# aging_scheduler

===== src/rtl/aging_scheduler.sv =====
// Aging sweep scheduler: a prescaled period timer launches sweeps that walk every
// hash bucket with one aging_req/aging_ack handshake each, yielding to frame lookups.
module aging_scheduler #(
    parameter int TICK_CYCLES  = 100000,
    parameter int PERIOD_TICKS = 300,
    parameter int ADDR_W       = 10,
    parameter int ACK_TIMEOUT  = 64
) (
    input  logic              clk,
    input  logic              rst,
    input  logic              enable,
    input  logic              se_req,
    output logic              aging_req,
    output logic [ADDR_W-1:0] aging_addr,
    input  logic              aging_ack,
    output logic              sweep_busy,
    output logic              sweep_done,
    output logic              timeout_err,
    output logic              overrun,
    output logic [15:0]       sweep_count
);

    localparam int PW = $clog2(TICK_CYCLES);
    localparam int QW = (PERIOD_TICKS > 1) ? $clog2(PERIOD_TICKS) : 1;
    localparam int TW = (ACK_TIMEOUT > 1) ? $clog2(ACK_TIMEOUT) : 1;
    localparam logic [PW-1:0] PRESC_LAST  = PW'(TICK_CYCLES - 1);
    localparam logic [QW-1:0] PERIOD_LAST = QW'(PERIOD_TICKS - 1);
    localparam logic [TW-1:0] TO_LAST     = TW'(ACK_TIMEOUT - 1);

    typedef enum logic [2:0] {
        IDLE = 3'd0,
        WAIT = 3'd1,
        REQ  = 3'd2,
        NEXT = 3'd3,
        DONE = 3'd4
    } state_t;

    state_t          state, state_next;
    logic [PW-1:0]   presc;
    logic [QW-1:0]   period;
    logic [TW-1:0]   to_cnt;
    logic            pending;
    logic            tick, expire, start, timeout_hit, addr_last;

    assign tick        = (presc == PRESC_LAST);
    assign expire      = tick && (period == PERIOD_LAST);
    assign addr_last   = (aging_addr == {ADDR_W{1'b1}});
    assign timeout_hit = (state == REQ) && !aging_ack && (to_cnt == TO_LAST);
    assign start       = (state == IDLE) && (state_next == WAIT);

    always_comb begin
        state_next = state;
        case (state)
            IDLE: if (pending && enable) state_next = WAIT;
            WAIT: begin
                if (!enable)      state_next = IDLE;
                else if (!se_req) state_next = REQ;
            end
            // Once raised, the request is held until ack or timeout regardless of se_req/enable.
            REQ:  if (aging_ack || to_cnt == TO_LAST) state_next = NEXT;
            NEXT: state_next = addr_last ? DONE : WAIT;
            DONE: state_next = IDLE;
            default: state_next = IDLE;
        endcase
    end

    always_ff @(posedge clk) begin
        if (rst) begin
            state       <= IDLE;
            presc       <= '0;
            period      <= '0;
            to_cnt      <= '0;
            pending     <= 1'b0;
            aging_req   <= 1'b0;
            aging_addr  <= '0;
            sweep_busy  <= 1'b0;
            sweep_done  <= 1'b0;
            timeout_err <= 1'b0;
            overrun     <= 1'b0;
            sweep_count <= '0;
        end else begin
            state <= state_next;
            presc <= tick ? '0 : presc + 1'b1;
            if (tick) period <= (period == PERIOD_LAST) ? '0 : period + 1'b1;

            // A fresh expiry wins over the sweep start consuming the previous one.
            if (expire)     pending <= 1'b1;
            else if (start) pending <= 1'b0;
            overrun <= expire && (pending || sweep_busy);

            if (state != REQ) to_cnt <= '0;
            else              to_cnt <= to_cnt + 1'b1;

            if (start)                          aging_addr <= '0;
            else if (state == NEXT && !addr_last) aging_addr <= aging_addr + 1'b1;

            aging_req   <= (state_next == REQ);
            sweep_busy  <= (state_next == WAIT) || (state_next == REQ) || (state_next == NEXT);
            sweep_done  <= (state_next == DONE);
            timeout_err <= timeout_hit;
            if (state == NEXT && addr_last) sweep_count <= sweep_count + 16'd1;
        end
    end

endmodule


===== config.mk =====
export PLATFORM = sky130hd
export DESIGN_NAME = aging_scheduler
export DESIGN_NICKNAME = d
export VERILOG_FILES = /design/src/rtl/aging_scheduler.sv
export SDC_FILE = /design/constraint.sdc
export NUM_CORES = 1
export LEC_CHECK = 0
export CAP_MARGIN = 20
export CORE_MARGIN = 1
export CORE_UTILIZATION = 30
export CTS_BUF_LIST = sky130_fd_sc_hd__clkbuf_2
export DETAILED_ROUTE_END_ITERATION = 8
export HOLD_SLACK_MARGIN = 0.05
export PLACE_DENSITY = 0.57
export SYNTH_ARGS = -nofsm -noshare
export SYNTH_HDL_FRONTEND = slang
export SYNTH_SLANG_ARGS = --single-unit
export TNS_END_PERCENT = 100

===== constraint.sdc =====
create_clock -name clk -period 3.75 [get_ports clk]
set_input_delay 0.9375 -clock clk [delete_from_list [all_inputs] [get_ports clk]]
set_output_delay 0.9375 -clock clk [all_outputs]
set_load 0.05 [all_outputs]

# seq_alu_flat

`src/rtl/alu_pkg.sv`:
```
// Shared opcode, state and flag helpers for the sequential ALU and its multiplier.
package alu_pkg;

  localparam logic [2:0] OP_ADD = 3'b000;
  localparam logic [2:0] OP_SUB = 3'b001;
  localparam logic [2:0] OP_AND = 3'b010;
  localparam logic [2:0] OP_OR  = 3'b011;
  localparam logic [2:0] OP_XOR = 3'b100;
  localparam logic [2:0] OP_SHL = 3'b101;
  localparam logic [2:0] OP_ASR = 3'b110;
  localparam logic [2:0] OP_MUL = 3'b111;

  typedef enum logic [1:0] {
    ST_IDLE = 2'd0,
    ST_MUL  = 2'd1,
    ST_DONE = 2'd2
  } state_e;

  // For subtraction the effective B sign is inverted before applying the add rule.
  function automatic logic addsub_ovf(input logic a_msb, input logic b_msb,
                                      input logic r_msb, input logic is_sub);
    logic b_eff;
    b_eff = b_msb ^ is_sub;
    return (a_msb == b_eff) && (r_msb != a_msb);
  endfunction

endpackage

```
`src/rtl/seq_alu_if.sv`:
```
// Request/result bus between the register file, the sequential ALU and the result bus.
interface seq_alu_if #(parameter int WIDTH = 5);

  logic             start;
  logic [WIDTH-1:0] X;
  logic [WIDTH-1:0] Y;
  logic [2:0]       S;
  logic             busy;
  logic             done;
  logic [WIDTH-1:0] F;
  logic [WIDTH-1:0] P_hi;
  logic             Cout;
  logic             Overflow;
  logic             Zero;

  modport master (
    output start, X, Y, S,
    input  busy, done, F, P_hi, Cout, Overflow, Zero
  );

  modport slave (
    input  start, X, Y, S,
    output busy, done, F, P_hi, Cout, Overflow, Zero
  );

endinterface

```
`src/rtl/seq_alu_mul.sv`:
```
// Shift-add unsigned multiplier: one partial product per cycle, WIDTH iterations.
module seq_alu_mul #(
  parameter int WIDTH = 5
) (
  input  logic               clk,
  input  logic               reset,
  input  logic               load,
  input  logic [WIDTH-1:0]   X,
  input  logic [WIDTH-1:0]   Y,
  output logic               run,
  output logic               last,
  output logic [2*WIDTH-1:0] product
);

  localparam int CNT_BITS = $clog2(WIDTH + 1);
  localparam logic [CNT_BITS-1:0] LAST_CNT = CNT_BITS'(WIDTH - 1);

  logic [WIDTH-1:0]   mcand_q, mcand_d;
  logic [WIDTH-1:0]   mplr_q, mplr_d;
  logic [2*WIDTH-1:0] acc_q, acc_d;
  logic [CNT_BITS-1:0] cnt_q, cnt_d;
  logic               run_q, run_d;
  logic [WIDTH:0]     upper_sum;
  logic [2*WIDTH-1:0] acc_step;

  // The carry out of the upper-half add becomes the new MSB after the shift.
  always_comb begin
    upper_sum = {1'b0, acc_q[2*WIDTH-1:WIDTH]}
              + (mplr_q[0] ? {1'b0, mcand_q} : {(WIDTH+1){1'b0}});
    acc_step  = {upper_sum, acc_q[WIDTH-1:1]};
  end

  assign run     = run_q;
  assign last    = run_q && (cnt_q == LAST_CNT);
  // Accumulator value after this cycle's step; the full product when last is high.
  assign product = acc_step;

  always_comb begin
    mcand_d = mcand_q;
    mplr_d  = mplr_q;
    acc_d   = acc_q;
    cnt_d   = cnt_q;
    run_d   = run_q;
    if (load) begin
      mcand_d = X;
      mplr_d  = Y;
      acc_d   = '0;
      cnt_d   = '0;
      run_d   = 1'b1;
    end else if (run_q) begin
      acc_d  = acc_step;
      mplr_d = mplr_q >> 1;
      cnt_d  = cnt_q + CNT_BITS'(1);
      if (last) run_d = 1'b0;
    end
  end

  always_ff @(posedge clk or posedge reset) begin
    if (reset) begin
      mcand_q <= '0;
      mplr_q  <= '0;
      acc_q   <= '0;
      cnt_q   <= '0;
      run_q   <= 1'b0;
    end else begin
      mcand_q <= mcand_d;
      mplr_q  <= mplr_d;
      acc_q   <= acc_d;
      cnt_q   <= cnt_d;
      run_q   <= run_d;
    end
  end

endmodule

```
`src/rtl/seq_alu.sv`:
```
// Clocked ALU with start/busy/done handshake, registered result/flags and multi-cycle MUL.
//   state   | meaning
//   IDLE    | waiting for start; single-cycle ops computed on the accepting edge
//   MUL     | shift-add multiplier iterating
//   DONE    | done pulse, result valid; start ignored
module seq_alu
  import alu_pkg::*;
#(
  parameter int WIDTH = 5
) (
  input  logic     clk,
  input  logic     reset,
  seq_alu_if.slave bus
);

  state_e state_q, state_d;

  logic               accept, mul_load, mul_run, mul_last;
  logic               busy, done;
  logic [2*WIDTH-1:0] mul_prod;

  logic [WIDTH-1:0] f_q, f_d, phi_q, phi_d;
  logic             cout_q, cout_d, ovf_q, ovf_d, zero_q, zero_d;

  logic [WIDTH:0]   sum, diff;
  logic [WIDTH-1:0] op_f;
  logic             op_cout, op_ovf;

  seq_alu_mul #(.WIDTH(WIDTH)) u_mul (
    .clk     (clk),
    .reset   (reset),
    .load    (mul_load),
    .X       (bus.X),
    .Y       (bus.Y),
    .run     (mul_run),
    .last    (mul_last),
    .product (mul_prod)
  );

  always_ff @(posedge clk or posedge reset) begin
    if (reset) state_q <= ST_IDLE;
    else       state_q <= state_d;
  end

  always_comb begin
    state_d = state_q;
    case (state_q)
      ST_IDLE: if (bus.start) state_d = (bus.S == OP_MUL) ? ST_MUL : ST_DONE;
      // A multiplier that is not running here can only mean a lost load; fall back to IDLE.
      ST_MUL:  if (mul_last) state_d = ST_DONE;
               else if (!mul_run) state_d = ST_IDLE;
      ST_DONE: state_d = ST_IDLE;
      default: state_d = ST_IDLE;
    endcase
  end

  always_comb begin
    busy     = (state_q != ST_IDLE);
    done     = (state_q == ST_DONE);
    accept   = (state_q == ST_IDLE) && bus.start;
    mul_load = accept && (bus.S == OP_MUL);
  end

  always_comb begin
    sum     = {1'b0, bus.X} + {1'b0, bus.Y};
    diff    = {1'b0, bus.X} - {1'b0, bus.Y};
    op_f    = '0;
    op_cout = 1'b0;
    op_ovf  = 1'b0;
    case (bus.S)
      OP_ADD: begin
        op_f    = sum[WIDTH-1:0];
        op_cout = sum[WIDTH];
        op_ovf  = addsub_ovf(bus.X[WIDTH-1], bus.Y[WIDTH-1], sum[WIDTH-1], 1'b0);
      end
      OP_SUB: begin
        op_f    = diff[WIDTH-1:0];
        op_cout = ~diff[WIDTH];
        op_ovf  = addsub_ovf(bus.X[WIDTH-1], bus.Y[WIDTH-1], diff[WIDTH-1], 1'b1);
      end
      OP_AND: op_f = bus.X & bus.Y;
      OP_OR:  op_f = bus.X | bus.Y;
      OP_XOR: op_f = bus.X ^ bus.Y;
      OP_SHL: begin
        op_f    = {bus.X[WIDTH-2:0], 1'b0};
        op_cout = bus.X[WIDTH-1];
      end
      OP_ASR: begin
        op_f    = {bus.X[WIDTH-1], bus.X[WIDTH-1:1]};
        op_cout = bus.X[0];
      end
      default: op_f = '0;
    endcase
  end

  // Results hold until the next completion; starting an operation does not clear them.
  always_comb begin
    f_d    = f_q;
    phi_d  = phi_q;
    cout_d = cout_q;
    ovf_d  = ovf_q;
    zero_d = zero_q;
    if (accept && !mul_load) begin
      f_d    = op_f;
      phi_d  = '0;
      cout_d = op_cout;
      ovf_d  = op_ovf;
      zero_d = (op_f == '0);
    end else if (state_q == ST_MUL && mul_last) begin
      f_d    = mul_prod[WIDTH-1:0];
      phi_d  = mul_prod[2*WIDTH-1:WIDTH];
      cout_d = 1'b0;
      ovf_d  = |mul_prod[2*WIDTH-1:WIDTH];
      zero_d = (mul_prod[WIDTH-1:0] == '0);
    end
  end

  always_ff @(posedge clk or posedge reset) begin
    if (reset) begin
      f_q    <= '0;
      phi_q  <= '0;
      cout_q <= 1'b0;
      ovf_q  <= 1'b0;
      zero_q <= 1'b0;
    end else begin
      f_q    <= f_d;
      phi_q  <= phi_d;
      cout_q <= cout_d;
      ovf_q  <= ovf_d;
      zero_q <= zero_d;
    end
  end

  assign bus.busy     = busy;
  assign bus.done     = done;
  assign bus.F        = f_q;
  assign bus.P_hi     = phi_q;
  assign bus.Cout     = cout_q;
  assign bus.Overflow = ovf_q;
  assign bus.Zero     = zero_q;

endmodule

```
`src/flat_wrapper.sv`:
```
// flat-port wrapper written by rule: the top's interface ports become plain ports
module seq_alu_flat import alu_pkg::*;
#(
  parameter int WIDTH = 5
)
  (clk, reset, bus_start, bus_X, bus_Y, bus_S, bus_busy, bus_done, bus_F, bus_P_hi, bus_Cout, bus_Overflow, bus_Zero);
  seq_alu_if #(.WIDTH(WIDTH)) bus_i ();
  input  logic clk;
  input  logic reset;
  input wire logic [$bits(bus_i.start)-1:0] bus_start;
  input wire logic [$bits(bus_i.X)-1:0] bus_X;
  input wire logic [$bits(bus_i.Y)-1:0] bus_Y;
  input wire logic [$bits(bus_i.S)-1:0] bus_S;
  output wire logic [$bits(bus_i.busy)-1:0] bus_busy;
  output wire logic [$bits(bus_i.done)-1:0] bus_done;
  output wire logic [$bits(bus_i.F)-1:0] bus_F;
  output wire logic [$bits(bus_i.P_hi)-1:0] bus_P_hi;
  output wire logic [$bits(bus_i.Cout)-1:0] bus_Cout;
  output wire logic [$bits(bus_i.Overflow)-1:0] bus_Overflow;
  output wire logic [$bits(bus_i.Zero)-1:0] bus_Zero;
  assign bus_i.start = bus_start;
  assign bus_i.X = bus_X;
  assign bus_i.Y = bus_Y;
  assign bus_i.S = bus_S;
  assign bus_busy = bus_i.busy;
  assign bus_done = bus_i.done;
  assign bus_F = bus_i.F;
  assign bus_P_hi = bus_i.P_hi;
  assign bus_Cout = bus_i.Cout;
  assign bus_Overflow = bus_i.Overflow;
  assign bus_Zero = bus_i.Zero;
  seq_alu #(.WIDTH(WIDTH)) u_core (.clk(clk), .reset(reset), .bus(bus_i));
endmodule
```
`config.mk`:
```
export PLATFORM = sky130hd
export DESIGN_NAME = seq_alu_flat
export DESIGN_NICKNAME = d
export VERILOG_FILES = /design/src/rtl/alu_pkg.sv /design/src/rtl/seq_alu_if.sv /design/src/rtl/seq_alu_mul.sv /design/src/rtl/seq_alu.sv /design/src/flat_wrapper.sv
export SDC_FILE = /design/constraint.sdc
export NUM_CORES = 1
export LEC_CHECK = 0
export CORE_UTILIZATION = 56
export CTS_CLUSTER_SIZE = 10
export DETAILED_ROUTE_END_ITERATION = 16
export PLACE_DENSITY = 0.8
export RECOVER_POWER = 100
export SYNTH_ARGS = -nofsm -noshare
export SYNTH_HDL_FRONTEND = slang
export SYNTH_SLANG_ARGS = --single-unit
```
`constraint.sdc`:
```
create_clock -name clk -period 2.5 [get_ports clk]
set_input_delay 0.75 -clock clk [delete_from_list [all_inputs] [get_ports clk]]
set_output_delay 0.75 -clock clk [all_outputs]
set_load 0.005 [all_outputs]
```
==> seq_alu_flat/m2.png <==
Bar = 20 µm.
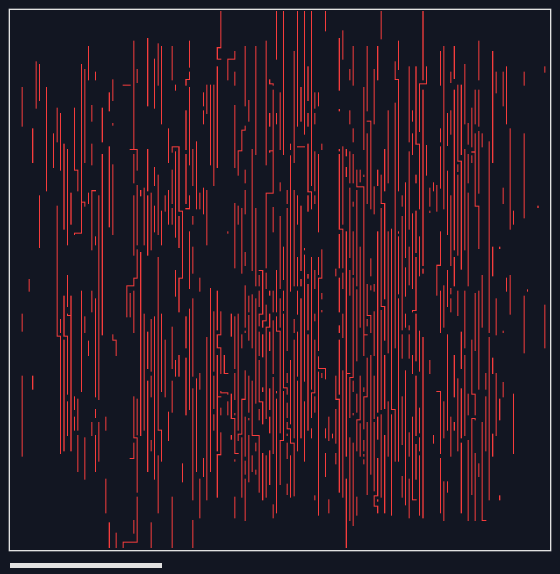
nets with wire on the layer = 332
wire length on this layer = 3,590 µm
main direction = vertical
share of all routed wire = 48%

==> impl_metrics.ini, seq_alu_flat <==
; implementation run metrics
[power_and_ir_drop]
pg_clk_mw = 0.438
combinationalPowerShare_pct = 43.1
power.largest_group = combinational logic

[synthesis]
flip_flops_with_a_built_in_enable = 0
simple_gate_area_share_pct = 15.3

[cts]
clk_transition_reported_paths_ns = 0.07

[run_status]
violations = design-rule violations, negative setup slack
outcome = finished, violations left

[setup_path]
worstReg2RegStart = u_core.u_mul.mplr_q[0]
worstSetupPathType = in -> reg

[drt]
drt_drc_violations_left = 3
highest_routing_layer_actually_used = met4

[placement]
gp_congestion = 0.894

[final_layout]
regArea_um2 = 951
nNonClkBuffers = 83

[sta]
report.final.setup_viol = 2
worst_slack_ns = -0.0711
hold_violation_count_in_the_final_report = 0

[grt]
global_route.usage.met3_pct = 5.63
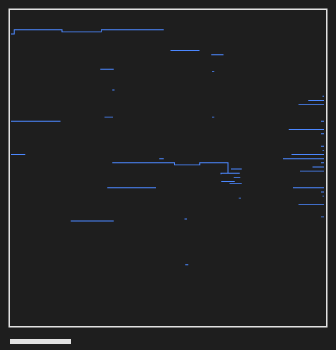
(aging_scheduler/m3.png)
Bar = 20 µm.
wire length on this layer = 268 µm
main direction = horizontal

==> impl_metrics.ini, aging_scheduler <==
; implementation run metrics
[run_status]
outcome = complete, no violations

[synthesis]
synth.cell_area_um2 = 3080
yosys.stat.chipArea_um2 = 3080
simple_gate_area_share_pct = 30.1
flop_cell = sky130_fd_sc_hd__dfxtp_1
syn_nets = 364
post_synth_mux_area_share_pct = 0.649
ys_cells = 354

[power_and_ir_drop]
share_seq_of_total_power_pct = 66.6
power.largest_group = registers
power_combinational_mw = 0.0281

[sta]
skew_ns = 0.00887
setup_repair_after_global_routing_missed_its_margin = no
slew_headroom_pct = 57.9
fin_crit_ns = 2.82

[floorplan]
fp.dieW_um = 103
core_area_um2 = 9860
placementRows = 36

[setup_path]
timing.critical_path.depth = 1
setup.worst_path.end_class = output port
worst_setup_path_endpoint = sweep_count[2]
worstRegToRegCells = 5
highest_net_fanout_along_the_worst_path = 10
ff2ff_setup_slack_ns = 1.43

[final_layout]
finish.utilization_pct = 36.9
registers.top_by_ff_count = presc
seq_cells = 67
fin_cells = 528
bufAreaShareNonClock_pct = 10.2

[flow_run]
tool_warnings = 26

[grt]
global_route.usage.met3_pct = 3.02
gr-usage-met2_pct = 20.6
grt_max_degree = 34

[cts]
clk_transition_reported_paths_ns = 0.17
clockBufferDepth = 2
ctsRootBufferMaster = sky130_fd_sc_hd__clkbuf_2

[drt]
postRouteAntennaNets = 0

==> layout pictures side by side <==
Clock nets.
shot_01.png
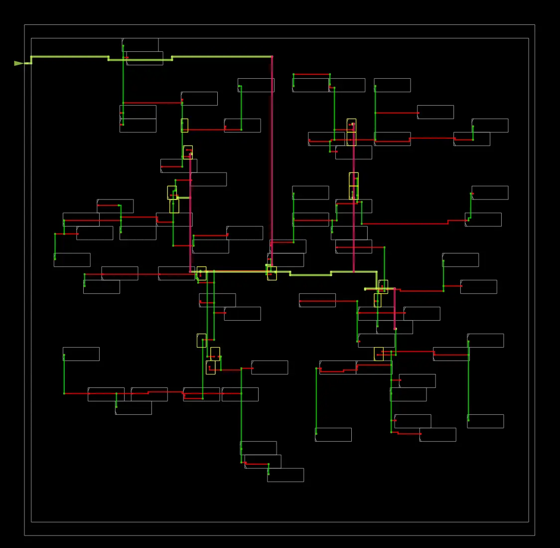
shot_02.png
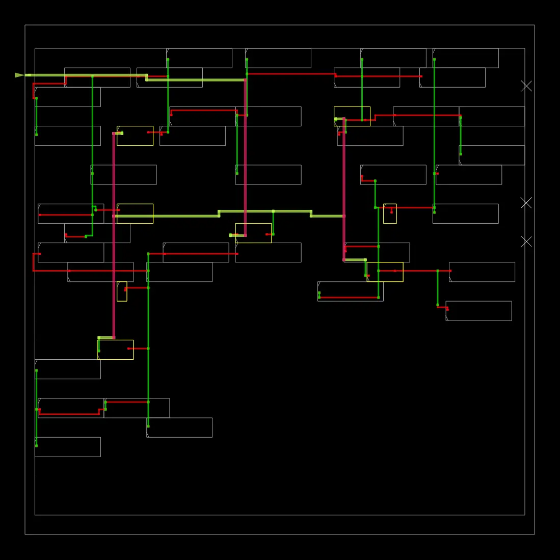
Of these, most sequential cells: shot_01.png
Of these, most clock buffers: shot_01.png
For aging_scheduler, see shot_01.png.
For seq_alu_flat, see shot_02.png.


# urv_irq_ctrl

**src/rtl/urv_irq_pkg.sv**
```systemverilog
// Shared definitions for the urv interrupt controller.
// Register map, FSM encoding and the fixed-priority pick helper.
package urv_irq_pkg;

    localparam int ID_W            = 5;
    localparam int CLAIM_VALID_BIT = 31;

    localparam logic [1:0] REG_ENABLE  = 2'd0;
    localparam logic [1:0] REG_PENDING = 2'd1;
    localparam logic [1:0] REG_EDGE    = 2'd2;
    localparam logic [1:0] REG_CLAIM   = 2'd3;

    typedef enum logic [1:0] {
        ST_IDLE    = 2'd0,
        ST_ASSERT  = 2'd1,
        ST_SERVICE = 2'd2
    } irq_state_e;

    // Returns {valid, id} of the lowest set bit.
    function automatic logic [ID_W:0] prio_pick(
        input logic [31:0] req
    );
        logic [ID_W:0] r;
        r = '0;
        for (int i = 31; i >= 0; i--) begin
            if (req[i]) begin
                r = {1'b1, ID_W'(i)};
            end
        end
        return r;
    endfunction

endpackage

```
**src/rtl/urv_irq_sync.sv**
```systemverilog
// Single-bit source synchroniser with rising-edge detect.
// With SYNC_EN=0 the metastability stage is bypassed.
module urv_irq_sync #(
    parameter bit SYNC_EN = 1'b1
) (
    input  logic clk,
    input  logic rst_n,
    input  logic src,
    output logic level,
    output logic rise
);

    logic meta;
    logic sync;
    logic prev;

    generate
        if (SYNC_EN) begin : g_sync
            always_ff @(posedge clk or negedge rst_n) begin
                if (!rst_n) begin
                    meta <= 1'b0;
                end else begin
                    meta <= src;
                end
            end
        end else begin : g_bypass
            assign meta = src;
        end
    endgenerate

    always_ff @(posedge clk or negedge rst_n) begin
        if (!rst_n) begin
            sync <= 1'b0;
            prev <= 1'b0;
        end else begin
            sync <= meta;
            prev <= sync;
        end
    end

    assign level = sync;
    assign rise  = sync & ~prev;

endmodule

```
**src/rtl/urv_irq_ctrl.sv**
```systemverilog
// Multi-source interrupt controller feeding the exception unit.
// Fixed-priority pick with a claim/complete register handshake.
module urv_irq_ctrl
    import urv_irq_pkg::*;
#(
    parameter int N_IRQ   = 8,
    parameter bit SYNC_EN = 1'b1
) (
    input  logic             clk_i,
    input  logic             rst_n_i,
    input  logic [N_IRQ-1:0] irq_src_i,
    input  logic             bus_sel_i,
    input  logic             bus_we_i,
    input  logic [3:0]       bus_addr_i,
    input  logic [31:0]      bus_wdata_i,
    output logic [31:0]      bus_rdata_o,
    output logic             bus_ack_o,
    output logic             irq_o
);

    logic [N_IRQ-1:0] level;
    logic [N_IRQ-1:0] rise;
    logic [N_IRQ-1:0] enable;
    logic [N_IRQ-1:0] edge_type;
    logic [N_IRQ-1:0] pending;
    logic [N_IRQ-1:0] pending_nxt;

    logic [31:0] en_ext;
    logic [31:0] pend_ext;
    logic [31:0] edge_ext;
    logic [31:0] rdata_nxt;

    irq_state_e      state;
    irq_state_e      state_nxt;
    logic [ID_W-1:0] active_id;
    logic [ID_W-1:0] win_id;
    logic            win;

    logic [1:0] reg_sel;
    logic       rd;
    logic       wr;
    logic       rd_en;
    logic       rd_pend;
    logic       rd_edge;
    logic       rd_claim;
    logic       en_wr;
    logic       pend_wr;
    logic       edge_wr;
    logic       claim_go;
    logic       complete;

    logic unused;
    assign unused = ^{bus_addr_i[1:0], bus_wdata_i};

    genvar g;
    generate
        for (g = 0; g < N_IRQ; g++) begin : g_src
            urv_irq_sync #(
                .SYNC_EN(SYNC_EN)
            ) u_sync (
                .clk  (clk_i),
                .rst_n(rst_n_i),
                .src  (irq_src_i[g]),
                .level(level[g]),
                .rise (rise[g])
            );
        end
    endgenerate

    always_comb begin
        en_ext   = '0;
        pend_ext = '0;
        edge_ext = '0;
        en_ext[N_IRQ-1:0]   = enable;
        pend_ext[N_IRQ-1:0] = pending;
        edge_ext[N_IRQ-1:0] = edge_type;
    end

    assign {win, win_id} = prio_pick(en_ext & pend_ext);

    assign reg_sel  = bus_addr_i[3:2];
    assign rd       = bus_sel_i & ~bus_we_i;
    assign wr       = bus_sel_i & bus_we_i;
    assign rd_en    = rd && (reg_sel == REG_ENABLE);
    assign rd_pend  = rd && (reg_sel == REG_PENDING);
    assign rd_edge  = rd && (reg_sel == REG_EDGE);
    assign rd_claim = rd && (reg_sel == REG_CLAIM);
    assign en_wr    = wr && (reg_sel == REG_ENABLE);
    assign pend_wr  = wr && (reg_sel == REG_PENDING);
    assign edge_wr  = wr && (reg_sel == REG_EDGE);

    assign claim_go = rd_claim && win && (state != ST_SERVICE);
    assign complete = wr && (reg_sel == REG_CLAIM)
                   && (state == ST_SERVICE)
                   && (bus_wdata_i[ID_W-1:0] == active_id);

    // Edge bits: a fresh rise beats a same-cycle clear.
    always_comb begin
        pending_nxt = pending;
        for (int i = 0; i < N_IRQ; i++) begin
            if (edge_type[i]) begin
                if (pend_wr && bus_wdata_i[i]) begin
                    pending_nxt[i] = 1'b0;
                end
                if (claim_go && (win_id == ID_W'(i))) begin
                    pending_nxt[i] = 1'b0;
                end
                if (rise[i]) begin
                    pending_nxt[i] = 1'b1;
                end
            end else begin
                pending_nxt[i] = level[i];
            end
            if (edge_wr && !edge_type[i] && bus_wdata_i[i]) begin
                pending_nxt[i] = 1'b0;
            end
        end
    end

    always_comb begin
        state_nxt = state;
        unique case (state)
            ST_IDLE: begin
                if (claim_go) begin
                    state_nxt = ST_SERVICE;
                end else if (win) begin
                    state_nxt = ST_ASSERT;
                end
            end
            ST_ASSERT: begin
                if (claim_go) begin
                    state_nxt = ST_SERVICE;
                end else if (!win) begin
                    state_nxt = ST_IDLE;
                end
            end
            ST_SERVICE: begin
                if (complete) begin
                    state_nxt = ST_IDLE;
                end
            end
            default: state_nxt = ST_IDLE;
        endcase
    end

    always_comb begin
        rdata_nxt = '0;
        unique case (1'b1)
            rd_en:   rdata_nxt = en_ext;
            rd_pend: rdata_nxt = pend_ext;
            rd_edge: rdata_nxt = edge_ext;
            rd_claim: begin
                if (state == ST_SERVICE) begin
                    rdata_nxt[CLAIM_VALID_BIT] = 1'b1;
                    rdata_nxt[ID_W-1:0]        = active_id;
                end else if (win) begin
                    rdata_nxt[CLAIM_VALID_BIT] = 1'b1;
                    rdata_nxt[ID_W-1:0]        = win_id;
                end
            end
            default: rdata_nxt = '0;
        endcase
    end

    always_ff @(posedge clk_i or negedge rst_n_i) begin
        if (!rst_n_i) begin
            enable      <= '0;
            edge_type   <= '0;
            pending     <= '0;
            state       <= ST_IDLE;
            active_id   <= '0;
            irq_o       <= 1'b0;
            bus_ack_o   <= 1'b0;
            bus_rdata_o <= '0;
        end else begin
            if (en_wr) begin
                enable <= bus_wdata_i[N_IRQ-1:0];
            end
            if (edge_wr) begin
                edge_type <= bus_wdata_i[N_IRQ-1:0];
            end
            if (claim_go) begin
                active_id <= win_id;
            end
            pending     <= pending_nxt;
            state       <= state_nxt;
            irq_o       <= (state_nxt == ST_ASSERT);
            bus_ack_o   <= bus_sel_i;
            bus_rdata_o <= rdata_nxt;
        end
    end

endmodule

```
**config.mk**
```make
export PLATFORM = sky130hd
export DESIGN_NAME = urv_irq_ctrl
export DESIGN_NICKNAME = d
export VERILOG_FILES = /design/src/rtl/urv_irq_pkg.sv /design/src/rtl/urv_irq_sync.sv /design/src/rtl/urv_irq_ctrl.sv
export SDC_FILE = /design/constraint.sdc
export NUM_CORES = 1
export LEC_CHECK = 0
export CAP_MARGIN = 20
export CORE_ASPECT_RATIO = 0.7
export CORE_MARGIN = 2
export CORE_UTILIZATION = 43
export DETAILED_ROUTE_END_ITERATION = 8
export GPL_TIMING_DRIVEN = 0
export HOLD_SLACK_MARGIN = 0.02
export PLACE_DENSITY_LB_ADDON = 0.3
export SLEW_MARGIN = 20
export SYNTH_ARGS = -nofsm -noshare
export SYNTH_HDL_FRONTEND = slang
export SYNTH_SLANG_ARGS = --single-unit
```
**constraint.sdc**
```tcl
create_clock -name clk_i -period 1.62 [get_ports clk_i]
set_input_delay 0.486 -clock clk_i [delete_from_list [all_inputs] [get_ports clk_i]]
set_output_delay 0.486 -clock clk_i [all_outputs]
set_load 0.01 [all_outputs]
```
# exposure_sequencer

**config.mk**
```make
export PLATFORM = sky130hd
export DESIGN_NAME = exposure_sequencer
export DESIGN_NICKNAME = d
export VERILOG_FILES = /design/src/rtl/exposure_sequencer.sv
export SDC_FILE = /design/constraint.sdc
export NUM_CORES = 1
export LEC_CHECK = 0
export CORE_ASPECT_RATIO = 1.2
export CORE_MARGIN = 1
export CORE_UTILIZATION = 35
export CTS_BUF_LIST = sky130_fd_sc_hd__clkbuf_16
export DETAILED_ROUTE_END_ITERATION = 7
export PLACE_DENSITY = 0.54
export SYNTH_ARGS = -nofsm -noshare
export SYNTH_HDL_FRONTEND = slang
export SYNTH_SLANG_ARGS = --single-unit
```
**constraint.sdc**
```tcl
create_clock -name clk -period 2.85 [get_ports clk]
set_clock_uncertainty 0.1 [all_clocks]
set_input_delay 0.7125 -clock clk [delete_from_list [all_inputs] [get_ports clk]]
set_output_delay 0.7125 -clock clk [all_outputs]
set_load 0.05 [all_outputs]
```
**src/rtl/exposure_sequencer.sv**
```systemverilog
// -----------------------------------------------------------------------------
// exposure_sequencer
//
// Runs one capture on the pixel array and ADC. When a capture starts it latches
// the exposure time, clamped to 2..30 units. It then steps through:
//   erase -> expose -> row-1 read (setup, convert) -> row-2 read (setup,
//   convert) -> idle
// A single down-counter times every phase. The counter is loaded on state
// entry, and the state advances when the counter reaches 1.
//
// Parameters
//   TICK_DIV      clk cycles per exposure-time unit (>= 1)
//   ERASE_CYCLES  cycles erase is held high (>= 1)
//   ADC_CYCLES    cycles ADC is held high per row readout (>= 1)
//
// Ports
//   clk      in   single clock, posedge
//   reset    in   synchronous, active-high
//   init     in   capture request (level-sampled in IDLE)
//   ex_time  in   5-bit exposure time in units
//   abort    in   cancel capture (only honoured with EXPOSURE_ABORT_EN)
//   erase    out  sensor erase strobe
//   expose   out  sensor exposure enable
//   NRE_1    out  row-1 read enable, active-low
//   NRE_2    out  row-2 read enable, active-low
//   ADC      out  ADC convert enable
//   busy     out  high in every non-IDLE state
//   done     out  one-cycle pulse in the first IDLE cycle after a capture
//
// Optional feature macro: EXPOSURE_ABORT_EN
//   When it is defined, abort in any non-IDLE state returns to IDLE on the
//   next edge, and abort blocks a start in IDLE. When it is undefined, abort
//   is ignored.
//
// All outputs are registered. Each output register is loaded from the decode
// of the next state, so the outputs always match the state register.
// -----------------------------------------------------------------------------
module exposure_sequencer #(
    parameter int TICK_DIV     = 1,
    parameter int ERASE_CYCLES = 2,
    parameter int ADC_CYCLES   = 2
) (
    input  logic       clk,
    input  logic       reset,
    input  logic       init,
    input  logic [4:0] ex_time,
    input  logic       abort,
    output logic       erase,
    output logic       expose,
    output logic       NRE_1,
    output logic       NRE_2,
    output logic       ADC,
    output logic       busy,
    output logic       done
);

    // The counter must hold the longest phase load.
    localparam int EXPOSE_MAX = 30 * TICK_DIV;
    localparam int CNT_MAX_A  = (EXPOSE_MAX > ERASE_CYCLES) ? EXPOSE_MAX : ERASE_CYCLES;
    localparam int CNT_MAX    = (CNT_MAX_A > ADC_CYCLES) ? CNT_MAX_A : ADC_CYCLES;
    localparam int CNT_W      = $clog2(CNT_MAX + 1);

    localparam logic [CNT_W-1:0] CNT_ZERO   = CNT_W'(0);
    localparam logic [CNT_W-1:0] CNT_ONE    = CNT_W'(1);
    localparam logic [CNT_W-1:0] ERASE_LOAD = CNT_W'(ERASE_CYCLES);
    localparam logic [CNT_W-1:0] ADC_LOAD   = CNT_W'(ADC_CYCLES);
    localparam logic [CNT_W-1:0] TICK_LOAD  = CNT_W'(TICK_DIV);

    typedef enum logic [2:0] {
        S_IDLE      = 3'd0,
        S_ERASE     = 3'd1,
        S_EXPOSE    = 3'd2,
        S_RD1_SETUP = 3'd3,
        S_RD1_CONV  = 3'd4,
        S_RD2_SETUP = 3'd5,
        S_RD2_CONV  = 3'd6
    } state_t;

    state_t           state_r;
    state_t           adv_state_s;
    state_t           state_next_s;
    logic [CNT_W-1:0] cnt_r;
    logic [CNT_W-1:0] adv_cnt_s;
    logic [CNT_W-1:0] cnt_next_s;
    logic [CNT_W-1:0] expose_load_s;
    logic [4:0]       time_r;
    logic [4:0]       time_next_s;
    logic             last_s;
    logic             abort_s;
    logic             abort_hit_s;
    logic             adv_done_s;

    logic             erase_r;
    logic             expose_r;
    logic             nre_1_r;
    logic             nre_2_r;
    logic             adc_r;
    logic             busy_r;
    logic             done_r;
    logic             erase_next_s;
    logic             expose_next_s;
    logic             nre_1_next_s;
    logic             nre_2_next_s;
    logic             adc_next_s;
    logic             busy_next_s;
    logic             done_next_s;

    // Out-of-range exposure settings are forced into 2..30 units.
    function automatic logic [4:0] clamp_time(input logic [4:0] t);
        logic [4:0] r;
        if (t < 5'd2) begin
            r = 5'd2;
        end else if (t > 5'd30) begin
            r = 5'd30;
        end else begin
            r = t;
        end
        return r;
    endfunction

`ifdef EXPOSURE_ABORT_EN
    assign abort_s = abort;
`else
    // Without the abort feature the port is present but has no effect.
    logic unused_abort_s;
    assign unused_abort_s = abort;
    assign abort_s        = 1'b0;
`endif

    assign last_s        = (cnt_r == CNT_ONE);
    assign expose_load_s = CNT_W'(time_r) * TICK_LOAD;

    // Normal sequencing: next state, counter reload/decrement, time latch.
    always_comb begin
        adv_state_s = state_r;
        adv_cnt_s   = cnt_r;
        adv_done_s  = 1'b0;
        time_next_s = time_r;
        case (state_r)
            S_IDLE: begin
                // abort in the same cycle as init blocks the start.
                if (init && !abort_s) begin
                    adv_state_s = S_ERASE;
                    adv_cnt_s   = ERASE_LOAD;
                    time_next_s = clamp_time(ex_time);
                end else begin
                    adv_cnt_s = CNT_ZERO;
                end
            end
            S_ERASE: begin
                if (last_s) begin
                    adv_state_s = S_EXPOSE;
                    adv_cnt_s   = expose_load_s;
                end else begin
                    adv_cnt_s = cnt_r - CNT_ONE;
                end
            end
            S_EXPOSE: begin
                if (last_s) begin
                    adv_state_s = S_RD1_SETUP;
                    adv_cnt_s   = CNT_ONE;
                end else begin
                    adv_cnt_s = cnt_r - CNT_ONE;
                end
            end
            S_RD1_SETUP: begin
                if (last_s) begin
                    adv_state_s = S_RD1_CONV;
                    adv_cnt_s   = ADC_LOAD;
                end else begin
                    adv_cnt_s = cnt_r - CNT_ONE;
                end
            end
            S_RD1_CONV: begin
                if (last_s) begin
                    adv_state_s = S_RD2_SETUP;
                    adv_cnt_s   = CNT_ONE;
                end else begin
                    adv_cnt_s = cnt_r - CNT_ONE;
                end
            end
            S_RD2_SETUP: begin
                if (last_s) begin
                    adv_state_s = S_RD2_CONV;
                    adv_cnt_s   = ADC_LOAD;
                end else begin
                    adv_cnt_s = cnt_r - CNT_ONE;
                end
            end
            S_RD2_CONV: begin
                if (last_s) begin
                    adv_state_s = S_IDLE;
                    adv_cnt_s   = CNT_ZERO;
                    adv_done_s  = 1'b1;
                end else begin
                    adv_cnt_s = cnt_r - CNT_ONE;
                end
            end
            default: begin
                adv_state_s = S_IDLE;
                adv_cnt_s   = CNT_ZERO;
            end
        endcase
    end

    // abort overrides normal advance. It returns to IDLE without a done pulse.
    assign abort_hit_s  = abort_s && (state_r != S_IDLE);
    assign state_next_s = abort_hit_s ? S_IDLE : adv_state_s;
    assign cnt_next_s   = abort_hit_s ? CNT_ZERO : adv_cnt_s;
    assign done_next_s  = abort_hit_s ? 1'b0 : adv_done_s;

    // Moore decode of the next state. It feeds the output registers.
    assign erase_next_s  = (state_next_s == S_ERASE);
    assign expose_next_s = (state_next_s == S_EXPOSE);
    assign nre_1_next_s  = !((state_next_s == S_RD1_SETUP) || (state_next_s == S_RD1_CONV));
    assign nre_2_next_s  = !((state_next_s == S_RD2_SETUP) || (state_next_s == S_RD2_CONV));
    assign adc_next_s    = (state_next_s == S_RD1_CONV) || (state_next_s == S_RD2_CONV);
    assign busy_next_s   = (state_next_s != S_IDLE);

    // State, counter, latched time and output registers.
    always_ff @(posedge clk) begin
        if (reset) begin
            state_r  <= S_IDLE;
            cnt_r    <= CNT_ZERO;
            time_r   <= 5'd2;
            erase_r  <= 1'b0;
            expose_r <= 1'b0;
            nre_1_r  <= 1'b1;
            nre_2_r  <= 1'b1;
            adc_r    <= 1'b0;
            busy_r   <= 1'b0;
            done_r   <= 1'b0;
        end else begin
            state_r  <= state_next_s;
            cnt_r    <= cnt_next_s;
            time_r   <= time_next_s;
            erase_r  <= erase_next_s;
            expose_r <= expose_next_s;
            nre_1_r  <= nre_1_next_s;
            nre_2_r  <= nre_2_next_s;
            adc_r    <= adc_next_s;
            busy_r   <= busy_next_s;
            done_r   <= done_next_s;
        end
    end

    assign erase  = erase_r;
    assign expose = expose_r;
    assign NRE_1  = nre_1_r;
    assign NRE_2  = nre_2_r;
    assign ADC    = adc_r;
    assign busy   = busy_r;
    assign done   = done_r;

endmodule

```
# universal_shift_reg

--- src/rtl/universal_shift_reg.sv ---
// N-bit register with parallel load and multi-cycle shift/rotate.
// Start launches an operation; Busy covers the shift cycles, Done pulses once.
module universal_shift_reg #(
    parameter int                 WIDTH       = 8,
    parameter int                 AW          = 4,
    parameter logic [WIDTH-1:0]   RESET_VALUE = '0
) (
    input  logic             Clk,
    input  logic             Reset,
    input  logic             Start,
    input  logic [2:0]       Mode,
    input  logic [AW-1:0]    Amount,
    input  logic [WIDTH-1:0] D,
    input  logic             Ser_in,
    output logic [WIDTH-1:0] Q,
    output logic             Ser_out,
    output logic             Busy,
    output logic             Done
);

    typedef enum logic {
        IDLE,
        SHIFT
    } state_t;

    localparam logic [2:0] M_LOAD = 3'd1;
    localparam logic [2:0] M_SHL  = 3'd2;
    localparam logic [2:0] M_SHR  = 3'd3;
    localparam logic [2:0] M_ASR  = 3'd4;
    localparam logic [2:0] M_ROL  = 3'd5;
    localparam logic [2:0] M_ROR  = 3'd6;

    state_t           state_q, state_d;
    logic [AW-1:0]    cnt_q, cnt_d;
    logic [2:0]       mode_q, mode_d;
    logic [WIDTH-1:0] q_q, q_d;
    logic             so_q, so_d;
    logic             done_q, done_d;

    logic [WIDTH-1:0] sh_q;
    logic             sh_so;
    logic             is_shift;

    // One single-bit step of the captured mode.
    always_comb begin
        sh_q  = q_q;
        sh_so = so_q;
        case (mode_q)
            M_SHL: begin
                sh_q  = {q_q[WIDTH-2:0], Ser_in};
                sh_so = q_q[WIDTH-1];
            end
            M_SHR: begin
                sh_q  = {Ser_in, q_q[WIDTH-1:1]};
                sh_so = q_q[0];
            end
            M_ASR: begin
                sh_q  = {q_q[WIDTH-1], q_q[WIDTH-1:1]};
                sh_so = q_q[0];
            end
            M_ROL: begin
                sh_q  = {q_q[WIDTH-2:0], q_q[WIDTH-1]};
                sh_so = q_q[WIDTH-1];
            end
            M_ROR: begin
                sh_q  = {q_q[0], q_q[WIDTH-1:1]};
                sh_so = q_q[0];
            end
            default: ;
        endcase
    end

    assign is_shift = (Mode >= M_SHL) && (Mode <= M_ROR);

    always_comb begin
        state_d = state_q;
        cnt_d   = cnt_q;
        mode_d  = mode_q;
        q_d     = q_q;
        so_d    = so_q;
        done_d  = 1'b0;
        case (state_q)
            IDLE: begin
                if (Start) begin
                    if (is_shift && (Amount != '0)) begin
                        mode_d  = Mode;
                        cnt_d   = Amount;
                        state_d = SHIFT;
                    end else begin
                        done_d = 1'b1;
                        if (Mode == M_LOAD) begin
                            q_d = D;
                        end
                    end
                end
            end
            SHIFT: begin
                q_d   = sh_q;
                so_d  = sh_so;
                cnt_d = cnt_q - AW'(1);
                if (cnt_q == AW'(1)) begin
                    state_d = IDLE;
                    done_d  = 1'b1;
                end
            end
            default: state_d = IDLE;
        endcase
    end

    always_ff @(posedge Clk) begin
        if (Reset) begin
            state_q <= IDLE;
            cnt_q   <= '0;
            mode_q  <= '0;
            q_q     <= RESET_VALUE;
            so_q    <= 1'b0;
            done_q  <= 1'b0;
        end else begin
            state_q <= state_d;
            cnt_q   <= cnt_d;
            mode_q  <= mode_d;
            q_q     <= q_d;
            so_q    <= so_d;
            done_q  <= done_d;
        end
    end

    assign Q       = q_q;
    assign Ser_out = so_q;
    assign Busy    = (state_q == SHIFT);
    assign Done    = done_q;

endmodule

--- config.mk ---
export PLATFORM = sky130hd
export DESIGN_NAME = universal_shift_reg
export DESIGN_NICKNAME = d
export VERILOG_FILES = /design/src/rtl/universal_shift_reg.sv
export SDC_FILE = /design/constraint.sdc
export NUM_CORES = 1
export LEC_CHECK = 0
export CORE_MARGIN = 1.5
export CORE_UTILIZATION = 49
export CTS_BUF_LIST = sky130_fd_sc_hd__clkbuf_16
export DETAILED_ROUTE_END_ITERATION = 7
export GPL_ROUTABILITY_DRIVEN = 0
export GPL_TIMING_DRIVEN = 0
export MAX_ROUTING_LAYER = met4
export PLACE_DENSITY = 0.79
export REMOVE_ABC_BUFFERS = 1
export SLEW_MARGIN = 15
export SYNTH_ARGS = -nofsm -noshare
export SYNTH_HDL_FRONTEND = slang
export SYNTH_SLANG_ARGS = --single-unit
--- constraint.sdc ---
create_clock -name Clk -period 1.8 [get_ports Clk]
set_input_delay 0.36 -clock Clk [delete_from_list [all_inputs] [get_ports Clk]]
set_output_delay 0.36 -clock Clk [all_outputs]
set_load 0.05 [all_outputs]
# clock_set_ctrl

[config.mk]
export PLATFORM = sky130hd
export DESIGN_NAME = clock_set_ctrl
export DESIGN_NICKNAME = d
export VERILOG_FILES = /design/src/rtl/clock_set_ctrl_pkg.sv /design/src/rtl/clock_set_ctrl_btn_repeat.sv /design/src/rtl/clock_set_ctrl.sv
export SDC_FILE = /design/constraint.sdc
export NUM_CORES = 1
export LEC_CHECK = 0
export CAP_MARGIN = 40
export CORE_ASPECT_RATIO = 1.75
export CORE_MARGIN = 3
export CORE_UTILIZATION = 50
export DETAILED_ROUTE_END_ITERATION = 10
export PLACE_DENSITY = 0.8
export SYNTH_ARGS = -nofsm -noshare
export SYNTH_HDL_FRONTEND = slang
export SYNTH_HIERARCHICAL = 1
export SYNTH_SLANG_ARGS = --single-unit
[constraint.sdc]
create_clock -name clk -period 2.3 [get_ports clk]
set_input_delay 0.69 -clock clk [delete_from_list [all_inputs] [get_ports clk]]
set_output_delay 0.69 -clock clk [all_outputs]
set_load 0.01 [all_outputs]
[src/rtl/clock_set_ctrl_pkg.sv]
// Shared types and constants for the clock mode/set sequencer.
package clock_ctrl_pkg;

   typedef enum logic [2:0] {
      RUN        = 3'd0,
      SET_HR     = 3'd1,
      SET_MIN    = 3'd2,
      SET_AL_HR  = 3'd3,
      SET_AL_MIN = 3'd4
   } mode_t;

   localparam logic [1:0] BLINK_NONE = 2'd0;
   localparam logic [1:0] BLINK_HR   = 2'd1;
   localparam logic [1:0] BLINK_MIN  = 2'd2;

   // Mode button walks the set fields in a fixed ring back to RUN.
   function automatic mode_t next_mode(input mode_t m);
      mode_t n;
      case (m)
         RUN:        n = SET_HR;
         SET_HR:     n = SET_MIN;
         SET_MIN:    n = SET_AL_HR;
         SET_AL_HR:  n = SET_AL_MIN;
         default:    n = RUN;
      endcase
      return n;
   endfunction

endpackage

[src/rtl/clock_set_ctrl_btn_repeat.sv]
// Edge detector plus long-press auto-repeat for the increment button.
// press_evt is combinational and single-cycle; the top registers it.
module btn_repeat #(
   parameter int HOLD_CYCLES   = 1000,
   parameter int REPEAT_CYCLES = 200
) (
   input  logic clk,
   input  logic rst_n,
   input  logic btn,
   input  logic clear,
   input  logic rpt_en,
   output logic press_evt
);

   localparam int CNT_MAX = (HOLD_CYCLES > REPEAT_CYCLES) ? HOLD_CYCLES : REPEAT_CYCLES;
   localparam int CNT_W   = $clog2(CNT_MAX + 1);
   localparam logic [CNT_W-1:0] HOLD_LIM = CNT_W'(HOLD_CYCLES);
   localparam logic [CNT_W-1:0] REP_LIM  = CNT_W'(REPEAT_CYCLES);
   localparam logic [CNT_W-1:0] CNT_ONE  = CNT_W'(1);

   logic             btn_prev;
   logic             armed;
   logic             repeating;
   logic [CNT_W-1:0] cnt;
   logic             rise;
   logic             hold_hit;
   logic             rep_hit;

   // A held press only repeats if it was accepted as a fresh rise and never cancelled.
   always_comb begin
      rise      = btn & ~btn_prev;
      hold_hit  = armed & btn & rpt_en & ~repeating & (cnt == HOLD_LIM);
      rep_hit   = armed & btn & rpt_en &  repeating & (cnt == REP_LIM);
      press_evt = ~clear & (rise | hold_hit | rep_hit);
   end

   // Previous level resets high so a button held through reset gives no edge.
   always_ff @(posedge clk or negedge rst_n) begin
      if (!rst_n) begin
         btn_prev  <= 1'b1;
         armed     <= 1'b0;
         repeating <= 1'b0;
         cnt       <= '0;
      end else begin
         btn_prev <= btn;
         if (clear || !btn) begin
            armed     <= 1'b0;
            repeating <= 1'b0;
            cnt       <= '0;
         end else if (rise) begin
            armed     <= 1'b1;
            repeating <= 1'b0;
            cnt       <= CNT_ONE;
         end else if (armed && rpt_en) begin
            if (hold_hit) begin
               repeating <= 1'b1;
               cnt       <= CNT_ONE;
            end else if (rep_hit) begin
               cnt <= CNT_ONE;
            end else begin
               cnt <= cnt + CNT_ONE;
            end
         end
      end
   end

endmodule

[src/rtl/clock_set_ctrl.sv]
// Mode/set sequencer: FSM over the set fields, inactivity timeout and
// registered decode of hold, blink and increment strobes.
module clock_set_ctrl
   import clock_ctrl_pkg::*;
#(
   parameter int HOLD_CYCLES    = 1000,
   parameter int REPEAT_CYCLES  = 200,
   parameter int TIMEOUT_CYCLES = 10000
) (
   input  logic       clk,
   input  logic       rst_n,
   input  logic       mode_btn,
   input  logic       inc_btn,
   output mode_t      mode,
   output logic       time_hold,
   output logic [1:0] blink_sel,
   output logic       inc_hr,
   output logic       inc_min,
   output logic       inc_al_hr,
   output logic       inc_al_min,
   output logic       alarm_en
);

   localparam int IDLE_W = $clog2(TIMEOUT_CYCLES + 1);
   localparam logic [IDLE_W-1:0] IDLE_LIM = IDLE_W'(TIMEOUT_CYCLES - 1);
   localparam logic [IDLE_W-1:0] IDLE_ONE = IDLE_W'(1);

   mode_t             state_q;
   mode_t             next_state;
   logic              mode_prev;
   logic              mode_rise;
   logic              in_set;
   logic              inc_evt;
   logic [IDLE_W-1:0] idle_cnt;

   logic       nxt_hold;
   logic [1:0] nxt_blink;
   logic       nxt_inc_hr;
   logic       nxt_inc_min;
   logic       nxt_inc_al_hr;
   logic       nxt_inc_al_min;
   logic       nxt_alarm;

   assign mode_rise = mode_btn & ~mode_prev;
   assign in_set    = (state_q != RUN);
   assign mode      = state_q;

   // A mode rise cancels any same-cycle increment and disarms a held press.
   btn_repeat #(
      .HOLD_CYCLES   (HOLD_CYCLES),
      .REPEAT_CYCLES (REPEAT_CYCLES)
   ) u_inc_repeat (
      .clk       (clk),
      .rst_n     (rst_n),
      .btn       (inc_btn),
      .clear     (mode_rise),
      .rpt_en    (in_set),
      .press_evt (inc_evt)
   );

   // Next state and next-cycle output values; mode rise outranks the timeout.
   always_comb begin
      next_state     = state_q;
      nxt_hold       = 1'b0;
      nxt_blink      = BLINK_NONE;
      nxt_inc_hr     = 1'b0;
      nxt_inc_min    = 1'b0;
      nxt_inc_al_hr  = 1'b0;
      nxt_inc_al_min = 1'b0;
      nxt_alarm      = alarm_en;

      if (mode_rise) begin
         next_state = next_mode(state_q);
      end else if (in_set && !mode_btn && !inc_btn && (idle_cnt == IDLE_LIM)) begin
         next_state = RUN;
      end

      case (state_q)
         RUN:        nxt_alarm      = alarm_en ^ inc_evt;
         SET_HR:     nxt_inc_hr     = inc_evt;
         SET_MIN:    nxt_inc_min    = inc_evt;
         SET_AL_HR:  nxt_inc_al_hr  = inc_evt;
         SET_AL_MIN: nxt_inc_al_min = inc_evt;
         default:    nxt_alarm      = alarm_en;
      endcase

      case (next_state)
         SET_HR:     begin nxt_hold = 1'b1; nxt_blink = BLINK_HR;  end
         SET_MIN:    begin nxt_hold = 1'b1; nxt_blink = BLINK_MIN; end
         SET_AL_HR:  nxt_blink = BLINK_HR;
         SET_AL_MIN: nxt_blink = BLINK_MIN;
         default:    nxt_blink = BLINK_NONE;
      endcase
   end

   // State and every output are registered so effects land one cycle after the sampled edge.
   always_ff @(posedge clk or negedge rst_n) begin
      if (!rst_n) begin
         state_q    <= RUN;
         mode_prev  <= 1'b1;
         time_hold  <= 1'b0;
         blink_sel  <= BLINK_NONE;
         inc_hr     <= 1'b0;
         inc_min    <= 1'b0;
         inc_al_hr  <= 1'b0;
         inc_al_min <= 1'b0;
         alarm_en   <= 1'b0;
      end else begin
         state_q    <= next_state;
         mode_prev  <= mode_btn;
         time_hold  <= nxt_hold;
         blink_sel  <= nxt_blink;
         inc_hr     <= nxt_inc_hr;
         inc_min    <= nxt_inc_min;
         inc_al_hr  <= nxt_inc_al_hr;
         inc_al_min <= nxt_inc_al_min;
         alarm_en   <= nxt_alarm;
      end
   end

   // Idle counter runs only in set states with both buttons released; saturates at the trip point.
   always_ff @(posedge clk or negedge rst_n) begin
      if (!rst_n) begin
         idle_cnt <= '0;
      end else if (!in_set || (next_state != state_q) || mode_btn || inc_btn) begin
         idle_cnt <= '0;
      end else if (idle_cnt != IDLE_LIM) begin
         idle_cnt <= idle_cnt + IDLE_ONE;
      end
   end

endmodule

==> urv_irq_ctrl/m1.png <==
Cells faint in the background.
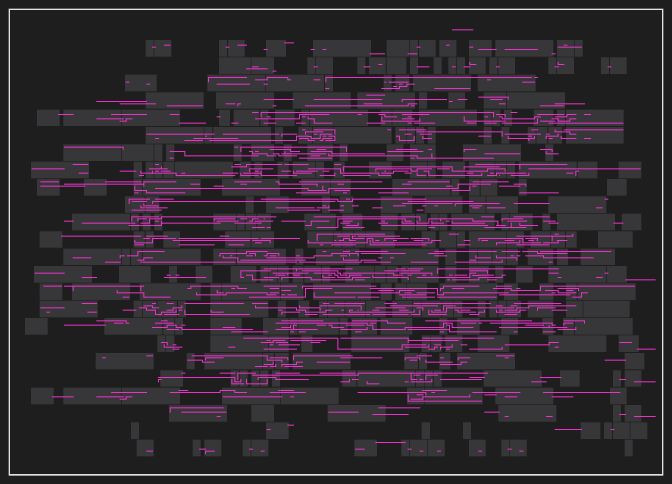
longest straight run = 36.3 µm
nets with wire on the layer = 320
wire length on this layer = 2,960 µm

==> impl_metrics.ini, urv_irq_ctrl <==
; implementation run metrics
[run_status]
outcome = complete, no violations

[power_and_ir_drop]
power_combinational_mw = 0.868
power.switching_mw = 1.24
total_power_mw = 4.05
pg_clk_mw = 1.16

[grt]
grt_pass1_wl_mm = 10.3
grt_max_degree = 35

[final_layout]
layout.area.comb_um2 = 1190
area_dominant_class = flip-flops and latches
regArea_um2 = 1600

[cts]
ctsRootBufferMaster = sky130_fd_sc_hd__clkbuf_8

[drt]
detail_route.wirelength.met1_mm = 2.96

[sta]
hold_slack_ns = 0.0688
hold_violation_count_in_the_final_report = 0
finalClockPeriodUsage_pct = 98.8

[synthesis]
synth_async_reset_ratio_pct = 100
yosys.stat.chipArea_um2 = 2890

[setup_path]
worstPathCellList = a22oi_4, nand3_4, or3_4, and3b_1, o22ai_1

[placement]
hpwlAfterDp_mm = 4.55
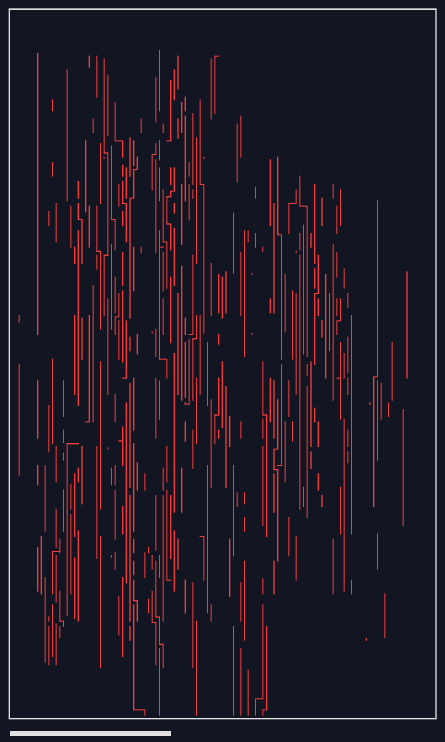
(clock_set_ctrl/m2.png)
Bar = 20 µm.
longest straight run = 35.0 µm
nets with wire on the layer = 187
main direction = vertical
wire length on this layer = 2,090 µm
GRT met2 Usage: 36.0%
aggregate routed wire length: 3.76 mm
via count of the routed design: 1,467

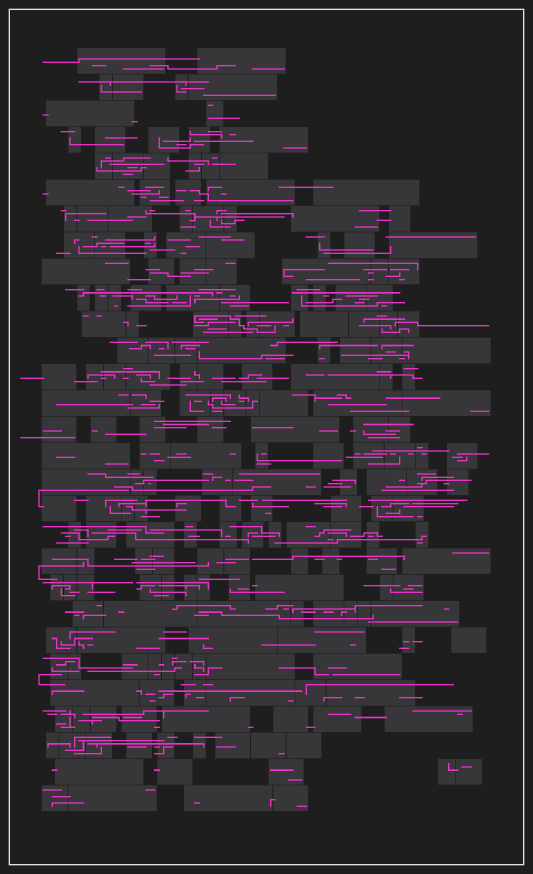
(clock_set_ctrl/m1.png)
Cells faint in the background.
wire length on this layer = 1,470 µm
longest straight run = 15.2 µm
met1 track demand over resource in global routing: 20.3%

==> impl_metrics.ini, clock_set_ctrl <==
; implementation run metrics
[cts]
cts_buffers = 5
clockBufferDepth = 2
post-cts-setup-buffers = 0
holdBufCountCts = 0
clock_tree_from_tritoncts = built
cts_num_sinks = 39

[sta]
hold_violation_count_in_the_final_report = 0
fmaxAchievable_mhz = 472
timing_max_transition_violations_final = 0

[synthesis]
compound_share_synth_pct = 9.98

[final_layout]
bufAreaShareNonClock_pct = 10.1
sh_comb_area_pct = 39.1
layout_top_cells_excl_fill_tap = 37 x sky130_fd_sc_hd__dfrtp_1, 22 x sky130_fd_sc_hd__nor2_1, 20 x sky130_fd_sc_hd__nand2_1, 15 x sky130_fd_sc_hd__xor2_1
n_clock_buffer = 6
seq_cells = 39

[floorplan]
floorplan.die_area_um2 = 4670
fp.dieH_um = 88.2
initial_core_util_pct = 52.7

[power_and_ir_drop]
power.switching_mw = 0.492

[drt]
post_drt_wl_per_cell_um = 14.4
highest_routing_layer_actually_used = met4
drt_drc_violations_left = 0
via_density_per_instance = 5.60

[run_status]
outcome = complete, no violations
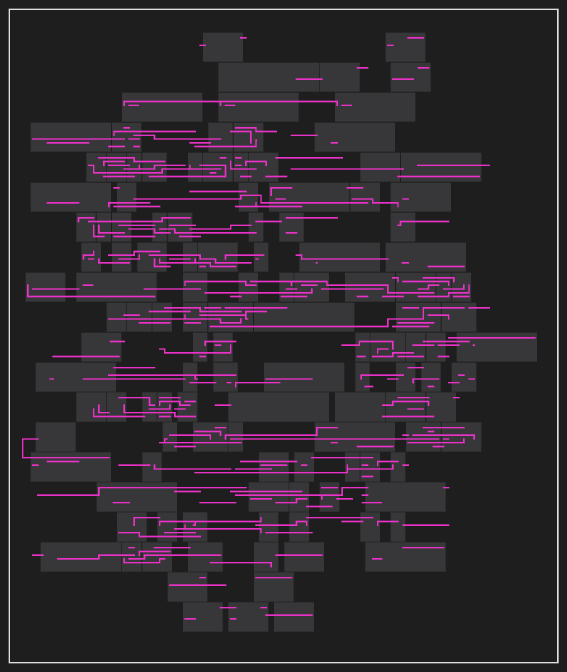
(exposure_sequencer/m1.png)
Cells faint in the background.
longest straight run = 19.3 µm
nets with wire on the layer = 123
main direction = horizontal
share of all routed wire = 47%
met1 track demand over resource in global routing: 18.1%
aggregate routed wire length: 2.00 mm

==> impl_metrics.ini, exposure_sequencer <==
; implementation run metrics
[run_status]
outcome = complete, no violations

[setup_path]
worstReg2RegStart = cnt_r[1]
worst_ep_required_time_ns = 2.04
critPathTopFamily = buffers and inverters
worstRegToRegCells = 7
highest_net_fanout_along_the_worst_path = 1
cp_slowest_stage_delay_ns = 0.79

[power_and_ir_drop]
power.switching_mw = 0.191
share_seq_of_total_power_pct = 43.5
internal-power_mw = 0.548
vdd_drop_max_mv = 0.285
combinationalPowerShare_pct = 17.6
power.share.clock_pct = 38.9
power_density_nw_per_um2 = 613
power.largest_group = registers

[cts]
holdBufCountCts = 0
cts_num_sinks = 20
clock_tree_from_tritoncts = built
clkLatencyLatePin_ns = 0.25
ctsRootBufferMaster = sky130_fd_sc_hd__clkbuf_16

[final_layout]
finalInstanceArea_um2 = 1200
clock_tree_area_fraction_pct = 6.55
fin_nets = 138
reg.largest.list = cnt_r (5), time_r (5), state_r (3)
inv_count = 3
regArea_um2 = 400
bufAreaShareNonClock_pct = 12.9
layout_top_cells_excl_fill_tap = 20 x sky130_fd_sc_hd__dfxtp_1, 14 x sky130_fd_sc_hd__clkdlybuf4s50_1, 12 x sky130_fd_sc_hd__a21oi_1, 9 x sky130_fd_sc_hd__nand2_1, 8 x sky130_fd_sc_hd__nor2_1
layout.area.comb_um2 = 517
final_layout_top_logic_cell = sky130_fd_sc_hd__dfxtp_1
fin_cells = 159
nNonClkBuffers = 16

[sta]
fin_crit_ns = 2.17
report.final.setup_viol = 0
fin_setup_tns_ns = 0
timing_max_transition_violations_final = 0
setup_repair_after_global_routing_missed_its_margin = no
hold_slack_ns = 0.355
timing_worst_slew_pin_value_ns = 0.646
finalClockPeriodUsage_pct = 76.2

[floorplan]
fp.dieH_um = 59.1
placementRows = 20
floorplan.die_area_um2 = 2930
tapCellCount = 33
floorplan.io_pins = 16

[synthesis]
synth.top_cell.area_share_pct = 42.0
compound_share_synth_pct = 20.5
synth-adder-area-share_pct = 2.63
yosys_top_cell_by_area = sky130_fd_sc_hd__dfxtp_1

[placement]
preCtsSetupSlack_ns = 0.767

[grt]
gr-usage-met2_pct = 26.8

[worst_hold_path]
holdCritPathClass = reg -> reg
min-delay-start = time_r[2]

[drt]
drt_iter0_markers = 23
dr_wl_met2_um = 951
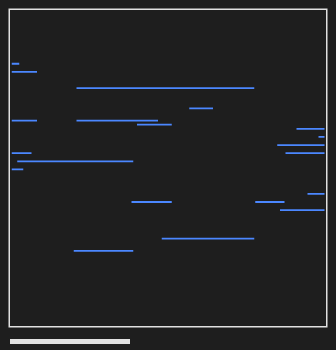
(universal_shift_reg/m3.png)
Bar = 20 µm.
share of all routed wire = 4.9%
nets with wire on the layer = 18
via count of the routed design: 1,179
met3 Use GR: 3.43%
aggregate routed wire length: 3.02 mm

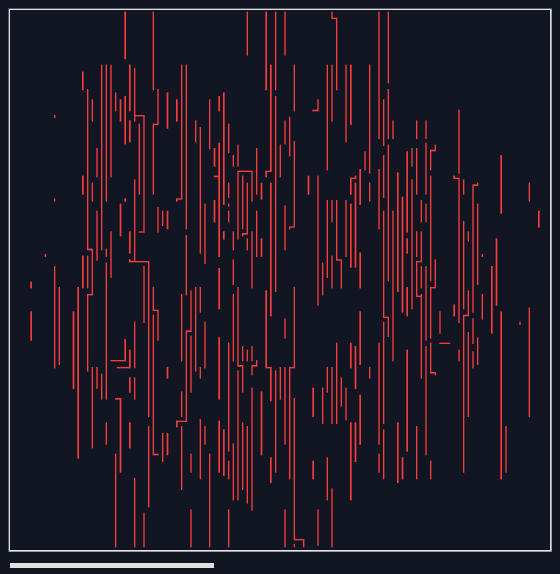
(universal_shift_reg/m2.png)
Bar = 20 µm.
share of all routed wire = 48%
wire length on this layer = 1,440 µm
main direction = vertical
longest straight run = 19.0 µm
nets with wire on the layer = 162

==> impl_metrics.ini, universal_shift_reg <==
; implementation run metrics
[run_status]
outcome = complete, no violations

[final_layout]
layout.area.comb_um2 = 783
antenna_cells = 0
nNonClkBuffers = 29
inv_count = 11
seq_cells = 18
layout_top_cells_excl_fill_tap = 22 x sky130_fd_sc_hd__nor2_1, 22 x sky130_fd_sc_hd__clkdlybuf4s50_1, 17 x sky130_fd_sc_hd__dfxtp_1, 11 x sky130_fd_sc_hd__inv_1, 8 x sky130_fd_sc_hd__o21ai_0
clock_tree_area_fraction_pct = 4.97
largest_register_ff_count = 8
regArea_um2 = 362
fin_nets = 190
finalInstanceArea_um2 = 1590
finish.utilization_pct = 69.7

[floorplan]
initial_core_util_pct = 53.5
placementRows = 17
floorplan.io_pins = 30
fp.dieH_um = 52.8

[power_and_ir_drop]
internal-power_mw = 0.863
combinationalPowerShare_pct = 25.3
power.switching_fraction_pct = 30.1
power_density_nw_per_um2 = 778
power.switching_mw = 0.371
leakagePower_nw = 0.608
power_combinational_mw = 0.312
sequentialPower_mw = 0.475

[setup_path]
worstPathCellList = clkdlybuf4s50_1
timing.critical_path.depth = 1
critPathTopFamily = buffers and inverters
cp_slowest_cell = sky130_fd_sc_hd__clkdlybuf4s50_1
worstRegToRegCells = 4
worst_setup_path_endpoint = Q[4]

[worst_hold_path]
min_delay_path_depth = 2
holdCritPathClass = reg -> reg
worstHoldEndpoint = Ser_out
min-delay-start = Ser_out

[sta]
hold_slack_ns = 0.499
hold_violation_count_in_the_final_report = 0
worst_slack_ns = 0.0298

[synthesis]
synth_async_reset_ratio_pct = 0
library_cell_with_the_highest_instance_count_after_synthesis = sky130_fd_sc_hd__nor2_1
synth.top_cell.area_share_pct = 29.6
compound_share_synth_pct = 33.9
synth.area.top_cells = sky130_fd_sc_hd__dfxtp_1 30%, sky130_fd_sc_hd__o32ai_2 8.0%, sky130_fd_sc_hd__nor2_1 6.8%

[cts]
cts_num_sinks = 18
post-cts-setup-buffers = 0
postCtsResizedCells = 8
clockBufferDepth = 2

[grt]
grt_use_met1_pct = 28.7
globalRoute.totalOverflow = 0

[drt]
drt_pre_antenna_iters = 4
via_density_per_instance = 6.02
postRouteAntennaNets = 0

[placement]
buffer_ports.inserted = 29
post_dp_cell_area_um2 = 1480

# seg_scan_decoder_flat

==> seg_scan_decoder_flat/route_heat.png <==
Bar = 50 µm. The die is cut into 27 by 27 equal tiles; dark purple is low, yellow is high, scaled to the fullest tile. Values are wire area over tile area, all layers added.
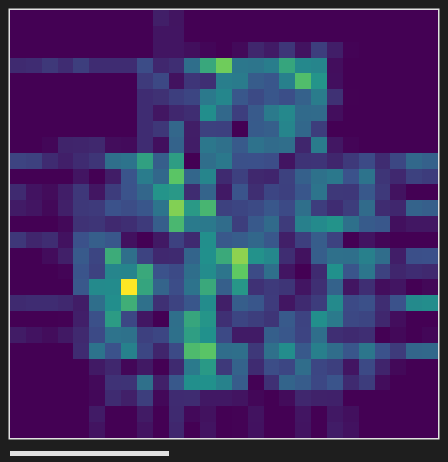

### src/rtl/seg_scan_decoder_if.sv
// Bus between a 7-segment scan source and the scan decoder: the AN/SEG scan
// plus the recovered word, decimal points and status flags.
interface seg_scan_decoder_if;
    logic [3:0]  AN;
    logic [7:0]  SEG;
    logic [15:0] dat;
    logic [3:0]  dp;
    logic        frame_stb;
    logic        valid;
    logic        err;

    modport master (
        output AN, SEG,
        input  dat, dp, frame_stb, valid, err
    );

    modport slave (
        input  AN, SEG,
        output dat, dp, frame_stb, valid, err
    );
endinterface

### src/rtl/seg_scan_decoder.sv
// Receive-side monitor for a multiplexed 4-digit 7-segment scan: debounces each
// lit digit, decodes it back to a hex nibble and reassembles complete frames.
module seg_scan_decoder #(
    parameter int STABLE_CYC  = 8,
    parameter int TIMEOUT_CYC = 150000
) (
    input  logic                clk,
    input  logic                R,
    seg_scan_decoder_if.slave   bus
);

    localparam int CNT_W = $clog2(STABLE_CYC + 1);
    localparam int TO_W  = $clog2(TIMEOUT_CYC + 1);
    localparam logic [CNT_W-1:0] CNT_MAX = CNT_W'(STABLE_CYC);
    localparam logic [CNT_W-1:0] CNT_ACC = CNT_W'(STABLE_CYC - 1);
    localparam logic [TO_W-1:0]  TO_MAX  = TO_W'(TIMEOUT_CYC);

    typedef enum logic [1:0] {
        S_IDLE    = 2'd0,
        S_COLLECT = 2'd1,
        S_LOAD    = 2'd2
    } state_t;

    function automatic logic [CNT_W-1:0] cnt_sat_inc(input logic [CNT_W-1:0] v);
        return (v == CNT_MAX) ? v : v + CNT_W'(1);
    endfunction

    function automatic logic [TO_W-1:0] to_sat_inc(input logic [TO_W-1:0] v);
        return (v == TO_MAX) ? v : v + TO_W'(1);
    endfunction

    function automatic logic an_onehot_low(input logic [3:0] an);
        logic [3:0] lit;
        lit = ~an;
        return (lit != 4'd0) && ((lit & (lit - 4'd1)) == 4'd0);
    endfunction

    function automatic logic [1:0] an_index(input logic [3:0] an);
        case (an)
            4'b1101: return 2'd1;
            4'b1011: return 2'd2;
            4'b0111: return 2'd3;
            default: return 2'd0;
        endcase
    endfunction

    // Returns {hit, nibble}; pattern is active-high gfedcba.
    function automatic logic [4:0] seg_decode(input logic [6:0] p);
        case (p)
            7'h3F:   return {1'b1, 4'h0};
            7'h06:   return {1'b1, 4'h1};
            7'h5B:   return {1'b1, 4'h2};
            7'h4F:   return {1'b1, 4'h3};
            7'h66:   return {1'b1, 4'h4};
            7'h6D:   return {1'b1, 4'h5};
            7'h7D:   return {1'b1, 4'h6};
            7'h07:   return {1'b1, 4'h7};
            7'h7F:   return {1'b1, 4'h8};
            7'h6F:   return {1'b1, 4'h9};
            7'h77:   return {1'b1, 4'hA};
            7'h7C:   return {1'b1, 4'hB};
            7'h39:   return {1'b1, 4'hC};
            7'h5E:   return {1'b1, 4'hD};
            7'h79:   return {1'b1, 4'hE};
            7'h71:   return {1'b1, 4'hF};
            default: return 5'h00;
        endcase
    endfunction

    logic [3:0]       r_an_p0;
    logic [7:0]       r_seg_p0;
    logic [3:0]       r_an_p1;
    logic [7:0]       r_seg_p1;
    logic [CNT_W-1:0] r_cnt;
    logic [TO_W-1:0]  r_to_cnt;
    logic [3:0]       r_mask;
    logic [15:0]      r_shadow_dat;
    logic [3:0]       r_shadow_dp;
    logic [15:0]      r_dat;
    logic [3:0]       r_dp;
    logic             r_valid;
    logic             r_err;
    state_t           r_state;

    logic             w_same;
    logic             w_accept;
    logic             w_onehot;
    logic [4:0]       w_dec;
    logic             w_capture;
    logic             w_bad;
    logic [1:0]       w_idx;
    logic             w_timeout;
    logic             w_drop;
    logic             w_load;
    logic [3:0]       w_mask_nxt;
    state_t           w_state_nxt;

    // Stage p0: input register; stage p1: previous sample for the stability compare
    always_ff @(posedge clk) begin
        r_an_p0  <= bus.AN;
        r_seg_p0 <= bus.SEG;
        r_an_p1  <= r_an_p0;
        r_seg_p1 <= r_seg_p0;
    end

    assign w_same    = (r_an_p0 == r_an_p1) && (r_seg_p0 == r_seg_p1);
    assign w_accept  = w_same && (r_cnt == CNT_ACC);
    assign w_onehot  = an_onehot_low(r_an_p0);
    assign w_dec     = seg_decode(~r_seg_p0[6:0]);
    assign w_idx     = an_index(r_an_p0);
    assign w_capture = w_accept && w_onehot && w_dec[4];
    assign w_bad     = w_accept && w_onehot && !w_dec[4];
    assign w_timeout = (r_to_cnt == TO_MAX);
    // A capture in the same clock as the timeout wins over the timeout.
    assign w_drop    = w_timeout && !w_capture;

    always_ff @(posedge clk) begin
        if (R) begin
            r_cnt    <= '0;
            r_to_cnt <= '0;
        end else begin
            r_cnt    <= w_same ? cnt_sat_inc(r_cnt) : '0;
            r_to_cnt <= w_capture ? '0 : to_sat_inc(r_to_cnt);
        end
    end

    always_comb begin
        w_state_nxt = r_state;
        w_load      = 1'b0;
        case (r_state)
            S_IDLE: begin
                if (w_capture) w_state_nxt = S_COLLECT;
            end
            S_COLLECT: begin
                if (w_drop) begin
                    w_state_nxt = S_IDLE;
                end else if (r_mask == 4'hF) begin
                    w_state_nxt = S_LOAD;
                    w_load      = 1'b1;
                end
            end
            S_LOAD: begin
                w_state_nxt = w_drop ? S_IDLE : S_COLLECT;
            end
            default: w_state_nxt = S_IDLE;
        endcase
    end

    always_ff @(posedge clk) begin
        if (R) r_state <= S_IDLE;
        else   r_state <= w_state_nxt;
    end

    always_comb begin
        w_mask_nxt = r_mask;
        if (w_load || w_drop) w_mask_nxt = 4'h0;
        if (w_capture)        w_mask_nxt[w_idx] = 1'b1;
    end

    always_ff @(posedge clk) begin
        if (R) r_mask <= 4'h0;
        else   r_mask <= w_mask_nxt;
    end

    // Shadow is not reset: a cleared mask forces every nibble to be rewritten.
    always_ff @(posedge clk) begin
        if (w_capture) begin
            r_shadow_dat[{w_idx, 2'b00} +: 4] <= w_dec[3:0];
            r_shadow_dp[w_idx]                <= ~r_seg_p0[7];
        end
    end

    always_ff @(posedge clk) begin
        if (R) begin
            r_dat   <= 16'h0000;
            r_dp    <= 4'h0;
            r_valid <= 1'b0;
            r_err   <= 1'b0;
        end else begin
            if (w_load) begin
                r_dat <= r_shadow_dat;
                r_dp  <= r_shadow_dp;
            end
            if (w_load)      r_valid <= 1'b1;
            else if (w_drop) r_valid <= 1'b0;
            if (w_bad)       r_err <= 1'b1;
        end
    end

    assign bus.dat       = r_dat;
    assign bus.dp        = r_dp;
    assign bus.frame_stb = (r_state == S_LOAD);
    assign bus.valid     = r_valid;
    assign bus.err       = r_err;

endmodule
### src/flat_wrapper.sv
// flat-port wrapper written by rule: the top's interface ports become plain ports
module seg_scan_decoder_flat 
#(
    parameter int STABLE_CYC  = 8,
    parameter int TIMEOUT_CYC = 150000
)
  (clk, R, bus_AN, bus_SEG, bus_dat, bus_dp, bus_frame_stb, bus_valid, bus_err);
  seg_scan_decoder_if bus_i ();
  input  logic clk;
  input  logic R;
  input wire logic [$bits(bus_i.AN)-1:0] bus_AN;
  input wire logic [$bits(bus_i.SEG)-1:0] bus_SEG;
  output wire logic [$bits(bus_i.dat)-1:0] bus_dat;
  output wire logic [$bits(bus_i.dp)-1:0] bus_dp;
  output wire logic [$bits(bus_i.frame_stb)-1:0] bus_frame_stb;
  output wire logic [$bits(bus_i.valid)-1:0] bus_valid;
  output wire logic [$bits(bus_i.err)-1:0] bus_err;
  assign bus_i.AN = bus_AN;
  assign bus_i.SEG = bus_SEG;
  assign bus_dat = bus_i.dat;
  assign bus_dp = bus_i.dp;
  assign bus_frame_stb = bus_i.frame_stb;
  assign bus_valid = bus_i.valid;
  assign bus_err = bus_i.err;
  seg_scan_decoder #(.STABLE_CYC(STABLE_CYC), .TIMEOUT_CYC(TIMEOUT_CYC)) u_core (.clk(clk), .R(R), .bus(bus_i));
endmodule
### config.mk
export PLATFORM = sky130hd
export DESIGN_NAME = seg_scan_decoder_flat
export DESIGN_NICKNAME = d
export VERILOG_FILES = /design/src/rtl/seg_scan_decoder_if.sv /design/src/rtl/seg_scan_decoder.sv /design/src/flat_wrapper.sv
export SDC_FILE = /design/constraint.sdc
export NUM_CORES = 1
export LEC_CHECK = 0
export ABC_AREA = 1
export ABC_CLOCK_PERIOD_IN_PS = 4550
export CORE_MARGIN = 8
export CORE_UTILIZATION = 30
export CTS_CLUSTER_DIAMETER = 40
export DETAILED_ROUTE_END_ITERATION = 10
export PLACE_DENSITY = 0.44
export SLEW_MARGIN = 40
export SYNTH_ARGS = -nofsm -noshare
export SYNTH_HDL_FRONTEND = slang
export SYNTH_SLANG_ARGS = --single-unit
### constraint.sdc
create_clock -name clk -period 4.55 [get_ports clk]
set_input_delay 0.91 -clock clk [delete_from_list [all_inputs] [get_ports clk]]
set_output_delay 0.91 -clock clk [all_outputs]
set_load 0.005 [all_outputs]
# mem_instr_receiver

File: src/rtl/gpu_isa_pkg.sv
// Shared instruction-set definitions for the controller and the memory-side receiver.
package gpu_isa_pkg;

  localparam int INSTRUCTION_WIDTH = 32;

  // Field positions use MSB-first indexing, so bit 0 is the instruction MSB.
  localparam int OP_MSB  = 0;
  localparam int OP_LSB  = 3;
  localparam int A_MSB   = 4;
  localparam int A_LSB   = 7;
  localparam int IMM_MSB = 8;
  localparam int IMM_LSB = 23;
  localparam int B_MSB   = 24;
  localparam int B_LSB   = 27;
  localparam int C_MSB   = 28;
  localparam int C_LSB   = 31;
  localparam int IMM_W   = IMM_LSB - IMM_MSB + 1;

  typedef enum logic [3:0] {
    OP_NOP    = 4'b0000,
    OP_ADD    = 4'b0001,
    OP_SUB    = 4'b0010,
    OP_MUL    = 4'b0011,
    OP_ADDI   = 4'b0100,
    OP_MULI   = 4'b0101,
    OP_SMA    = 4'b0110,
    OP_LOADI  = 4'b0111,
    OP_SENDL  = 4'b1000,
    OP_JMP    = 4'b1001,
    OP_WRITEB = 4'b1010,
    OP_BEQ    = 4'b1011,
    OP_BNE    = 4'b1100,
    OP_HALT   = 4'b1101,
    OP_WRITE  = 4'b1110
  } opcode_e;

  function automatic logic is_mem_op(input opcode_e op);
    case (op)
      OP_SMA, OP_LOADI, OP_SENDL, OP_WRITEB, OP_WRITE: is_mem_op = 1'b1;
      default:                                          is_mem_op = 1'b0;
    endcase
  endfunction

endpackage

File: src/rtl/mem_instr_receiver.sv
// Memory-side receiver: decodes memory-class instructions from the controller and
// drives the data-cache port and the FMA line bus.
module mem_instr_receiver #(
  parameter int INSTRUCTION_WIDTH = gpu_isa_pkg::INSTRUCTION_WIDTH,
  parameter int DATA_CACHE_WIDTH  = 16,
  parameter int DATA_CACHE_DEPTH  = 4096,
  parameter int FMA_COUNT         = 4,
  parameter int READ_LATENCY      = 2
) (
  input  logic                                      clk_in,
  input  logic                                      rst_in,
  input  logic [0:INSTRUCTION_WIDTH-1]              instr_in,
  input  logic                                      instr_valid_in,
  output logic                                      ready_out,
  output logic                                      drop_err_out,
  output logic [$clog2(DATA_CACHE_DEPTH)-1:0]       cache_addr_out,
  output logic [3*FMA_COUNT*DATA_CACHE_WIDTH-1:0]   cache_din_out,
  output logic                                      cache_we_out,
  input  logic [3*FMA_COUNT*DATA_CACHE_WIDTH-1:0]   cache_dout_in,
  output logic [3*FMA_COUNT*DATA_CACHE_WIDTH-1:0]   fma_line_out,
  output logic                                      fma_replace_c_out,
  output logic                                      fma_valid_out,
  output logic                                      fma_strobe_out
);
  import gpu_isa_pkg::*;

  localparam int ADDR_W     = $clog2(DATA_CACHE_DEPTH);
  localparam int LINE_WORDS = 3 * FMA_COUNT;
  localparam int LINE_W     = LINE_WORDS * DATA_CACHE_WIDTH;
  localparam int CNT_W      = $clog2(READ_LATENCY + 1);

  typedef enum logic [1:0] {
    ST_IDLE      = 2'd0,
    ST_SEND      = 2'd1,
    ST_READ_WAIT = 2'd2,
    ST_PRESENT   = 2'd3
  } state_e;

  opcode_e                   op_s;
  logic [3:0]                a_s;
  logic [IMM_W-1:0]          imm_s;
  logic                      mem_op_s;
  logic                      unused_fields_s;

  state_e                                       state_r;
  logic                                         ready_r;
  logic                                         drop_err_r;
  logic [ADDR_W-1:0]                            line_addr_r;
  logic [LINE_WORDS-1:0][DATA_CACHE_WIDTH-1:0]  line_buf_r;
  logic [CNT_W-1:0]                             cnt_r;
  logic [ADDR_W-1:0]                            cache_addr_r;
  logic [LINE_W-1:0]                            cache_din_r;
  logic                                         cache_we_r;
  logic [LINE_W-1:0]                            fma_line_r;
  logic                                         replace_c_r;
  logic                                         fma_valid_r;
  logic                                         fma_strobe_r;
  logic                                         pend_replace_c_r;
  logic                                         pend_fma_valid_r;

  assign op_s     = opcode_e'(instr_in[OP_MSB:OP_LSB]);
  assign a_s      = instr_in[A_MSB:A_LSB];
  assign imm_s    = instr_in[IMM_MSB:IMM_LSB];
  assign mem_op_s = is_mem_op(op_s);
  // Only the LSBs of a and b act as flags; the c field has no meaning here.
  assign unused_fields_s = ^{instr_in[B_MSB:B_LSB-1], instr_in[C_MSB:C_LSB]};

  assign ready_out         = ready_r;
  assign drop_err_out      = drop_err_r;
  assign cache_addr_out    = cache_addr_r;
  assign cache_din_out     = cache_din_r;
  assign cache_we_out      = cache_we_r;
  assign fma_line_out      = fma_line_r;
  assign fma_replace_c_out = replace_c_r;
  assign fma_valid_out     = fma_valid_r;
  assign fma_strobe_out    = fma_strobe_r;

  // Instruction decode, line buffer and cache/FMA sequencing.
  always_ff @(posedge clk_in) begin
    if (rst_in) begin
      state_r          <= ST_IDLE;
      ready_r          <= 1'b1;
      drop_err_r       <= 1'b0;
      line_addr_r      <= '0;
      line_buf_r       <= '0;
      cnt_r            <= '0;
      cache_addr_r     <= '0;
      cache_din_r      <= '0;
      cache_we_r       <= 1'b0;
      fma_line_r       <= '0;
      replace_c_r      <= 1'b0;
      fma_valid_r      <= 1'b0;
      fma_strobe_r     <= 1'b0;
      pend_replace_c_r <= 1'b0;
      pend_fma_valid_r <= 1'b0;
    end else begin
      cache_we_r   <= 1'b0;
      fma_strobe_r <= 1'b0;
      if (instr_valid_in && !ready_r && mem_op_s) begin
        drop_err_r <= 1'b1;
      end
      case (state_r)
        ST_IDLE: begin
          if (instr_valid_in && ready_r) begin
            case (op_s)
              OP_SMA: line_addr_r <= imm_s[ADDR_W-1:0];
              OP_LOADI: begin
                if (int'(a_s) < LINE_WORDS) begin
                  line_buf_r[a_s] <= DATA_CACHE_WIDTH'(imm_s);
                end
              end
              OP_SENDL: begin
                cache_addr_r <= line_addr_r;
                cache_din_r  <= line_buf_r;
                cache_we_r   <= 1'b1;
                ready_r      <= 1'b0;
                state_r      <= ST_SEND;
              end
              OP_WRITEB: begin
                cache_addr_r     <= imm_s[ADDR_W-1:0];
                pend_replace_c_r <= instr_in[A_LSB];
                pend_fma_valid_r <= instr_in[B_LSB];
                cnt_r            <= '0;
                ready_r          <= 1'b0;
                state_r          <= ST_READ_WAIT;
              end
              OP_WRITE: begin
                fma_line_r   <= line_buf_r;
                replace_c_r  <= instr_in[A_LSB];
                fma_valid_r  <= instr_in[B_LSB];
                fma_strobe_r <= 1'b1;
              end
              default: ;
            endcase
          end
        end
        ST_SEND: begin
          ready_r <= 1'b1;
          state_r <= ST_IDLE;
        end
        ST_READ_WAIT: begin
          // Address went out on entry, so read data is valid after READ_LATENCY cycles.
          if (cnt_r == CNT_W'(READ_LATENCY)) begin
            fma_line_r   <= cache_dout_in;
            replace_c_r  <= pend_replace_c_r;
            fma_valid_r  <= pend_fma_valid_r;
            fma_strobe_r <= 1'b1;
            state_r      <= ST_PRESENT;
          end else begin
            cnt_r <= cnt_r + CNT_W'(1);
          end
        end
        ST_PRESENT: begin
          ready_r <= 1'b1;
          state_r <= ST_IDLE;
        end
        default: begin
          ready_r <= 1'b1;
          state_r <= ST_IDLE;
        end
      endcase
    end
  end

endmodule

File: config.mk
export PLATFORM = sky130hd
export DESIGN_NAME = mem_instr_receiver
export DESIGN_NICKNAME = d
export VERILOG_FILES = /design/src/rtl/gpu_isa_pkg.sv /design/src/rtl/mem_instr_receiver.sv
export SDC_FILE = /design/constraint.sdc
export NUM_CORES = 1
export LEC_CHECK = 0
export ABC_AREA = 1
export ABC_CLOCK_PERIOD_IN_PS = 3000
export CORE_AREA = 2 2 246 248
export DETAILED_ROUTE_END_ITERATION = 16
export DIE_AREA = 0 0 248 250
export PLACE_DENSITY_LB_ADDON = 0.25
export SKIP_CTS_REPAIR_TIMING = 1
export SLEW_MARGIN = 20
export SYNTH_ARGS = -nofsm -noshare
export SYNTH_HDL_FRONTEND = slang
export SYNTH_SLANG_ARGS = --single-unit
export TNS_END_PERCENT = 10
File: constraint.sdc
create_clock -name clk_in -period 3 [get_ports clk_in]
set_input_delay 0.6 -clock clk_in [delete_from_list [all_inputs] [get_ports clk_in]]
set_output_delay 0.6 -clock clk_in [all_outputs]
set_load 0.05 [all_outputs]
==> mem_instr_receiver/clock_nets.png <==
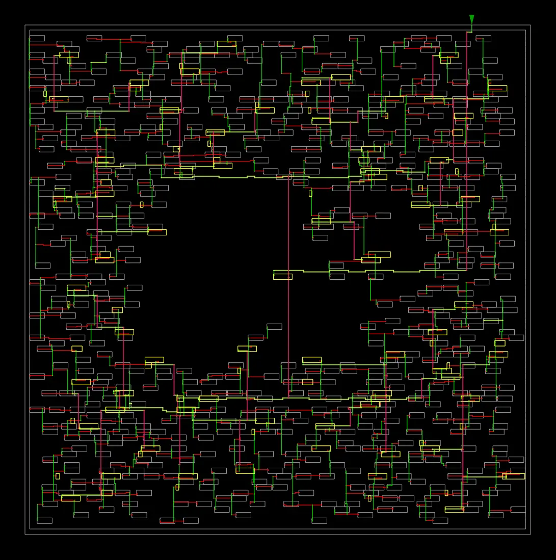
clock latency on the worst-skew pair: 0.60 ns
CLK BUF: 101
clock network power: 7.95 mW
Fin Clk Skew: 0.0219 ns

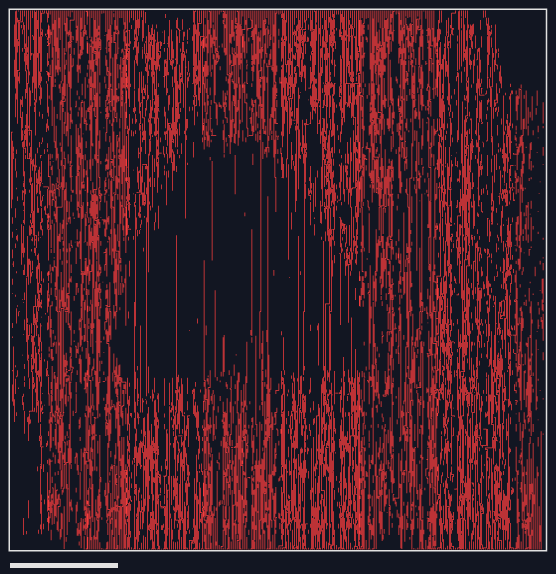
(mem_instr_receiver/m2.png)
Bar = 50 µm.
share of all routed wire = 49%
longest straight run = 124 µm
wire length on this layer = 42.7 mm
GRT met2 Usage: 46.9%
via count of the routed design: 23,800
aggregate routed wire length: 87.2 mm

==> impl_metrics.ini, mem_instr_receiver <==
; implementation run metrics
[run_status]
outcome = complete, no violations

[setup_path]
cp_slowest_stage_delay_ns = 1.00
setup.worst_path.end_class = output port
highest_net_fanout_along_the_worst_path = 4
regToRegEndpoint = fma_line_out[170]
cp-start-kind = flop
worst_ep_required_time_ns = 2.40
endpoint_arrival_time_on_the_critical_path_ns = 1.99
critPathTopFamily = buffers and inverters

[final_layout]
inv_count = 214
finalInstanceArea_um2 = 33500
finish.utilization_pct = 56.2
layout.area.comb_um2 = 10400
synthToLayoutAreaGrowth_pct = 35.4
area_dominant_class = flip-flops and latches
sh_comb_area_pct = 31.1
sequential_share_of_cell_area_pct = 36.6
regArea_um2 = 12300

[flow_run]
max_cap_viol = 0

[sta]
report.final.setup_viol = 0
finalClockPeriodUsage_pct = 86.2
timing_worst_slew_pin_value_ns = 0.807
worst_slack_ns = 0.413
hold_violation_count_in_the_final_report = 0
fin_crit_ns = 2.59
timing_max_transition_violations_final = 0
fmaxAchievable_mhz = 387
slew_headroom_pct = 46.2
setup_repair_after_global_routing_missed_its_margin = no

[cts]
h-tree-depth = 3
cts_num_sinks = 612

[placement]
buffer_ports.inserted = 621

[floorplan]
core_area_um2 = 59600
floorplan.io_pins = 629
initial_core_util_pct = 41.5
fp.dieW_um = 248

[synthesis]
postSynthCellCount = 3591
synth_cell_types = 24
logic_family = simple AND/OR/NAND/NOR gates
post_synth_mux_area_share_pct = 0
postSynthRegisterBits = 612
synth.cell_area_um2 = 24700

[power_and_ir_drop]
combinationalPowerShare_pct = 8.9
power_combinational_mw = 1.60
sequentialPower_mw = 8.33
power_density_nw_per_um2 = 534
internal-power_mw = 13.4
vdd_drop_max_mv = 0.409
power.switching_fraction_pct = 24.9

[grt]
globalRoute.totalOverflow = 0
global_route.usage.met3_pct = 5.72
grt_pass1_wl_mm = 132

[worst_hold_path]
holdCritPathClass = reg -> reg

[drt]
post_drt_wl_per_cell_um = 17.7
met3_wl_post_dr_mm = 5.45
postRouteAntennaNets = 0
via_density_per_instance = 4.84
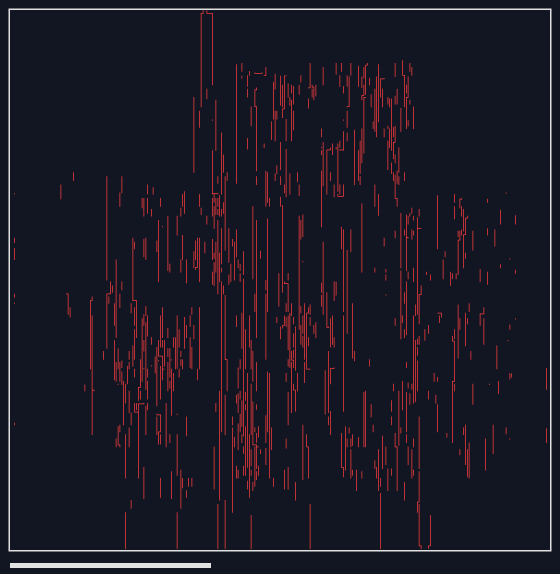
(seg_scan_decoder_flat/m2.png)
Bar = 50 µm.
longest straight run = 39.1 µm
wire length on this layer = 3,460 µm
main direction = vertical
share of all routed wire = 42%

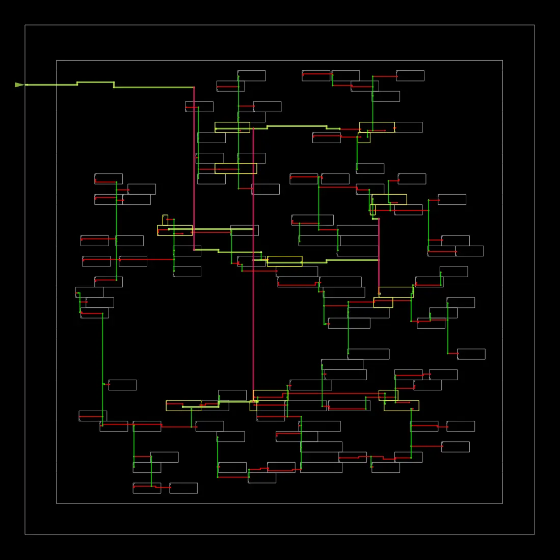
(seg_scan_decoder_flat/clock_nets.png)
number of sequential cells: 94
total CTS buffers: 9
Fin Clk Skew: 0.00968 ns
CLK BUF: 13

## Picture notes: seg_scan_decoder_flat/route_heat.png
emptiest ninth of the die = north-west
tiles over half the peak = 4.8%
nearly empty tiles = 34%
densest ninth of the die = centre
fullest tile = 0.45
aggregate routed wire length: 8.20 mm
Wirelength per Cell: 11.0 µm

==> impl_metrics.ini, seg_scan_decoder_flat <==
; implementation run metrics
[run_status]
outcome = complete, no violations

[sta]
hold_violation_count_in_the_final_report = 0
timing_max_transition_violations_final = 0
slew_headroom_pct = 51.1
setup_repair_after_global_routing_missed_its_margin = no

[synthesis]
syn_avg_cell_area_um2 = 8.00
ys_cells = 526
post_synth_mux_area_share_pct = 0
logic_family = simple AND/OR/NAND/NOR gates
yosys_top_cell_by_area = sky130_fd_sc_hd__dfxtp_1
compound_share_synth_pct = 4.96
synth_async_reset_ratio_pct = 0

[flow_run]
tool_warnings = 33

[cts]
clockBufferDepth = 2
holdBufCountCts = 0
ctsRootBufferMaster = sky130_fd_sc_hd__clkbuf_16

[grt]
gr-usage-all-layers_pct = 9.57
most_utilized_layer_in_the_global_route_result = met2
gr-usage-met2_pct = 14.4
grt_use_met1_pct = 11.9
grt_max_degree = 48

[setup_path]
worstRegToRegCells = 8
endpoint_arrival_time_on_the_critical_path_ns = 2.70
highest_net_fanout_along_the_worst_path = 23
cp_slowest_stage_delay_ns = 0.60
worstPathCellList = clkdlybuf4s50_1, inv_1, nand2_2, nor3b_1

[final_layout]
nNonClkBuffers = 37
final_layout_size_suffix_gt1_share_pct = 8.69
regArea_um2 = 2080
final_layout_top_logic_cell = sky130_fd_sc_hd__nand2_1
antenna_cells = 0
finish.utilization_pct = 36.4
sh_comb_area_pct = 34.9

[floorplan]
tapCellCount = 180
fp.dieH_um = 134
initial_core_util_pct = 30.6

[power_and_ir_drop]
power_combinational_mw = 0.0784
combinationalPowerShare_pct = 4.6
internal-power_mw = 1.35
power.switching_fraction_pct = 21.0

[worst_hold_path]
min-delay-start = u_core.r_seg_p0[7]

[drt]
detail_route.wirelength.met1_mm = 4.20
highest_routing_layer_actually_used = met4

[placement]
dpl.cell_count = 728

==> layout pictures side by side <==
Met1 routing.
Cells faint in the background.
image #1
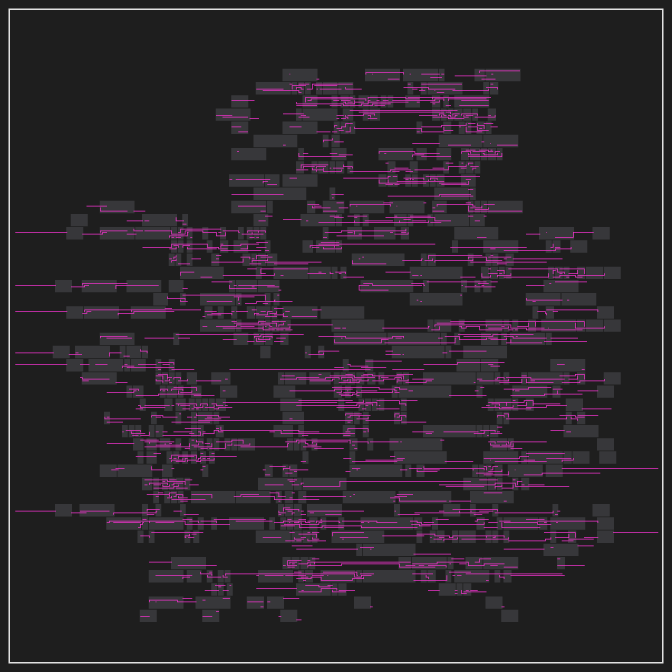
image #2
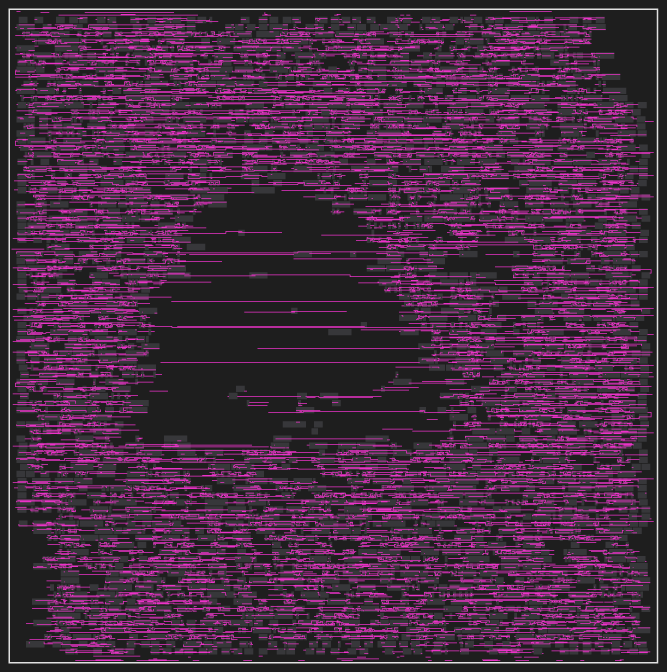
seg_scan_decoder_flat: image #1
mem_instr_receiver: image #2

Key to image #1:
nets with wire on the layer = 535
longest straight run = 31.7 µm
share of all routed wire = 51%


# adder_seq_ctrl

## config.mk

```make
export PLATFORM = sky130hd
export DESIGN_NAME = adder_seq_ctrl
export DESIGN_NICKNAME = d
export VERILOG_FILES = /design/src/rtl/adder_seq_pkg.sv /design/src/rtl/adder_seq_checker.sv /design/src/rtl/adder_seq_ctrl.sv
export SDC_FILE = /design/constraint.sdc
export NUM_CORES = 1
export LEC_CHECK = 0
export ABC_AREA = 1
export CORE_ASPECT_RATIO = 0.6
export CORE_UTILIZATION = 48
export DETAILED_ROUTE_END_ITERATION = 8
export GPL_ROUTABILITY_DRIVEN = 0
export PLACE_DENSITY = 0.8
export SLEW_MARGIN = 20
export SYNTH_ARGS = -nofsm -noshare
export SYNTH_HDL_FRONTEND = slang
export SYNTH_SLANG_ARGS = --single-unit
```

## constraint.sdc

```tcl
create_clock -name clk -period 2.1 [get_ports clk]
set_clock_uncertainty 0.1 [all_clocks]
set_input_delay 0.525 -clock clk [delete_from_list [all_inputs] [get_ports clk]]
set_output_delay 0.525 -clock clk [all_outputs]
set_load 0.05 [all_outputs]
```

## src/rtl/adder_seq_pkg.sv

```systemverilog
// Shared types and constants for the nibble-serial adder sequencer.
// Holds the FSM state enum, nibble width and the index-width helper.
package adder_seq_pkg;

    localparam int NIBBLE_W = 4;

    typedef enum logic [1:0] {
        IDLE = 2'd0,
        RUN  = 2'd1,
        DONE = 2'd2
    } state_e;

    // Index register width; a single-nibble build still needs one bit.
    function automatic int idx_width(input int nibbles);
        return (nibbles <= 1) ? 1 : $clog2(nibbles);
    endfunction

endpackage

```

## src/rtl/adder_seq_checker.sv

```systemverilog
// Reference compare of the external nibble adder with a sticky error flag.
// Only instantiated when ADDER_SELF_CHECK_EN is defined.
module adder_seq_checker
    import adder_seq_pkg::*;
(
    input  logic                clk,
    input  logic                rst,
    input  logic                active,
    input  logic [NIBBLE_W-1:0] a,
    input  logic [NIBBLE_W-1:0] b,
    input  logic                cin,
    input  logic [NIBBLE_W-1:0] sum,
    input  logic                cout,
    output logic                err
);

    logic [NIBBLE_W:0] exp_res;
    logic              err_d;
    logic              err_q;

    always_comb begin
        exp_res = {1'b0, a} + {1'b0, b} + {{NIBBLE_W{1'b0}}, cin};
        err_d   = err_q;
        if (active && ({cout, sum} != exp_res)) begin
            err_d = 1'b1;
        end
    end

    always_ff @(posedge clk) begin
        if (rst) begin
            err_q <= 1'b0;
        end else begin
            err_q <= err_d;
        end
    end

    assign err = err_q;

endmodule

```

## src/rtl/adder_seq_ctrl.sv

```systemverilog
// Wide adder built by feeding an external 4-bit adder one nibble per cycle, LSB first.
// Optional ADDER_SELF_CHECK_EN adds a nibble reference check and a sticky err port.
module adder_seq_ctrl
    import adder_seq_pkg::*;
#(
    parameter  int NIBBLES = 4,
    localparam int W       = NIBBLE_W * NIBBLES
) (
    input  logic                clk,
    input  logic                rst,
    input  logic                req_valid,
    output logic                req_ready,
    input  logic [W-1:0]        req_a,
    input  logic [W-1:0]        req_b,
    input  logic                req_cin,
    output logic [NIBBLE_W-1:0] add_a,
    output logic [NIBBLE_W-1:0] add_b,
    output logic                add_cin,
    input  logic [NIBBLE_W-1:0] add_sum,
    input  logic                add_cout,
    output logic                rsp_valid,
    input  logic                rsp_ready,
    output logic [W-1:0]        rsp_sum,
    output logic                rsp_cout
`ifdef ADDER_SELF_CHECK_EN
    ,
    output logic                err
`endif
);

    localparam int            IW       = idx_width(NIBBLES);
    localparam logic [IW-1:0] LAST_IDX = IW'(NIBBLES - 1);

    state_e        state_q, state_d;
    logic [IW-1:0] idx_q, idx_d;
    logic [W-1:0]  op_a_q, op_a_d;
    logic [W-1:0]  op_b_q, op_b_d;
    logic [W-1:0]  sum_q, sum_d;
    logic          carry_q, carry_d;
    logic          req_ready_q, req_ready_d;
    logic          rsp_valid_q, rsp_valid_d;
    logic          run;

    assign run = (state_q == RUN);

    // Nibble select for the adder; forced to zero outside RUN.
    always_comb begin
        add_a   = '0;
        add_b   = '0;
        add_cin = 1'b0;
        if (run) begin
            add_cin = carry_q;
            for (int i = 0; i < NIBBLES; i++) begin
                if (idx_q == IW'(i)) begin
                    add_a = op_a_q[i*NIBBLE_W +: NIBBLE_W];
                    add_b = op_b_q[i*NIBBLE_W +: NIBBLE_W];
                end
            end
        end
    end

    always_comb begin
        state_d     = state_q;
        idx_d       = idx_q;
        op_a_d      = op_a_q;
        op_b_d      = op_b_q;
        sum_d       = sum_q;
        carry_d     = carry_q;
        req_ready_d = req_ready_q;
        rsp_valid_d = rsp_valid_q;
        case (state_q)
            IDLE: begin
                if (req_valid) begin
                    op_a_d      = req_a;
                    op_b_d      = req_b;
                    carry_d     = req_cin;
                    idx_d       = '0;
                    sum_d       = '0;
                    req_ready_d = 1'b0;
                    state_d     = RUN;
                end
            end
            RUN: begin
                for (int i = 0; i < NIBBLES; i++) begin
                    if (idx_q == IW'(i)) begin
                        sum_d[i*NIBBLE_W +: NIBBLE_W] = add_sum;
                    end
                end
                carry_d = add_cout;
                if (idx_q == LAST_IDX) begin
                    rsp_valid_d = 1'b1;
                    state_d     = DONE;
                end else begin
                    idx_d = idx_q + 1'b1;
                end
            end
            DONE: begin
                if (rsp_ready) begin
                    rsp_valid_d = 1'b0;
                    req_ready_d = 1'b1;
                    state_d     = IDLE;
                end
            end
            default: begin
                rsp_valid_d = 1'b0;
                req_ready_d = 1'b1;
                state_d     = IDLE;
            end
        endcase
    end

    always_ff @(posedge clk) begin
        if (rst) begin
            state_q     <= IDLE;
            idx_q       <= '0;
            op_a_q      <= '0;
            op_b_q      <= '0;
            sum_q       <= '0;
            carry_q     <= 1'b0;
            req_ready_q <= 1'b1;
            rsp_valid_q <= 1'b0;
        end else begin
            state_q     <= state_d;
            idx_q       <= idx_d;
            op_a_q      <= op_a_d;
            op_b_q      <= op_b_d;
            sum_q       <= sum_d;
            carry_q     <= carry_d;
            req_ready_q <= req_ready_d;
            rsp_valid_q <= rsp_valid_d;
        end
    end

    assign req_ready = req_ready_q;
    assign rsp_valid = rsp_valid_q;
    assign rsp_sum   = sum_q;
    assign rsp_cout  = carry_q;

`ifdef ADDER_SELF_CHECK_EN
    adder_seq_checker u_checker (
        .clk    (clk),
        .rst    (rst),
        .active (run),
        .a      (add_a),
        .b      (add_b),
        .cin    (add_cin),
        .sum    (add_sum),
        .cout   (add_cout),
        .err    (err)
    );
`endif

endmodule

```

# lc3_fetch_queue

--- src/rtl/lc3_fetch_pkg.sv ---
// LC-3 fetch queue shared types.
// Reset PC constant and the buffered fetch entry.
package lc3_fetch_pkg;

  localparam logic [15:0] LC3_RESET_PC = 16'h3000;

  typedef struct packed {
    logic [15:0] pc;
    logic [15:0] npc;
    logic [15:0] instr;
  } fetch_entry_t;

endpackage

--- src/rtl/lc3_fetch_queue_fifo.sv ---
// Synchronous FIFO of fetch entries.
// Flush empties it in one cycle; pointers wrap naturally.
module fetch_fifo
  import lc3_fetch_pkg::*;
#(
  parameter int DEPTH = 4
) (
  input  logic                   clk,
  input  logic                   reset,
  input  logic                   push,
  input  logic                   pop,
  input  logic                   flush,
  input  fetch_entry_t           din,
  output fetch_entry_t           head,
  output logic [$clog2(DEPTH):0] count,
  output logic                   empty,
  output logic                   full
);

  localparam int AW = $clog2(DEPTH);
  localparam logic [AW:0] FULL_CNT = (AW+1)'(DEPTH);

  fetch_entry_t  mem [DEPTH];
  logic [AW-1:0] wr_ptr;
  logic [AW-1:0] rd_ptr;

  assign head  = mem[rd_ptr];
  assign empty = (count == '0);
  assign full  = (count == FULL_CNT);

  // pointer and count update; flush wins over push/pop
  always_ff @(posedge clk or negedge reset) begin
    if (!reset) begin
      wr_ptr <= '0;
      rd_ptr <= '0;
      count  <= '0;
    end else if (flush) begin
      wr_ptr <= '0;
      rd_ptr <= '0;
      count  <= '0;
    end else begin
      if (push) wr_ptr <= wr_ptr + 1'b1;
      if (pop)  rd_ptr <= rd_ptr + 1'b1;
      unique case ({push, pop})
        2'b10:   count <= count + 1'b1;
        2'b01:   count <= count - 1'b1;
        default: count <= count;
      endcase
    end
  end

  // entry storage; cleared on reset so the head reads zero
  always_ff @(posedge clk or negedge reset) begin
    if (!reset) begin
      for (int i = 0; i < DEPTH; i++) mem[i] <= '0;
    end else if (push && !flush) begin
      mem[wr_ptr] <= din;
    end
  end

endmodule

--- src/rtl/lc3_fetch_queue.sv ---
// LC-3 fetch stage: owns the PC, issues reads,
// buffers responses and flushes on taken branches.
module lc3_fetch_queue
  import lc3_fetch_pkg::*;
#(
  parameter logic [15:0] RESET_PC = LC3_RESET_PC,
  parameter int          DEPTH    = 4
) (
  input  logic                   clk,
  input  logic                   reset,
  input  logic                   br_taken,
  input  logic [15:0]            taddr,
  input  logic                   enable_updatePC,
  input  logic                   enable_fetch,
  output logic                   instrmem_rd,
  output logic [15:0]            pc,
  input  logic [15:0]            dout,
  output logic                   inst_valid,
  input  logic                   inst_ready,
  output logic [15:0]            inst_pc,
  output logic [15:0]            inst_npc,
  output logic [15:0]            instr,
  output logic [$clog2(DEPTH):0] occupancy
);

  localparam int AW = $clog2(DEPTH);
  localparam logic [AW+1:0] LIMIT = (AW+2)'(DEPTH);

  logic         redirect;
  logic         issue;
  logic         push;
  logic         pop;
  logic         inflight;
  logic         empty;
  logic         full;
  logic [15:0]  tag;
  logic [AW+1:0] credit;
  fetch_entry_t din;
  fetch_entry_t head;

  assign redirect = br_taken & enable_updatePC;
  assign credit   = {1'b0, occupancy}
                  + {{(AW+1){1'b0}}, inflight};
  assign issue    = reset & enable_fetch
                  & enable_updatePC & ~redirect
                  & (credit < LIMIT);

  assign instrmem_rd = issue;
  assign inst_valid  = ~empty & ~redirect;
  assign pop         = inst_valid & inst_ready;
  assign push        = inflight & ~redirect & ~full;

  assign din = '{pc: tag, npc: tag + 16'd1, instr: dout};

  assign inst_pc  = head.pc;
  assign inst_npc = head.npc;
  assign instr    = head.instr;

  // PC, in-flight flag and issued-PC tag
  always_ff @(posedge clk or negedge reset) begin
    if (!reset) begin
      pc       <= RESET_PC;
      inflight <= 1'b0;
      tag      <= '0;
    end else if (redirect) begin
      pc       <= taddr;
      inflight <= 1'b0;
    end else if (issue) begin
      pc       <= pc + 16'd1;
      inflight <= 1'b1;
      tag      <= pc;
    end else begin
      inflight <= 1'b0;
    end
  end

  fetch_fifo #(
    .DEPTH (DEPTH)
  ) u_fifo (
    .clk   (clk),
    .reset (reset),
    .push  (push),
    .pop   (pop),
    .flush (redirect),
    .din   (din),
    .head  (head),
    .count (occupancy),
    .empty (empty),
    .full  (full)
  );

endmodule
--- config.mk ---
export PLATFORM = sky130hd
export DESIGN_NAME = lc3_fetch_queue
export DESIGN_NICKNAME = d
export VERILOG_FILES = /design/src/rtl/lc3_fetch_pkg.sv /design/src/rtl/lc3_fetch_queue_fifo.sv /design/src/rtl/lc3_fetch_queue.sv
export SDC_FILE = /design/constraint.sdc
export NUM_CORES = 1
export LEC_CHECK = 0
export CELL_PAD_IN_SITES_DETAIL_PLACEMENT = 0
export CELL_PAD_IN_SITES_GLOBAL_PLACEMENT = 1
export CORE_MARGIN = 2
export CORE_UTILIZATION = 44
export CTS_CLUSTER_DIAMETER = 30
export DETAILED_ROUTE_END_ITERATION = 10
export GPL_ROUTABILITY_DRIVEN = 0
export GPL_TIMING_DRIVEN = 0
export PLACE_DENSITY_LB_ADDON = 0.1
export SYNTH_ARGS = -nofsm -noshare
export SYNTH_HDL_FRONTEND = slang
export SYNTH_SLANG_ARGS = --single-unit
--- constraint.sdc ---
create_clock -name clk -period 2.7 [get_ports clk]
set_input_delay 0.54 -clock clk [delete_from_list [all_inputs] [get_ports clk]]
set_output_delay 0.54 -clock clk [all_outputs]
set_load 0.05 [all_outputs]
==> lc3_fetch_queue/clock_nets.png <==
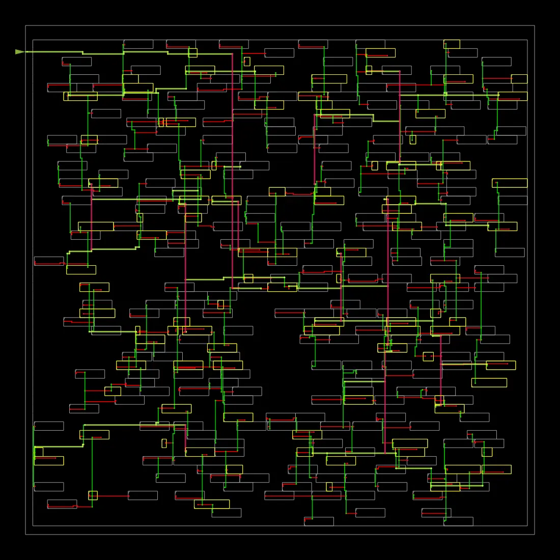
total CTS buffers: 54
clock net sink count: 232
clock network power: 7.01 mW
CLK BUF: 75

==> impl_metrics.ini, lc3_fetch_queue <==
; implementation run metrics
[run_status]
outcome = complete, no violations

[setup_path]
highest_net_fanout_along_the_worst_path = 10
worst_ep_required_time_ns = 2.16
cp-start-kind = flop

[synthesis]
postSynthRegisterBits = 232
library_cell_with_the_highest_instance_count_after_synthesis = sky130_fd_sc_hd__nand2_1
synth.cell_area_um2 = 10600
synth.area.top_cells = sky130_fd_sc_hd__dfrtp_1 54%, sky130_fd_sc_hd__nand2_1 17%, sky130_fd_sc_hd__mux4_2 10%
flip_flops_with_a_built_in_enable = 0
synth.top_cell.area_share_pct = 54.1

[floorplan]
tapCellCount = 319
floorplan.io_pins = 107

[grt]
first_global_vias = 8795
gr-usage-all-layers_pct = 24.5
globalRoute.totalOverflow = 0
grt_max_degree = 89

[power_and_ir_drop]
internal-power_mw = 10.9
power_density_nw_per_um2 = 1160
total_power_mw = 16.6

[sta]
hold_violation_count_in_the_final_report = 0

[drt]
via_density_per_instance = 5.27
dr_wl_met2_mm = 14.4
met3_wl_post_dr_mm = 1.68

[worst_hold_path]
holdCritPathClass = in -> async

[final_layout]
final_layout_top_logic_cell = sky130_fd_sc_hd__nand2_1
nNonClkBuffers = 192
bufAreaShareNonClock_pct = 11.8
area_dominant_class = flip-flops and latches
logic_gates = 773

[cts]
clockBufferDepth = 3

[flow_run]
max_cap_viol = 0

[placement]
dpl.cell_count = 1519
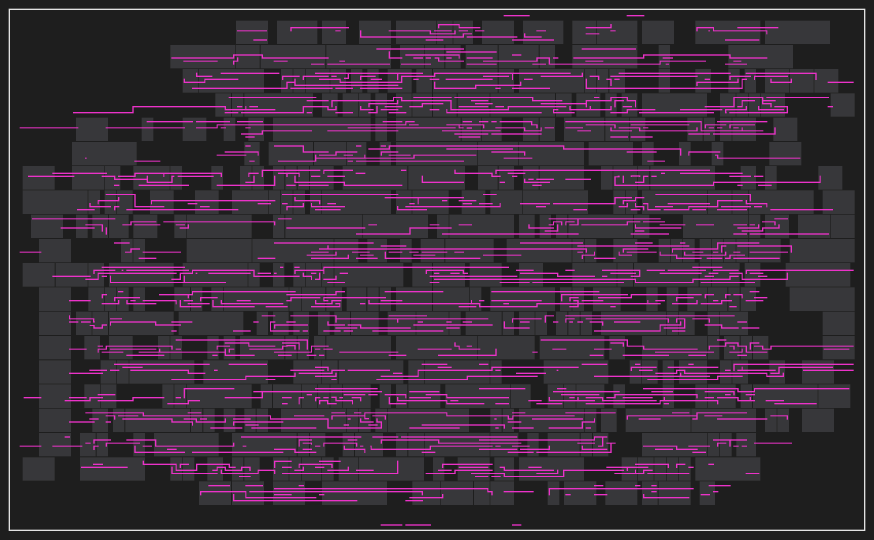
(adder_seq_ctrl/m1.png)
Cells faint in the background.
share of all routed wire = 49%
main direction = horizontal
aggregate routed wire length: 7.09 mm
via count of the routed design: 2,609
met1 track demand over resource in global routing: 38.1%

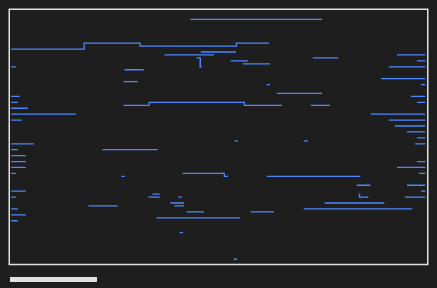
(adder_seq_ctrl/m3.png)
Bar = 20 µm.
wire length on this layer = 451 µm
longest straight run = 29.9 µm
met3 Use GR: 6.96%

==> impl_metrics.ini, adder_seq_ctrl <==
; implementation run metrics
[setup_path]
cp_slowest_stage_delay_ns = 0.42
worstPathCellList = inv_6, ha_4, buf_8, a21oi_2, o21ai_1, nand2_1, nand2_2, buf_12
worst_setup_path_endpoint = add_b[0]
crit_start = idx_q[1]
critical_path_buf_inv_count = 3

[synthesis]
post_synth_mux_area_share_pct = 0
simple_gate_area_share_pct = 29.8
compound_share_synth_pct = 15.4
syn_nets = 401
synth_async_reset_ratio_pct = 0
logic_family = simple AND/OR/NAND/NOR gates
syn_avg_cell_area_um2 = 7.13

[run_status]
outcome = finished, violations left
violations = negative setup slack

[placement]
dpl.cell_count = 484

[drt]
drt_pre_antenna_iters = 5
drt_drc_violations_left = 0

[grt]
most_utilized_layer_in_the_global_route_result = met2
first_global_vias = 2448
gr-usage-all-layers_pct = 27.4
grt_antenna_before_repair = 0

[flow_run]
max_cap_viol = 0

[cts]
cts_buffers = 5
clkLatencyLatePin_ns = 0.30

[final_layout]
inv_count = 22
logic_gates = 256
nNonClkBuffers = 90
antenna_cells = 0
regArea_um2 = 1110
sh_comb_area_pct = 36.1
fin_nets = 476
finalInstanceArea_um2 = 3730

[sta]
fin_crit_ns = 2.23
worst_slack_ns = -0.128
report.final.setup_viol = 8
setup_repair_after_global_routing_missed_its_margin = yes
timing_worst_slew_pin_value_ns = 0.526
hold_slack_ns = 0.371

[power_and_ir_drop]
vdd_drop_max_mv = 0.395
power_combinational_mw = 0.744
leakagePower_nw = 1.65
share_seq_of_total_power_pct = 45.4

[floorplan]
tapCellCount = 66

# snd_i2s_tx

==> snd_i2s_tx/route_heat.png <==
Bar = 20 µm. The die is cut into 15 by 18 equal tiles; dark purple is low, yellow is high, scaled to the fullest tile. Values are wire area over tile area, all layers added.
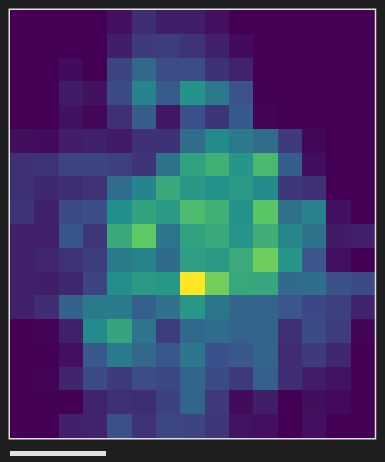

**src/rtl/snd_i2s_tx.sv**
```systemverilog
// I2S transmitter: serializes 16-bit stereo samples from shadow registers into
// a standard I2S stream. BCLK and LRCK are derived from CLK and one SMPL_REQ
// pulse is issued per frame, when the shadow registers reload.
module snd_i2s_tx #(
  parameter int BCLK_DIV  = 4,
  parameter int SLOT_BITS = 32
) (
  input  logic        CLK,
  input  logic        RST,
  input  logic        EN,
  input  logic [15:0] L_BUFF,
  input  logic [15:0] R_BUFF,
  output logic        SMPL_REQ,
  output logic        I2S_BCLK,
  output logic        I2S_LRCK,
  output logic        I2S_SDATA
);

  localparam int DIV_W = (BCLK_DIV > 1) ? $clog2(BCLK_DIV) : 1;
  localparam int BIT_W = $clog2(2 * SLOT_BITS);
  localparam logic [DIV_W-1:0] DIV_TC = DIV_W'(BCLK_DIV - 1);
  localparam logic [BIT_W-1:0] BIT_TC = BIT_W'(2 * SLOT_BITS - 1);
  localparam logic [BIT_W-1:0] SLOT_C = BIT_W'(SLOT_BITS);

  typedef enum logic {
    S_IDLE = 1'b0,
    S_RUN  = 1'b1
  } state_t;

  state_t             state_q, state_d;
  logic [DIV_W-1:0]   div_cnt_q, div_cnt_d;
  logic [BIT_W-1:0]   bit_cnt_q, bit_cnt_d;
  logic               bclk_q, bclk_d;
  logic               lrck_q, lrck_d;
  logic               sdata_q, sdata_d;
  logic               req_q, req_d;
  logic [15:0]        l_sh_q, l_sh_d;
  logic [15:0]        r_sh_q, r_sh_d;
  logic [BIT_W-1:0]   slot_pos;
  logic [15:0]        word;

  // Next-state logic: divider, falling-edge bit advance, frame-boundary reload.
  always_comb begin
    state_d   = state_q;
    div_cnt_d = div_cnt_q;
    bit_cnt_d = bit_cnt_q;
    bclk_d    = bclk_q;
    lrck_d    = lrck_q;
    sdata_d   = sdata_q;
    req_d     = 1'b0;
    l_sh_d    = l_sh_q;
    r_sh_d    = r_sh_q;
    slot_pos  = '0;
    word      = l_sh_q;
    case (state_q)
      S_IDLE: begin
        div_cnt_d = '0;
        bit_cnt_d = '0;
        bclk_d    = 1'b0;
        lrck_d    = 1'b0;
        sdata_d   = 1'b0;
        if (EN) begin
          state_d = S_RUN;
          l_sh_d  = L_BUFF;
          r_sh_d  = R_BUFF;
          req_d   = 1'b1;
        end
      end
      S_RUN: begin
        if (div_cnt_q != DIV_TC) begin
          div_cnt_d = div_cnt_q + DIV_W'(1);
        end else begin
          div_cnt_d = '0;
          bclk_d    = ~bclk_q;
          // Everything else only moves on the BCLK falling edge.
          if (bclk_q) begin
            if (bit_cnt_q == BIT_TC) begin
              bit_cnt_d = '0;
              lrck_d    = 1'b0;
              sdata_d   = 1'b0;
              if (EN) begin
                l_sh_d = L_BUFF;
                r_sh_d = R_BUFF;
                req_d  = 1'b1;
              end else begin
                state_d = S_IDLE;
              end
            end else begin
              bit_cnt_d = bit_cnt_q + BIT_W'(1);
              lrck_d    = (bit_cnt_d >= SLOT_C);
              slot_pos  = lrck_d ? (bit_cnt_d - SLOT_C) : bit_cnt_d;
              word      = lrck_d ? r_sh_q : l_sh_q;
              // Position 0 of each slot is the one-BCLK MSB delay; past 16 is padding.
              if ((slot_pos != '0) && (slot_pos <= BIT_W'(16)))
                sdata_d = word[4'(5'd16 - 5'(slot_pos))];
              else
                sdata_d = 1'b0;
            end
          end
        end
      end
      default: state_d = S_IDLE;
    endcase
  end

  // State and output registers; reset aborts any frame in progress.
  always_ff @(posedge CLK or posedge RST) begin
    if (RST) begin
      state_q   <= S_IDLE;
      div_cnt_q <= '0;
      bit_cnt_q <= '0;
      bclk_q    <= 1'b0;
      lrck_q    <= 1'b0;
      sdata_q   <= 1'b0;
      req_q     <= 1'b0;
      l_sh_q    <= '0;
      r_sh_q    <= '0;
    end else begin
      state_q   <= state_d;
      div_cnt_q <= div_cnt_d;
      bit_cnt_q <= bit_cnt_d;
      bclk_q    <= bclk_d;
      lrck_q    <= lrck_d;
      sdata_q   <= sdata_d;
      req_q     <= req_d;
      l_sh_q    <= l_sh_d;
      r_sh_q    <= r_sh_d;
    end
  end

  assign SMPL_REQ  = req_q;
  assign I2S_BCLK  = bclk_q;
  assign I2S_LRCK  = lrck_q;
  assign I2S_SDATA = sdata_q;

endmodule

```
**config.mk**
```make
export PLATFORM = sky130hd
export DESIGN_NAME = snd_i2s_tx
export DESIGN_NICKNAME = d
export VERILOG_FILES = /design/src/rtl/snd_i2s_tx.sv
export SDC_FILE = /design/constraint.sdc
export NUM_CORES = 1
export LEC_CHECK = 0
export ABC_CLOCK_PERIOD_IN_PS = 2550
export CAP_MARGIN = 15
export CORE_ASPECT_RATIO = 1.2
export CORE_MARGIN = 5
export CORE_UTILIZATION = 45
export DETAILED_ROUTE_END_ITERATION = 8
export GPL_ROUTABILITY_DRIVEN = 1
export GPL_TIMING_DRIVEN = 0
export PLACE_DENSITY = 0.74
export SETUP_SLACK_MARGIN = 0.05
export SLEW_MARGIN = 30
export SYNTH_ARGS = -nofsm -noshare
export SYNTH_HDL_FRONTEND = slang
export SYNTH_SLANG_ARGS = --single-unit
```
**constraint.sdc**
```tcl
create_clock -name CLK -period 2.55 [get_ports CLK]
set_input_delay 0.6375 -clock CLK [delete_from_list [all_inputs] [get_ports CLK]]
set_output_delay 0.6375 -clock CLK [all_outputs]
set_load 0.02 [all_outputs]
```
# noc_link_pipe_monitor

$ cat src/rtl/noc_link_pkg.sv
// Shared types and helpers for the NoC link pipeline/monitor stage.
// Holds the framing state encoding, the flit layout and the credit-count
// width helper used by noc_link_channel and noc_link_pipe_monitor.
package noc_link_pkg;

    localparam int unsigned NOC_FLIT_WIDTH = 64;
    localparam int unsigned NOC_DEST_WIDTH = 6;

    typedef enum logic [0:0] {
        IDLE   = 1'b0,
        IN_PKT = 1'b1
    } link_state_e;

    // Flit layout as carried on the link (valid travels alongside).
    typedef struct packed {
        logic                      is_tail;
        logic [NOC_DEST_WIDTH-1:0] dest;
        logic [NOC_FLIT_WIDTH-1:0] data;
    } noc_flit_t;

    // Width able to hold every credit value from 0 up to the buffer depth.
    function automatic int unsigned credit_cnt_width(input int unsigned depth);
        return $clog2(depth + 1);
    endfunction

endpackage

$ cat src/rtl/noc_link_channel.sv
// One link channel: forward flit pipeline, reverse credit pipeline,
// credit occupancy monitor, packet framing FSM and sticky error flags.
// Optional statistics counters are built when NOC_LINK_STATS_EN is defined;
// otherwise flit_count/pkt_count are tied to zero.
module noc_link_channel
    import noc_link_pkg::*;
#(
    parameter int unsigned FLIT_WIDTH        = NOC_FLIT_WIDTH,
    parameter int unsigned DEST_WIDTH        = NOC_DEST_WIDTH,
    parameter int unsigned NUM_PIPELINE      = 1,
    parameter int unsigned FLIT_BUFFER_DEPTH = 8,
    parameter int unsigned CNT_WIDTH         = 32
) (
    input  logic                  clk_noc,
    input  logic                  rst_n,
    input  logic [FLIT_WIDTH-1:0] data_in,
    input  logic [DEST_WIDTH-1:0] dest_in,
    input  logic                  is_tail_in,
    input  logic                  send_in,
    output logic                  credit_out,
    output logic [FLIT_WIDTH-1:0] data_out,
    output logic [DEST_WIDTH-1:0] dest_out,
    output logic                  is_tail_out,
    output logic                  send_out,
    input  logic                  credit_in,
    input  logic                  err_clear,
    output logic                  pkt_active,
    output logic                  err_overflow,
    output logic                  err_underflow,
    output logic                  err_dest,
    output logic [CNT_WIDTH-1:0]  flit_count,
    output logic [CNT_WIDTH-1:0]  pkt_count
);

    localparam int unsigned CW = credit_cnt_width(FLIT_BUFFER_DEPTH);
    localparam logic [CW-1:0] DEPTH_CNT = CW'(FLIT_BUFFER_DEPTH);
    localparam logic [CW-1:0] CNT_ZERO  = {CW{1'b0}};
    localparam logic [CW-1:0] CNT_ONE   = {{(CW-1){1'b0}}, 1'b1};

    // Payload fields are not reset; they only matter when send is high.
    typedef struct packed {
        logic [DEST_WIDTH-1:0] dest;
        logic [FLIT_WIDTH-1:0] data;
    } payload_t;

    logic credit_out_s;

    generate
        if (NUM_PIPELINE == 0) begin : g_pass
            assign send_out     = send_in;
            assign is_tail_out  = is_tail_in;
            assign dest_out     = dest_in;
            assign data_out     = data_in;
            assign credit_out_s = credit_in;
        end else begin : g_pipe
            logic [1:0] ctrl_pipe_r    [NUM_PIPELINE];
            payload_t   payload_pipe_r [NUM_PIPELINE];
            logic       credit_pipe_r  [NUM_PIPELINE];

            // Control stages ({send, is_tail} forward, credit reverse) with reset.
            always_ff @(posedge clk_noc or negedge rst_n) begin
                if (!rst_n) begin
                    for (int i = 0; i < int'(NUM_PIPELINE); i++) begin
                        ctrl_pipe_r[i]   <= 2'b00;
                        credit_pipe_r[i] <= 1'b0;
                    end
                end else begin
                    ctrl_pipe_r[0]   <= {send_in, is_tail_in};
                    credit_pipe_r[0] <= credit_in;
                    for (int i = 1; i < int'(NUM_PIPELINE); i++) begin
                        ctrl_pipe_r[i]   <= ctrl_pipe_r[i-1];
                        credit_pipe_r[i] <= credit_pipe_r[i-1];
                    end
                end
            end

            // Payload stages shift every cycle without reset or enable.
            always_ff @(posedge clk_noc) begin
                payload_pipe_r[0] <= '{dest: dest_in, data: data_in};
                for (int i = 1; i < int'(NUM_PIPELINE); i++) begin
                    payload_pipe_r[i] <= payload_pipe_r[i-1];
                end
            end

            assign send_out     = ctrl_pipe_r[NUM_PIPELINE-1][1];
            assign is_tail_out  = ctrl_pipe_r[NUM_PIPELINE-1][0];
            assign dest_out     = payload_pipe_r[NUM_PIPELINE-1].dest;
            assign data_out     = payload_pipe_r[NUM_PIPELINE-1].data;
            assign credit_out_s = credit_pipe_r[NUM_PIPELINE-1];
        end
    endgenerate

    assign credit_out = credit_out_s;

    // ---------------- credit monitor ----------------
    logic [CW-1:0] credit_cnt_r;
    logic [CW-1:0] credit_cnt_nxt_s;
    logic          ovf_evt_s;
    logic          unf_evt_s;

    // Next credit count and over/underflow events; simultaneous send and credit cancel.
    always_comb begin
        credit_cnt_nxt_s = credit_cnt_r;
        ovf_evt_s        = 1'b0;
        unf_evt_s        = 1'b0;
        case ({send_in, credit_out_s})
            2'b10: begin
                if (credit_cnt_r == CNT_ZERO) begin
                    ovf_evt_s = 1'b1;
                end else begin
                    credit_cnt_nxt_s = credit_cnt_r - CNT_ONE;
                end
            end
            2'b01: begin
                if (credit_cnt_r == DEPTH_CNT) begin
                    unf_evt_s = 1'b1;
                end else begin
                    credit_cnt_nxt_s = credit_cnt_r + CNT_ONE;
                end
            end
            default: begin
                credit_cnt_nxt_s = credit_cnt_r;
            end
        endcase
    end

    // Credit count register, starts full (downstream buffer empty).
    always_ff @(posedge clk_noc or negedge rst_n) begin
        if (!rst_n) begin
            credit_cnt_r <= DEPTH_CNT;
        end else begin
            credit_cnt_r <= credit_cnt_nxt_s;
        end
    end

    // ---------------- framing FSM ----------------
    link_state_e           state_r;
    link_state_e           state_nxt_s;
    logic [DEST_WIDTH-1:0] pkt_dest_r;
    logic [DEST_WIDTH-1:0] pkt_dest_nxt_s;
    logic                  dest_evt_s;

    // Framing next state: head opens a packet, tail closes it, dest must stay fixed.
    always_comb begin
        state_nxt_s    = state_r;
        pkt_dest_nxt_s = pkt_dest_r;
        dest_evt_s     = 1'b0;
        case (state_r)
            IDLE: begin
                if (send_in && !is_tail_in) begin
                    state_nxt_s    = IN_PKT;
                    pkt_dest_nxt_s = dest_in;
                end else begin
                    state_nxt_s = IDLE;
                end
            end
            IN_PKT: begin
                if (send_in) begin
                    dest_evt_s = (dest_in != pkt_dest_r);
                    if (is_tail_in) begin
                        state_nxt_s = IDLE;
                    end else begin
                        state_nxt_s = IN_PKT;
                    end
                end else begin
                    state_nxt_s = IN_PKT;
                end
            end
            default: begin
                state_nxt_s = IDLE;
            end
        endcase
    end

    // Framing state and latched packet destination.
    always_ff @(posedge clk_noc or negedge rst_n) begin
        if (!rst_n) begin
            state_r    <= IDLE;
            pkt_dest_r <= {DEST_WIDTH{1'b0}};
        end else begin
            state_r    <= state_nxt_s;
            pkt_dest_r <= pkt_dest_nxt_s;
        end
    end

    assign pkt_active = (state_r == IN_PKT);

    // ---------------- sticky errors ----------------
    logic err_overflow_r;
    logic err_underflow_r;
    logic err_dest_r;

    // Sticky flags: a new event beats a concurrent clear.
    always_ff @(posedge clk_noc or negedge rst_n) begin
        if (!rst_n) begin
            err_overflow_r  <= 1'b0;
            err_underflow_r <= 1'b0;
            err_dest_r      <= 1'b0;
        end else begin
            err_overflow_r  <= ovf_evt_s  | (err_overflow_r  & ~err_clear);
            err_underflow_r <= unf_evt_s  | (err_underflow_r & ~err_clear);
            err_dest_r      <= dest_evt_s | (err_dest_r      & ~err_clear);
        end
    end

    assign err_overflow  = err_overflow_r;
    assign err_underflow = err_underflow_r;
    assign err_dest      = err_dest_r;

    // ---------------- statistics ----------------
`ifdef NOC_LINK_STATS_EN
    localparam logic [CNT_WIDTH-1:0] STAT_MAX = {CNT_WIDTH{1'b1}};
    localparam logic [CNT_WIDTH-1:0] STAT_ONE = {{(CNT_WIDTH-1){1'b0}}, 1'b1};

    logic [CNT_WIDTH-1:0] flit_cnt_r;
    logic [CNT_WIDTH-1:0] pkt_cnt_r;

    // Saturating flit/packet counters, cleared together with the error flags.
    always_ff @(posedge clk_noc or negedge rst_n) begin
        if (!rst_n) begin
            flit_cnt_r <= {CNT_WIDTH{1'b0}};
            pkt_cnt_r  <= {CNT_WIDTH{1'b0}};
        end else if (err_clear) begin
            flit_cnt_r <= {CNT_WIDTH{1'b0}};
            pkt_cnt_r  <= {CNT_WIDTH{1'b0}};
        end else begin
            if (send_in && (flit_cnt_r != STAT_MAX)) begin
                flit_cnt_r <= flit_cnt_r + STAT_ONE;
            end
            if (send_in && is_tail_in && (pkt_cnt_r != STAT_MAX)) begin
                pkt_cnt_r <= pkt_cnt_r + STAT_ONE;
            end
        end
    end

    assign flit_count = flit_cnt_r;
    assign pkt_count  = pkt_cnt_r;
`else
    assign flit_count = {CNT_WIDTH{1'b0}};
    assign pkt_count  = {CNT_WIDTH{1'b0}};
`endif

endmodule

$ cat src/rtl/noc_link_pipe_monitor.sv
// Multi-channel credit-based router-to-router link stage: replicates
// noc_link_channel per link and shares err_clear across all channels.
// Optional statistics are enabled with the NOC_LINK_STATS_EN macro.
module noc_link_pipe_monitor
    import noc_link_pkg::*;
#(
    parameter int unsigned NUM_CHANNELS      = 4,
    parameter int unsigned FLIT_WIDTH        = NOC_FLIT_WIDTH,
    parameter int unsigned DEST_WIDTH        = NOC_DEST_WIDTH,
    parameter int unsigned NUM_PIPELINE      = 1,
    parameter int unsigned FLIT_BUFFER_DEPTH = 8,
    parameter int unsigned CNT_WIDTH         = 32
) (
    input  logic                                    clk_noc,
    input  logic                                    rst_n,
    input  logic [0:NUM_CHANNELS-1][FLIT_WIDTH-1:0] data_in,
    input  logic [0:NUM_CHANNELS-1][DEST_WIDTH-1:0] dest_in,
    input  logic [0:NUM_CHANNELS-1]                 is_tail_in,
    input  logic [0:NUM_CHANNELS-1]                 send_in,
    output logic [0:NUM_CHANNELS-1]                 credit_out,
    output logic [0:NUM_CHANNELS-1][FLIT_WIDTH-1:0] data_out,
    output logic [0:NUM_CHANNELS-1][DEST_WIDTH-1:0] dest_out,
    output logic [0:NUM_CHANNELS-1]                 is_tail_out,
    output logic [0:NUM_CHANNELS-1]                 send_out,
    input  logic [0:NUM_CHANNELS-1]                 credit_in,
    input  logic                                    err_clear,
    output logic [0:NUM_CHANNELS-1]                 pkt_active,
    output logic [0:NUM_CHANNELS-1]                 err_overflow,
    output logic [0:NUM_CHANNELS-1]                 err_underflow,
    output logic [0:NUM_CHANNELS-1]                 err_dest,
    output logic [0:NUM_CHANNELS-1][CNT_WIDTH-1:0]  flit_count,
    output logic [0:NUM_CHANNELS-1][CNT_WIDTH-1:0]  pkt_count
);

    generate
        for (genvar c = 0; c < int'(NUM_CHANNELS); c++) begin : g_ch
            noc_link_channel #(
                .FLIT_WIDTH        (FLIT_WIDTH),
                .DEST_WIDTH        (DEST_WIDTH),
                .NUM_PIPELINE      (NUM_PIPELINE),
                .FLIT_BUFFER_DEPTH (FLIT_BUFFER_DEPTH),
                .CNT_WIDTH         (CNT_WIDTH)
            ) u_ch (
                .clk_noc       (clk_noc),
                .rst_n         (rst_n),
                .data_in       (data_in[c]),
                .dest_in       (dest_in[c]),
                .is_tail_in    (is_tail_in[c]),
                .send_in       (send_in[c]),
                .credit_out    (credit_out[c]),
                .data_out      (data_out[c]),
                .dest_out      (dest_out[c]),
                .is_tail_out   (is_tail_out[c]),
                .send_out      (send_out[c]),
                .credit_in     (credit_in[c]),
                .err_clear     (err_clear),
                .pkt_active    (pkt_active[c]),
                .err_overflow  (err_overflow[c]),
                .err_underflow (err_underflow[c]),
                .err_dest      (err_dest[c]),
                .flit_count    (flit_count[c]),
                .pkt_count     (pkt_count[c])
            );
        end
    endgenerate

endmodule

$ cat config.mk
export PLATFORM = sky130hd
export DESIGN_NAME = noc_link_pipe_monitor
export DESIGN_NICKNAME = d
export VERILOG_FILES = /design/src/rtl/noc_link_pkg.sv /design/src/rtl/noc_link_channel.sv /design/src/rtl/noc_link_pipe_monitor.sv
export SDC_FILE = /design/constraint.sdc
export NUM_CORES = 1
export LEC_CHECK = 0
export CORE_AREA = 2 2 333 335
export DETAILED_ROUTE_END_ITERATION = 16
export DIE_AREA = 0 0 335 337
export RECOVER_POWER = 100
export SLEW_MARGIN = 20
export SYNTH_ARGS = -nofsm -noshare
export SYNTH_HDL_FRONTEND = slang
export SYNTH_SLANG_ARGS = --single-unit
export TNS_END_PERCENT = 30
$ cat constraint.sdc
create_clock -name clk_noc -period 2.1 [get_ports clk_noc]
set_input_delay 0.42 -clock clk_noc [delete_from_list [all_inputs] [get_ports clk_noc]]
set_output_delay 0.42 -clock clk_noc [all_outputs]
set_load 0.05 [all_outputs]
# tick_level_generator

**config.mk**
```make
export PLATFORM = sky130hd
export DESIGN_NAME = tick_level_generator
export DESIGN_NICKNAME = d
export VERILOG_FILES = /design/src/rtl/tick_level_generator.sv
export SDC_FILE = /design/constraint.sdc
export NUM_CORES = 1
export LEC_CHECK = 0
export CAP_MARGIN = 0
export CORE_ASPECT_RATIO = 1.4
export CORE_MARGIN = 4
export CORE_UTILIZATION = 50
export CTS_BUF_LIST = sky130_fd_sc_hd__clkbuf_8
export DETAILED_ROUTE_END_ITERATION = 7
export PLACE_DENSITY = 0.74
export SYNTH_ARGS = -nofsm -noshare
export SYNTH_HDL_FRONTEND = slang
export SYNTH_SLANG_ARGS = --single-unit
```
**constraint.sdc**
```tcl
create_clock -name clk -period 5.1 [get_ports clk]
set_input_delay 1.02 -clock clk [delete_from_list [all_inputs] [get_ports clk]]
set_output_delay 1.02 -clock clk [all_outputs]
set_load 0.005 [all_outputs]
```
**src/rtl/tick_level_generator.sv**
```systemverilog
// tick_level_generator
//   Turns single-cycle ticks into level pulses of programmable width, each
//   followed by a guaranteed minimum low gap.
//
// Parameters
//   WIDTH_BITS  width of the `width` input and of the high-time counter
//   GAP_CYCLES  minimum low cycles after a pulse (0 = no gap)
//   RETRIGGER   1: a tick during HIGH reloads the counter, 0: it is dropped
//
// Ports
//   clk     system clock, rising edge
//   rst     asynchronous active-high reset
//   tick    trigger, every high cycle is one tick
//   width   high time in cycles, sampled on acceptance (0 behaves as 1)
//   level   registered pulse output
//   toggle  registered, inverts on every accepted tick
//   busy    registered, high while in HIGH or GAP
//   done    registered one-cycle pulse in the first low cycle after a pulse
//   drop    registered one-cycle pulse in the cycle after an ignored tick
module tick_level_generator #(
  parameter int WIDTH_BITS = 8,
  parameter int GAP_CYCLES = 2,
  parameter bit RETRIGGER  = 1'b0
) (
  input  logic                  clk,
  input  logic                  rst,
  input  logic                  tick,
  input  logic [WIDTH_BITS-1:0] width,
  output logic                  level,
  output logic                  toggle,
  output logic                  busy,
  output logic                  done,
  output logic                  drop
);

  localparam int GCNT_BITS = (GAP_CYCLES > 1) ? $clog2(GAP_CYCLES) : 1;
  // With no gap the GAP state is unreachable; load 0 so the constant stays legal.
  localparam logic [GCNT_BITS-1:0] GAP_LOAD =
    GCNT_BITS'((GAP_CYCLES > 0) ? (GAP_CYCLES - 1) : 0);

  typedef enum logic [1:0] {
    ST_IDLE = 2'd0,
    ST_HIGH = 2'd1,
    ST_GAP  = 2'd2
  } state_t;

  state_t                state_q, state_d;
  logic [WIDTH_BITS-1:0] cnt_q, cnt_d;
  logic [GCNT_BITS-1:0]  gcnt_q, gcnt_d;
  logic                  level_q, level_d;
  logic                  toggle_q, toggle_d;
  logic                  busy_q, busy_d;
  logic                  done_q, done_d;
  logic                  drop_q, drop_d;

  logic                  accept_s;
  logic                  expire_s;
  logic                  ignore_s;
  logic [WIDTH_BITS-1:0] reload_s;

  // Counter reload value: effective width minus one, a zero width acting as one.
  assign reload_s = (width == '0) ? '0 : (width - WIDTH_BITS'(1));

  // State register, counters and registered outputs.
  always_ff @(posedge clk or posedge rst) begin
    if (rst) begin
      state_q  <= ST_IDLE;
      cnt_q    <= '0;
      gcnt_q   <= '0;
      level_q  <= 1'b0;
      toggle_q <= 1'b0;
      busy_q   <= 1'b0;
      done_q   <= 1'b0;
      drop_q   <= 1'b0;
    end else begin
      state_q  <= state_d;
      cnt_q    <= cnt_d;
      gcnt_q   <= gcnt_d;
      level_q  <= level_d;
      toggle_q <= toggle_d;
      busy_q   <= busy_d;
      done_q   <= done_d;
      drop_q   <= drop_d;
    end
  end

  // Next-state and counter logic, plus the accept/expire/ignore events.
  always_comb begin
    state_d  = state_q;
    cnt_d    = cnt_q;
    gcnt_d   = gcnt_q;
    accept_s = 1'b0;
    expire_s = 1'b0;
    ignore_s = 1'b0;
    case (state_q)
      ST_IDLE: begin
        if (tick) begin
          state_d  = ST_HIGH;
          cnt_d    = reload_s;
          accept_s = 1'b1;
        end else begin
          state_d  = ST_IDLE;
        end
      end
      ST_HIGH: begin
        // A retrigger wins over expiry, even on the last high cycle.
        if (tick && (RETRIGGER == 1'b1)) begin
          cnt_d    = reload_s;
          accept_s = 1'b1;
        end else if (cnt_q == '0) begin
          expire_s = 1'b1;
          if (GAP_CYCLES > 0) begin
            state_d = ST_GAP;
            gcnt_d  = GAP_LOAD;
          end else begin
            state_d = ST_IDLE;
          end
        end else begin
          cnt_d = cnt_q - WIDTH_BITS'(1);
        end
        if (tick && (RETRIGGER == 1'b0)) begin
          ignore_s = 1'b1;
        end else begin
          ignore_s = 1'b0;
        end
      end
      ST_GAP: begin
        if (gcnt_q == '0) begin
          state_d = ST_IDLE;
        end else begin
          gcnt_d = gcnt_q - GCNT_BITS'(1);
        end
        ignore_s = tick;
      end
      default: begin
        state_d = ST_IDLE;
        cnt_d   = '0;
        gcnt_d  = '0;
      end
    endcase
  end

  // Output decode from the next state so every output leaves a flop.
  always_comb begin
    level_d  = (state_d == ST_HIGH);
    busy_d   = (state_d != ST_IDLE);
    toggle_d = toggle_q ^ accept_s;
    done_d   = expire_s;
    drop_d   = ignore_s;
  end

  assign level  = level_q;
  assign toggle = toggle_q;
  assign busy   = busy_q;
  assign done   = done_q;
  assign drop   = drop_q;

endmodule
```
==> noc_link_pipe_monitor/m4.png <==
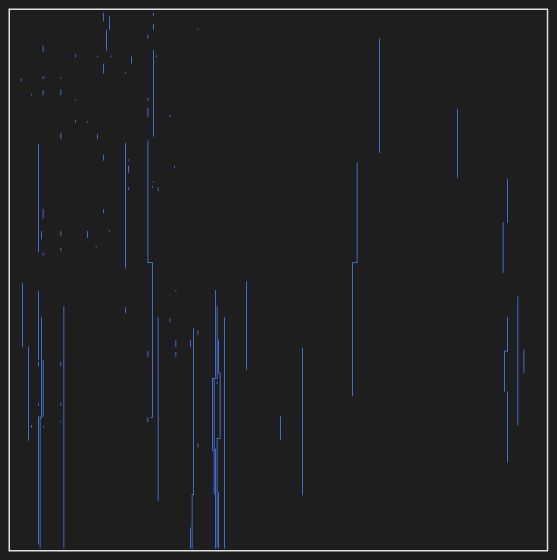
share of all routed wire = 5.1%
nets with wire on the layer = 66
longest straight run = 150 µm
via count of the routed design: 7,660
aggregate routed wire length: 50.7 mm

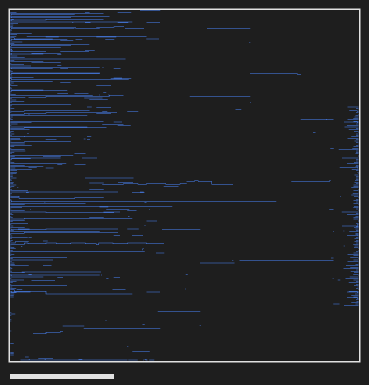
(noc_link_pipe_monitor/m3.png)
Bar = 100 µm.
main direction = horizontal
wire length on this layer = 8,010 µm
share of all routed wire = 16%
met3 Use GR: 7.12%

==> impl_metrics.ini, noc_link_pipe_monitor <==
; implementation run metrics
[synthesis]
postSynthCellCount = 840
flop_cell = sky130_fd_sc_hd__dfxtp_1
synth_sequential_area_ratio_pct = 66.4
library_cell_with_the_highest_instance_count_after_synthesis = sky130_fd_sc_hd__buf_4
syn_warnings = 0
synth-adder-area-share_pct = 2.55
compound_share_synth_pct = 2.85
yosys.stat.chipArea_um2 = 11000
simple_gate_area_share_pct = 2.21
synth_cell_types = 30
postSynthRegisterBits = 348
synth.area.top_cells = sky130_fd_sc_hd__dfxtp_1 51%, sky130_fd_sc_hd__buf_4 19%, sky130_fd_sc_hd__dfrtp_1 15%
synth.cell_area_um2 = 11000
syn_avg_cell_area_um2 = 13.1
synth.top_cells.by_count = 284 x sky130_fd_sc_hd__buf_4, 280 x sky130_fd_sc_hd__dfxtp_1, 64 x sky130_fd_sc_hd__dfrtp_1
flip_flops_with_a_built_in_enable = 0

[power_and_ir_drop]
power_combinational_mw = 4.32
combinationalPowerShare_pct = 21.4
total_power_mw = 20.2
sequentialPower_mw = 7.60
power.largest_group = clock
power.switching_fraction_pct = 33.6
pg_clk_mw = 8.24

[final_layout]
antenna_cells = 30
fin_nets = 1805
finish.utilization_pct = 16.9
clock_tree_area_fraction_pct = 8.49
seq_cells = 348
fin_cells = 2979
nNonClkBuffers = 632
final_layout_top_logic_cell = sky130_fd_sc_hd__dlygate4sd3_1

[run_status]
outcome = complete, no violations

[drt]
dr_wl_met2_mm = 24.1
postRouteAntennaNets = 0
detail_route.wirelength.met1_mm = 15.3
highest_routing_layer_actually_used = met5
via_density_per_instance = 2.57

[placement]
preCtsSetupSlack_ns = -0.173
post_dp_cell_area_um2 = 17600
buffer_ports.inserted = 602
dpl.cell_count = 2867

[floorplan]
floorplan.io_pins = 859
core_area_um2 = 110000
fp.dieW_um = 335
initial_core_util_pct = 10.0
tapCellCount = 1426

[cts]
holdBufCountCts = 1
ctsRootBufferMaster = sky130_fd_sc_hd__clkbuf_16
clk_transition_reported_paths_ns = 0.06
post-cts-setup-buffers = 0

[sta]
report.final.setup_viol = 0
timing_worst_slew_pin_value_ns = 0.993
skew_ns = 0.00987
worst_slack_ns = 0.0966
hold_violation_count_in_the_final_report = 0
setup_repair_after_global_routing_missed_its_margin = no
slew_headroom_pct = 33.8

[worst_hold_path]
holdCritPathClass = in -> reg
min-delay-start = data_in[174]

[setup_path]
timing.critical_path.depth = 1
worstPathCellList = dlygate4sd2_1
ff2ff_setup_slack_ns = 0.26
regToRegEndpoint = g_ch[0].u_ch.credit_cnt_r[3]
crit_start = g_ch[3].u_ch.credit_out
worstSetupPathType = reg -> out
worstReg2RegStart = g_ch[0].u_ch.credit_out

[grt]
globalRoute.totalOverflow = 0
gr-usage-all-layers_pct = 8.54
gr-usage-met2_pct = 14.3

[flow_run]
max_cap_viol = 0
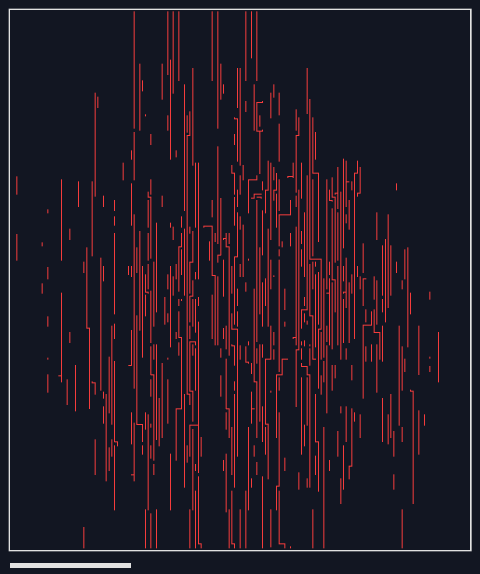
(snd_i2s_tx/m2.png)
Bar = 20 µm.
share of all routed wire = 53%
longest straight run = 42.7 µm
main direction = vertical
via count of the routed design: 1,710
GRT met2 Usage: 27.3%

## Picture notes: snd_i2s_tx/route_heat.png
tiles over half the peak = 13%
emptiest ninth of the die = north-east
nearly empty tiles = 26%
densest ninth of the die = centre
fullest tile = 0.58
mean over tiles = 0.12

==> impl_metrics.ini, snd_i2s_tx <==
; implementation run metrics
[synthesis]
flip_flops_with_a_built_in_enable = 0
postSynthCellCount = 195
simple_gate_area_share_pct = 14.7
library_cell_with_the_highest_instance_count_after_synthesis = sky130_fd_sc_hd__dfrtp_1
yosys.stat.chipArea_um2 = 2340
ys_cells = 195
synth_async_reset_ratio_pct = 100
compound_share_synth_pct = 14.1
logic_family = multiplexers
syn_avg_cell_area_um2 = 12.0
synth_cell_types = 55

[floorplan]
placementRows = 28
tapCellCount = 60
initial_core_util_pct = 46.7

[cts]
clock_tree_from_tritoncts = built
clockBufferDepth = 2
post-cts-setup-buffers = 0

[sta]
fin_crit_ns = 2.32
timing_max_transition_violations_final = 0
finalClockPeriodUsage_pct = 90.8
fmaxAchievable_mhz = 432
fin_setup_tns_ns = 0

[placement]
dpl.cell_count = 294
buffer_ports.inserted = 38
post_dp_cell_area_um2 = 2820

[final_layout]
fin_cells = 302
reg.largest.list = l_sh_q (16), r_sh_q (16), bit_cnt_q (6)
logic_gates = 138
seq_cells = 45
final_layout_size_suffix_gt1_share_pct = 30.2
n_clock_buffer = 6
antenna_cells = 0

[power_and_ir_drop]
vdd_drop_max_mv = 0.335
power.largest_group = combinational logic

[run_status]
outcome = complete, no violations

[setup_path]
worstSetupPathType = reg -> reg
regToRegEndpoint = I2S_SDATA
critical_path_buf_inv_count = 1

[grt]
globalRoute.totalOverflow = 0
grt_pass1_wl_mm = 8.42
grt_use_met1_pct = 21.2

[drt]
drt_drc_violations_left = 0
postRouteAntennaNets = 0
post_drt_wl_per_cell_um = 16.9
drt_iter0_markers = 75
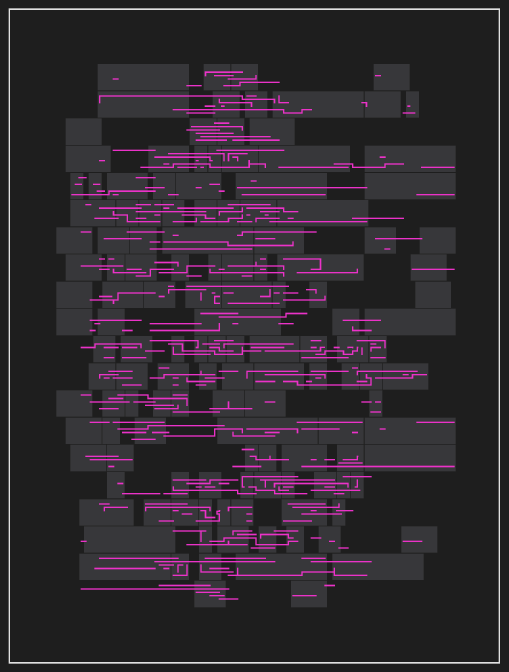
(tick_level_generator/m1.png)
Cells faint in the background.
share of all routed wire = 37%
main direction = horizontal

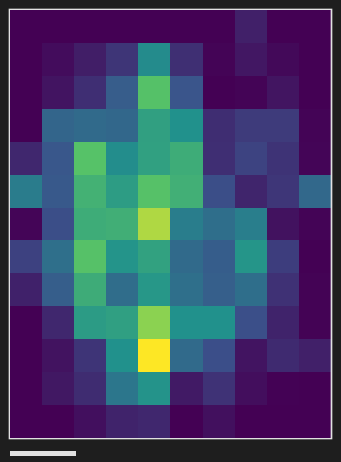
(tick_level_generator/route_heat.png)
Bar = 10 µm. The die is cut into 10 by 13 equal tiles; dark purple is low, yellow is high, scaled to the fullest tile. Values are wire area over tile area, all layers added.
tiles over half the peak = 20%
nearly empty tiles = 27%
emptiest ninth of the die = north-east

==> impl_metrics.ini, tick_level_generator <==
; implementation run metrics
[grt]
globalRoute.totalOverflow = 0
grt_max_degree = 17
first_global_vias = 992
gr-usage-all-layers_pct = 17.7

[run_status]
outcome = complete, no violations

[setup_path]
highest_net_fanout_along_the_worst_path = 5
crit_start = width[0]
worst_setup_path_endpoint = cnt_q[3]
worstSetupPathType = in -> reg
worstReg2RegStart = state_q[1]

[synthesis]
synth.top_cells.by_count = 16 x sky130_fd_sc_hd__dfrtp_1, 11 x sky130_fd_sc_hd__inv_1, 8 x sky130_fd_sc_hd__ha_1
post_synth_mux_area_share_pct = 1.93
synth.cell_area_um2 = 1170
synth-adder-area-share_pct = 8.57
syn_nets = 138
syn_warnings = 0
yosys_top_cell_by_area = sky130_fd_sc_hd__dfrtp_1

[final_layout]
reg.largest.list = cnt_q (8), state_q (2)
n_clock_buffer = 4
inv_count = 13
antenna_cells = 0
final_layout_size_suffix_gt1_share_pct = 11.7
final_layout_top_logic_cell = sky130_fd_sc_hd__dfrtp_1
largest_register_ff_count = 8
finish.utilization_pct = 63.4
filler_cell_count = 192

[drt]
via_density_per_instance = 6.45
drt_pre_antenna_iters = 4
met3_wl_post_dr_um = 122

[power_and_ir_drop]
power_density_nw_per_um2 = 519
vdd_drop_max_mv = 0.223

[cts]
cts_buffers = 3

[floorplan]
core_area_um2 = 2200

[placement]
gp_congestion = 0.844
post_dp_cell_area_um2 = 1340

[sta]
timing_max_transition_violations_final = 0

[worst_hold_path]
min_delay_path_depth = 1

# sr_latch_driver

### src/rtl/sr_drv_pkg.sv
// Shared types and encodings for the SR latch command driver.
package sr_drv_pkg;

  typedef enum logic [1:0] {
    IDLE   = 2'd0,
    SETUP  = 2'd1,
    STROBE = 2'd2,
    HOLD   = 2'd3
  } state_e;

  localparam int PRI_DROP = 0;
  localparam int PRI_SET  = 1;
  localparam int PRI_RST  = 2;

  localparam logic DIR_SET = 1'b1;
  localparam logic DIR_RST = 1'b0;

endpackage

### src/rtl/sr_debounce.sv
// Button conditioner: 2-FF synchroniser, stability-count debounce and a
// one-cycle pulse on each debounced rising edge.
module sr_debounce
  import sr_drv_pkg::*;
#(
  parameter int DEBOUNCE_CYCLES = 16
) (
  input  logic clk,
  input  logic rst_n,
  input  logic din,
  output logic level,
  output logic rise
);

  localparam int CW = $clog2(DEBOUNCE_CYCLES + 1);

  logic          sync1_q, sync2_q;
  logic          level_q, level_d;
  logic          rise_q, rise_d;
  logic [CW-1:0] cnt_q, cnt_d;

  // Any sample that agrees with the current level restarts the count.
  always_comb begin
    level_d = level_q;
    cnt_d   = '0;
    if (sync2_q != level_q) begin
      if (cnt_q == CW'(DEBOUNCE_CYCLES)) begin
        level_d = sync2_q;
      end else begin
        cnt_d = cnt_q + CW'(1);
      end
    end
    rise_d = level_d & ~level_q;
  end

  always_ff @(posedge clk or negedge rst_n) begin
    if (!rst_n) begin
      sync1_q <= 1'b0;
      sync2_q <= 1'b0;
      level_q <= 1'b0;
      rise_q  <= 1'b0;
      cnt_q   <= '0;
    end else begin
      sync1_q <= din;
      sync2_q <= sync1_q;
      level_q <= level_d;
      rise_q  <= rise_d;
      cnt_q   <= cnt_d;
    end
  end

  assign level = level_q;
  assign rise  = rise_q;

endmodule

### src/rtl/sr_latch_driver.sv
// Turns raw set/reset buttons into a safe s/r/en sequence for a gated SR
// latch: data is set up one cycle before en and held one cycle after it.
module sr_latch_driver
  import sr_drv_pkg::*;
#(
  parameter int DEBOUNCE_CYCLES = 16,
  parameter int PULSE_CYCLES    = 2,
  parameter int PRIORITY        = 0
) (
  input  logic clk,
  input  logic rst_n,
  input  logic set_btn,
  input  logic rst_btn,
  output logic s,
  output logic r,
  output logic en,
  output logic busy,
  output logic cmd_err,
  output logic q_model
);

  localparam int PW = (PULSE_CYCLES > 1) ? $clog2(PULSE_CYCLES) : 1;

  logic set_rise, rst_rise;
  logic set_lvl_unused, rst_lvl_unused;

  sr_debounce #(.DEBOUNCE_CYCLES(DEBOUNCE_CYCLES)) u_set_db (
    .clk(clk), .rst_n(rst_n), .din(set_btn), .level(set_lvl_unused), .rise(set_rise)
  );

  sr_debounce #(.DEBOUNCE_CYCLES(DEBOUNCE_CYCLES)) u_rst_db (
    .clk(clk), .rst_n(rst_n), .din(rst_btn), .level(rst_lvl_unused), .rise(rst_rise)
  );

  logic req_vld, req_dir, err_d;

  always_comb begin
    req_vld = set_rise | rst_rise;
    req_dir = set_rise ? DIR_SET : DIR_RST;
    err_d   = 1'b0;
    if (set_rise && rst_rise) begin
      case (PRIORITY)
        PRI_SET: req_dir = DIR_SET;
        PRI_RST: req_dir = DIR_RST;
        default: begin
          req_vld = 1'b0;
          err_d   = 1'b1;
        end
      endcase
    end
  end

  state_e        state_q, state_d;
  logic [PW-1:0] pcnt_q, pcnt_d;
  logic          dir_q, dir_d;
  logic          pend_vld_q, pend_vld_d;
  logic          pend_dir_q, pend_dir_d;
  logic          qm_q, qm_d;
  logic          s_q, s_d, r_q, r_d, en_q, en_d, busy_q, busy_d, err_q;

  always_comb begin
    state_d    = state_q;
    pcnt_d     = pcnt_q;
    dir_d      = dir_q;
    qm_d       = qm_q;
    pend_vld_d = pend_vld_q;
    pend_dir_d = pend_dir_q;
    case (state_q)
      IDLE: begin
        if (pend_vld_q) begin
          state_d    = SETUP;
          dir_d      = pend_dir_q;
          pend_vld_d = 1'b0;
        end
      end
      SETUP: begin
        state_d = STROBE;
        pcnt_d  = '0;
      end
      STROBE: begin
        if (pcnt_q == PW'(PULSE_CYCLES - 1)) state_d = HOLD;
        else pcnt_d = pcnt_q + PW'(1);
      end
      HOLD: begin
        state_d = IDLE;
        qm_d    = dir_q;
      end
      default: state_d = IDLE;
    endcase
    // A new request always wins, even over the one being consumed now.
    if (req_vld) begin
      pend_vld_d = 1'b1;
      pend_dir_d = req_dir;
    end
    // Outputs are decoded from the next state so they register with it.
    busy_d = (state_d != IDLE);
    s_d    = busy_d && (dir_d == DIR_SET);
    r_d    = busy_d && (dir_d == DIR_RST);
    en_d   = (state_d == STROBE);
  end

  always_ff @(posedge clk or negedge rst_n) begin
    if (!rst_n) begin
      state_q    <= IDLE;
      pcnt_q     <= '0;
      dir_q      <= DIR_RST;
      qm_q       <= 1'b0;
      pend_vld_q <= 1'b0;
      pend_dir_q <= DIR_RST;
      s_q        <= 1'b0;
      r_q        <= 1'b0;
      en_q       <= 1'b0;
      busy_q     <= 1'b0;
      err_q      <= 1'b0;
    end else begin
      state_q    <= state_d;
      pcnt_q     <= pcnt_d;
      dir_q      <= dir_d;
      qm_q       <= qm_d;
      pend_vld_q <= pend_vld_d;
      pend_dir_q <= pend_dir_d;
      s_q        <= s_d;
      r_q        <= r_d;
      en_q       <= en_d;
      busy_q     <= busy_d;
      err_q      <= err_d;
    end
  end

  assign s       = s_q;
  assign r       = r_q;
  assign en      = en_q;
  assign busy    = busy_q;
  assign cmd_err = err_q;
  assign q_model = qm_q;

endmodule
### config.mk
export PLATFORM = sky130hd
export DESIGN_NAME = sr_latch_driver
export DESIGN_NICKNAME = d
export VERILOG_FILES = /design/src/rtl/sr_drv_pkg.sv /design/src/rtl/sr_debounce.sv /design/src/rtl/sr_latch_driver.sv
export SDC_FILE = /design/constraint.sdc
export NUM_CORES = 1
export LEC_CHECK = 0
export ABC_AREA = 1
export CORE_ASPECT_RATIO = 1.1
export CORE_MARGIN = 10
export CORE_UTILIZATION = 50
export DETAILED_ROUTE_END_ITERATION = 10
export PLACE_DENSITY = 0.74
export SLEW_MARGIN = 20
export SYNTH_ARGS = -nofsm -noshare
export SYNTH_HDL_FRONTEND = slang
export SYNTH_HIERARCHICAL = 1
export SYNTH_SLANG_ARGS = --single-unit
### constraint.sdc
create_clock -name clk -period 2.2 [get_ports clk]
set_clock_uncertainty 0.2 [all_clocks]
set_input_delay 0.55 -clock clk [delete_from_list [all_inputs] [get_ports clk]]
set_output_delay 0.55 -clock clk [all_outputs]
set_load 0.05 [all_outputs]
# servo_move_seq

File: src/rtl/servo_move_seq.sv
// ============================================================================
// Module   : servo_move_seq
// Purpose  : Angle-command front end for the servo PWM generator; slews duty
//            toward each target by a bounded step per frame, then settles.
// Revision : 1.0
// ============================================================================
`default_nettype none

module servo_move_seq #(
  parameter int unsigned PERIOD_CNT    = 1000000,
  parameter int unsigned MIN_CNT       = 25000,
  parameter int unsigned STEP_CNT      = 555,
  parameter int unsigned MAX_POS       = 180,
  parameter int unsigned RAMP_CNT      = 2775,
  parameter int unsigned SETTLE_FRAMES = 5,
  parameter int unsigned POS_W         = 8
) (
  input  logic             clk,
  input  logic             reset,
  input  logic             cmd_valid,
  input  logic [POS_W-1:0] cmd_pos,
  output logic             cmd_ready,
  input  logic             stop,
  output logic [31:0]      d,
  output logic [31:0]      t,
  output logic             busy,
  output logic             done,
  output logic             cmd_clamped,
  output logic             frame_tick
);

  localparam logic [31:0] c_period      = 32'(PERIOD_CNT);
  localparam logic [31:0] c_period_last = 32'(PERIOD_CNT - 1);
  localparam logic [31:0] c_min         = 32'(MIN_CNT);
  localparam logic [31:0] c_step        = 32'(STEP_CNT);
  localparam logic [31:0] c_max_pos     = 32'(MAX_POS);
  localparam logic [31:0] c_ramp        = 32'(RAMP_CNT);
  localparam logic [31:0] c_home        = 32'(MIN_CNT + (MAX_POS / 2) * STEP_CNT);
  localparam logic [31:0] c_settle_last =
    (SETTLE_FRAMES == 0) ? 32'd0 : 32'(SETTLE_FRAMES - 1);

  typedef enum logic [1:0] {
    ST_IDLE   = 2'd0,
    ST_RAMP   = 2'd1,
    ST_SETTLE = 2'd2
  } state_t;

  state_t      r_state;
  state_t      w_state_next;
  logic [31:0] r_frame_cnt;
  logic [31:0] w_frame_cnt_next;
  logic        r_tick;
  logic [31:0] r_d;
  logic [31:0] w_d_next;
  logic [31:0] r_target;
  logic [31:0] w_target_next;
  logic [31:0] r_settle_cnt;
  logic [31:0] w_settle_next;
  logic        r_done;
  logic        w_done_next;
  logic        r_clamped;
  logic        w_clamped_next;

  logic [31:0] w_pos_ext;
  logic        w_over;
  logic [31:0] w_pos_eff;
  logic [31:0] w_target_cmd;
  logic        w_up;
  logic [31:0] w_diff;

  // Frame timebase; tick is registered so it lines up with the last count.
  assign w_frame_cnt_next = (r_frame_cnt == c_period_last) ? 32'd0 : r_frame_cnt + 32'd1;

  always_ff @(posedge clk) begin
    if (reset) begin
      r_frame_cnt <= 32'd0;
      r_tick      <= 1'b0;
    end else begin
      r_frame_cnt <= w_frame_cnt_next;
      r_tick      <= (w_frame_cnt_next == c_period_last);
    end
  end

  assign w_pos_ext    = 32'(cmd_pos);
  assign w_over       = (w_pos_ext > c_max_pos);
  assign w_pos_eff    = w_over ? c_max_pos : w_pos_ext;
  assign w_target_cmd = c_min + w_pos_eff * c_step;

  // Magnitude is taken by ordered subtraction so neither branch can wrap.
  assign w_up   = (r_target > r_d);
  assign w_diff = w_up ? (r_target - r_d) : (r_d - r_target);

  always_ff @(posedge clk) begin
    if (reset) begin
      r_state      <= ST_IDLE;
      r_d          <= c_home;
      r_target     <= c_home;
      r_settle_cnt <= 32'd0;
      r_done       <= 1'b0;
      r_clamped    <= 1'b0;
    end else begin
      r_state      <= w_state_next;
      r_d          <= w_d_next;
      r_target     <= w_target_next;
      r_settle_cnt <= w_settle_next;
      r_done       <= w_done_next;
      r_clamped    <= w_clamped_next;
    end
  end

  always_comb begin
    w_state_next   = r_state;
    w_d_next       = r_d;
    w_target_next  = r_target;
    w_settle_next  = r_settle_cnt;
    w_done_next    = 1'b0;
    w_clamped_next = 1'b0;
    case (r_state)
      ST_IDLE: begin
        if (cmd_valid) begin
          w_target_next  = w_target_cmd;
          w_clamped_next = w_over;
          w_state_next   = ST_RAMP;
        end
      end
      ST_RAMP: begin
        // stop outranks a coincident tick: the duty freezes where it is.
        if (stop) begin
          w_state_next = ST_IDLE;
        end else if (r_tick) begin
          if (w_diff <= c_ramp) begin
            w_d_next      = r_target;
            w_settle_next = 32'd0;
            w_state_next  = ST_SETTLE;
          end else if (w_up) begin
            w_d_next = r_d + c_ramp;
          end else begin
            w_d_next = r_d - c_ramp;
          end
        end
      end
      ST_SETTLE: begin
        if (stop) begin
          w_state_next = ST_IDLE;
        end else if (SETTLE_FRAMES == 0) begin
          w_done_next  = 1'b1;
          w_state_next = ST_IDLE;
        end else if (r_tick) begin
          if (r_settle_cnt == c_settle_last) begin
            w_done_next  = 1'b1;
            w_state_next = ST_IDLE;
          end else begin
            w_settle_next = r_settle_cnt + 32'd1;
          end
        end
      end
      default: begin
        w_state_next = ST_IDLE;
      end
    endcase
  end

  assign cmd_ready   = (r_state == ST_IDLE);
  assign busy        = (r_state == ST_RAMP) || (r_state == ST_SETTLE);
  assign d           = r_d;
  assign t           = c_period;
  assign done        = r_done;
  assign cmd_clamped = r_clamped;
  assign frame_tick  = r_tick;

endmodule

`default_nettype wire
File: config.mk
export PLATFORM = sky130hd
export DESIGN_NAME = servo_move_seq
export DESIGN_NICKNAME = d
export VERILOG_FILES = /design/src/rtl/servo_move_seq.sv
export SDC_FILE = /design/constraint.sdc
export NUM_CORES = 1
export LEC_CHECK = 0
export ABC_AREA = 1
export ABC_CLOCK_PERIOD_IN_PS = 7010
export CAP_MARGIN = 20
export CORE_MARGIN = 2
export CORE_UTILIZATION = 35
export DETAILED_ROUTE_END_ITERATION = 10
export GPL_TIMING_DRIVEN = 0
export HOLD_SLACK_MARGIN = 0.02
export PLACE_DENSITY = 0.61
export SETUP_SLACK_MARGIN = 0.3
export SYNTH_ARGS = -nofsm -noshare
export SYNTH_HDL_FRONTEND = slang
export SYNTH_SLANG_ARGS = --single-unit
File: constraint.sdc
create_clock -name clk -period 7.01 [get_ports clk]
set_clock_uncertainty 0.2 [all_clocks]
set_input_delay 1.402 -clock clk [delete_from_list [all_inputs] [get_ports clk]]
set_output_delay 1.402 -clock clk [all_outputs]
set_load 0.05 [all_outputs]

==> gallery <==
Met1 routing.
Cells faint in the background.
Plate I
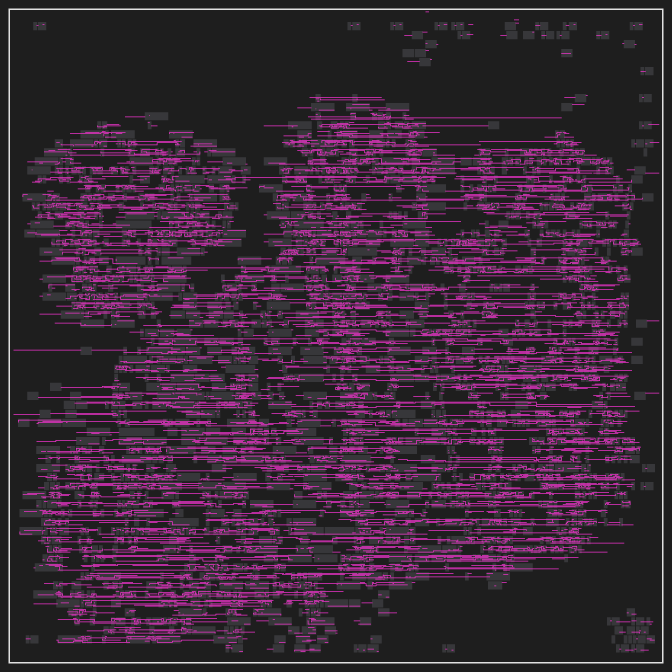
Plate II
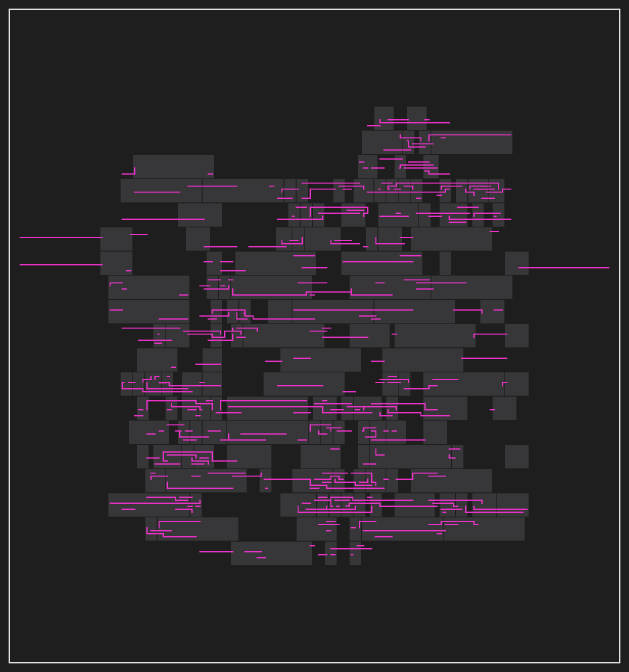
| from | picture |
|---|---|
| sr_latch_driver | Plate II |
| servo_move_seq | Plate I |

Key to Plate II:
main direction = horizontal
longest straight run = 13.3 µm
wire length on this layer = 803 µm
nets with wire on the layer = 138

==> sr_latch_driver/m2.png <==
Bar = 20 µm.
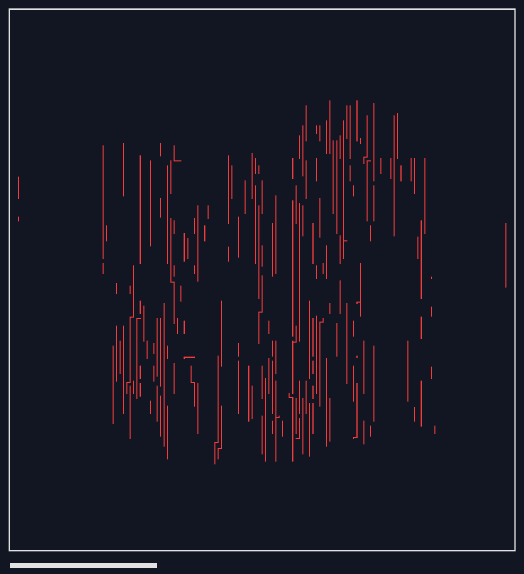
share of all routed wire = 50%
longest straight run = 19.4 µm

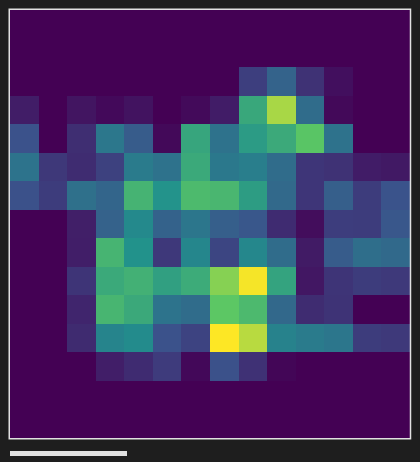
(sr_latch_driver/route_heat.png)
Bar = 20 µm. The die is cut into 14 by 15 equal tiles; dark purple is low, yellow is high, scaled to the fullest tile. Values are wire area over tile area, all layers added.
nearly empty tiles = 44%
mean over tiles = 0.063
densest ninth of the die = centre
tiles over half the peak = 13%

==> impl_metrics.ini, sr_latch_driver <==
; implementation run metrics
[run_status]
outcome = complete, no violations

[sta]
setup_repair_after_global_routing_missed_its_margin = no
hold_violation_count_in_the_final_report = 0
timing_max_transition_violations_final = 0
slew_headroom_pct = 76.2
timing_worst_slew_pin_value_ns = 0.358
fin_setup_tns_ns = 0

[power_and_ir_drop]
vdd_drop_max_mv = 0.491
total_power_mw = 1.03

[drt]
drt_iter0_markers = 24
dr_wl_met2_um = 973
drt_pre_antenna_iters = 4
highest_routing_layer_actually_used = met4
via_density_per_instance = 4.75
postRouteAntennaNets = 0

[worst_hold_path]
min_delay_path_depth = 0
min-delay-start = u_rst_db/sync1_q
worstHoldEndpoint = u_rst_db/sync2_q

[synthesis]
synth.cell_area_um2 = 1290
yosys_top_cell_by_area = sky130_fd_sc_hd__dfrtp_1
synth_sequential_area_ratio_pct = 58.0
synth-adder-area-share_pct = 8.70
syn_warnings = 6
synth.top_cells.by_count = 30 x sky130_fd_sc_hd__dfrtp_1, 26 x sky130_fd_sc_hd__nand2_1, 21 x sky130_fd_sc_hd__inv_1
xor_xnor_cells_area_fraction_pct = 1.35
synth_cell_types = 17
compound_share_synth_pct = 4.35
simple_gate_area_share_pct = 19.5
ys_cells = 132

[final_layout]
inv_count = 22
logic_gates = 80
final_layout_top_logic_cell = sky130_fd_sc_hd__dfrtp_1
fin_nets = 162
sh_comb_area_pct = 30.9
clock_tree_area_fraction_pct = 5.27
antenna_cells = 0
n_clock_buffer = 8
reg.largest.list = u_rst_db/cnt_q (5), u_set_db/cnt_q (5), state_q (2)
layout.area.comb_um2 = 462
nNonClkBuffers = 10

[setup_path]
crit_start = q_model
critPathTopFamily = flip-flops
cp-start-kind = flop
regToRegEndpoint = r
worst_setup_path_endpoint = q_model
worstReg2RegStart = state_q[0]
highest_net_fanout_along_the_worst_path = 2
worstPathCellList = buf_4
endpoint_arrival_time_on_the_critical_path_ns = 0.90
worst_ep_required_time_ns = 1.45

[grt]
globalRoute.totalOverflow = 0
gr-usage-all-layers_pct = 8.82
grt_use_met1_pct = 8.66

[floorplan]
fp.dieH_um = 73.4
core_area_um2 = 2500
floorplan.io_pins = 10
floorplan.die_area_um2 = 5030
tapCellCount = 31

[placement]
post_dp_cell_area_um2 = 1420
gp_congestion = 0.756

[flow_run]
tool_warnings = 31
max_cap_viol = 0

[cts]
clkLatencyLatePin_ns = 0.32
clk_transition_reported_paths_ns = 0.09
cts_buffers = 5
post-cts-setup-buffers = 0
clockBufferDepth = 2
postCtsResizedCells = 0
h-tree-depth = 2
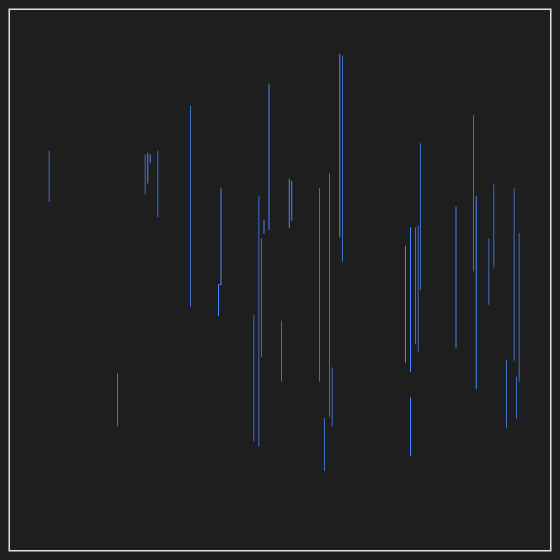
(servo_move_seq/m4.png)
share of all routed wire = 3.6%
main direction = vertical
wire length on this layer = 1,480 µm
nets with wire on the layer = 34
via count of the routed design: 13,600
aggregate routed wire length: 41.8 mm

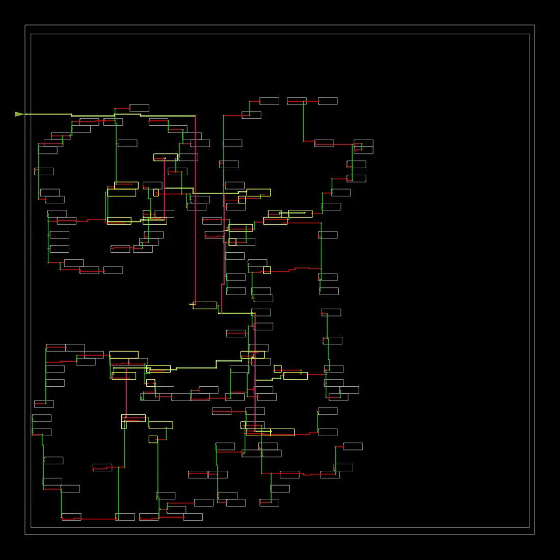
(servo_move_seq/clock_nets.png)
CLK BUF: 18
clock latency on the worst-skew pair: 0.43 ns

==> impl_metrics.ini, servo_move_seq <==
; implementation run metrics
[power_and_ir_drop]
share_seq_of_total_power_pct = 12.6
total_power_mw = 6.14
pg_clk_mw = 0.857
sequentialPower_mw = 0.773
vdd_drop_max_mv = 0.188
power_density_nw_per_um2 = 415
power.switching_fraction_pct = 54.9

[final_layout]
seq_cells = 120
bufAreaShareNonClock_pct = 6.74
final_layout_top_logic_cell = sky130_fd_sc_hd__nand2_1
layout_top_cells_excl_fill_tap = 557 x sky130_fd_sc_hd__nand2_1, 297 x sky130_fd_sc_hd__inv_1, 228 x sky130_fd_sc_hd__nor2_1, 174 x sky130_fd_sc_hd__nand3_1, 162 x sky130_fd_sc_hd__a21oi_1
finalInstanceArea_um2 = 14800
fin_nets = 2374
layout.area.comb_um2 = 9090
filler_cell_count = 3951
sh_comb_area_pct = 61.5
clock_tree_area_fraction_pct = 3.85
final_layout_size_suffix_gt1_share_pct = 6.29
inv_count = 304
area_dominant_class = multi-input combinational cells
logic_gates = 1656
regArea_um2 = 2400

[sta]
fmaxAchievable_mhz = 159
setup_repair_after_global_routing_missed_its_margin = no
hold_slack_ns = 0.263
worst_slack_ns = 0.715

[placement]
buffer_ports.inserted = 48
gp_congestion = 1.01
hpwlAfterDp_mm = 34.9

[cts]
h-tree-depth = 4
post-cts-setup-buffers = 0
cts_num_sinks = 120
cts_buffers = 17

[drt]
postRouteAntennaNets = 0
met3_wl_post_dr_mm = 1.92
highest_routing_layer_actually_used = met4
drt_pre_antenna_iters = 9
via_density_per_instance = 5.03
drt_drc_violations_left = 0
post_drt_wl_per_cell_um = 15.4

[setup_path]
timing.critical_path.depth = 30
highest_net_fanout_along_the_worst_path = 5
critical_path_buf_inv_count = 5
crit_start = cmd_pos[7]
cp-start-kind = input port

[floorplan]
fp.dieW_um = 197
floorplan.die_area_um2 = 38600
core_area_um2 = 36600
placementRows = 70

[run_status]
outcome = complete, no violations

[grt]
most_utilized_layer_in_the_global_route_result = met2
globalRoute.totalOverflow = 0
grt_antenna_before_repair = 0

[synthesis]
postSynthRegisterBits = 120
synth.top_cell.area_share_pct = 18.5
syn_avg_cell_area_um2 = 6.09
compound_share_synth_pct = 11.7
ys_cells = 2133
synth_cell_types = 51
synth_sequential_area_ratio_pct = 18.5
synth.cell_area_um2 = 13000
postSynthCellCount = 2133
synth.top_cells.by_count = 558 x sky130_fd_sc_hd__nand2_1, 298 x sky130_fd_sc_hd__inv_1, 229 x sky130_fd_sc_hd__nor2_1
flip_flops_with_a_built_in_enable = 0
synth-adder-area-share_pct = 13.6
logic_family = simple AND/OR/NAND/NOR gates

[worst_hold_path]
holdCritPathClass = reg -> reg
min-delay-start = r_settle_cnt[3]

[flow_run]
tool_warnings = 52

# sysahb_arbiter_flat

==> sysahb_arbiter_flat/m2.png <==
Bar = 50 µm.
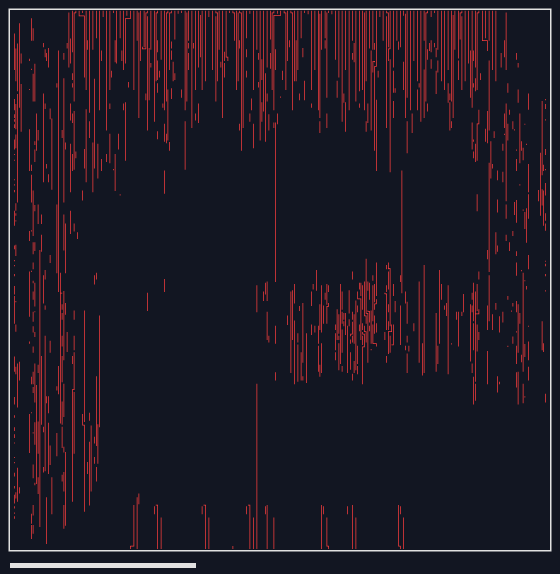

`src/rtl/sysahb_arbiter_if.sv`:
```
// Bundle of every bus-side signal of the two-master system AHB arbiter.
// The slave modport is the arbiter's view; the master modport is the environment's view.
interface sysahb_arbiter_if;
  logic        m0_hbusreq;
  logic        m0_hlock;
  logic [31:0] m0_haddr;
  logic [1:0]  m0_htrans;
  logic        m0_hwrite;
  logic [2:0]  m0_hsize;
  logic [2:0]  m0_hburst;
  logic [3:0]  m0_hprot;
  logic [31:0] m0_hwdata;
  logic        m0_hgrant;

  logic        m1_hbusreq;
  logic        m1_hlock;
  logic [31:0] m1_haddr;
  logic [1:0]  m1_htrans;
  logic        m1_hwrite;
  logic [2:0]  m1_hsize;
  logic [2:0]  m1_hburst;
  logic [3:0]  m1_hprot;
  logic [31:0] m1_hwdata;
  logic        m1_hgrant;

  logic        mst_hready;
  logic        mst_hresp;
  logic [31:0] mst_hrdata;

  logic [31:0] sysahb_haddr;
  logic [1:0]  sysahb_htrans;
  logic        sysahb_hwrite;
  logic [2:0]  sysahb_hsize;
  logic [2:0]  sysahb_hburst;
  logic [3:0]  sysahb_hprot;
  logic [31:0] sysahb_hwdata;
  logic        sysahb_hmastlock;
  logic        sysahb_hready;
  logic        sysahb_hresp;
  logic [31:0] sysahb_hrdata;
  logic        hmaster;

  modport slave (
    input  m0_hbusreq, m0_hlock, m0_haddr, m0_htrans, m0_hwrite, m0_hsize, m0_hburst, m0_hprot, m0_hwdata,
    input  m1_hbusreq, m1_hlock, m1_haddr, m1_htrans, m1_hwrite, m1_hsize, m1_hburst, m1_hprot, m1_hwdata,
    output m0_hgrant, m1_hgrant,
    output mst_hready, mst_hresp, mst_hrdata,
    output sysahb_haddr, sysahb_htrans, sysahb_hwrite, sysahb_hsize, sysahb_hburst, sysahb_hprot,
    output sysahb_hwdata, sysahb_hmastlock, hmaster,
    input  sysahb_hready, sysahb_hresp, sysahb_hrdata
  );

  modport master (
    output m0_hbusreq, m0_hlock, m0_haddr, m0_htrans, m0_hwrite, m0_hsize, m0_hburst, m0_hprot, m0_hwdata,
    output m1_hbusreq, m1_hlock, m1_haddr, m1_htrans, m1_hwrite, m1_hsize, m1_hburst, m1_hprot, m1_hwdata,
    input  m0_hgrant, m1_hgrant,
    input  mst_hready, mst_hresp, mst_hrdata,
    input  sysahb_haddr, sysahb_htrans, sysahb_hwrite, sysahb_hsize, sysahb_hburst, sysahb_hprot,
    input  sysahb_hwdata, sysahb_hmastlock, hmaster,
    output sysahb_hready, sysahb_hresp, sysahb_hrdata
  );
endinterface

```
`src/rtl/sysahb_arbiter.sv`:
```
// Two-master AHB-Lite arbiter/mux: AHB2 request/grant, round-robin with a hold quantum,
// bursts (SEQ beats) and locked sequences are never split.
module sysahb_arbiter #(
  parameter bit          PARK    = 1'b0,
  parameter int unsigned QUANTUM = 16
) (
  input logic              sys_clk,
  input logic              sys_rst,
  sysahb_arbiter_if.slave  bus
);

  localparam logic [1:0] HTRANS_IDLE = 2'b00;
  localparam logic [1:0] HTRANS_SEQ  = 2'b11;
  localparam logic [7:0] QUANTUM_L   = 8'(QUANTUM);

  logic       grant;
  logic       hmaster;
  logic       hmaster_d;
  logic [7:0] hold_cnt;

  logic [1:0] own_trans;
  logic       own_lock;
  logic       rearb;
  logic       grant_nxt;

  assign own_trans = hmaster ? bus.m1_htrans : bus.m0_htrans;
  assign own_lock  = hmaster ? bus.m1_hlock  : bus.m0_hlock;

  // A SEQ beat or an asserted lock pins the current owner; grant only moves between transfers.
  assign rearb = bus.sysahb_hready && (own_trans != HTRANS_SEQ) && !own_lock;

  // NOTE: every variable assigned in always_comb gets a default first, so no path can infer a latch.
  always_comb begin
    grant_nxt = grant;
    if (rearb) begin
      unique case ({bus.m1_hbusreq, bus.m0_hbusreq})
        2'b01:   grant_nxt = 1'b0;
        2'b10:   grant_nxt = 1'b1;
        2'b11:   grant_nxt = (hold_cnt >= QUANTUM_L) ? ~hmaster : hmaster;
        default: grant_nxt = PARK;
      endcase
    end
  end

  // NOTE: sequential state uses non-blocking assignments so every register samples pre-edge values.
  always_ff @(posedge sys_clk) begin
    if (sys_rst) begin
      grant     <= PARK;
      hmaster   <= PARK;
      hmaster_d <= PARK;
      hold_cnt  <= 8'd0;
    end else if (bus.sysahb_hready) begin
      grant     <= grant_nxt;
      hmaster   <= grant;
      hmaster_d <= hmaster;
      if (grant != hmaster)
        hold_cnt <= 8'd0;
      else if (own_trans[1] && (hold_cnt != 8'hFF))
        hold_cnt <= hold_cnt + 8'd1;
    end
  end

  assign bus.m0_hgrant = ~grant;
  assign bus.m1_hgrant = grant;
  assign bus.hmaster   = hmaster;

  assign bus.sysahb_haddr     = hmaster ? bus.m1_haddr  : bus.m0_haddr;
  assign bus.sysahb_hwrite    = hmaster ? bus.m1_hwrite : bus.m0_hwrite;
  assign bus.sysahb_hsize     = hmaster ? bus.m1_hsize  : bus.m0_hsize;
  assign bus.sysahb_hburst    = hmaster ? bus.m1_hburst : bus.m0_hburst;
  assign bus.sysahb_hprot     = hmaster ? bus.m1_hprot  : bus.m0_hprot;
  assign bus.sysahb_htrans    = sys_rst ? HTRANS_IDLE : own_trans;
  assign bus.sysahb_hmastlock = sys_rst ? 1'b0 : own_lock;

  // Write data belongs to the data-phase owner, which lags the address owner by one ready cycle.
  assign bus.sysahb_hwdata = hmaster_d ? bus.m1_hwdata : bus.m0_hwdata;

  assign bus.mst_hready = bus.sysahb_hready;
  assign bus.mst_hresp  = bus.sysahb_hresp;
  assign bus.mst_hrdata = bus.sysahb_hrdata;

endmodule

```
`src/flat_wrapper.sv`:
```
// flat-port wrapper written by rule: the top's interface ports become plain ports
module sysahb_arbiter_flat 
#(
  parameter bit          PARK    = 1'b0,
  parameter int unsigned QUANTUM = 16
)
  (sys_clk, sys_rst, bus_m0_hbusreq, bus_m0_hlock, bus_m0_haddr, bus_m0_htrans, bus_m0_hwrite, bus_m0_hsize, bus_m0_hburst, bus_m0_hprot, bus_m0_hwdata, bus_m1_hbusreq, bus_m1_hlock, bus_m1_haddr, bus_m1_htrans, bus_m1_hwrite, bus_m1_hsize, bus_m1_hburst, bus_m1_hprot, bus_m1_hwdata, bus_m0_hgrant, bus_m1_hgrant, bus_mst_hready, bus_mst_hresp, bus_mst_hrdata, bus_sysahb_haddr, bus_sysahb_htrans, bus_sysahb_hwrite, bus_sysahb_hsize, bus_sysahb_hburst, bus_sysahb_hprot, bus_sysahb_hwdata, bus_sysahb_hmastlock, bus_hmaster, bus_sysahb_hready, bus_sysahb_hresp, bus_sysahb_hrdata);
  sysahb_arbiter_if bus_i ();
  input logic sys_clk;
  input logic sys_rst;
  input wire logic [$bits(bus_i.m0_hbusreq)-1:0] bus_m0_hbusreq;
  input wire logic [$bits(bus_i.m0_hlock)-1:0] bus_m0_hlock;
  input wire logic [$bits(bus_i.m0_haddr)-1:0] bus_m0_haddr;
  input wire logic [$bits(bus_i.m0_htrans)-1:0] bus_m0_htrans;
  input wire logic [$bits(bus_i.m0_hwrite)-1:0] bus_m0_hwrite;
  input wire logic [$bits(bus_i.m0_hsize)-1:0] bus_m0_hsize;
  input wire logic [$bits(bus_i.m0_hburst)-1:0] bus_m0_hburst;
  input wire logic [$bits(bus_i.m0_hprot)-1:0] bus_m0_hprot;
  input wire logic [$bits(bus_i.m0_hwdata)-1:0] bus_m0_hwdata;
  input wire logic [$bits(bus_i.m1_hbusreq)-1:0] bus_m1_hbusreq;
  input wire logic [$bits(bus_i.m1_hlock)-1:0] bus_m1_hlock;
  input wire logic [$bits(bus_i.m1_haddr)-1:0] bus_m1_haddr;
  input wire logic [$bits(bus_i.m1_htrans)-1:0] bus_m1_htrans;
  input wire logic [$bits(bus_i.m1_hwrite)-1:0] bus_m1_hwrite;
  input wire logic [$bits(bus_i.m1_hsize)-1:0] bus_m1_hsize;
  input wire logic [$bits(bus_i.m1_hburst)-1:0] bus_m1_hburst;
  input wire logic [$bits(bus_i.m1_hprot)-1:0] bus_m1_hprot;
  input wire logic [$bits(bus_i.m1_hwdata)-1:0] bus_m1_hwdata;
  output wire logic [$bits(bus_i.m0_hgrant)-1:0] bus_m0_hgrant;
  output wire logic [$bits(bus_i.m1_hgrant)-1:0] bus_m1_hgrant;
  output wire logic [$bits(bus_i.mst_hready)-1:0] bus_mst_hready;
  output wire logic [$bits(bus_i.mst_hresp)-1:0] bus_mst_hresp;
  output wire logic [$bits(bus_i.mst_hrdata)-1:0] bus_mst_hrdata;
  output wire logic [$bits(bus_i.sysahb_haddr)-1:0] bus_sysahb_haddr;
  output wire logic [$bits(bus_i.sysahb_htrans)-1:0] bus_sysahb_htrans;
  output wire logic [$bits(bus_i.sysahb_hwrite)-1:0] bus_sysahb_hwrite;
  output wire logic [$bits(bus_i.sysahb_hsize)-1:0] bus_sysahb_hsize;
  output wire logic [$bits(bus_i.sysahb_hburst)-1:0] bus_sysahb_hburst;
  output wire logic [$bits(bus_i.sysahb_hprot)-1:0] bus_sysahb_hprot;
  output wire logic [$bits(bus_i.sysahb_hwdata)-1:0] bus_sysahb_hwdata;
  output wire logic [$bits(bus_i.sysahb_hmastlock)-1:0] bus_sysahb_hmastlock;
  output wire logic [$bits(bus_i.hmaster)-1:0] bus_hmaster;
  input wire logic [$bits(bus_i.sysahb_hready)-1:0] bus_sysahb_hready;
  input wire logic [$bits(bus_i.sysahb_hresp)-1:0] bus_sysahb_hresp;
  input wire logic [$bits(bus_i.sysahb_hrdata)-1:0] bus_sysahb_hrdata;
  assign bus_i.m0_hbusreq = bus_m0_hbusreq;
  assign bus_i.m0_hlock = bus_m0_hlock;
  assign bus_i.m0_haddr = bus_m0_haddr;
  assign bus_i.m0_htrans = bus_m0_htrans;
  assign bus_i.m0_hwrite = bus_m0_hwrite;
  assign bus_i.m0_hsize = bus_m0_hsize;
  assign bus_i.m0_hburst = bus_m0_hburst;
  assign bus_i.m0_hprot = bus_m0_hprot;
  assign bus_i.m0_hwdata = bus_m0_hwdata;
  assign bus_i.m1_hbusreq = bus_m1_hbusreq;
  assign bus_i.m1_hlock = bus_m1_hlock;
  assign bus_i.m1_haddr = bus_m1_haddr;
  assign bus_i.m1_htrans = bus_m1_htrans;
  assign bus_i.m1_hwrite = bus_m1_hwrite;
  assign bus_i.m1_hsize = bus_m1_hsize;
  assign bus_i.m1_hburst = bus_m1_hburst;
  assign bus_i.m1_hprot = bus_m1_hprot;
  assign bus_i.m1_hwdata = bus_m1_hwdata;
  assign bus_m0_hgrant = bus_i.m0_hgrant;
  assign bus_m1_hgrant = bus_i.m1_hgrant;
  assign bus_mst_hready = bus_i.mst_hready;
  assign bus_mst_hresp = bus_i.mst_hresp;
  assign bus_mst_hrdata = bus_i.mst_hrdata;
  assign bus_sysahb_haddr = bus_i.sysahb_haddr;
  assign bus_sysahb_htrans = bus_i.sysahb_htrans;
  assign bus_sysahb_hwrite = bus_i.sysahb_hwrite;
  assign bus_sysahb_hsize = bus_i.sysahb_hsize;
  assign bus_sysahb_hburst = bus_i.sysahb_hburst;
  assign bus_sysahb_hprot = bus_i.sysahb_hprot;
  assign bus_sysahb_hwdata = bus_i.sysahb_hwdata;
  assign bus_sysahb_hmastlock = bus_i.sysahb_hmastlock;
  assign bus_hmaster = bus_i.hmaster;
  assign bus_i.sysahb_hready = bus_sysahb_hready;
  assign bus_i.sysahb_hresp = bus_sysahb_hresp;
  assign bus_i.sysahb_hrdata = bus_sysahb_hrdata;
  sysahb_arbiter #(.PARK(PARK), .QUANTUM(QUANTUM)) u_core (.sys_clk(sys_clk), .sys_rst(sys_rst), .bus(bus_i));
endmodule
```
`config.mk`:
```
export PLATFORM = sky130hd
export DESIGN_NAME = sysahb_arbiter_flat
export DESIGN_NICKNAME = d
export VERILOG_FILES = /design/src/rtl/sysahb_arbiter_if.sv /design/src/rtl/sysahb_arbiter.sv /design/src/flat_wrapper.sv
export SDC_FILE = /design/constraint.sdc
export NUM_CORES = 1
export LEC_CHECK = 0
export CAP_MARGIN = 30
export CELL_PAD_IN_SITES_DETAIL_PLACEMENT = 1
export CELL_PAD_IN_SITES_GLOBAL_PLACEMENT = 2
export CORE_MARGIN = 5
export CORE_UTILIZATION = 10
export DETAILED_ROUTE_END_ITERATION = 10
export GPL_ROUTABILITY_DRIVEN = 0
export GPL_TIMING_DRIVEN = 0
export HOLD_SLACK_MARGIN = 0.05
export MAX_ROUTING_LAYER = met4
export PLACE_DENSITY = 0.92
export SLEW_MARGIN = 20
export SYNTH_ARGS = -nofsm -noshare
export SYNTH_HDL_FRONTEND = slang
export SYNTH_SLANG_ARGS = --single-unit
```
`constraint.sdc`:
```
create_clock -name sys_clk -period 2 [get_ports sys_clk]
set_clock_uncertainty 0.05 [all_clocks]
set_input_delay 0.2 -clock sys_clk [delete_from_list [all_inputs] [get_ports sys_clk]]
set_output_delay 0.2 -clock sys_clk [all_outputs]
set_load 0.005 [all_outputs]
```
# fetch_decode_buffer

`config.mk`:
```
export PLATFORM = sky130hd
export DESIGN_NAME = fetch_decode_buffer
export DESIGN_NICKNAME = d
export VERILOG_FILES = /design/src/rtl/fetch_decode_buffer_pkg.sv /design/src/rtl/fetch_buf_storage.sv /design/src/rtl/fetch_decode_buffer.sv
export SDC_FILE = /design/constraint.sdc
export NUM_CORES = 1
export LEC_CHECK = 0
export CORE_UTILIZATION = 58
export DETAILED_ROUTE_END_ITERATION = 12
export GPL_TIMING_DRIVEN = 0
export PLACE_DENSITY_LB_ADDON = 0.05
export SLEW_MARGIN = 15
export SYNTH_ARGS = -nofsm -noshare
export SYNTH_HDL_FRONTEND = slang
export SYNTH_HIERARCHICAL = 1
export SYNTH_SLANG_ARGS = --single-unit
```
`constraint.sdc`:
```
create_clock -name clock -period 14.1 [get_ports clock]
set_clock_uncertainty 0.2 [all_clocks]
set_input_delay 1.41 -clock clock [delete_from_list [all_inputs] [get_ports clock]]
set_output_delay 1.41 -clock clock [all_outputs]
set_load 0.01 [all_outputs]
```
`src/rtl/fetch_decode_buffer_pkg.sv`:
```
// Shared constants and helpers for the fetch-to-decode instruction buffer.
// Used by fetch_decode_buffer and fetch_buf_storage; FETCH_BUF_STATS_EN uses sat_inc32.
package fetch_decode_buffer_pkg;

    localparam logic [31:0] NOP_INST = 32'h0000_0013;

    typedef enum logic [1:0] {
        OCC_EMPTY   = 2'd0,
        OCC_PARTIAL = 2'd1,
        OCC_FULL    = 2'd2
    } occ_e;

    // Ceiling log2; returns 1 for values of 1 or less so widths never collapse to zero.
    function automatic int fdb_log2(input int value);
        int result;
        result = 0;
        while ((32'sd1 <<< result) < value) begin
            result = result + 1;
        end
        if (result == 0) begin
            result = 1;
        end
        return result;
    endfunction

    function automatic logic [31:0] sat_inc32(input logic [31:0] value);
        if (value == 32'hFFFF_FFFF) begin
            return value;
        end else begin
            return value + 32'd1;
        end
    endfunction

endpackage

```
`src/rtl/fetch_buf_storage.sv`:
```
// Register-array entry store for the fetch buffer: one write port, one
// asynchronous read port. Contents carry no reset.
module fetch_buf_storage
    import fetch_decode_buffer_pkg::*;
#(
    parameter int WIDTH = 52,
    parameter int DEPTH = 4,
    parameter int PTR_W = 2
) (
    input  logic             clock,
    input  logic             wr_en_i,
    input  logic [PTR_W-1:0] wr_addr_i,
    input  logic [WIDTH-1:0] wr_data_i,
    input  logic [PTR_W-1:0] rd_addr_i,
    output logic [WIDTH-1:0] rd_data_o
);

    logic [WIDTH-1:0] mem_q [DEPTH];

    // Entry write.
    always_ff @(posedge clock) begin
        if (wr_en_i) begin
            mem_q[wr_addr_i] <= wr_data_i;
        end
    end

    assign rd_data_o = mem_q[rd_addr_i];

endmodule

```
`src/rtl/fetch_decode_buffer.sv`:
```
// In-order {instruction, PC} FIFO between fetch and decode with single-cycle flush.
// Optional FETCH_BUF_STATS_EN adds internal stall/empty/flush counters.
module fetch_decode_buffer
    import fetch_decode_buffer_pkg::*;
#(
    parameter int          DATA_WIDTH   = 32,
    parameter int          ADDRESS_BITS = 20,
    parameter int          DEPTH        = 4,
    parameter logic [31:0] NOP_VALUE    = NOP_INST,
    localparam int         PTR_W        = fdb_log2(DEPTH),
    localparam int         CNT_W        = PTR_W + 1
) (
    input  logic                    clock,
    input  logic                    reset,
    input  logic                    flush,
    input  logic                    in_valid,
    input  logic [DATA_WIDTH-1:0]   in_instruction,
    input  logic [ADDRESS_BITS-1:0] in_PC,
    output logic                    in_ready,
    output logic                    out_valid,
    output logic [DATA_WIDTH-1:0]   out_instruction,
    output logic [ADDRESS_BITS-1:0] out_PC,
    input  logic                    out_ready,
    output logic [CNT_W-1:0]        count,
    input  logic                    report
);

    localparam int ENTRY_W = DATA_WIDTH + ADDRESS_BITS;

    logic [PTR_W-1:0]   wr_ptr_q, wr_ptr_d;
    logic [PTR_W-1:0]   rd_ptr_q, rd_ptr_d;
    logic [CNT_W-1:0]   count_q, count_d;
    occ_e               occ_s;
    logic               in_ready_s;
    logic               out_valid_s;
    logic               push_s;
    logic               pop_s;
    logic [ENTRY_W-1:0] head_s;

    fetch_buf_storage #(
        .WIDTH (ENTRY_W),
        .DEPTH (DEPTH),
        .PTR_W (PTR_W)
    ) u_storage (
        .clock     (clock),
        .wr_en_i   (push_s),
        .wr_addr_i (wr_ptr_q),
        .wr_data_i ({in_instruction, in_PC}),
        .rd_addr_i (rd_ptr_q),
        .rd_data_o (head_s)
    );

    // Occupancy, handshakes and next pointer/count; flush outranks push and pop.
    always_comb begin
        occ_s    = OCC_PARTIAL;
        wr_ptr_d = wr_ptr_q;
        rd_ptr_d = rd_ptr_q;
        count_d  = count_q;
        if (count_q == {CNT_W{1'b0}}) begin
            occ_s = OCC_EMPTY;
        end else if (count_q == CNT_W'(DEPTH)) begin
            occ_s = OCC_FULL;
        end else begin
            occ_s = OCC_PARTIAL;
        end
        in_ready_s  = (occ_s != OCC_FULL);
        out_valid_s = (occ_s != OCC_EMPTY);
        push_s      = in_valid & in_ready_s & ~flush;
        pop_s       = out_valid_s & out_ready & ~flush;
        if (flush) begin
            wr_ptr_d = {PTR_W{1'b0}};
            rd_ptr_d = {PTR_W{1'b0}};
            count_d  = {CNT_W{1'b0}};
        end else begin
            if (push_s) begin
                wr_ptr_d = wr_ptr_q + PTR_W'(1);
            end else begin
                wr_ptr_d = wr_ptr_q;
            end
            if (pop_s) begin
                rd_ptr_d = rd_ptr_q + PTR_W'(1);
            end else begin
                rd_ptr_d = rd_ptr_q;
            end
            case ({push_s, pop_s})
                2'b10:   count_d = count_q + CNT_W'(1);
                2'b01:   count_d = count_q - CNT_W'(1);
                default: count_d = count_q;
            endcase
        end
    end

    // Control state register.
    always_ff @(posedge clock) begin
        if (reset) begin
            wr_ptr_q <= {PTR_W{1'b0}};
            rd_ptr_q <= {PTR_W{1'b0}};
            count_q  <= {CNT_W{1'b0}};
        end else begin
            wr_ptr_q <= wr_ptr_d;
            rd_ptr_q <= rd_ptr_d;
            count_q  <= count_d;
        end
    end

    assign in_ready        = in_ready_s;
    assign out_valid       = out_valid_s;
    assign count           = count_q;
    assign out_instruction = out_valid_s ? head_s[ENTRY_W-1:ADDRESS_BITS] : NOP_VALUE[DATA_WIDTH-1:0];
    assign out_PC          = out_valid_s ? head_s[ADDRESS_BITS-1:0] : {ADDRESS_BITS{1'b0}};

`ifdef FETCH_BUF_STATS_EN
    logic [31:0] full_stall_cycles_q;
    logic [31:0] empty_cycles_q;
    logic [31:0] flush_count_q;

    // Saturating activity counters.
    always_ff @(posedge clock) begin
        if (reset) begin
            full_stall_cycles_q <= 32'd0;
            empty_cycles_q      <= 32'd0;
            flush_count_q       <= 32'd0;
        end else begin
            if (in_valid & ~in_ready_s) begin
                full_stall_cycles_q <= sat_inc32(full_stall_cycles_q);
            end
            if (~out_valid_s) begin
                empty_cycles_q <= sat_inc32(empty_cycles_q);
            end
            if (flush) begin
                flush_count_q <= sat_inc32(flush_count_q);
            end
        end
    end
`endif

`ifndef SYNTHESIS
    // Simulation-only status print.
    always_ff @(posedge clock) begin
        if (report) begin
`ifdef FETCH_BUF_STATS_EN
            $display("fetch_decode_buffer: count=%0d rd=%0d wr=%0d pc=%h inst=%h in_v=%b in_r=%b out_v=%b out_r=%b stall=%0d empty=%0d flushes=%0d",
                     count_q, rd_ptr_q, wr_ptr_q, out_PC, out_instruction, in_valid, in_ready_s,
                     out_valid_s, out_ready, full_stall_cycles_q, empty_cycles_q, flush_count_q);
`else
            $display("fetch_decode_buffer: count=%0d rd=%0d wr=%0d pc=%h inst=%h in_v=%b in_r=%b out_v=%b out_r=%b",
                     count_q, rd_ptr_q, wr_ptr_q, out_PC, out_instruction, in_valid, in_ready_s,
                     out_valid_s, out_ready);
`endif
        end
    end
`endif

endmodule

```
# apb_master

`config.mk`:
```
export PLATFORM = sky130hd
export DESIGN_NAME = apb_master
export DESIGN_NICKNAME = d
export VERILOG_FILES = /design/src/rtl/apb_master.sv
export SDC_FILE = /design/constraint.sdc
export NUM_CORES = 1
export LEC_CHECK = 0
export CORE_MARGIN = 5
export CORE_UTILIZATION = 48
export CTS_BUF_LIST = sky130_fd_sc_hd__clkbuf_2 sky130_fd_sc_hd__clkbuf_4 sky130_fd_sc_hd__clkbuf_8
export CTS_CLUSTER_DIAMETER = 200
export DETAILED_ROUTE_END_ITERATION = 7
export GPL_TIMING_DRIVEN = 0
export PLACE_DENSITY_LB_ADDON = 0.25
export SLEW_MARGIN = 20
export SYNTH_ARGS = -nofsm -noshare
export SYNTH_HDL_FRONTEND = slang
export SYNTH_SLANG_ARGS = --single-unit
```
`constraint.sdc`:
```
create_clock -name PCLK -period 4.07 [get_ports PCLK]
set_input_delay 0.814 -clock PCLK [delete_from_list [all_inputs] [get_ports PCLK]]
set_output_delay 0.814 -clock PCLK [all_outputs]
set_load 0.02 [all_outputs]
```
`src/rtl/apb_master.sv`:
```
// apb_master: APB requester that runs single valid/ready commands as SETUP->ACCESS transfers
// and returns a one-cycle response pulse, with a watchdog for a stuck PREADY.
module apb_master #(
    parameter int ADDR_WIDTH = 4,
    parameter int DATA_WIDTH = 8,
    parameter int TIMEOUT    = 16
) (
    input  logic                  PCLK,
    input  logic                  PRESET,
    input  logic                  cmd_valid,
    output logic                  cmd_ready,
    input  logic                  cmd_write,
    input  logic [ADDR_WIDTH-1:0] cmd_addr,
    input  logic [DATA_WIDTH-1:0] cmd_wdata,
    output logic                  rsp_valid,
    output logic [DATA_WIDTH-1:0] rsp_rdata,
    output logic                  rsp_err,
    output logic                  rsp_timeout,
    output logic [ADDR_WIDTH-1:0] PADDR,
    output logic                  PSELx,
    output logic                  PENABLE,
    output logic                  PWRITE,
    output logic [DATA_WIDTH-1:0] PWDATA,
    input  logic                  PREADY,
    input  logic [DATA_WIDTH-1:0] PRDATA,
    input  logic                  PSLVERR
);
    localparam int CW = TIMEOUT > 1 ? $clog2(TIMEOUT) : 1;
    localparam logic [CW-1:0] LIMIT = CW'(TIMEOUT - 1);

    typedef enum logic [1:0] {IDLE, SETUP, ACCESS} state_t;

    state_t                state_q;
    logic [CW-1:0]         cnt_q;
    logic [ADDR_WIDTH-1:0] paddr_q;
    logic [DATA_WIDTH-1:0] pwdata_q;
    logic [DATA_WIDTH-1:0] rdata_q;
    logic                  psel_q;
    logic                  penable_q;
    logic                  pwrite_q;
    logic                  rvalid_q;
    logic                  err_q;
    logic                  to_q;

    assign cmd_ready   = state_q == IDLE;
    assign PADDR       = paddr_q;
    assign PSELx       = psel_q;
    assign PENABLE     = penable_q;
    assign PWRITE      = pwrite_q;
    assign PWDATA      = pwdata_q;
    assign rsp_valid   = rvalid_q;
    assign rsp_rdata   = rdata_q;
    assign rsp_err     = err_q;
    assign rsp_timeout = to_q;

    always_ff @(posedge PCLK or posedge PRESET) begin
        if (PRESET) begin
            state_q   <= IDLE;
            cnt_q     <= '0;
            paddr_q   <= '0;
            pwdata_q  <= '0;
            rdata_q   <= '0;
            psel_q    <= 1'b0;
            penable_q <= 1'b0;
            pwrite_q  <= 1'b0;
            rvalid_q  <= 1'b0;
            err_q     <= 1'b0;
            to_q      <= 1'b0;
        end else begin
            rvalid_q <= 1'b0;
            case (state_q)
                IDLE: if (cmd_valid) begin
                    paddr_q  <= cmd_addr;
                    pwdata_q <= cmd_wdata;
                    pwrite_q <= cmd_write;
                    psel_q   <= 1'b1;
                    cnt_q    <= '0;
                    state_q  <= SETUP;
                end
                SETUP: begin
                    penable_q <= 1'b1;
                    state_q   <= ACCESS;
                end
                ACCESS: if (PREADY || cnt_q == LIMIT) begin
                    // a PREADY arriving on the last allowed cycle still wins over the watchdog
                    rdata_q   <= (PREADY && !pwrite_q) ? PRDATA : '0;
                    err_q     <= PREADY ? PSLVERR : 1'b1;
                    to_q      <= !PREADY;
                    rvalid_q  <= 1'b1;
                    psel_q    <= 1'b0;
                    penable_q <= 1'b0;
                    state_q   <= IDLE;
                end else begin
                    cnt_q <= cnt_q + 1'b1;
                end
                default: state_q <= IDLE;
            endcase
        end
    end
endmodule

```

==> layout pictures side by side <==
Met1 routing.
Cells faint in the background.
(a)
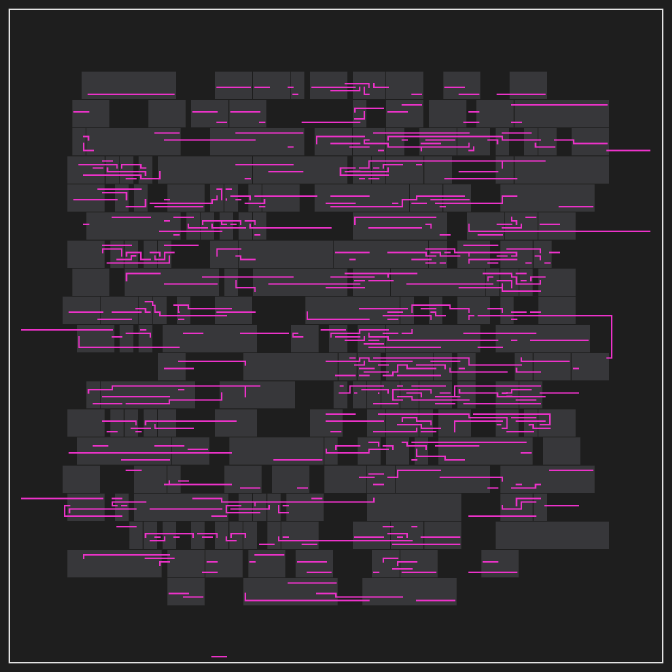
(b)
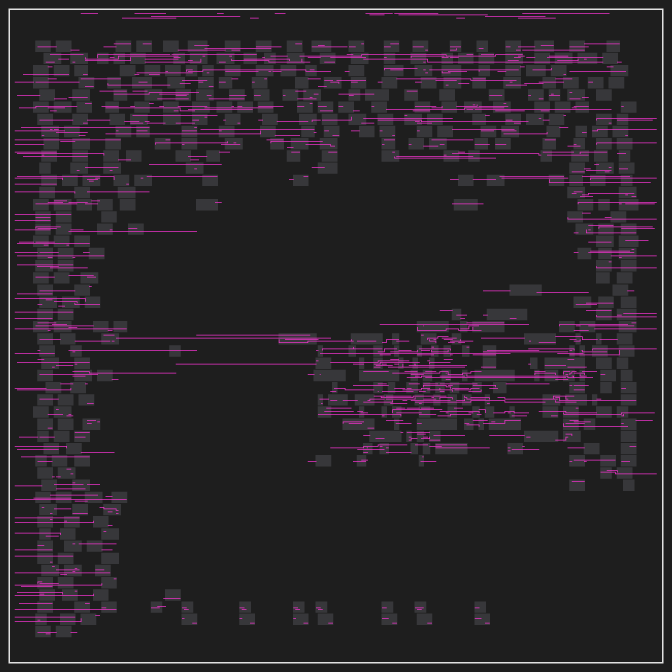
(c)
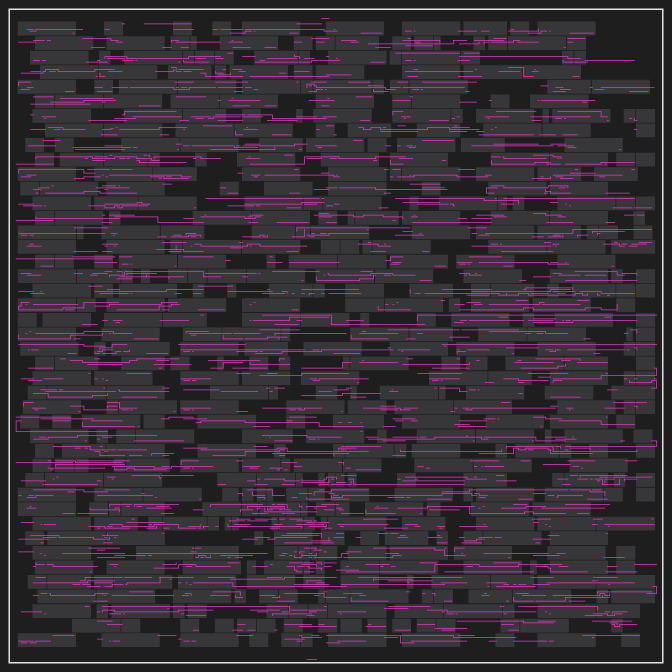
(c) -> fetch_decode_buffer
(b) -> sysahb_arbiter_flat
(a) -> apb_master

Key to (a):
share of all routed wire = 40%
main direction = horizontal
nets with wire on the layer = 191
longest straight run = 17.5 µm

==> fetch_decode_buffer/m4.png <==
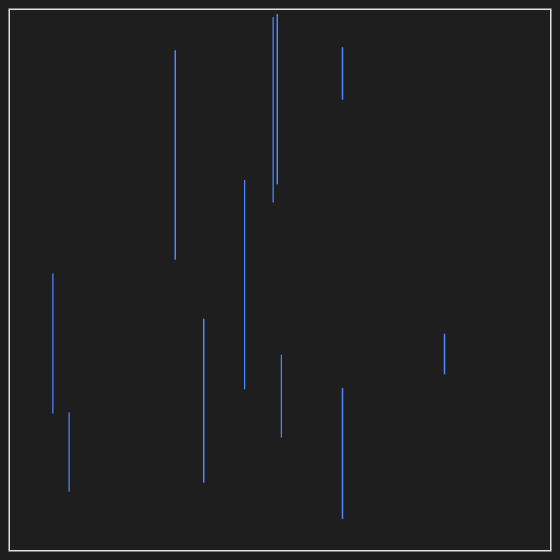
nets with wire on the layer = 7
main direction = vertical
share of all routed wire = 2.2%
wire length on this layer = 327 µm
via count of the routed design: 4,005
aggregate routed wire length: 14.7 mm

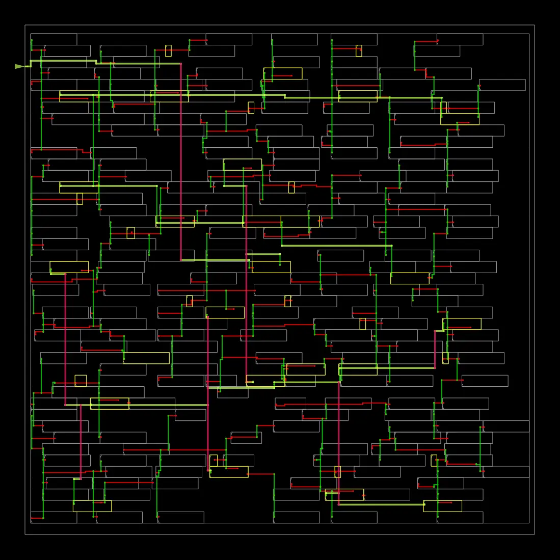
(fetch_decode_buffer/clock_nets.png)
CLK BUF: 30
clock latency on the worst-skew pair: 0.49 ns
total CTS buffers: 22

==> impl_metrics.ini, fetch_decode_buffer <==
; implementation run metrics
[drt]
drt_iter0_markers = 222
highest_routing_layer_actually_used = met4
drt_pre_antenna_iters = 4
post_drt_wl_per_cell_um = 20.5

[setup_path]
worstSetupPathType = reg -> out
highest_net_fanout_along_the_worst_path = 10
worstReg2RegStart = count[0]

[grt]
grt_antenna_before_repair = 0

[power_and_ir_drop]
pg_clk_mw = 0.532
combinationalPowerShare_pct = 4.9

[final_layout]
seq_cells = 215
fin_nets = 582
fin_cells = 717
sequential_share_of_cell_area_pct = 60.9

[synthesis]
post_synth_mux_area_share_pct = 14.4
logic_family = multiplexers
postSynthCellCount = 376

[sta]
setup_repair_after_global_routing_missed_its_margin = no
fmaxAchievable_mhz = 238

[cts]
clock_tree_from_tritoncts = built

[run_status]
outcome = complete, no violations
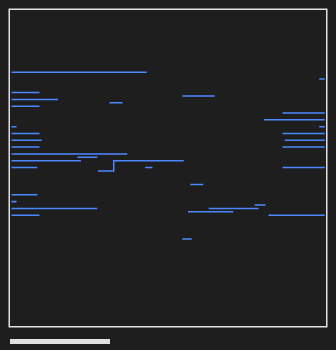
(apb_master/m3.png)
Bar = 20 µm.
longest straight run = 26.7 µm
nets with wire on the layer = 30
main direction = horizontal

==> impl_metrics.ini, apb_master <==
; implementation run metrics
[drt]
drt_pre_antenna_iters = 4
num_vias = 1166
drt_drc_violations_left = 0

[floorplan]
fp.dieW_um = 63.1
fp.dieH_um = 63.1
core_area_um2 = 2730

[grt]
gr-usage-met2_pct = 30.5
most_utilized_layer_in_the_global_route_result = met2

[flow_run]
max_cap_viol = 0

[setup_path]
worstReg2RegStart = cnt_q[0]
timing.critical_path.depth = 2
regToRegEndpoint = cnt_q[0]

[run_status]
outcome = complete, no violations

[placement]
preCtsSetupSlack_ns = 1.81

[synthesis]
xor_xnor_cells_area_fraction_pct = 0

[final_layout]
n_clock_buffer = 6
clock_tree_area_fraction_pct = 4.02

[sta]
hold_slack_ns = 0.487
fin_crit_ns = 2.33

[power_and_ir_drop]
share_seq_of_total_power_pct = 36.6
leakagePower_nw = 0.923

[worst_hold_path]
worstHoldEndpoint = PADDR[0]

[cts]
postCtsResizedCells = 0
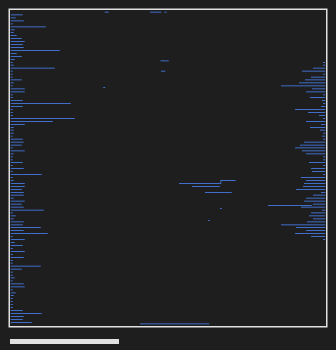
(sysahb_arbiter_flat/m3.png)
Bar = 50 µm.
nets with wire on the layer = 173
share of all routed wire = 9.0%
main direction = horizontal
longest straight run = 31.5 µm
wire length on this layer = 1,020 µm

## Picture notes: sysahb_arbiter_flat/m2.png
longest straight run = 74.5 µm
main direction = vertical
GRT met2 Usage: 18.4%
via count of the routed design: 2,727
aggregate routed wire length: 11.2 mm

==> impl_metrics.ini, sysahb_arbiter_flat <==
; implementation run metrics
[placement]
dpl.cell_count = 711

[synthesis]
yosys_top_cell_by_area = sky130_fd_sc_hd__mux2_2
postSynthCellCount = 208
synth_async_reset_ratio_pct = 0
flop_cell = sky130_fd_sc_hd__dfxtp_1
ys_cells = 208
logic_family = multiplexers
synth-adder-area-share_pct = 1.36
synth_sequential_area_ratio_pct = 12.0
post_synth_mux_area_share_pct = 49.4
synth.top_cell.area_share_pct = 46.7
syn_nets = 404
syn_warnings = 0

[grt]
globalRoute.totalOverflow = 0
grt_pass1_wl_mm = 16.7
most_utilized_layer_in_the_global_route_result = met2

[final_layout]
inv_count = 8
layout.area.comb_um2 = 1270
nNonClkBuffers = 328
fin_nets = 690
final_layout_size_suffix_gt1_share_pct = 27.2
n_clock_buffer = 4
bufAreaShareNonClock_pct = 62.9
regArea_um2 = 225
synthToLayoutAreaGrowth_pct = 178

[cts]
postCtsResizedCells = 59
clockBufferDepth = 2

[run_status]
outcome = complete, no violations

[setup_path]
worstPathCellList = buf_6, buf_4, mux2i_2, nor2_1, clkdlybuf4s50_1
highest_net_fanout_along_the_worst_path = 6
cp_slowest_stage_delay_ns = 0.45
cp-start-kind = flop
crit_start = u_core.bus.hmaster
regToRegEndpoint = u_core.hold_cnt[7]
worstRegToRegCells = 6
critical_path_buf_inv_count = 3
worstSetupPathType = reg -> out
worstReg2RegStart = u_core.bus.hmaster

[drt]
postRouteAntennaNets = 0
post_drt_wl_per_cell_um = 15.6
highest_routing_layer_actually_used = met4
via_density_per_instance = 3.78

[worst_hold_path]
worstHoldEndpoint = u_core.hmaster_d
holdCritPathClass = in -> reg

[power_and_ir_drop]
power.switching_mw = 0.297
power.largest_group = combinational logic

[sta]
report.final.setup_viol = 0
timing_max_transition_violations_final = 0

[flow_run]
max_cap_viol = 0

[floorplan]
floorplan.io_pins = 309

# ripple_carry_adder_4bit

==> ripple_carry_adder_4bit/route_heat.png <==
Bar = 10 µm. The die is cut into 8 by 9 equal tiles; dark purple is low, yellow is high, scaled to the fullest tile. Values are wire area over tile area, all layers added.
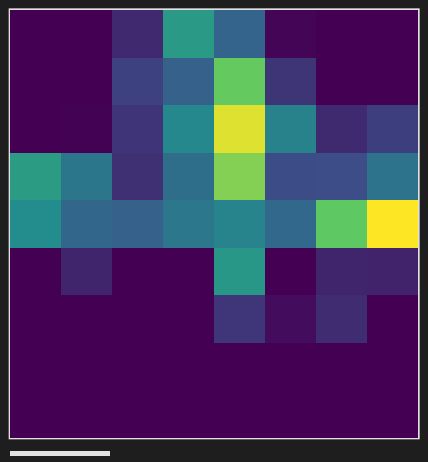

--- src/rtl/ripple_carry_adder_4bit_pkg.sv ---
// rtl/ripple_carry_adder_4bit_pkg.sv - shared constants for the registered ripple-carry adder
//
// Purpose : Holds the default operand width used by the adder top and
//           anything that instantiates it.
// Contents: ADDER_WIDTH - default operand/sum width (4).
package ripple_carry_adder_4bit_pkg;

    localparam int ADDER_WIDTH = 4;

endpackage : ripple_carry_adder_4bit_pkg

--- src/rtl/ripple_carry_adder_4bit_full_adder.sv ---
// rtl/ripple_carry_adder_4bit_full_adder.sv - 1-bit combinational full adder cell
//
// Purpose : One stage of the ripple chain. Purely combinational.
// Ports   : a, b - operand bits
//           ci   - carry in from the previous stage
//           s    - sum bit
//           co   - carry out to the next stage
module full_adder (
    input  logic a,
    input  logic b,
    input  logic ci,
    output logic s,
    output logic co
);

    logic p;

    // Propagate term is shared by the sum and the carry.
    assign p  = a ^ b;
    assign s  = p ^ ci;
    assign co = (a & b) | (ci & p);

endmodule : full_adder

--- src/rtl/ripple_carry_adder_4bit.sv ---
// rtl/ripple_carry_adder_4bit.sv - registered ripple-carry adder, {Cout,Sum} = A + B + Cin
//
// Purpose : WIDTH-bit unsigned adder built from a chain of full_adder cells,
//           followed by one output register stage (latency 1, throughput 1).
// Ports   : clk   - rising-edge clock
//           rst_n - synchronous active-low reset; clears Sum and Cout
//           A, B  - unsigned addends [WIDTH-1:0]
//           Cin   - carry into bit 0
//           Sum   - registered sum [WIDTH-1:0]
//           Cout  - registered carry out of the top bit
module ripple_carry_adder_4bit
    import ripple_carry_adder_4bit_pkg::*;
#(
    parameter int WIDTH = ADDER_WIDTH
) (
    input  logic             clk,
    input  logic             rst_n,
    input  logic [WIDTH-1:0] A,
    input  logic [WIDTH-1:0] B,
    input  logic             Cin,
    output logic [WIDTH-1:0] Sum,
    output logic             Cout
);

    // c[i] is the carry into bit i; c[WIDTH] leaves the top bit.
    logic [WIDTH:0]   carry;
    logic [WIDTH-1:0] sum_d;
    logic             cout_d;
    logic [WIDTH-1:0] sum_q;
    logic             cout_q;

    assign carry[0] = Cin;

    for (genvar i = 0; i < WIDTH; i++) begin : g_chain
        full_adder u_fa (
            .a  (A[i]),
            .b  (B[i]),
            .ci (carry[i]),
            .s  (sum_d[i]),
            .co (carry[i+1])
        );
    end : g_chain

    assign cout_d = carry[WIDTH];

    // Reset wins over the add, so an in-flight result is dropped.
    always_ff @(posedge clk) begin
        if (!rst_n) begin
            sum_q  <= '0;
            cout_q <= 1'b0;
        end else begin
            sum_q  <= sum_d;
            cout_q <= cout_d;
        end
    end

    assign Sum  = sum_q;
    assign Cout = cout_q;

endmodule : ripple_carry_adder_4bit

--- config.mk ---
export PLATFORM = sky130hd
export DESIGN_NAME = ripple_carry_adder_4bit
export DESIGN_NICKNAME = d
export VERILOG_FILES = /design/src/rtl/ripple_carry_adder_4bit_pkg.sv /design/src/rtl/ripple_carry_adder_4bit_full_adder.sv /design/src/rtl/ripple_carry_adder_4bit.sv
export SDC_FILE = /design/constraint.sdc
export NUM_CORES = 1
export LEC_CHECK = 0
export CAP_MARGIN = 15
export CORE_AREA = 2 2 39 41
export DETAILED_ROUTE_END_ITERATION = 12
export DIE_AREA = 0 0 41 43
export GPL_TIMING_DRIVEN = 0
export PLACE_DENSITY = 0.54
export SLEW_MARGIN = 20
export SYNTH_ARGS = -nofsm -noshare
export SYNTH_HDL_FRONTEND = slang
export SYNTH_SLANG_ARGS = --single-unit
--- constraint.sdc ---
create_clock -name clk -period 2.02 [get_ports clk]
set_clock_uncertainty 0.05 [all_clocks]
set_input_delay 0.404 -clock clk [delete_from_list [all_inputs] [get_ports clk]]
set_output_delay 0.404 -clock clk [all_outputs]
set_load 0.005 [all_outputs]
# and_unit_rr_arbiter

[src/rtl/and_unit_rr_arbiter.sv]
`default_nettype none
// ============================================================================
// and_unit_rr_arbiter: round-robin sequencer sharing one WIDTH-bit AND datapath
// Rev 1.0
// ============================================================================
module and_unit_rr_arbiter #(
  parameter int N_REQ = 4,
  parameter int WIDTH = 8
) (
  input  logic                     clk,
  input  logic                     rst,
  input  logic [N_REQ-1:0]         req,
  input  logic [N_REQ*WIDTH-1:0]   a_in,
  input  logic [N_REQ*WIDTH-1:0]   b_in,
  output logic [N_REQ-1:0]         gnt,
  output logic [WIDTH-1:0]         result,
  output logic                     done,
  output logic                     busy
);

  localparam int PTR_W = $clog2(N_REQ);

  typedef enum logic [1:0] {
    IDLE = 2'd0,
    EXEC = 2'd1,
    DONE = 2'd2
  } state_t;

  state_t             state;
  logic [PTR_W-1:0]   ptr;
  logic [PTR_W-1:0]   sel_q;
  logic [WIDTH-1:0]   op_a;
  logic [WIDTH-1:0]   op_b;

  logic [N_REQ-1:0]   req_rot;
  logic [PTR_W-1:0]   sel;
  logic               found;
  logic [N_REQ-1:0]   gnt_next;
  logic [WIDTH-1:0]   a_sel;
  logic [WIDTH-1:0]   b_sel;
  int                 pos;

  // Rotating req so that bit 0 corresponds to ptr turns the wrap search into
  // a plain lowest-set-bit scan.
  assign req_rot = N_REQ'({req, req} >> ptr);

  always_comb begin
    sel   = '0;
    found = 1'b0;
    pos   = 0;
    for (int k = 0; k < N_REQ; k++) begin
      if (!found && req_rot[k]) begin
        found = 1'b1;
        pos   = int'(ptr) + k;
        if (pos >= N_REQ) pos = pos - N_REQ;
        sel   = PTR_W'(pos);
      end
    end
  end

  always_comb begin
    gnt_next = '0;
    a_sel    = '0;
    b_sel    = '0;
    for (int k = 0; k < N_REQ; k++) begin
      if (sel == PTR_W'(k)) begin
        gnt_next[k] = 1'b1;
        a_sel       = a_in[k*WIDTH +: WIDTH];
        b_sel       = b_in[k*WIDTH +: WIDTH];
      end
    end
  end

  always_ff @(posedge clk) begin
    if (rst) begin
      state  <= IDLE;
      gnt    <= '0;
      done   <= 1'b0;
      result <= '0;
      ptr    <= '0;
      sel_q  <= '0;
      op_a   <= '0;
      op_b   <= '0;
    end else begin
      case (state)
        IDLE: begin
          if (found) begin
            gnt   <= gnt_next;
            op_a  <= a_sel;
            op_b  <= b_sel;
            sel_q <= sel;
            state <= EXEC;
          end
        end
        EXEC: begin
          result <= op_a & op_b;
          done   <= 1'b1;
          state  <= DONE;
        end
        DONE: begin
          gnt   <= '0;
          done  <= 1'b0;
          ptr   <= (sel_q == PTR_W'(N_REQ-1)) ? '0 : sel_q + 1'b1;
          state <= IDLE;
        end
        default: state <= IDLE;
      endcase
    end
  end

  assign busy = (state != IDLE);

endmodule
`default_nettype wire

[config.mk]
export PLATFORM = sky130hd
export DESIGN_NAME = and_unit_rr_arbiter
export DESIGN_NICKNAME = d
export VERILOG_FILES = /design/src/rtl/and_unit_rr_arbiter.sv
export SDC_FILE = /design/constraint.sdc
export NUM_CORES = 1
export LEC_CHECK = 0
export ABC_AREA = 0
export ABC_CLOCK_PERIOD_IN_PS = 3700
export CORE_AREA = 2 2 79 62
export CTS_CLUSTER_SIZE = 16
export DETAILED_ROUTE_END_ITERATION = 10
export DIE_AREA = 0 0 81 64
export HOLD_SLACK_MARGIN = 0.03
export PLACE_DENSITY = 0.87
export SLEW_MARGIN = 20
export SYNTH_ARGS = -nofsm -noshare
export SYNTH_HDL_FRONTEND = slang
export SYNTH_SLANG_ARGS = --single-unit
[constraint.sdc]
create_clock -name clk -period 3.7 [get_ports clk]
set_input_delay 0.555 -clock clk [delete_from_list [all_inputs] [get_ports clk]]
set_output_delay 0.555 -clock clk [all_outputs]
set_load 0.05 [all_outputs]
# tm1637_display_ctrl

[src/rtl/tm1637_pkg.sv]
// tm1637_pkg: TM1637 command constants, controller FSM states and the hex-to-segment table.
package tm1637_pkg;

    localparam logic [7:0] CMD_DATA_AUTO = 8'h40;
    localparam logic [7:0] CMD_ADDR0     = 8'hC0;
    localparam logic [7:0] CMD_DISP      = 8'h80;
    localparam int         DISP_ON_BIT   = 3;

    typedef enum logic [2:0] {IDLE, LOAD, ISSUE, WAIT_HI, WAIT_LO, NEXT, FINISH} state_t;

    // gfedcba patterns for hex digits 0..F
    localparam logic [6:0] SEG7 [16] = '{
        7'h3F, 7'h06, 7'h5B, 7'h4F, 7'h66, 7'h6D, 7'h7D, 7'h07,
        7'h7F, 7'h6F, 7'h77, 7'h7C, 7'h39, 7'h5E, 7'h79, 7'h71
    };

    function automatic logic [6:0] seg7(input logic [3:0] hex);
        return SEG7[hex];
    endfunction

endpackage

[src/rtl/tm1637_hex_seg.sv]
// tm1637_hex_seg: hex nibble plus decimal point to TM1637 segment byte.
module tm1637_hex_seg
    import tm1637_pkg::*;
(
    input  logic [3:0] hex,
    input  logic       dp,
    output logic [7:0] seg
);

    assign seg = {dp, seg7(hex)};

endmodule

[src/rtl/tm1637_display_ctrl.sv]
// tm1637_display_ctrl: snapshots digits/brightness and streams the TM1637 frame to the byte engine.
// Define TM1637_HEX_DECODE_EN to treat each digit byte as {dp, xxx, hex} and decode it.
module tm1637_display_ctrl
    import tm1637_pkg::*;
#(
    parameter int NUM_DIGITS   = 4,
    parameter int BUSY_TIMEOUT = 15
) (
    input  logic                    clk,
    input  logic                    rst,
    input  logic                    update,
    input  logic [8*NUM_DIGITS-1:0] seg_data,
    input  logic [2:0]              brightness,
    input  logic                    display_on,
    output logic                    ready,
    output logic                    done,
    output logic                    error,
    output logic                    tx_latch,
    output logic [7:0]              tx_byte,
    output logic                    tx_stop,
    input  logic                    tx_busy
);

    localparam int              IW   = $clog2(NUM_DIGITS + 3);
    localparam logic [IW-1:0]   LAST = IW'(NUM_DIGITS + 2);

    state_t                  state, state_nxt;
    logic                    pending;
    logic [IW-1:0]           idx;
    logic [7:0]              cnt;
    logic [8*NUM_DIGITS-1:0] sh_seg;
    logic [2:0]              sh_bright;
    logic                    sh_on;
    logic [7:0]              last_byte;
    logic                    last_stop;
    logic [7:0]              raw_digit;
    logic [7:0]              digit_byte;
    logic [7:0]              cur_byte;
    logic                    cur_stop;
    logic                    timeout;

    always_comb begin
        raw_digit = '0;
        for (int i = 0; i < NUM_DIGITS; i++)
            if (idx == IW'(i + 2)) raw_digit = sh_seg[8*i +: 8];
    end

`ifdef TM1637_HEX_DECODE_EN
    logic unused_digit_bits;
    assign unused_digit_bits = ^raw_digit[6:4];
    tm1637_hex_seg u_hex_seg (
        .hex (raw_digit[3:0]),
        .dp  (raw_digit[7]),
        .seg (digit_byte)
    );
`else
    assign digit_byte = raw_digit;
`endif

    always_comb begin
        cur_byte = (idx == '0)       ? CMD_DATA_AUTO :
                   (idx == IW'(1))   ? CMD_ADDR0 :
                   (idx == LAST)     ? (CMD_DISP | (8'(sh_on) << DISP_ON_BIT) | 8'(sh_bright)) :
                                       digit_byte;
        cur_stop = (idx == '0) || (idx == IW'(NUM_DIGITS + 1)) || (idx == LAST);
    end

    assign timeout  = (state == WAIT_HI) && !tx_busy && (cnt == 8'(BUSY_TIMEOUT - 1));
    assign tx_latch = (state == ISSUE) && !tx_busy;
    assign tx_byte  = tx_latch ? cur_byte : last_byte;
    assign tx_stop  = tx_latch ? cur_stop : last_stop;
    assign done     = state == FINISH;
    assign error    = timeout;
    assign ready    = (state == IDLE) && !pending && !update;

    always_comb begin
        state_nxt = state;
        case (state)
            IDLE:    state_nxt = (update || pending) ? LOAD : IDLE;
            LOAD:    state_nxt = ISSUE;
            ISSUE:   state_nxt = tx_busy ? ISSUE : WAIT_HI;
            WAIT_HI: state_nxt = tx_busy ? WAIT_LO : timeout ? IDLE : WAIT_HI;
            WAIT_LO: state_nxt = tx_busy ? WAIT_LO : NEXT;
            NEXT:    state_nxt = (idx == LAST) ? FINISH : ISSUE;
            FINISH:  state_nxt = IDLE;
            default: state_nxt = IDLE;
        endcase
    end

    always_ff @(posedge clk or negedge rst) begin
        if (!rst) begin
            state     <= IDLE;
            pending   <= 1'b0;
            idx       <= '0;
            cnt       <= '0;
            sh_seg    <= '0;
            sh_bright <= '0;
            sh_on     <= 1'b0;
            last_byte <= '0;
            last_stop <= 1'b0;
        end else begin
            state   <= state_nxt;
            // a request arriving during LOAD still earns a re-run
            pending <= (update && state != IDLE) || (pending && state != LOAD);
            cnt     <= (state == WAIT_HI) ? cnt + 8'd1 : 8'd0;
            if (state == LOAD) begin
                sh_seg    <= seg_data;
                sh_bright <= brightness;
                sh_on     <= display_on;
                idx       <= '0;
            end
            if (state == NEXT && idx != LAST) idx <= idx + 1'b1;
            if (tx_latch) begin
                last_byte <= cur_byte;
                last_stop <= cur_stop;
            end
        end
    end

endmodule
[config.mk]
export PLATFORM = sky130hd
export DESIGN_NAME = tm1637_display_ctrl
export DESIGN_NICKNAME = d
export VERILOG_FILES = /design/src/rtl/tm1637_pkg.sv /design/src/rtl/tm1637_hex_seg.sv /design/src/rtl/tm1637_display_ctrl.sv
export SDC_FILE = /design/constraint.sdc
export NUM_CORES = 1
export LEC_CHECK = 0
export CORE_ASPECT_RATIO = 1.75
export CORE_MARGIN = 4
export CORE_UTILIZATION = 52
export CTS_CLUSTER_DIAMETER = 80
export DETAILED_ROUTE_END_ITERATION = 12
export PLACE_DENSITY = 0.79
export SKIP_CTS_REPAIR_TIMING = 1
export SYNTH_ARGS = -nofsm -noshare
export SYNTH_HDL_FRONTEND = slang
export SYNTH_SLANG_ARGS = --single-unit
export TNS_END_PERCENT = 10
[constraint.sdc]
create_clock -name clk -period 2.4 [get_ports clk]
set_clock_uncertainty 0.05 [all_clocks]
set_input_delay 0.36 -clock clk [delete_from_list [all_inputs] [get_ports clk]]
set_output_delay 0.36 -clock clk [all_outputs]
set_load 0.02 [all_outputs]
==> and_unit_rr_arbiter/m1.png <==
Cells faint in the background.
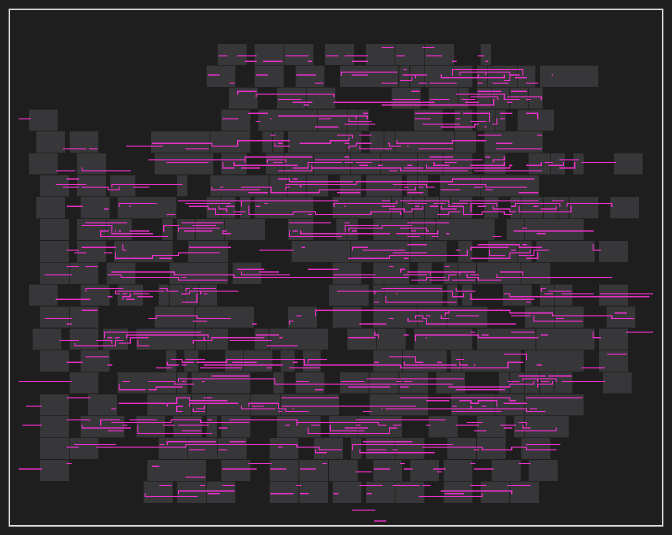
share of all routed wire = 44%
nets with wire on the layer = 305
via count of the routed design: 1,707
met1 track demand over resource in global routing: 22.3%
aggregate routed wire length: 4.75 mm

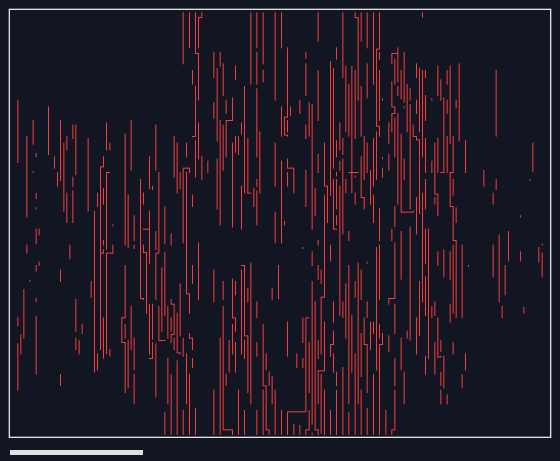
(and_unit_rr_arbiter/m2.png)
Bar = 20 µm.
nets with wire on the layer = 297
share of all routed wire = 49%
main direction = vertical
GRT met2 Usage: 34.5%

==> impl_metrics.ini, and_unit_rr_arbiter <==
; implementation run metrics
[power_and_ir_drop]
power.largest_group = registers
power.share.clock_pct = 29.4
power_combinational_mw = 0.285
sequentialPower_mw = 0.434
combinationalPowerShare_pct = 28.0
total_power_mw = 1.02

[final_layout]
layout_top_cells_excl_fill_tap = 83 x sky130_fd_sc_hd__clkdlybuf4s50_1, 36 x sky130_fd_sc_hd__mux2i_1, 35 x sky130_fd_sc_hd__dfxtp_1, 19 x sky130_fd_sc_hd__nand2_1, 16 x sky130_fd_sc_hd__a21oi_1
sequential_share_of_cell_area_pct = 24.9
n_clock_buffer = 8
reg.largest.list = op_a (8), op_b (8), result (8)
filler_cell_count = 379
layout.area.comb_um2 = 1070
inv_count = 6
final_layout_top_logic_cell = sky130_fd_sc_hd__clkdlybuf4s50_1
antenna_cells = 0

[sta]
hold_slack_ns = 0.454
report.final.setup_viol = 0
hold_violation_count_in_the_final_report = 0
timing_max_transition_violations_final = 0
worst_slack_ns = 1.11
fin_setup_tns_ns = 0

[synthesis]
flop_cell = sky130_fd_sc_hd__dfxtp_1
synth_sequential_area_ratio_pct = 36.6
synth_cell_types = 30
syn_nets = 269
synth.area.top_cells = sky130_fd_sc_hd__dfxtp_1 37%, sky130_fd_sc_hd__mux2i_1 19%, sky130_fd_sc_hd__o221ai_2 7.8%
yosys_top_cell_by_area = sky130_fd_sc_hd__dfxtp_1
synth.top_cells.by_count = 36 x sky130_fd_sc_hd__mux2i_1, 35 x sky130_fd_sc_hd__dfxtp_1, 19 x sky130_fd_sc_hd__nand2_1
syn_warnings = 0
simple_gate_area_share_pct = 14.9
postSynthCellCount = 193
synth_async_reset_ratio_pct = 0
syn_avg_cell_area_um2 = 9.92

[placement]
gp_congestion = 0.829
buffer_ports.inserted = 83
hpwlAfterDp_mm = 3.59

[flow_run]
max_cap_viol = 0
tool_warnings = 30

[cts]
h-tree-depth = 2
ctsRootBufferMaster = sky130_fd_sc_hd__clkbuf_8
postCtsResizedCells = 0
cts_num_sinks = 35

[floorplan]
tapCellCount = 57
placementRows = 21
initial_core_util_pct = 43.9

[setup_path]
crit_start = req[0]
worst_ep_required_time_ns = 3.83
regToRegEndpoint = op_b[0]
cp_slowest_stage_delay_ns = 0.86
worstRegToRegCells = 5
cp-start-kind = input port

[grt]
gr-usage-all-layers_pct = 19.3
globalRoute.totalOverflow = 0
most_utilized_layer_in_the_global_route_result = met2
first_global_vias = 1775

[worst_hold_path]
min-delay-start = gnt[1]
holdCritPathClass = reg -> reg

[drt]
highest_routing_layer_actually_used = met4
dr_wl_met2_mm = 2.35
postRouteAntennaNets = 0

[run_status]
outcome = complete, no violations
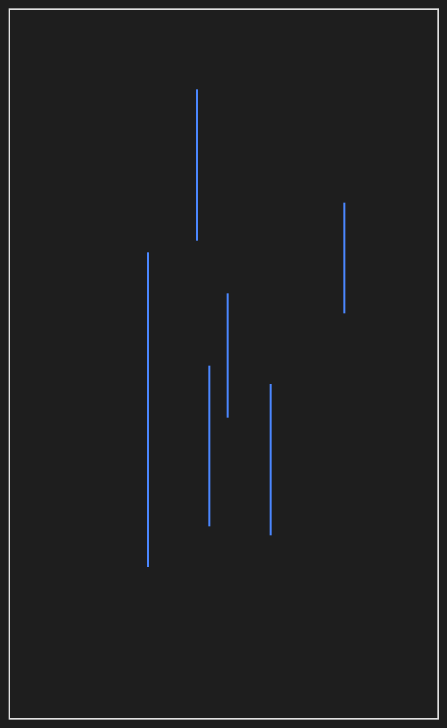
(tm1637_display_ctrl/m4.png)
nets with wire on the layer = 5
main direction = vertical

==> impl_metrics.ini, tm1637_display_ctrl <==
; implementation run metrics
[sta]
worst_slack_ns = -0.176
fin_setup_tns_ns = -0.986
fmaxAchievable_mhz = 388
slew_headroom_pct = 74.5
report.final.setup_viol = 9
timing_max_transition_violations_final = 0

[placement]
dpl.cell_count = 390
post_dp_cell_area_um2 = 3620

[power_and_ir_drop]
power.switching_mw = 1.41
vdd_drop_max_mv = 0.706
pg_clk_mw = 1.07
combinationalPowerShare_pct = 38.4
leakagePower_nw = 1.73
power_combinational_mw = 1.71

[cts]
clk_transition_reported_paths_ns = 0.07
clock_tree_from_tritoncts = built

[grt]
grt_antenna_before_repair = 0
first_global_vias = 2348
gr-usage-all-layers_pct = 20.3
most_utilized_layer_in_the_global_route_result = met2

[flow_run]
tool_warnings = 31
max_cap_viol = 0

[floorplan]
floorplan.die_area_um2 = 6810
fp.dieW_um = 64.1
core_area_um2 = 5300
initial_core_util_pct = 54.1
fp.dieH_um = 106

[final_layout]
reg.largest.list = sh_seg (32), cnt (8), last_byte (8)
layout.area.comb_um2 = 1360
logic_gates = 169
inv_count = 7
sequential_share_of_cell_area_pct = 37.7
nNonClkBuffers = 84
antenna_cells = 0
registers.top_by_ff_count = sh_seg
n_clock_buffer = 11
bufAreaShareNonClock_pct = 19.3
regArea_um2 = 1500

[run_status]
violations = negative setup slack
outcome = finished, violations left

[synthesis]
synth.top_cell.area_share_pct = 52.4
synth.top_cells.by_count = 60 x sky130_fd_sc_hd__dfrtp_1, 37 x sky130_fd_sc_hd__mux2_2, 24 x sky130_fd_sc_hd__nor2_1
compound_share_synth_pct = 11.3
syn_warnings = 0
library_cell_with_the_highest_instance_count_after_synthesis = sky130_fd_sc_hd__dfrtp_1
flip_flops_with_a_built_in_enable = 0
simple_gate_area_share_pct = 12.4
synth_cell_types = 44
xor_xnor_cells_area_fraction_pct = 1.83

[setup_path]
worstReg2RegStart = idx[0]
critical_path_buf_inv_count = 3
cp_slowest_stage_delay_ns = 0.41
cp-start-kind = flop
cp_slowest_cell = sky130_fd_sc_hd__dfrtp_1
highest_net_fanout_along_the_worst_path = 3
critPathTopFamily = AND-OR/OR-AND gates

[drt]
met3_wl_post_dr_um = 318
drt_iter0_markers = 142
num_vias = 2284
postRouteAntennaNets = 0
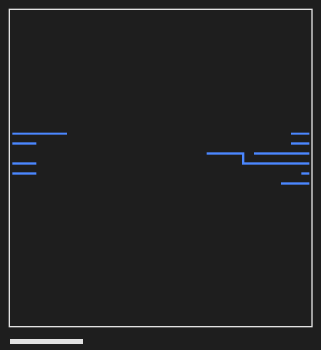
(ripple_carry_adder_4bit/m3.png)
Bar = 10 µm.
main direction = horizontal
nets with wire on the layer = 10
met3 Use GR: 2.09%
aggregate routed wire length: 361 µm
via count of the routed design: 176

Notes on ripple_carry_adder_4bit/route_heat.png above:
mean over tiles = 0.035
emptiest ninth of the die = south-west
densest ninth of the die = north
nearly empty tiles = 50%
tiles over half the peak = 11%
total routing resource utilization after global routing: 4.74%
Wirelength per Cell: 6.45 µm

==> impl_metrics.ini, ripple_carry_adder_4bit <==
; implementation run metrics
[run_status]
outcome = complete, no violations

[floorplan]
fp.dieH_um = 43

[setup_path]
worst_ep_required_time_ns = 2.15
timing.critical_path.depth = 9
setup.worst_path.end_class = flop
critPathTopFamily = adder cells

[final_layout]
clock_tree_area_fraction_pct = 5.85
seq_cells = 5
sh_comb_area_pct = 28.7

[power_and_ir_drop]
power.switching_mw = 0.0629
power_density_nw_per_um2 = 663
pg_clk_mw = 0.113

[synthesis]
syn_nets = 36
synth.top_cells.by_count = 7 x sky130_fd_sc_hd__inv_1, 5 x sky130_fd_sc_hd__dfxtp_1, 4 x sky130_fd_sc_hd__fa_1
yosys_top_cell_by_area = sky130_fd_sc_hd__dfxtp_1
flop_cell = sky130_fd_sc_hd__dfxtp_1

[cts]
postCtsResizedCells = 21
cts_buffers = 3
clock_tree_from_tritoncts = built

[drt]
detail_route.wirelength.met1_um = 129

# mux_sel_pipe

==> mux_sel_pipe/m2.png <==
Bar = 20 µm.
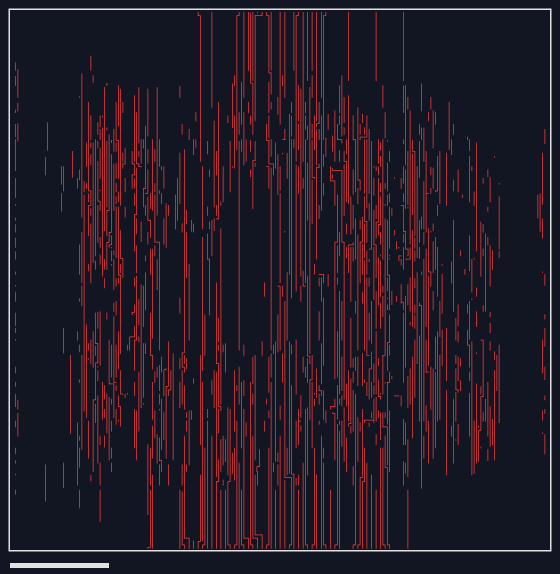

**config.mk**
```make
export PLATFORM = sky130hd
export DESIGN_NAME = mux_sel_pipe
export DESIGN_NICKNAME = d
export VERILOG_FILES = /design/src/rtl/mux_sel_pipe.sv
export SDC_FILE = /design/constraint.sdc
export NUM_CORES = 1
export LEC_CHECK = 0
export CAP_MARGIN = 20
export CORE_MARGIN = 10
export CORE_UTILIZATION = 31
export DETAILED_ROUTE_END_ITERATION = 8
export GPL_TIMING_DRIVEN = 0
export PLACE_DENSITY_LB_ADDON = 0.3
export SYNTH_ARGS = -nofsm -noshare
export SYNTH_HDL_FRONTEND = slang
export SYNTH_SLANG_ARGS = --single-unit
```
**constraint.sdc**
```tcl
create_clock -name clk -period 1.75 [get_ports clk]
set_clock_uncertainty 0.2 [all_clocks]
set_input_delay 0.175 -clock clk [delete_from_list [all_inputs] [get_ports clk]]
set_output_delay 0.175 -clock clk [all_outputs]
set_load 0.005 [all_outputs]
```
**src/rtl/mux_sel_pipe.sv**
```systemverilog
// mux_sel_pipe: N-channel registered selector; direct select by sel, or round-robin scan when built with MUX_SEL_PIPE_SCAN_EN.
// Latency: 1 cycle from input handshake to out_valid; one beat per cycle at full throughput.
// Backpressure: in_ready is combinational and all-zero while the output beat is stalled (out_valid && !out_ready).
module mux_sel_pipe #(
   parameter int WIDTH  = 16,
   parameter int NUM_CH = 9,
   parameter int SEL_W  = 4
) (
   input  logic                    clk,
   input  logic                    resetn,
   input  logic [NUM_CH*WIDTH-1:0] in_data,
   input  logic [NUM_CH-1:0]       in_valid,
   output logic [NUM_CH-1:0]       in_ready,
   input  logic [SEL_W-1:0]        sel,
   input  logic                    mode,
   output logic [WIDTH-1:0]        dout,
   output logic [SEL_W-1:0]        out_ch,
   output logic                    out_err,
   output logic                    out_valid,
   input  logic                    out_ready
);

   localparam logic [SEL_W:0]   NUM_CH_W = (SEL_W+1)'(NUM_CH);
   localparam logic [SEL_W-1:0] LAST_CH  = SEL_W'(NUM_CH - 1);

   logic             out_valid_q, out_valid_d;
   logic [WIDTH-1:0] dout_q, dout_d;
   logic [SEL_W-1:0] out_ch_q, out_ch_d;
   logic             out_err_q, out_err_d;

   logic             load;       // output register may take a new beat this cycle
   logic             grant_vld;  // a real channel is selected and offers data
   logic             fill;       // direct mode with out-of-range sel
   logic [SEL_W-1:0] grant_ch;
   logic [WIDTH-1:0] grant_dat;
   logic             scan_sel;   // round-robin pointer chooses the channel
   logic             scan_hit;
   logic [SEL_W-1:0] scan_ch;

   assign load = !out_valid_q || out_ready;

`ifdef MUX_SEL_PIPE_SCAN_EN
   logic [SEL_W-1:0]  ptr_q, ptr_d;
   logic [NUM_CH-1:0] scan_rot;  // in_valid rotated so bit 0 is the channel at ptr
   logic [SEL_W:0]    scan_sum;

   assign scan_sel = mode;
   assign scan_rot = NUM_CH'({in_valid, in_valid} >> ptr_q);

   // Find the first valid channel at or after ptr, wrapping modulo NUM_CH
   always_comb begin
      scan_hit = 1'b0;
      scan_ch  = '0;
      scan_sum = '0;
      for (int i = 0; i < NUM_CH; i++) begin
         if (!scan_hit && scan_rot[i]) begin
            scan_hit = 1'b1;
            scan_sum = {1'b0, ptr_q} + (SEL_W+1)'(i);
            if (scan_sum >= NUM_CH_W) begin
               scan_sum = scan_sum - NUM_CH_W;
            end
            scan_ch = scan_sum[SEL_W-1:0];
         end
      end
   end

   // Pointer moves past the winner only when a scan beat is actually captured
   always_comb begin
      ptr_d = ptr_q;
      if (scan_sel && load && scan_hit) begin
         ptr_d = (scan_ch == LAST_CH) ? '0 : scan_ch + SEL_W'(1);
      end
   end

   // Pointer register; survives direct-mode periods, cleared only by reset
   always_ff @(posedge clk) begin
      if (!resetn) begin
         ptr_q <= '0;
      end else begin
         ptr_q <= ptr_d;
      end
   end
`else
   logic unused_mode;

   assign unused_mode = mode;
   assign scan_sel    = 1'b0;
   assign scan_hit    = 1'b0;
   assign scan_ch     = '0;
`endif

   // Decide which channel (or the fill word) is offered to the output register
   always_comb begin
      grant_vld = 1'b0;
      fill      = 1'b0;
      grant_ch  = sel;
      if (scan_sel) begin
         grant_vld = scan_hit;
         grant_ch  = scan_ch;
      end else if ({1'b0, sel} < NUM_CH_W) begin
         for (int k = 0; k < NUM_CH; k++) begin
            if (SEL_W'(k) == sel) begin
               grant_vld = in_valid[k];
            end
         end
      end else begin
         fill = 1'b1;
      end
   end

   // Data of the granted channel; only ever feeds a register
   always_comb begin
      grant_dat = '0;
      for (int k = 0; k < NUM_CH; k++) begin
         if (SEL_W'(k) == grant_ch) begin
            grant_dat = in_data[k*WIDTH +: WIDTH];
         end
      end
   end

   // One-hot accept to the granted channel; fill beats never accept input
   always_comb begin
      in_ready = '0;
      for (int k = 0; k < NUM_CH; k++) begin
         in_ready[k] = resetn && load && grant_vld && (SEL_W'(k) == grant_ch);
      end
   end

   // Output next state: capture on load, drop the beat when nothing to load, else hold
   always_comb begin
      out_valid_d = out_valid_q;
      dout_d      = dout_q;
      out_ch_d    = out_ch_q;
      out_err_d   = out_err_q;
      if (load) begin
         out_valid_d = grant_vld || fill;
         if (grant_vld || fill) begin
            dout_d    = fill ? {WIDTH{1'b1}} : grant_dat;
            out_ch_d  = grant_ch;
            out_err_d = fill;
         end
      end
   end

   // Output register with synchronous reset discarding any pending beat
   always_ff @(posedge clk) begin
      if (!resetn) begin
         out_valid_q <= 1'b0;
         dout_q      <= '0;
         out_ch_q    <= '0;
         out_err_q   <= 1'b0;
      end else begin
         out_valid_q <= out_valid_d;
         dout_q      <= dout_d;
         out_ch_q    <= out_ch_d;
         out_err_q   <= out_err_d;
      end
   end

   assign out_valid = out_valid_q;
   assign dout      = dout_q;
   assign out_ch    = out_ch_q;
   assign out_err   = out_err_q;

endmodule

```
# uart_rx

$ cat src/rtl/uart_rx.sv
// uart_rx: 8N1 UART receiver with mid-bit sampling and one-cycle valid/error strobes.
// Define UART_RX_PARITY_EN to receive 8E1 frames with an even-parity check.
module uart_rx #(
    parameter int CLK_FREQ  = 50_000_000,
    parameter int BAUD_RATE = 9600
) (
    input  logic       clk,
    input  logic       reset,
    input  logic       uart_rxd,
    output logic [7:0] rx_data,
    output logic       rx_valid,
    output logic       rx_busy,
    output logic       rx_frame_err,
    output logic       rx_parity_err
);

    localparam int N     = CLK_FREQ / BAUD_RATE;
    localparam int H     = N / 2;
    localparam int CNT_W = $clog2(N);

    localparam logic [CNT_W-1:0] BIT_LAST  = CNT_W'(N - 1);
    localparam logic [CNT_W-1:0] HALF_LAST = CNT_W'(H - 1);

    typedef enum logic [2:0] {
        S_IDLE,
        S_START,
        S_DATA,
`ifdef UART_RX_PARITY_EN
        S_PARITY,
`endif
        S_STOP,
        S_WAIT_HIGH
    } state_t;

    state_t           state, state_next;
    logic [CNT_W-1:0] cnt, cnt_next;
    logic [2:0]       bit_idx, bit_next;
    logic [7:0]       shift_reg, shift_next;
    logic [7:0]       data_next;
    logic             valid_next;
    logic             ferr_next;
    logic             rxd_m, rxd_s;

`ifdef UART_RX_PARITY_EN
    logic parity_bad, parity_bad_next;
    logic perr_next;
`endif

    // Two-stage synchronizer; resets to the idle line level so reset never looks like a start bit.
    always_ff @(posedge clk) begin
        if (reset) begin
            rxd_m <= 1'b1;
            rxd_s <= 1'b1;
        end else begin
            // NOTE: non-blocking assignments give every flop the pre-edge value of its source,
            // which is what makes this a two-stage chain rather than one wire.
            rxd_m <= uart_rxd;
            rxd_s <= rxd_m;
        end
    end

    always_ff @(posedge clk) begin
        if (reset) begin
            state        <= S_IDLE;
            cnt          <= '0;
            bit_idx      <= '0;
            rx_data      <= '0;
            rx_valid     <= 1'b0;
            rx_frame_err <= 1'b0;
        end else begin
            state        <= state_next;
            cnt          <= cnt_next;
            bit_idx      <= bit_next;
            rx_data      <= data_next;
            rx_valid     <= valid_next;
            rx_frame_err <= ferr_next;
        end
    end

    // NOTE: the shift register is left out of reset on purpose; all eight bits are
    // overwritten before rx_data can ever be loaded from it.
    always_ff @(posedge clk) begin
        shift_reg <= shift_next;
    end

`ifdef UART_RX_PARITY_EN
    always_ff @(posedge clk) begin
        if (reset) begin
            parity_bad    <= 1'b0;
            rx_parity_err <= 1'b0;
        end else begin
            parity_bad    <= parity_bad_next;
            rx_parity_err <= perr_next;
        end
    end
`else
    assign rx_parity_err = 1'b0;
`endif

    assign rx_busy = (state != S_IDLE);

    always_comb begin
        // NOTE: every signal gets a default before the case so no path leaves one unassigned,
        // which would otherwise infer a latch.
        state_next = state;
        cnt_next   = cnt + CNT_W'(1);
        bit_next   = bit_idx;
        shift_next = shift_reg;
        data_next  = rx_data;
        valid_next = 1'b0;
        ferr_next  = 1'b0;
`ifdef UART_RX_PARITY_EN
        parity_bad_next = parity_bad;
        perr_next       = 1'b0;
`endif

        case (state)
            S_IDLE: begin
                cnt_next = '0;
                if (!rxd_s) begin
                    state_next = S_START;
                end
            end

            S_START: begin
                if (cnt == HALF_LAST) begin
                    cnt_next   = '0;
                    bit_next   = '0;
                    // A start bit that has gone high again by mid-bit is a glitch.
                    state_next = rxd_s ? S_IDLE : S_DATA;
                end
            end

            S_DATA: begin
                if (cnt == BIT_LAST) begin
                    cnt_next   = '0;
                    shift_next = {rxd_s, shift_reg[7:1]};
                    bit_next   = bit_idx + 3'd1;
                    if (bit_idx == 3'd7) begin
`ifdef UART_RX_PARITY_EN
                        state_next = S_PARITY;
`else
                        state_next = S_STOP;
`endif
                    end
                end
            end

`ifdef UART_RX_PARITY_EN
            S_PARITY: begin
                if (cnt == BIT_LAST) begin
                    cnt_next        = '0;
                    parity_bad_next = ^{shift_reg, rxd_s};
                    state_next      = S_STOP;
                end
            end
`endif

            S_STOP: begin
                if (cnt == BIT_LAST) begin
                    cnt_next = '0;
                    if (rxd_s) begin
                        data_next  = shift_reg;
                        valid_next = 1'b1;
`ifdef UART_RX_PARITY_EN
                        perr_next  = parity_bad;
`endif
                        state_next = S_IDLE;
                    end else begin
                        ferr_next  = 1'b1;
                        state_next = S_WAIT_HIGH;
                    end
                end
            end

            S_WAIT_HIGH: begin
                // Hold off until a break or stuck-low line releases.
                cnt_next = '0;
                if (rxd_s) begin
                    state_next = S_IDLE;
                end
            end

            default: begin
                cnt_next   = '0;
                state_next = S_IDLE;
            end
        endcase
    end

endmodule

$ cat config.mk
export PLATFORM = sky130hd
export DESIGN_NAME = uart_rx
export DESIGN_NICKNAME = d
export VERILOG_FILES = /design/src/rtl/uart_rx.sv
export SDC_FILE = /design/constraint.sdc
export NUM_CORES = 1
export LEC_CHECK = 0
export CORE_MARGIN = 4
export CORE_UTILIZATION = 35
export CTS_CLUSTER_DIAMETER = 50
export DETAILED_ROUTE_END_ITERATION = 10
export PLACE_DENSITY_LB_ADDON = 0.08
export SKIP_CTS_REPAIR_TIMING = 1
export SLEW_MARGIN = 10
export SYNTH_ARGS = -nofsm -noshare
export SYNTH_HDL_FRONTEND = slang
export SYNTH_SLANG_ARGS = --single-unit
$ cat constraint.sdc
create_clock -name clk -period 4.81 [get_ports clk]
set_clock_uncertainty 0.15 [all_clocks]
set_input_delay 0.962 -clock clk [delete_from_list [all_inputs] [get_ports clk]]
set_output_delay 0.962 -clock clk [all_outputs]
set_load 0.05 [all_outputs]
==> uart_rx/m1.png <==
Cells faint in the background.
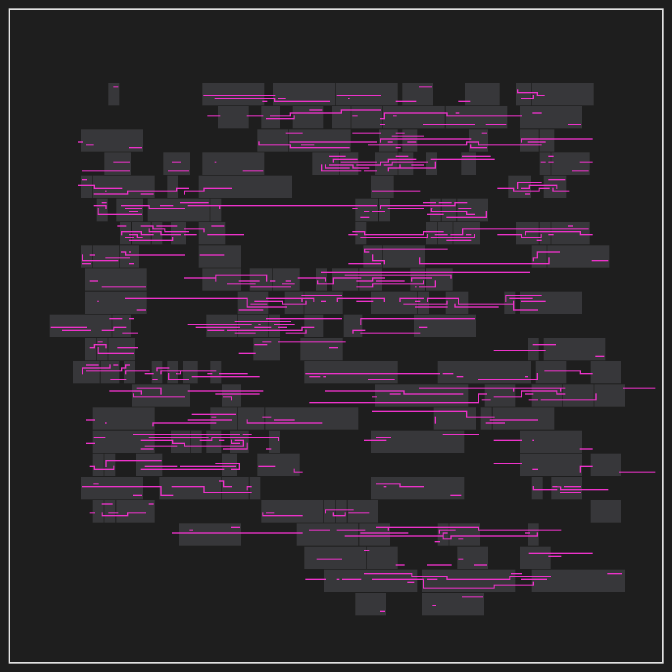
wire length on this layer = 1,430 µm
share of all routed wire = 47%

==> impl_metrics.ini, uart_rx <==
; implementation run metrics
[grt]
gr-usage-met2_pct = 18.7

[sta]
setup_repair_after_global_routing_missed_its_margin = no
fin_setup_tns_ns = 0

[flow_run]
tool_warnings = 26

[setup_path]
cp_slowest_stage_delay_ns = 0.71
ff2ff_setup_slack_ns = 2.44
worst_setup_path_endpoint = rx_busy

[run_status]
outcome = complete, no violations

[cts]
cts_buffers = 5
h-tree-depth = 2

[placement]
hpwlAfterDp_mm = 2.14
gp_congestion = 0.757
dpl.cell_count = 218

[power_and_ir_drop]
share_seq_of_total_power_pct = 50.1
leakagePower_nw = 0.744
combinationalPowerShare_pct = 1.7
power.largest_group = registers

[floorplan]
core_area_um2 = 4440
floorplan.io_pins = 15
floorplan.die_area_um2 = 5850

[synthesis]
compound_share_synth_pct = 4.49

[final_layout]
fin_cells = 226
sh_comb_area_pct = 38.2
final_layout_size_suffix_gt1_share_pct = 9.20
logic_gates = 112
synthToLayoutAreaGrowth_pct = 18.5
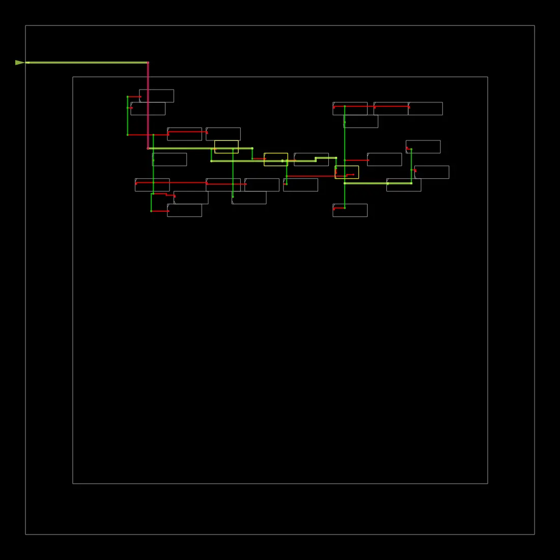
(mux_sel_pipe/clock_nets.png)
total CTS buffers: 3
CLK BUF: 3
number of sequential cells: 22

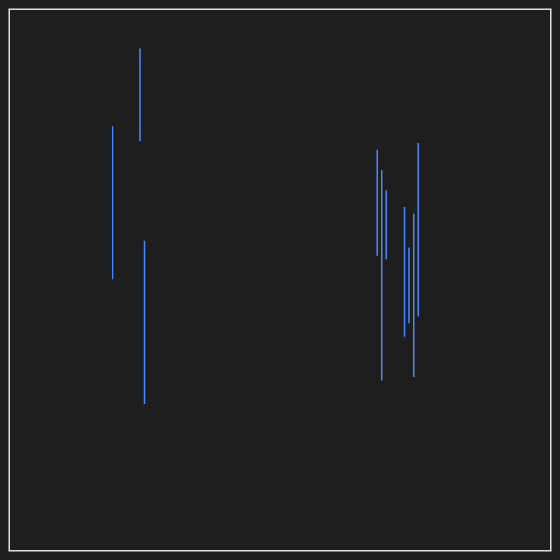
(mux_sel_pipe/m4.png)
wire length on this layer = 267 µm
main direction = vertical
longest straight run = 42.2 µm
share of all routed wire = 2.0%
nets with wire on the layer = 10

## Picture notes: mux_sel_pipe/m2.png
share of all routed wire = 49%
longest straight run = 53.7 µm
wire length on this layer = 6,560 µm
main direction = vertical

==> impl_metrics.ini, mux_sel_pipe <==
; implementation run metrics
[sta]
fmaxAchievable_mhz = 472
worst_slack_ns = -0.368
report.final.setup_viol = 28
timing_max_transition_violations_final = 0
hold_violation_count_in_the_final_report = 0
finalClockPeriodUsage_pct = 121

[final_layout]
filler_cell_count = 673
final_layout_top_logic_cell = sky130_fd_sc_hd__clkdlybuf4s50_1
nNonClkBuffers = 249
inv_count = 7
fin_nets = 716

[floorplan]
placementRows = 32
floorplan.die_area_um2 = 11900
initial_core_util_pct = 31.7
fp.dieW_um = 109

[placement]
post_dp_cell_area_um2 = 4520
gp_congestion = 0.882
buffer_ports.inserted = 189

[synthesis]
simple_gate_area_share_pct = 26.4
synth_sequential_area_ratio_pct = 18.0
synth.top_cells.by_count = 31 x sky130_fd_sc_hd__o21ai_0, 28 x sky130_fd_sc_hd__nor2_1, 25 x sky130_fd_sc_hd__mux2i_1
synth_async_reset_ratio_pct = 0
yosys_top_cell_by_area = sky130_fd_sc_hd__dfxtp_1
yosys.stat.chipArea_um2 = 2450
logic_family = AND-OR/OR-AND gates

[run_status]
outcome = finished, violations left
violations = negative setup slack

[power_and_ir_drop]
sequentialPower_mw = 0.591
vdd_drop_max_mv = 0.291
leakagePower_nw = 2.00
power.switching_mw = 0.637
power.share.clock_pct = 15.0

[setup_path]
cp_slowest_stage_delay_ns = 0.35
critical_path_buf_inv_count = 4
crit_start = sel[1]

[cts]
postCtsResizedCells = 111
cts_num_sinks = 22
ctsRootBufferMaster = sky130_fd_sc_hd__clkbuf_8
clk_transition_reported_paths_ns = 0.08

[drt]
met3_wl_post_dr_mm = 1.68
routed_wl_mm = 13.5

[worst_hold_path]
min_delay_path_depth = 5
holdCritPathClass = in -> reg

==> layout pictures side by side <==
Metal 3.
Bar = 20 µm.
picture 1
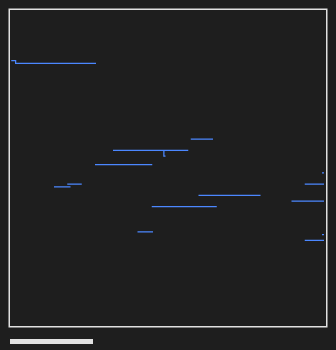
picture 2
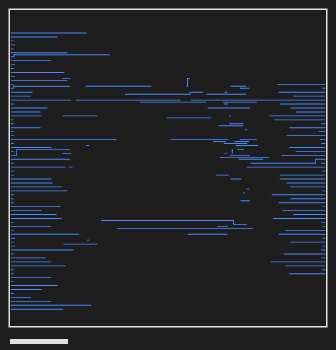
picture 1: uart_rx
picture 2: mux_sel_pipe
Of these, largest die: picture 2



==> screenshots <==
Wire density map.
panel A
Bar = 10 µm. The die is cut into 10 by 12 equal tiles; dark purple is low, yellow is high, scaled to the fullest tile. Values are wire area over tile area, all layers added.
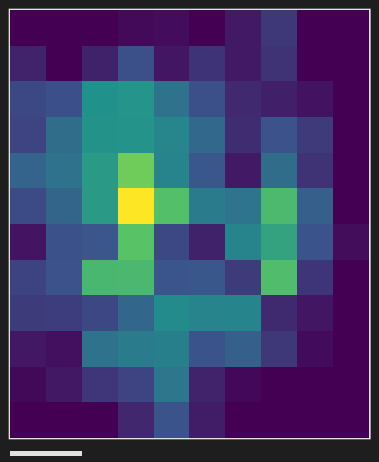
panel B
Bar = 20 µm. The die is cut into 15 by 15 equal tiles; dark purple is low, yellow is high, scaled to the fullest tile. Values are wire area over tile area, all layers added.
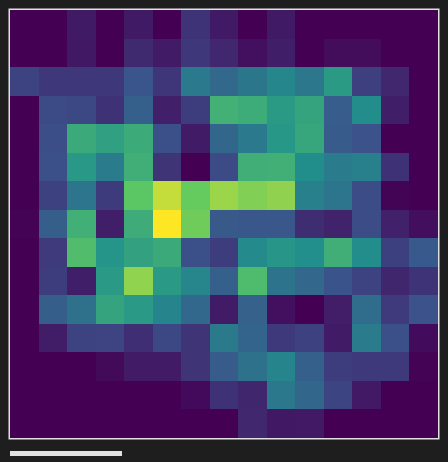
panel C
Bar = 20 µm. The die is cut into 11 by 11 equal tiles; dark purple is low, yellow is high, scaled to the fullest tile. Values are wire area over tile area, all layers added.
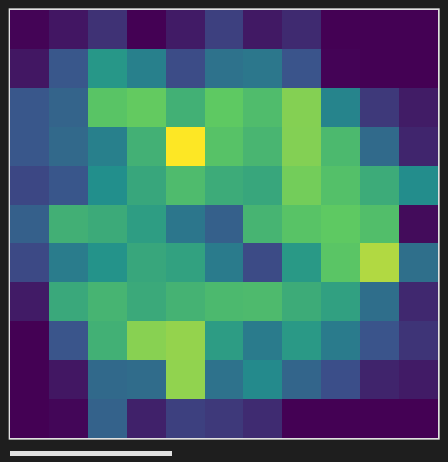
panel D
Bar = 50 µm. The die is cut into 29 by 29 equal tiles; dark purple is low, yellow is high, scaled to the fullest tile. Values are wire area over tile area, all layers added.
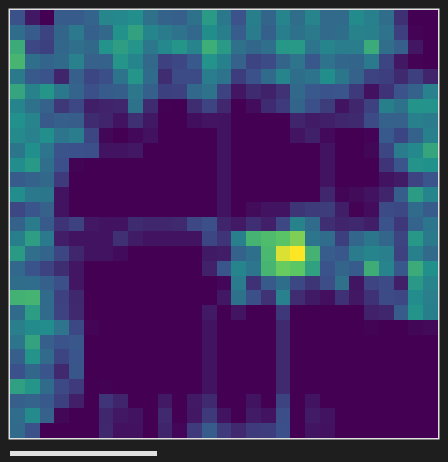
panel E
Bar = 20 µm. The die is cut into 11 by 18 equal tiles; dark purple is low, yellow is high, scaled to the fullest tile. Values are wire area over tile area, all layers added.
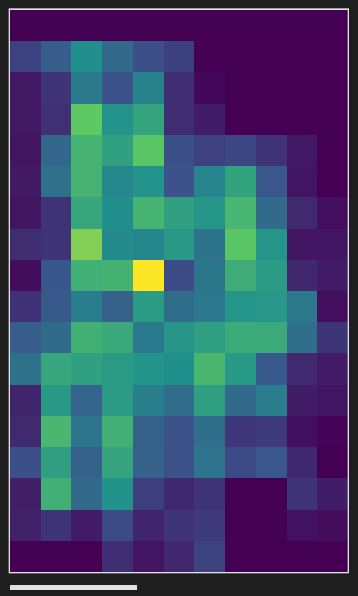
panel F
Bar = 20 µm. The die is cut into 19 by 12 equal tiles; dark purple is low, yellow is high, scaled to the fullest tile. Values are wire area over tile area, all layers added.
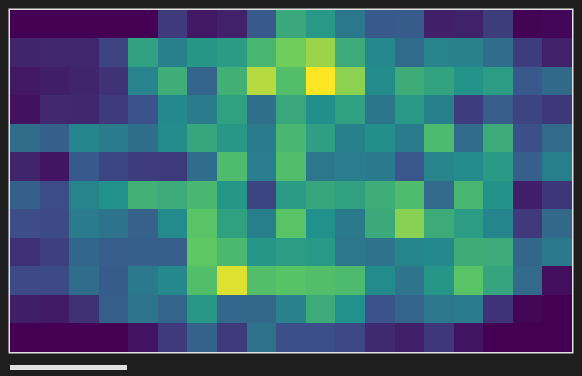
Panel C is universal_shift_reg.
Panel B is uart_rx.
Panel D is sysahb_arbiter_flat.
Panel E is clock_set_ctrl.
Panel F is adder_seq_ctrl.
Panel A is exposure_sequencer.
- largest die: panel D


==> notes/layouts.md <==
Pictures saved along the way, in no particular order.

Metal 3.
panel A
Bar = 10 µm.
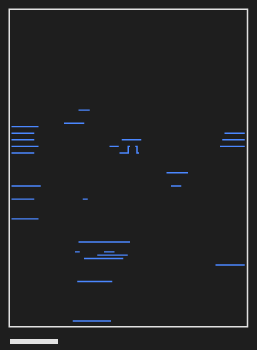
panel B
Bar = 20 µm.
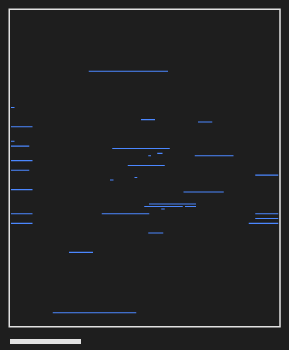
panel C
Bar = 20 µm.
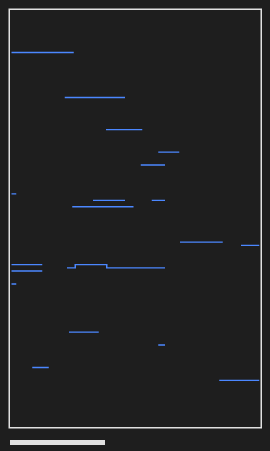
panel D
Bar = 50 µm.
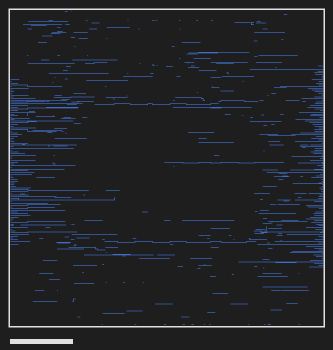
panel E
Bar = 20 µm.
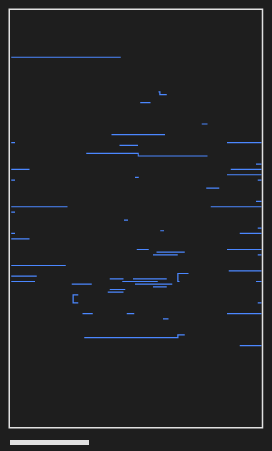
panel F
Bar = 20 µm.
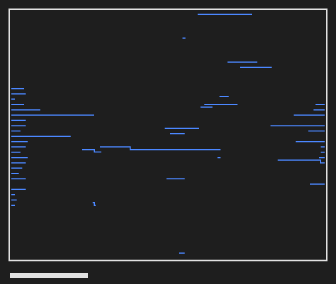
Panel A is tick_level_generator.
Panel E is tm1637_display_ctrl.
Panel D is mem_instr_receiver.
Panel C is clock_set_ctrl.
Panel F is and_unit_rr_arbiter.
Panel B is snd_i2s_tx.
Of these, smallest die: panel A
Of these, largest die: panel D

Key to panel B:
nets with wire on the layer = 25
longest straight run = 23.2 µm

Power is estimated from default activity; no workload was simulated.
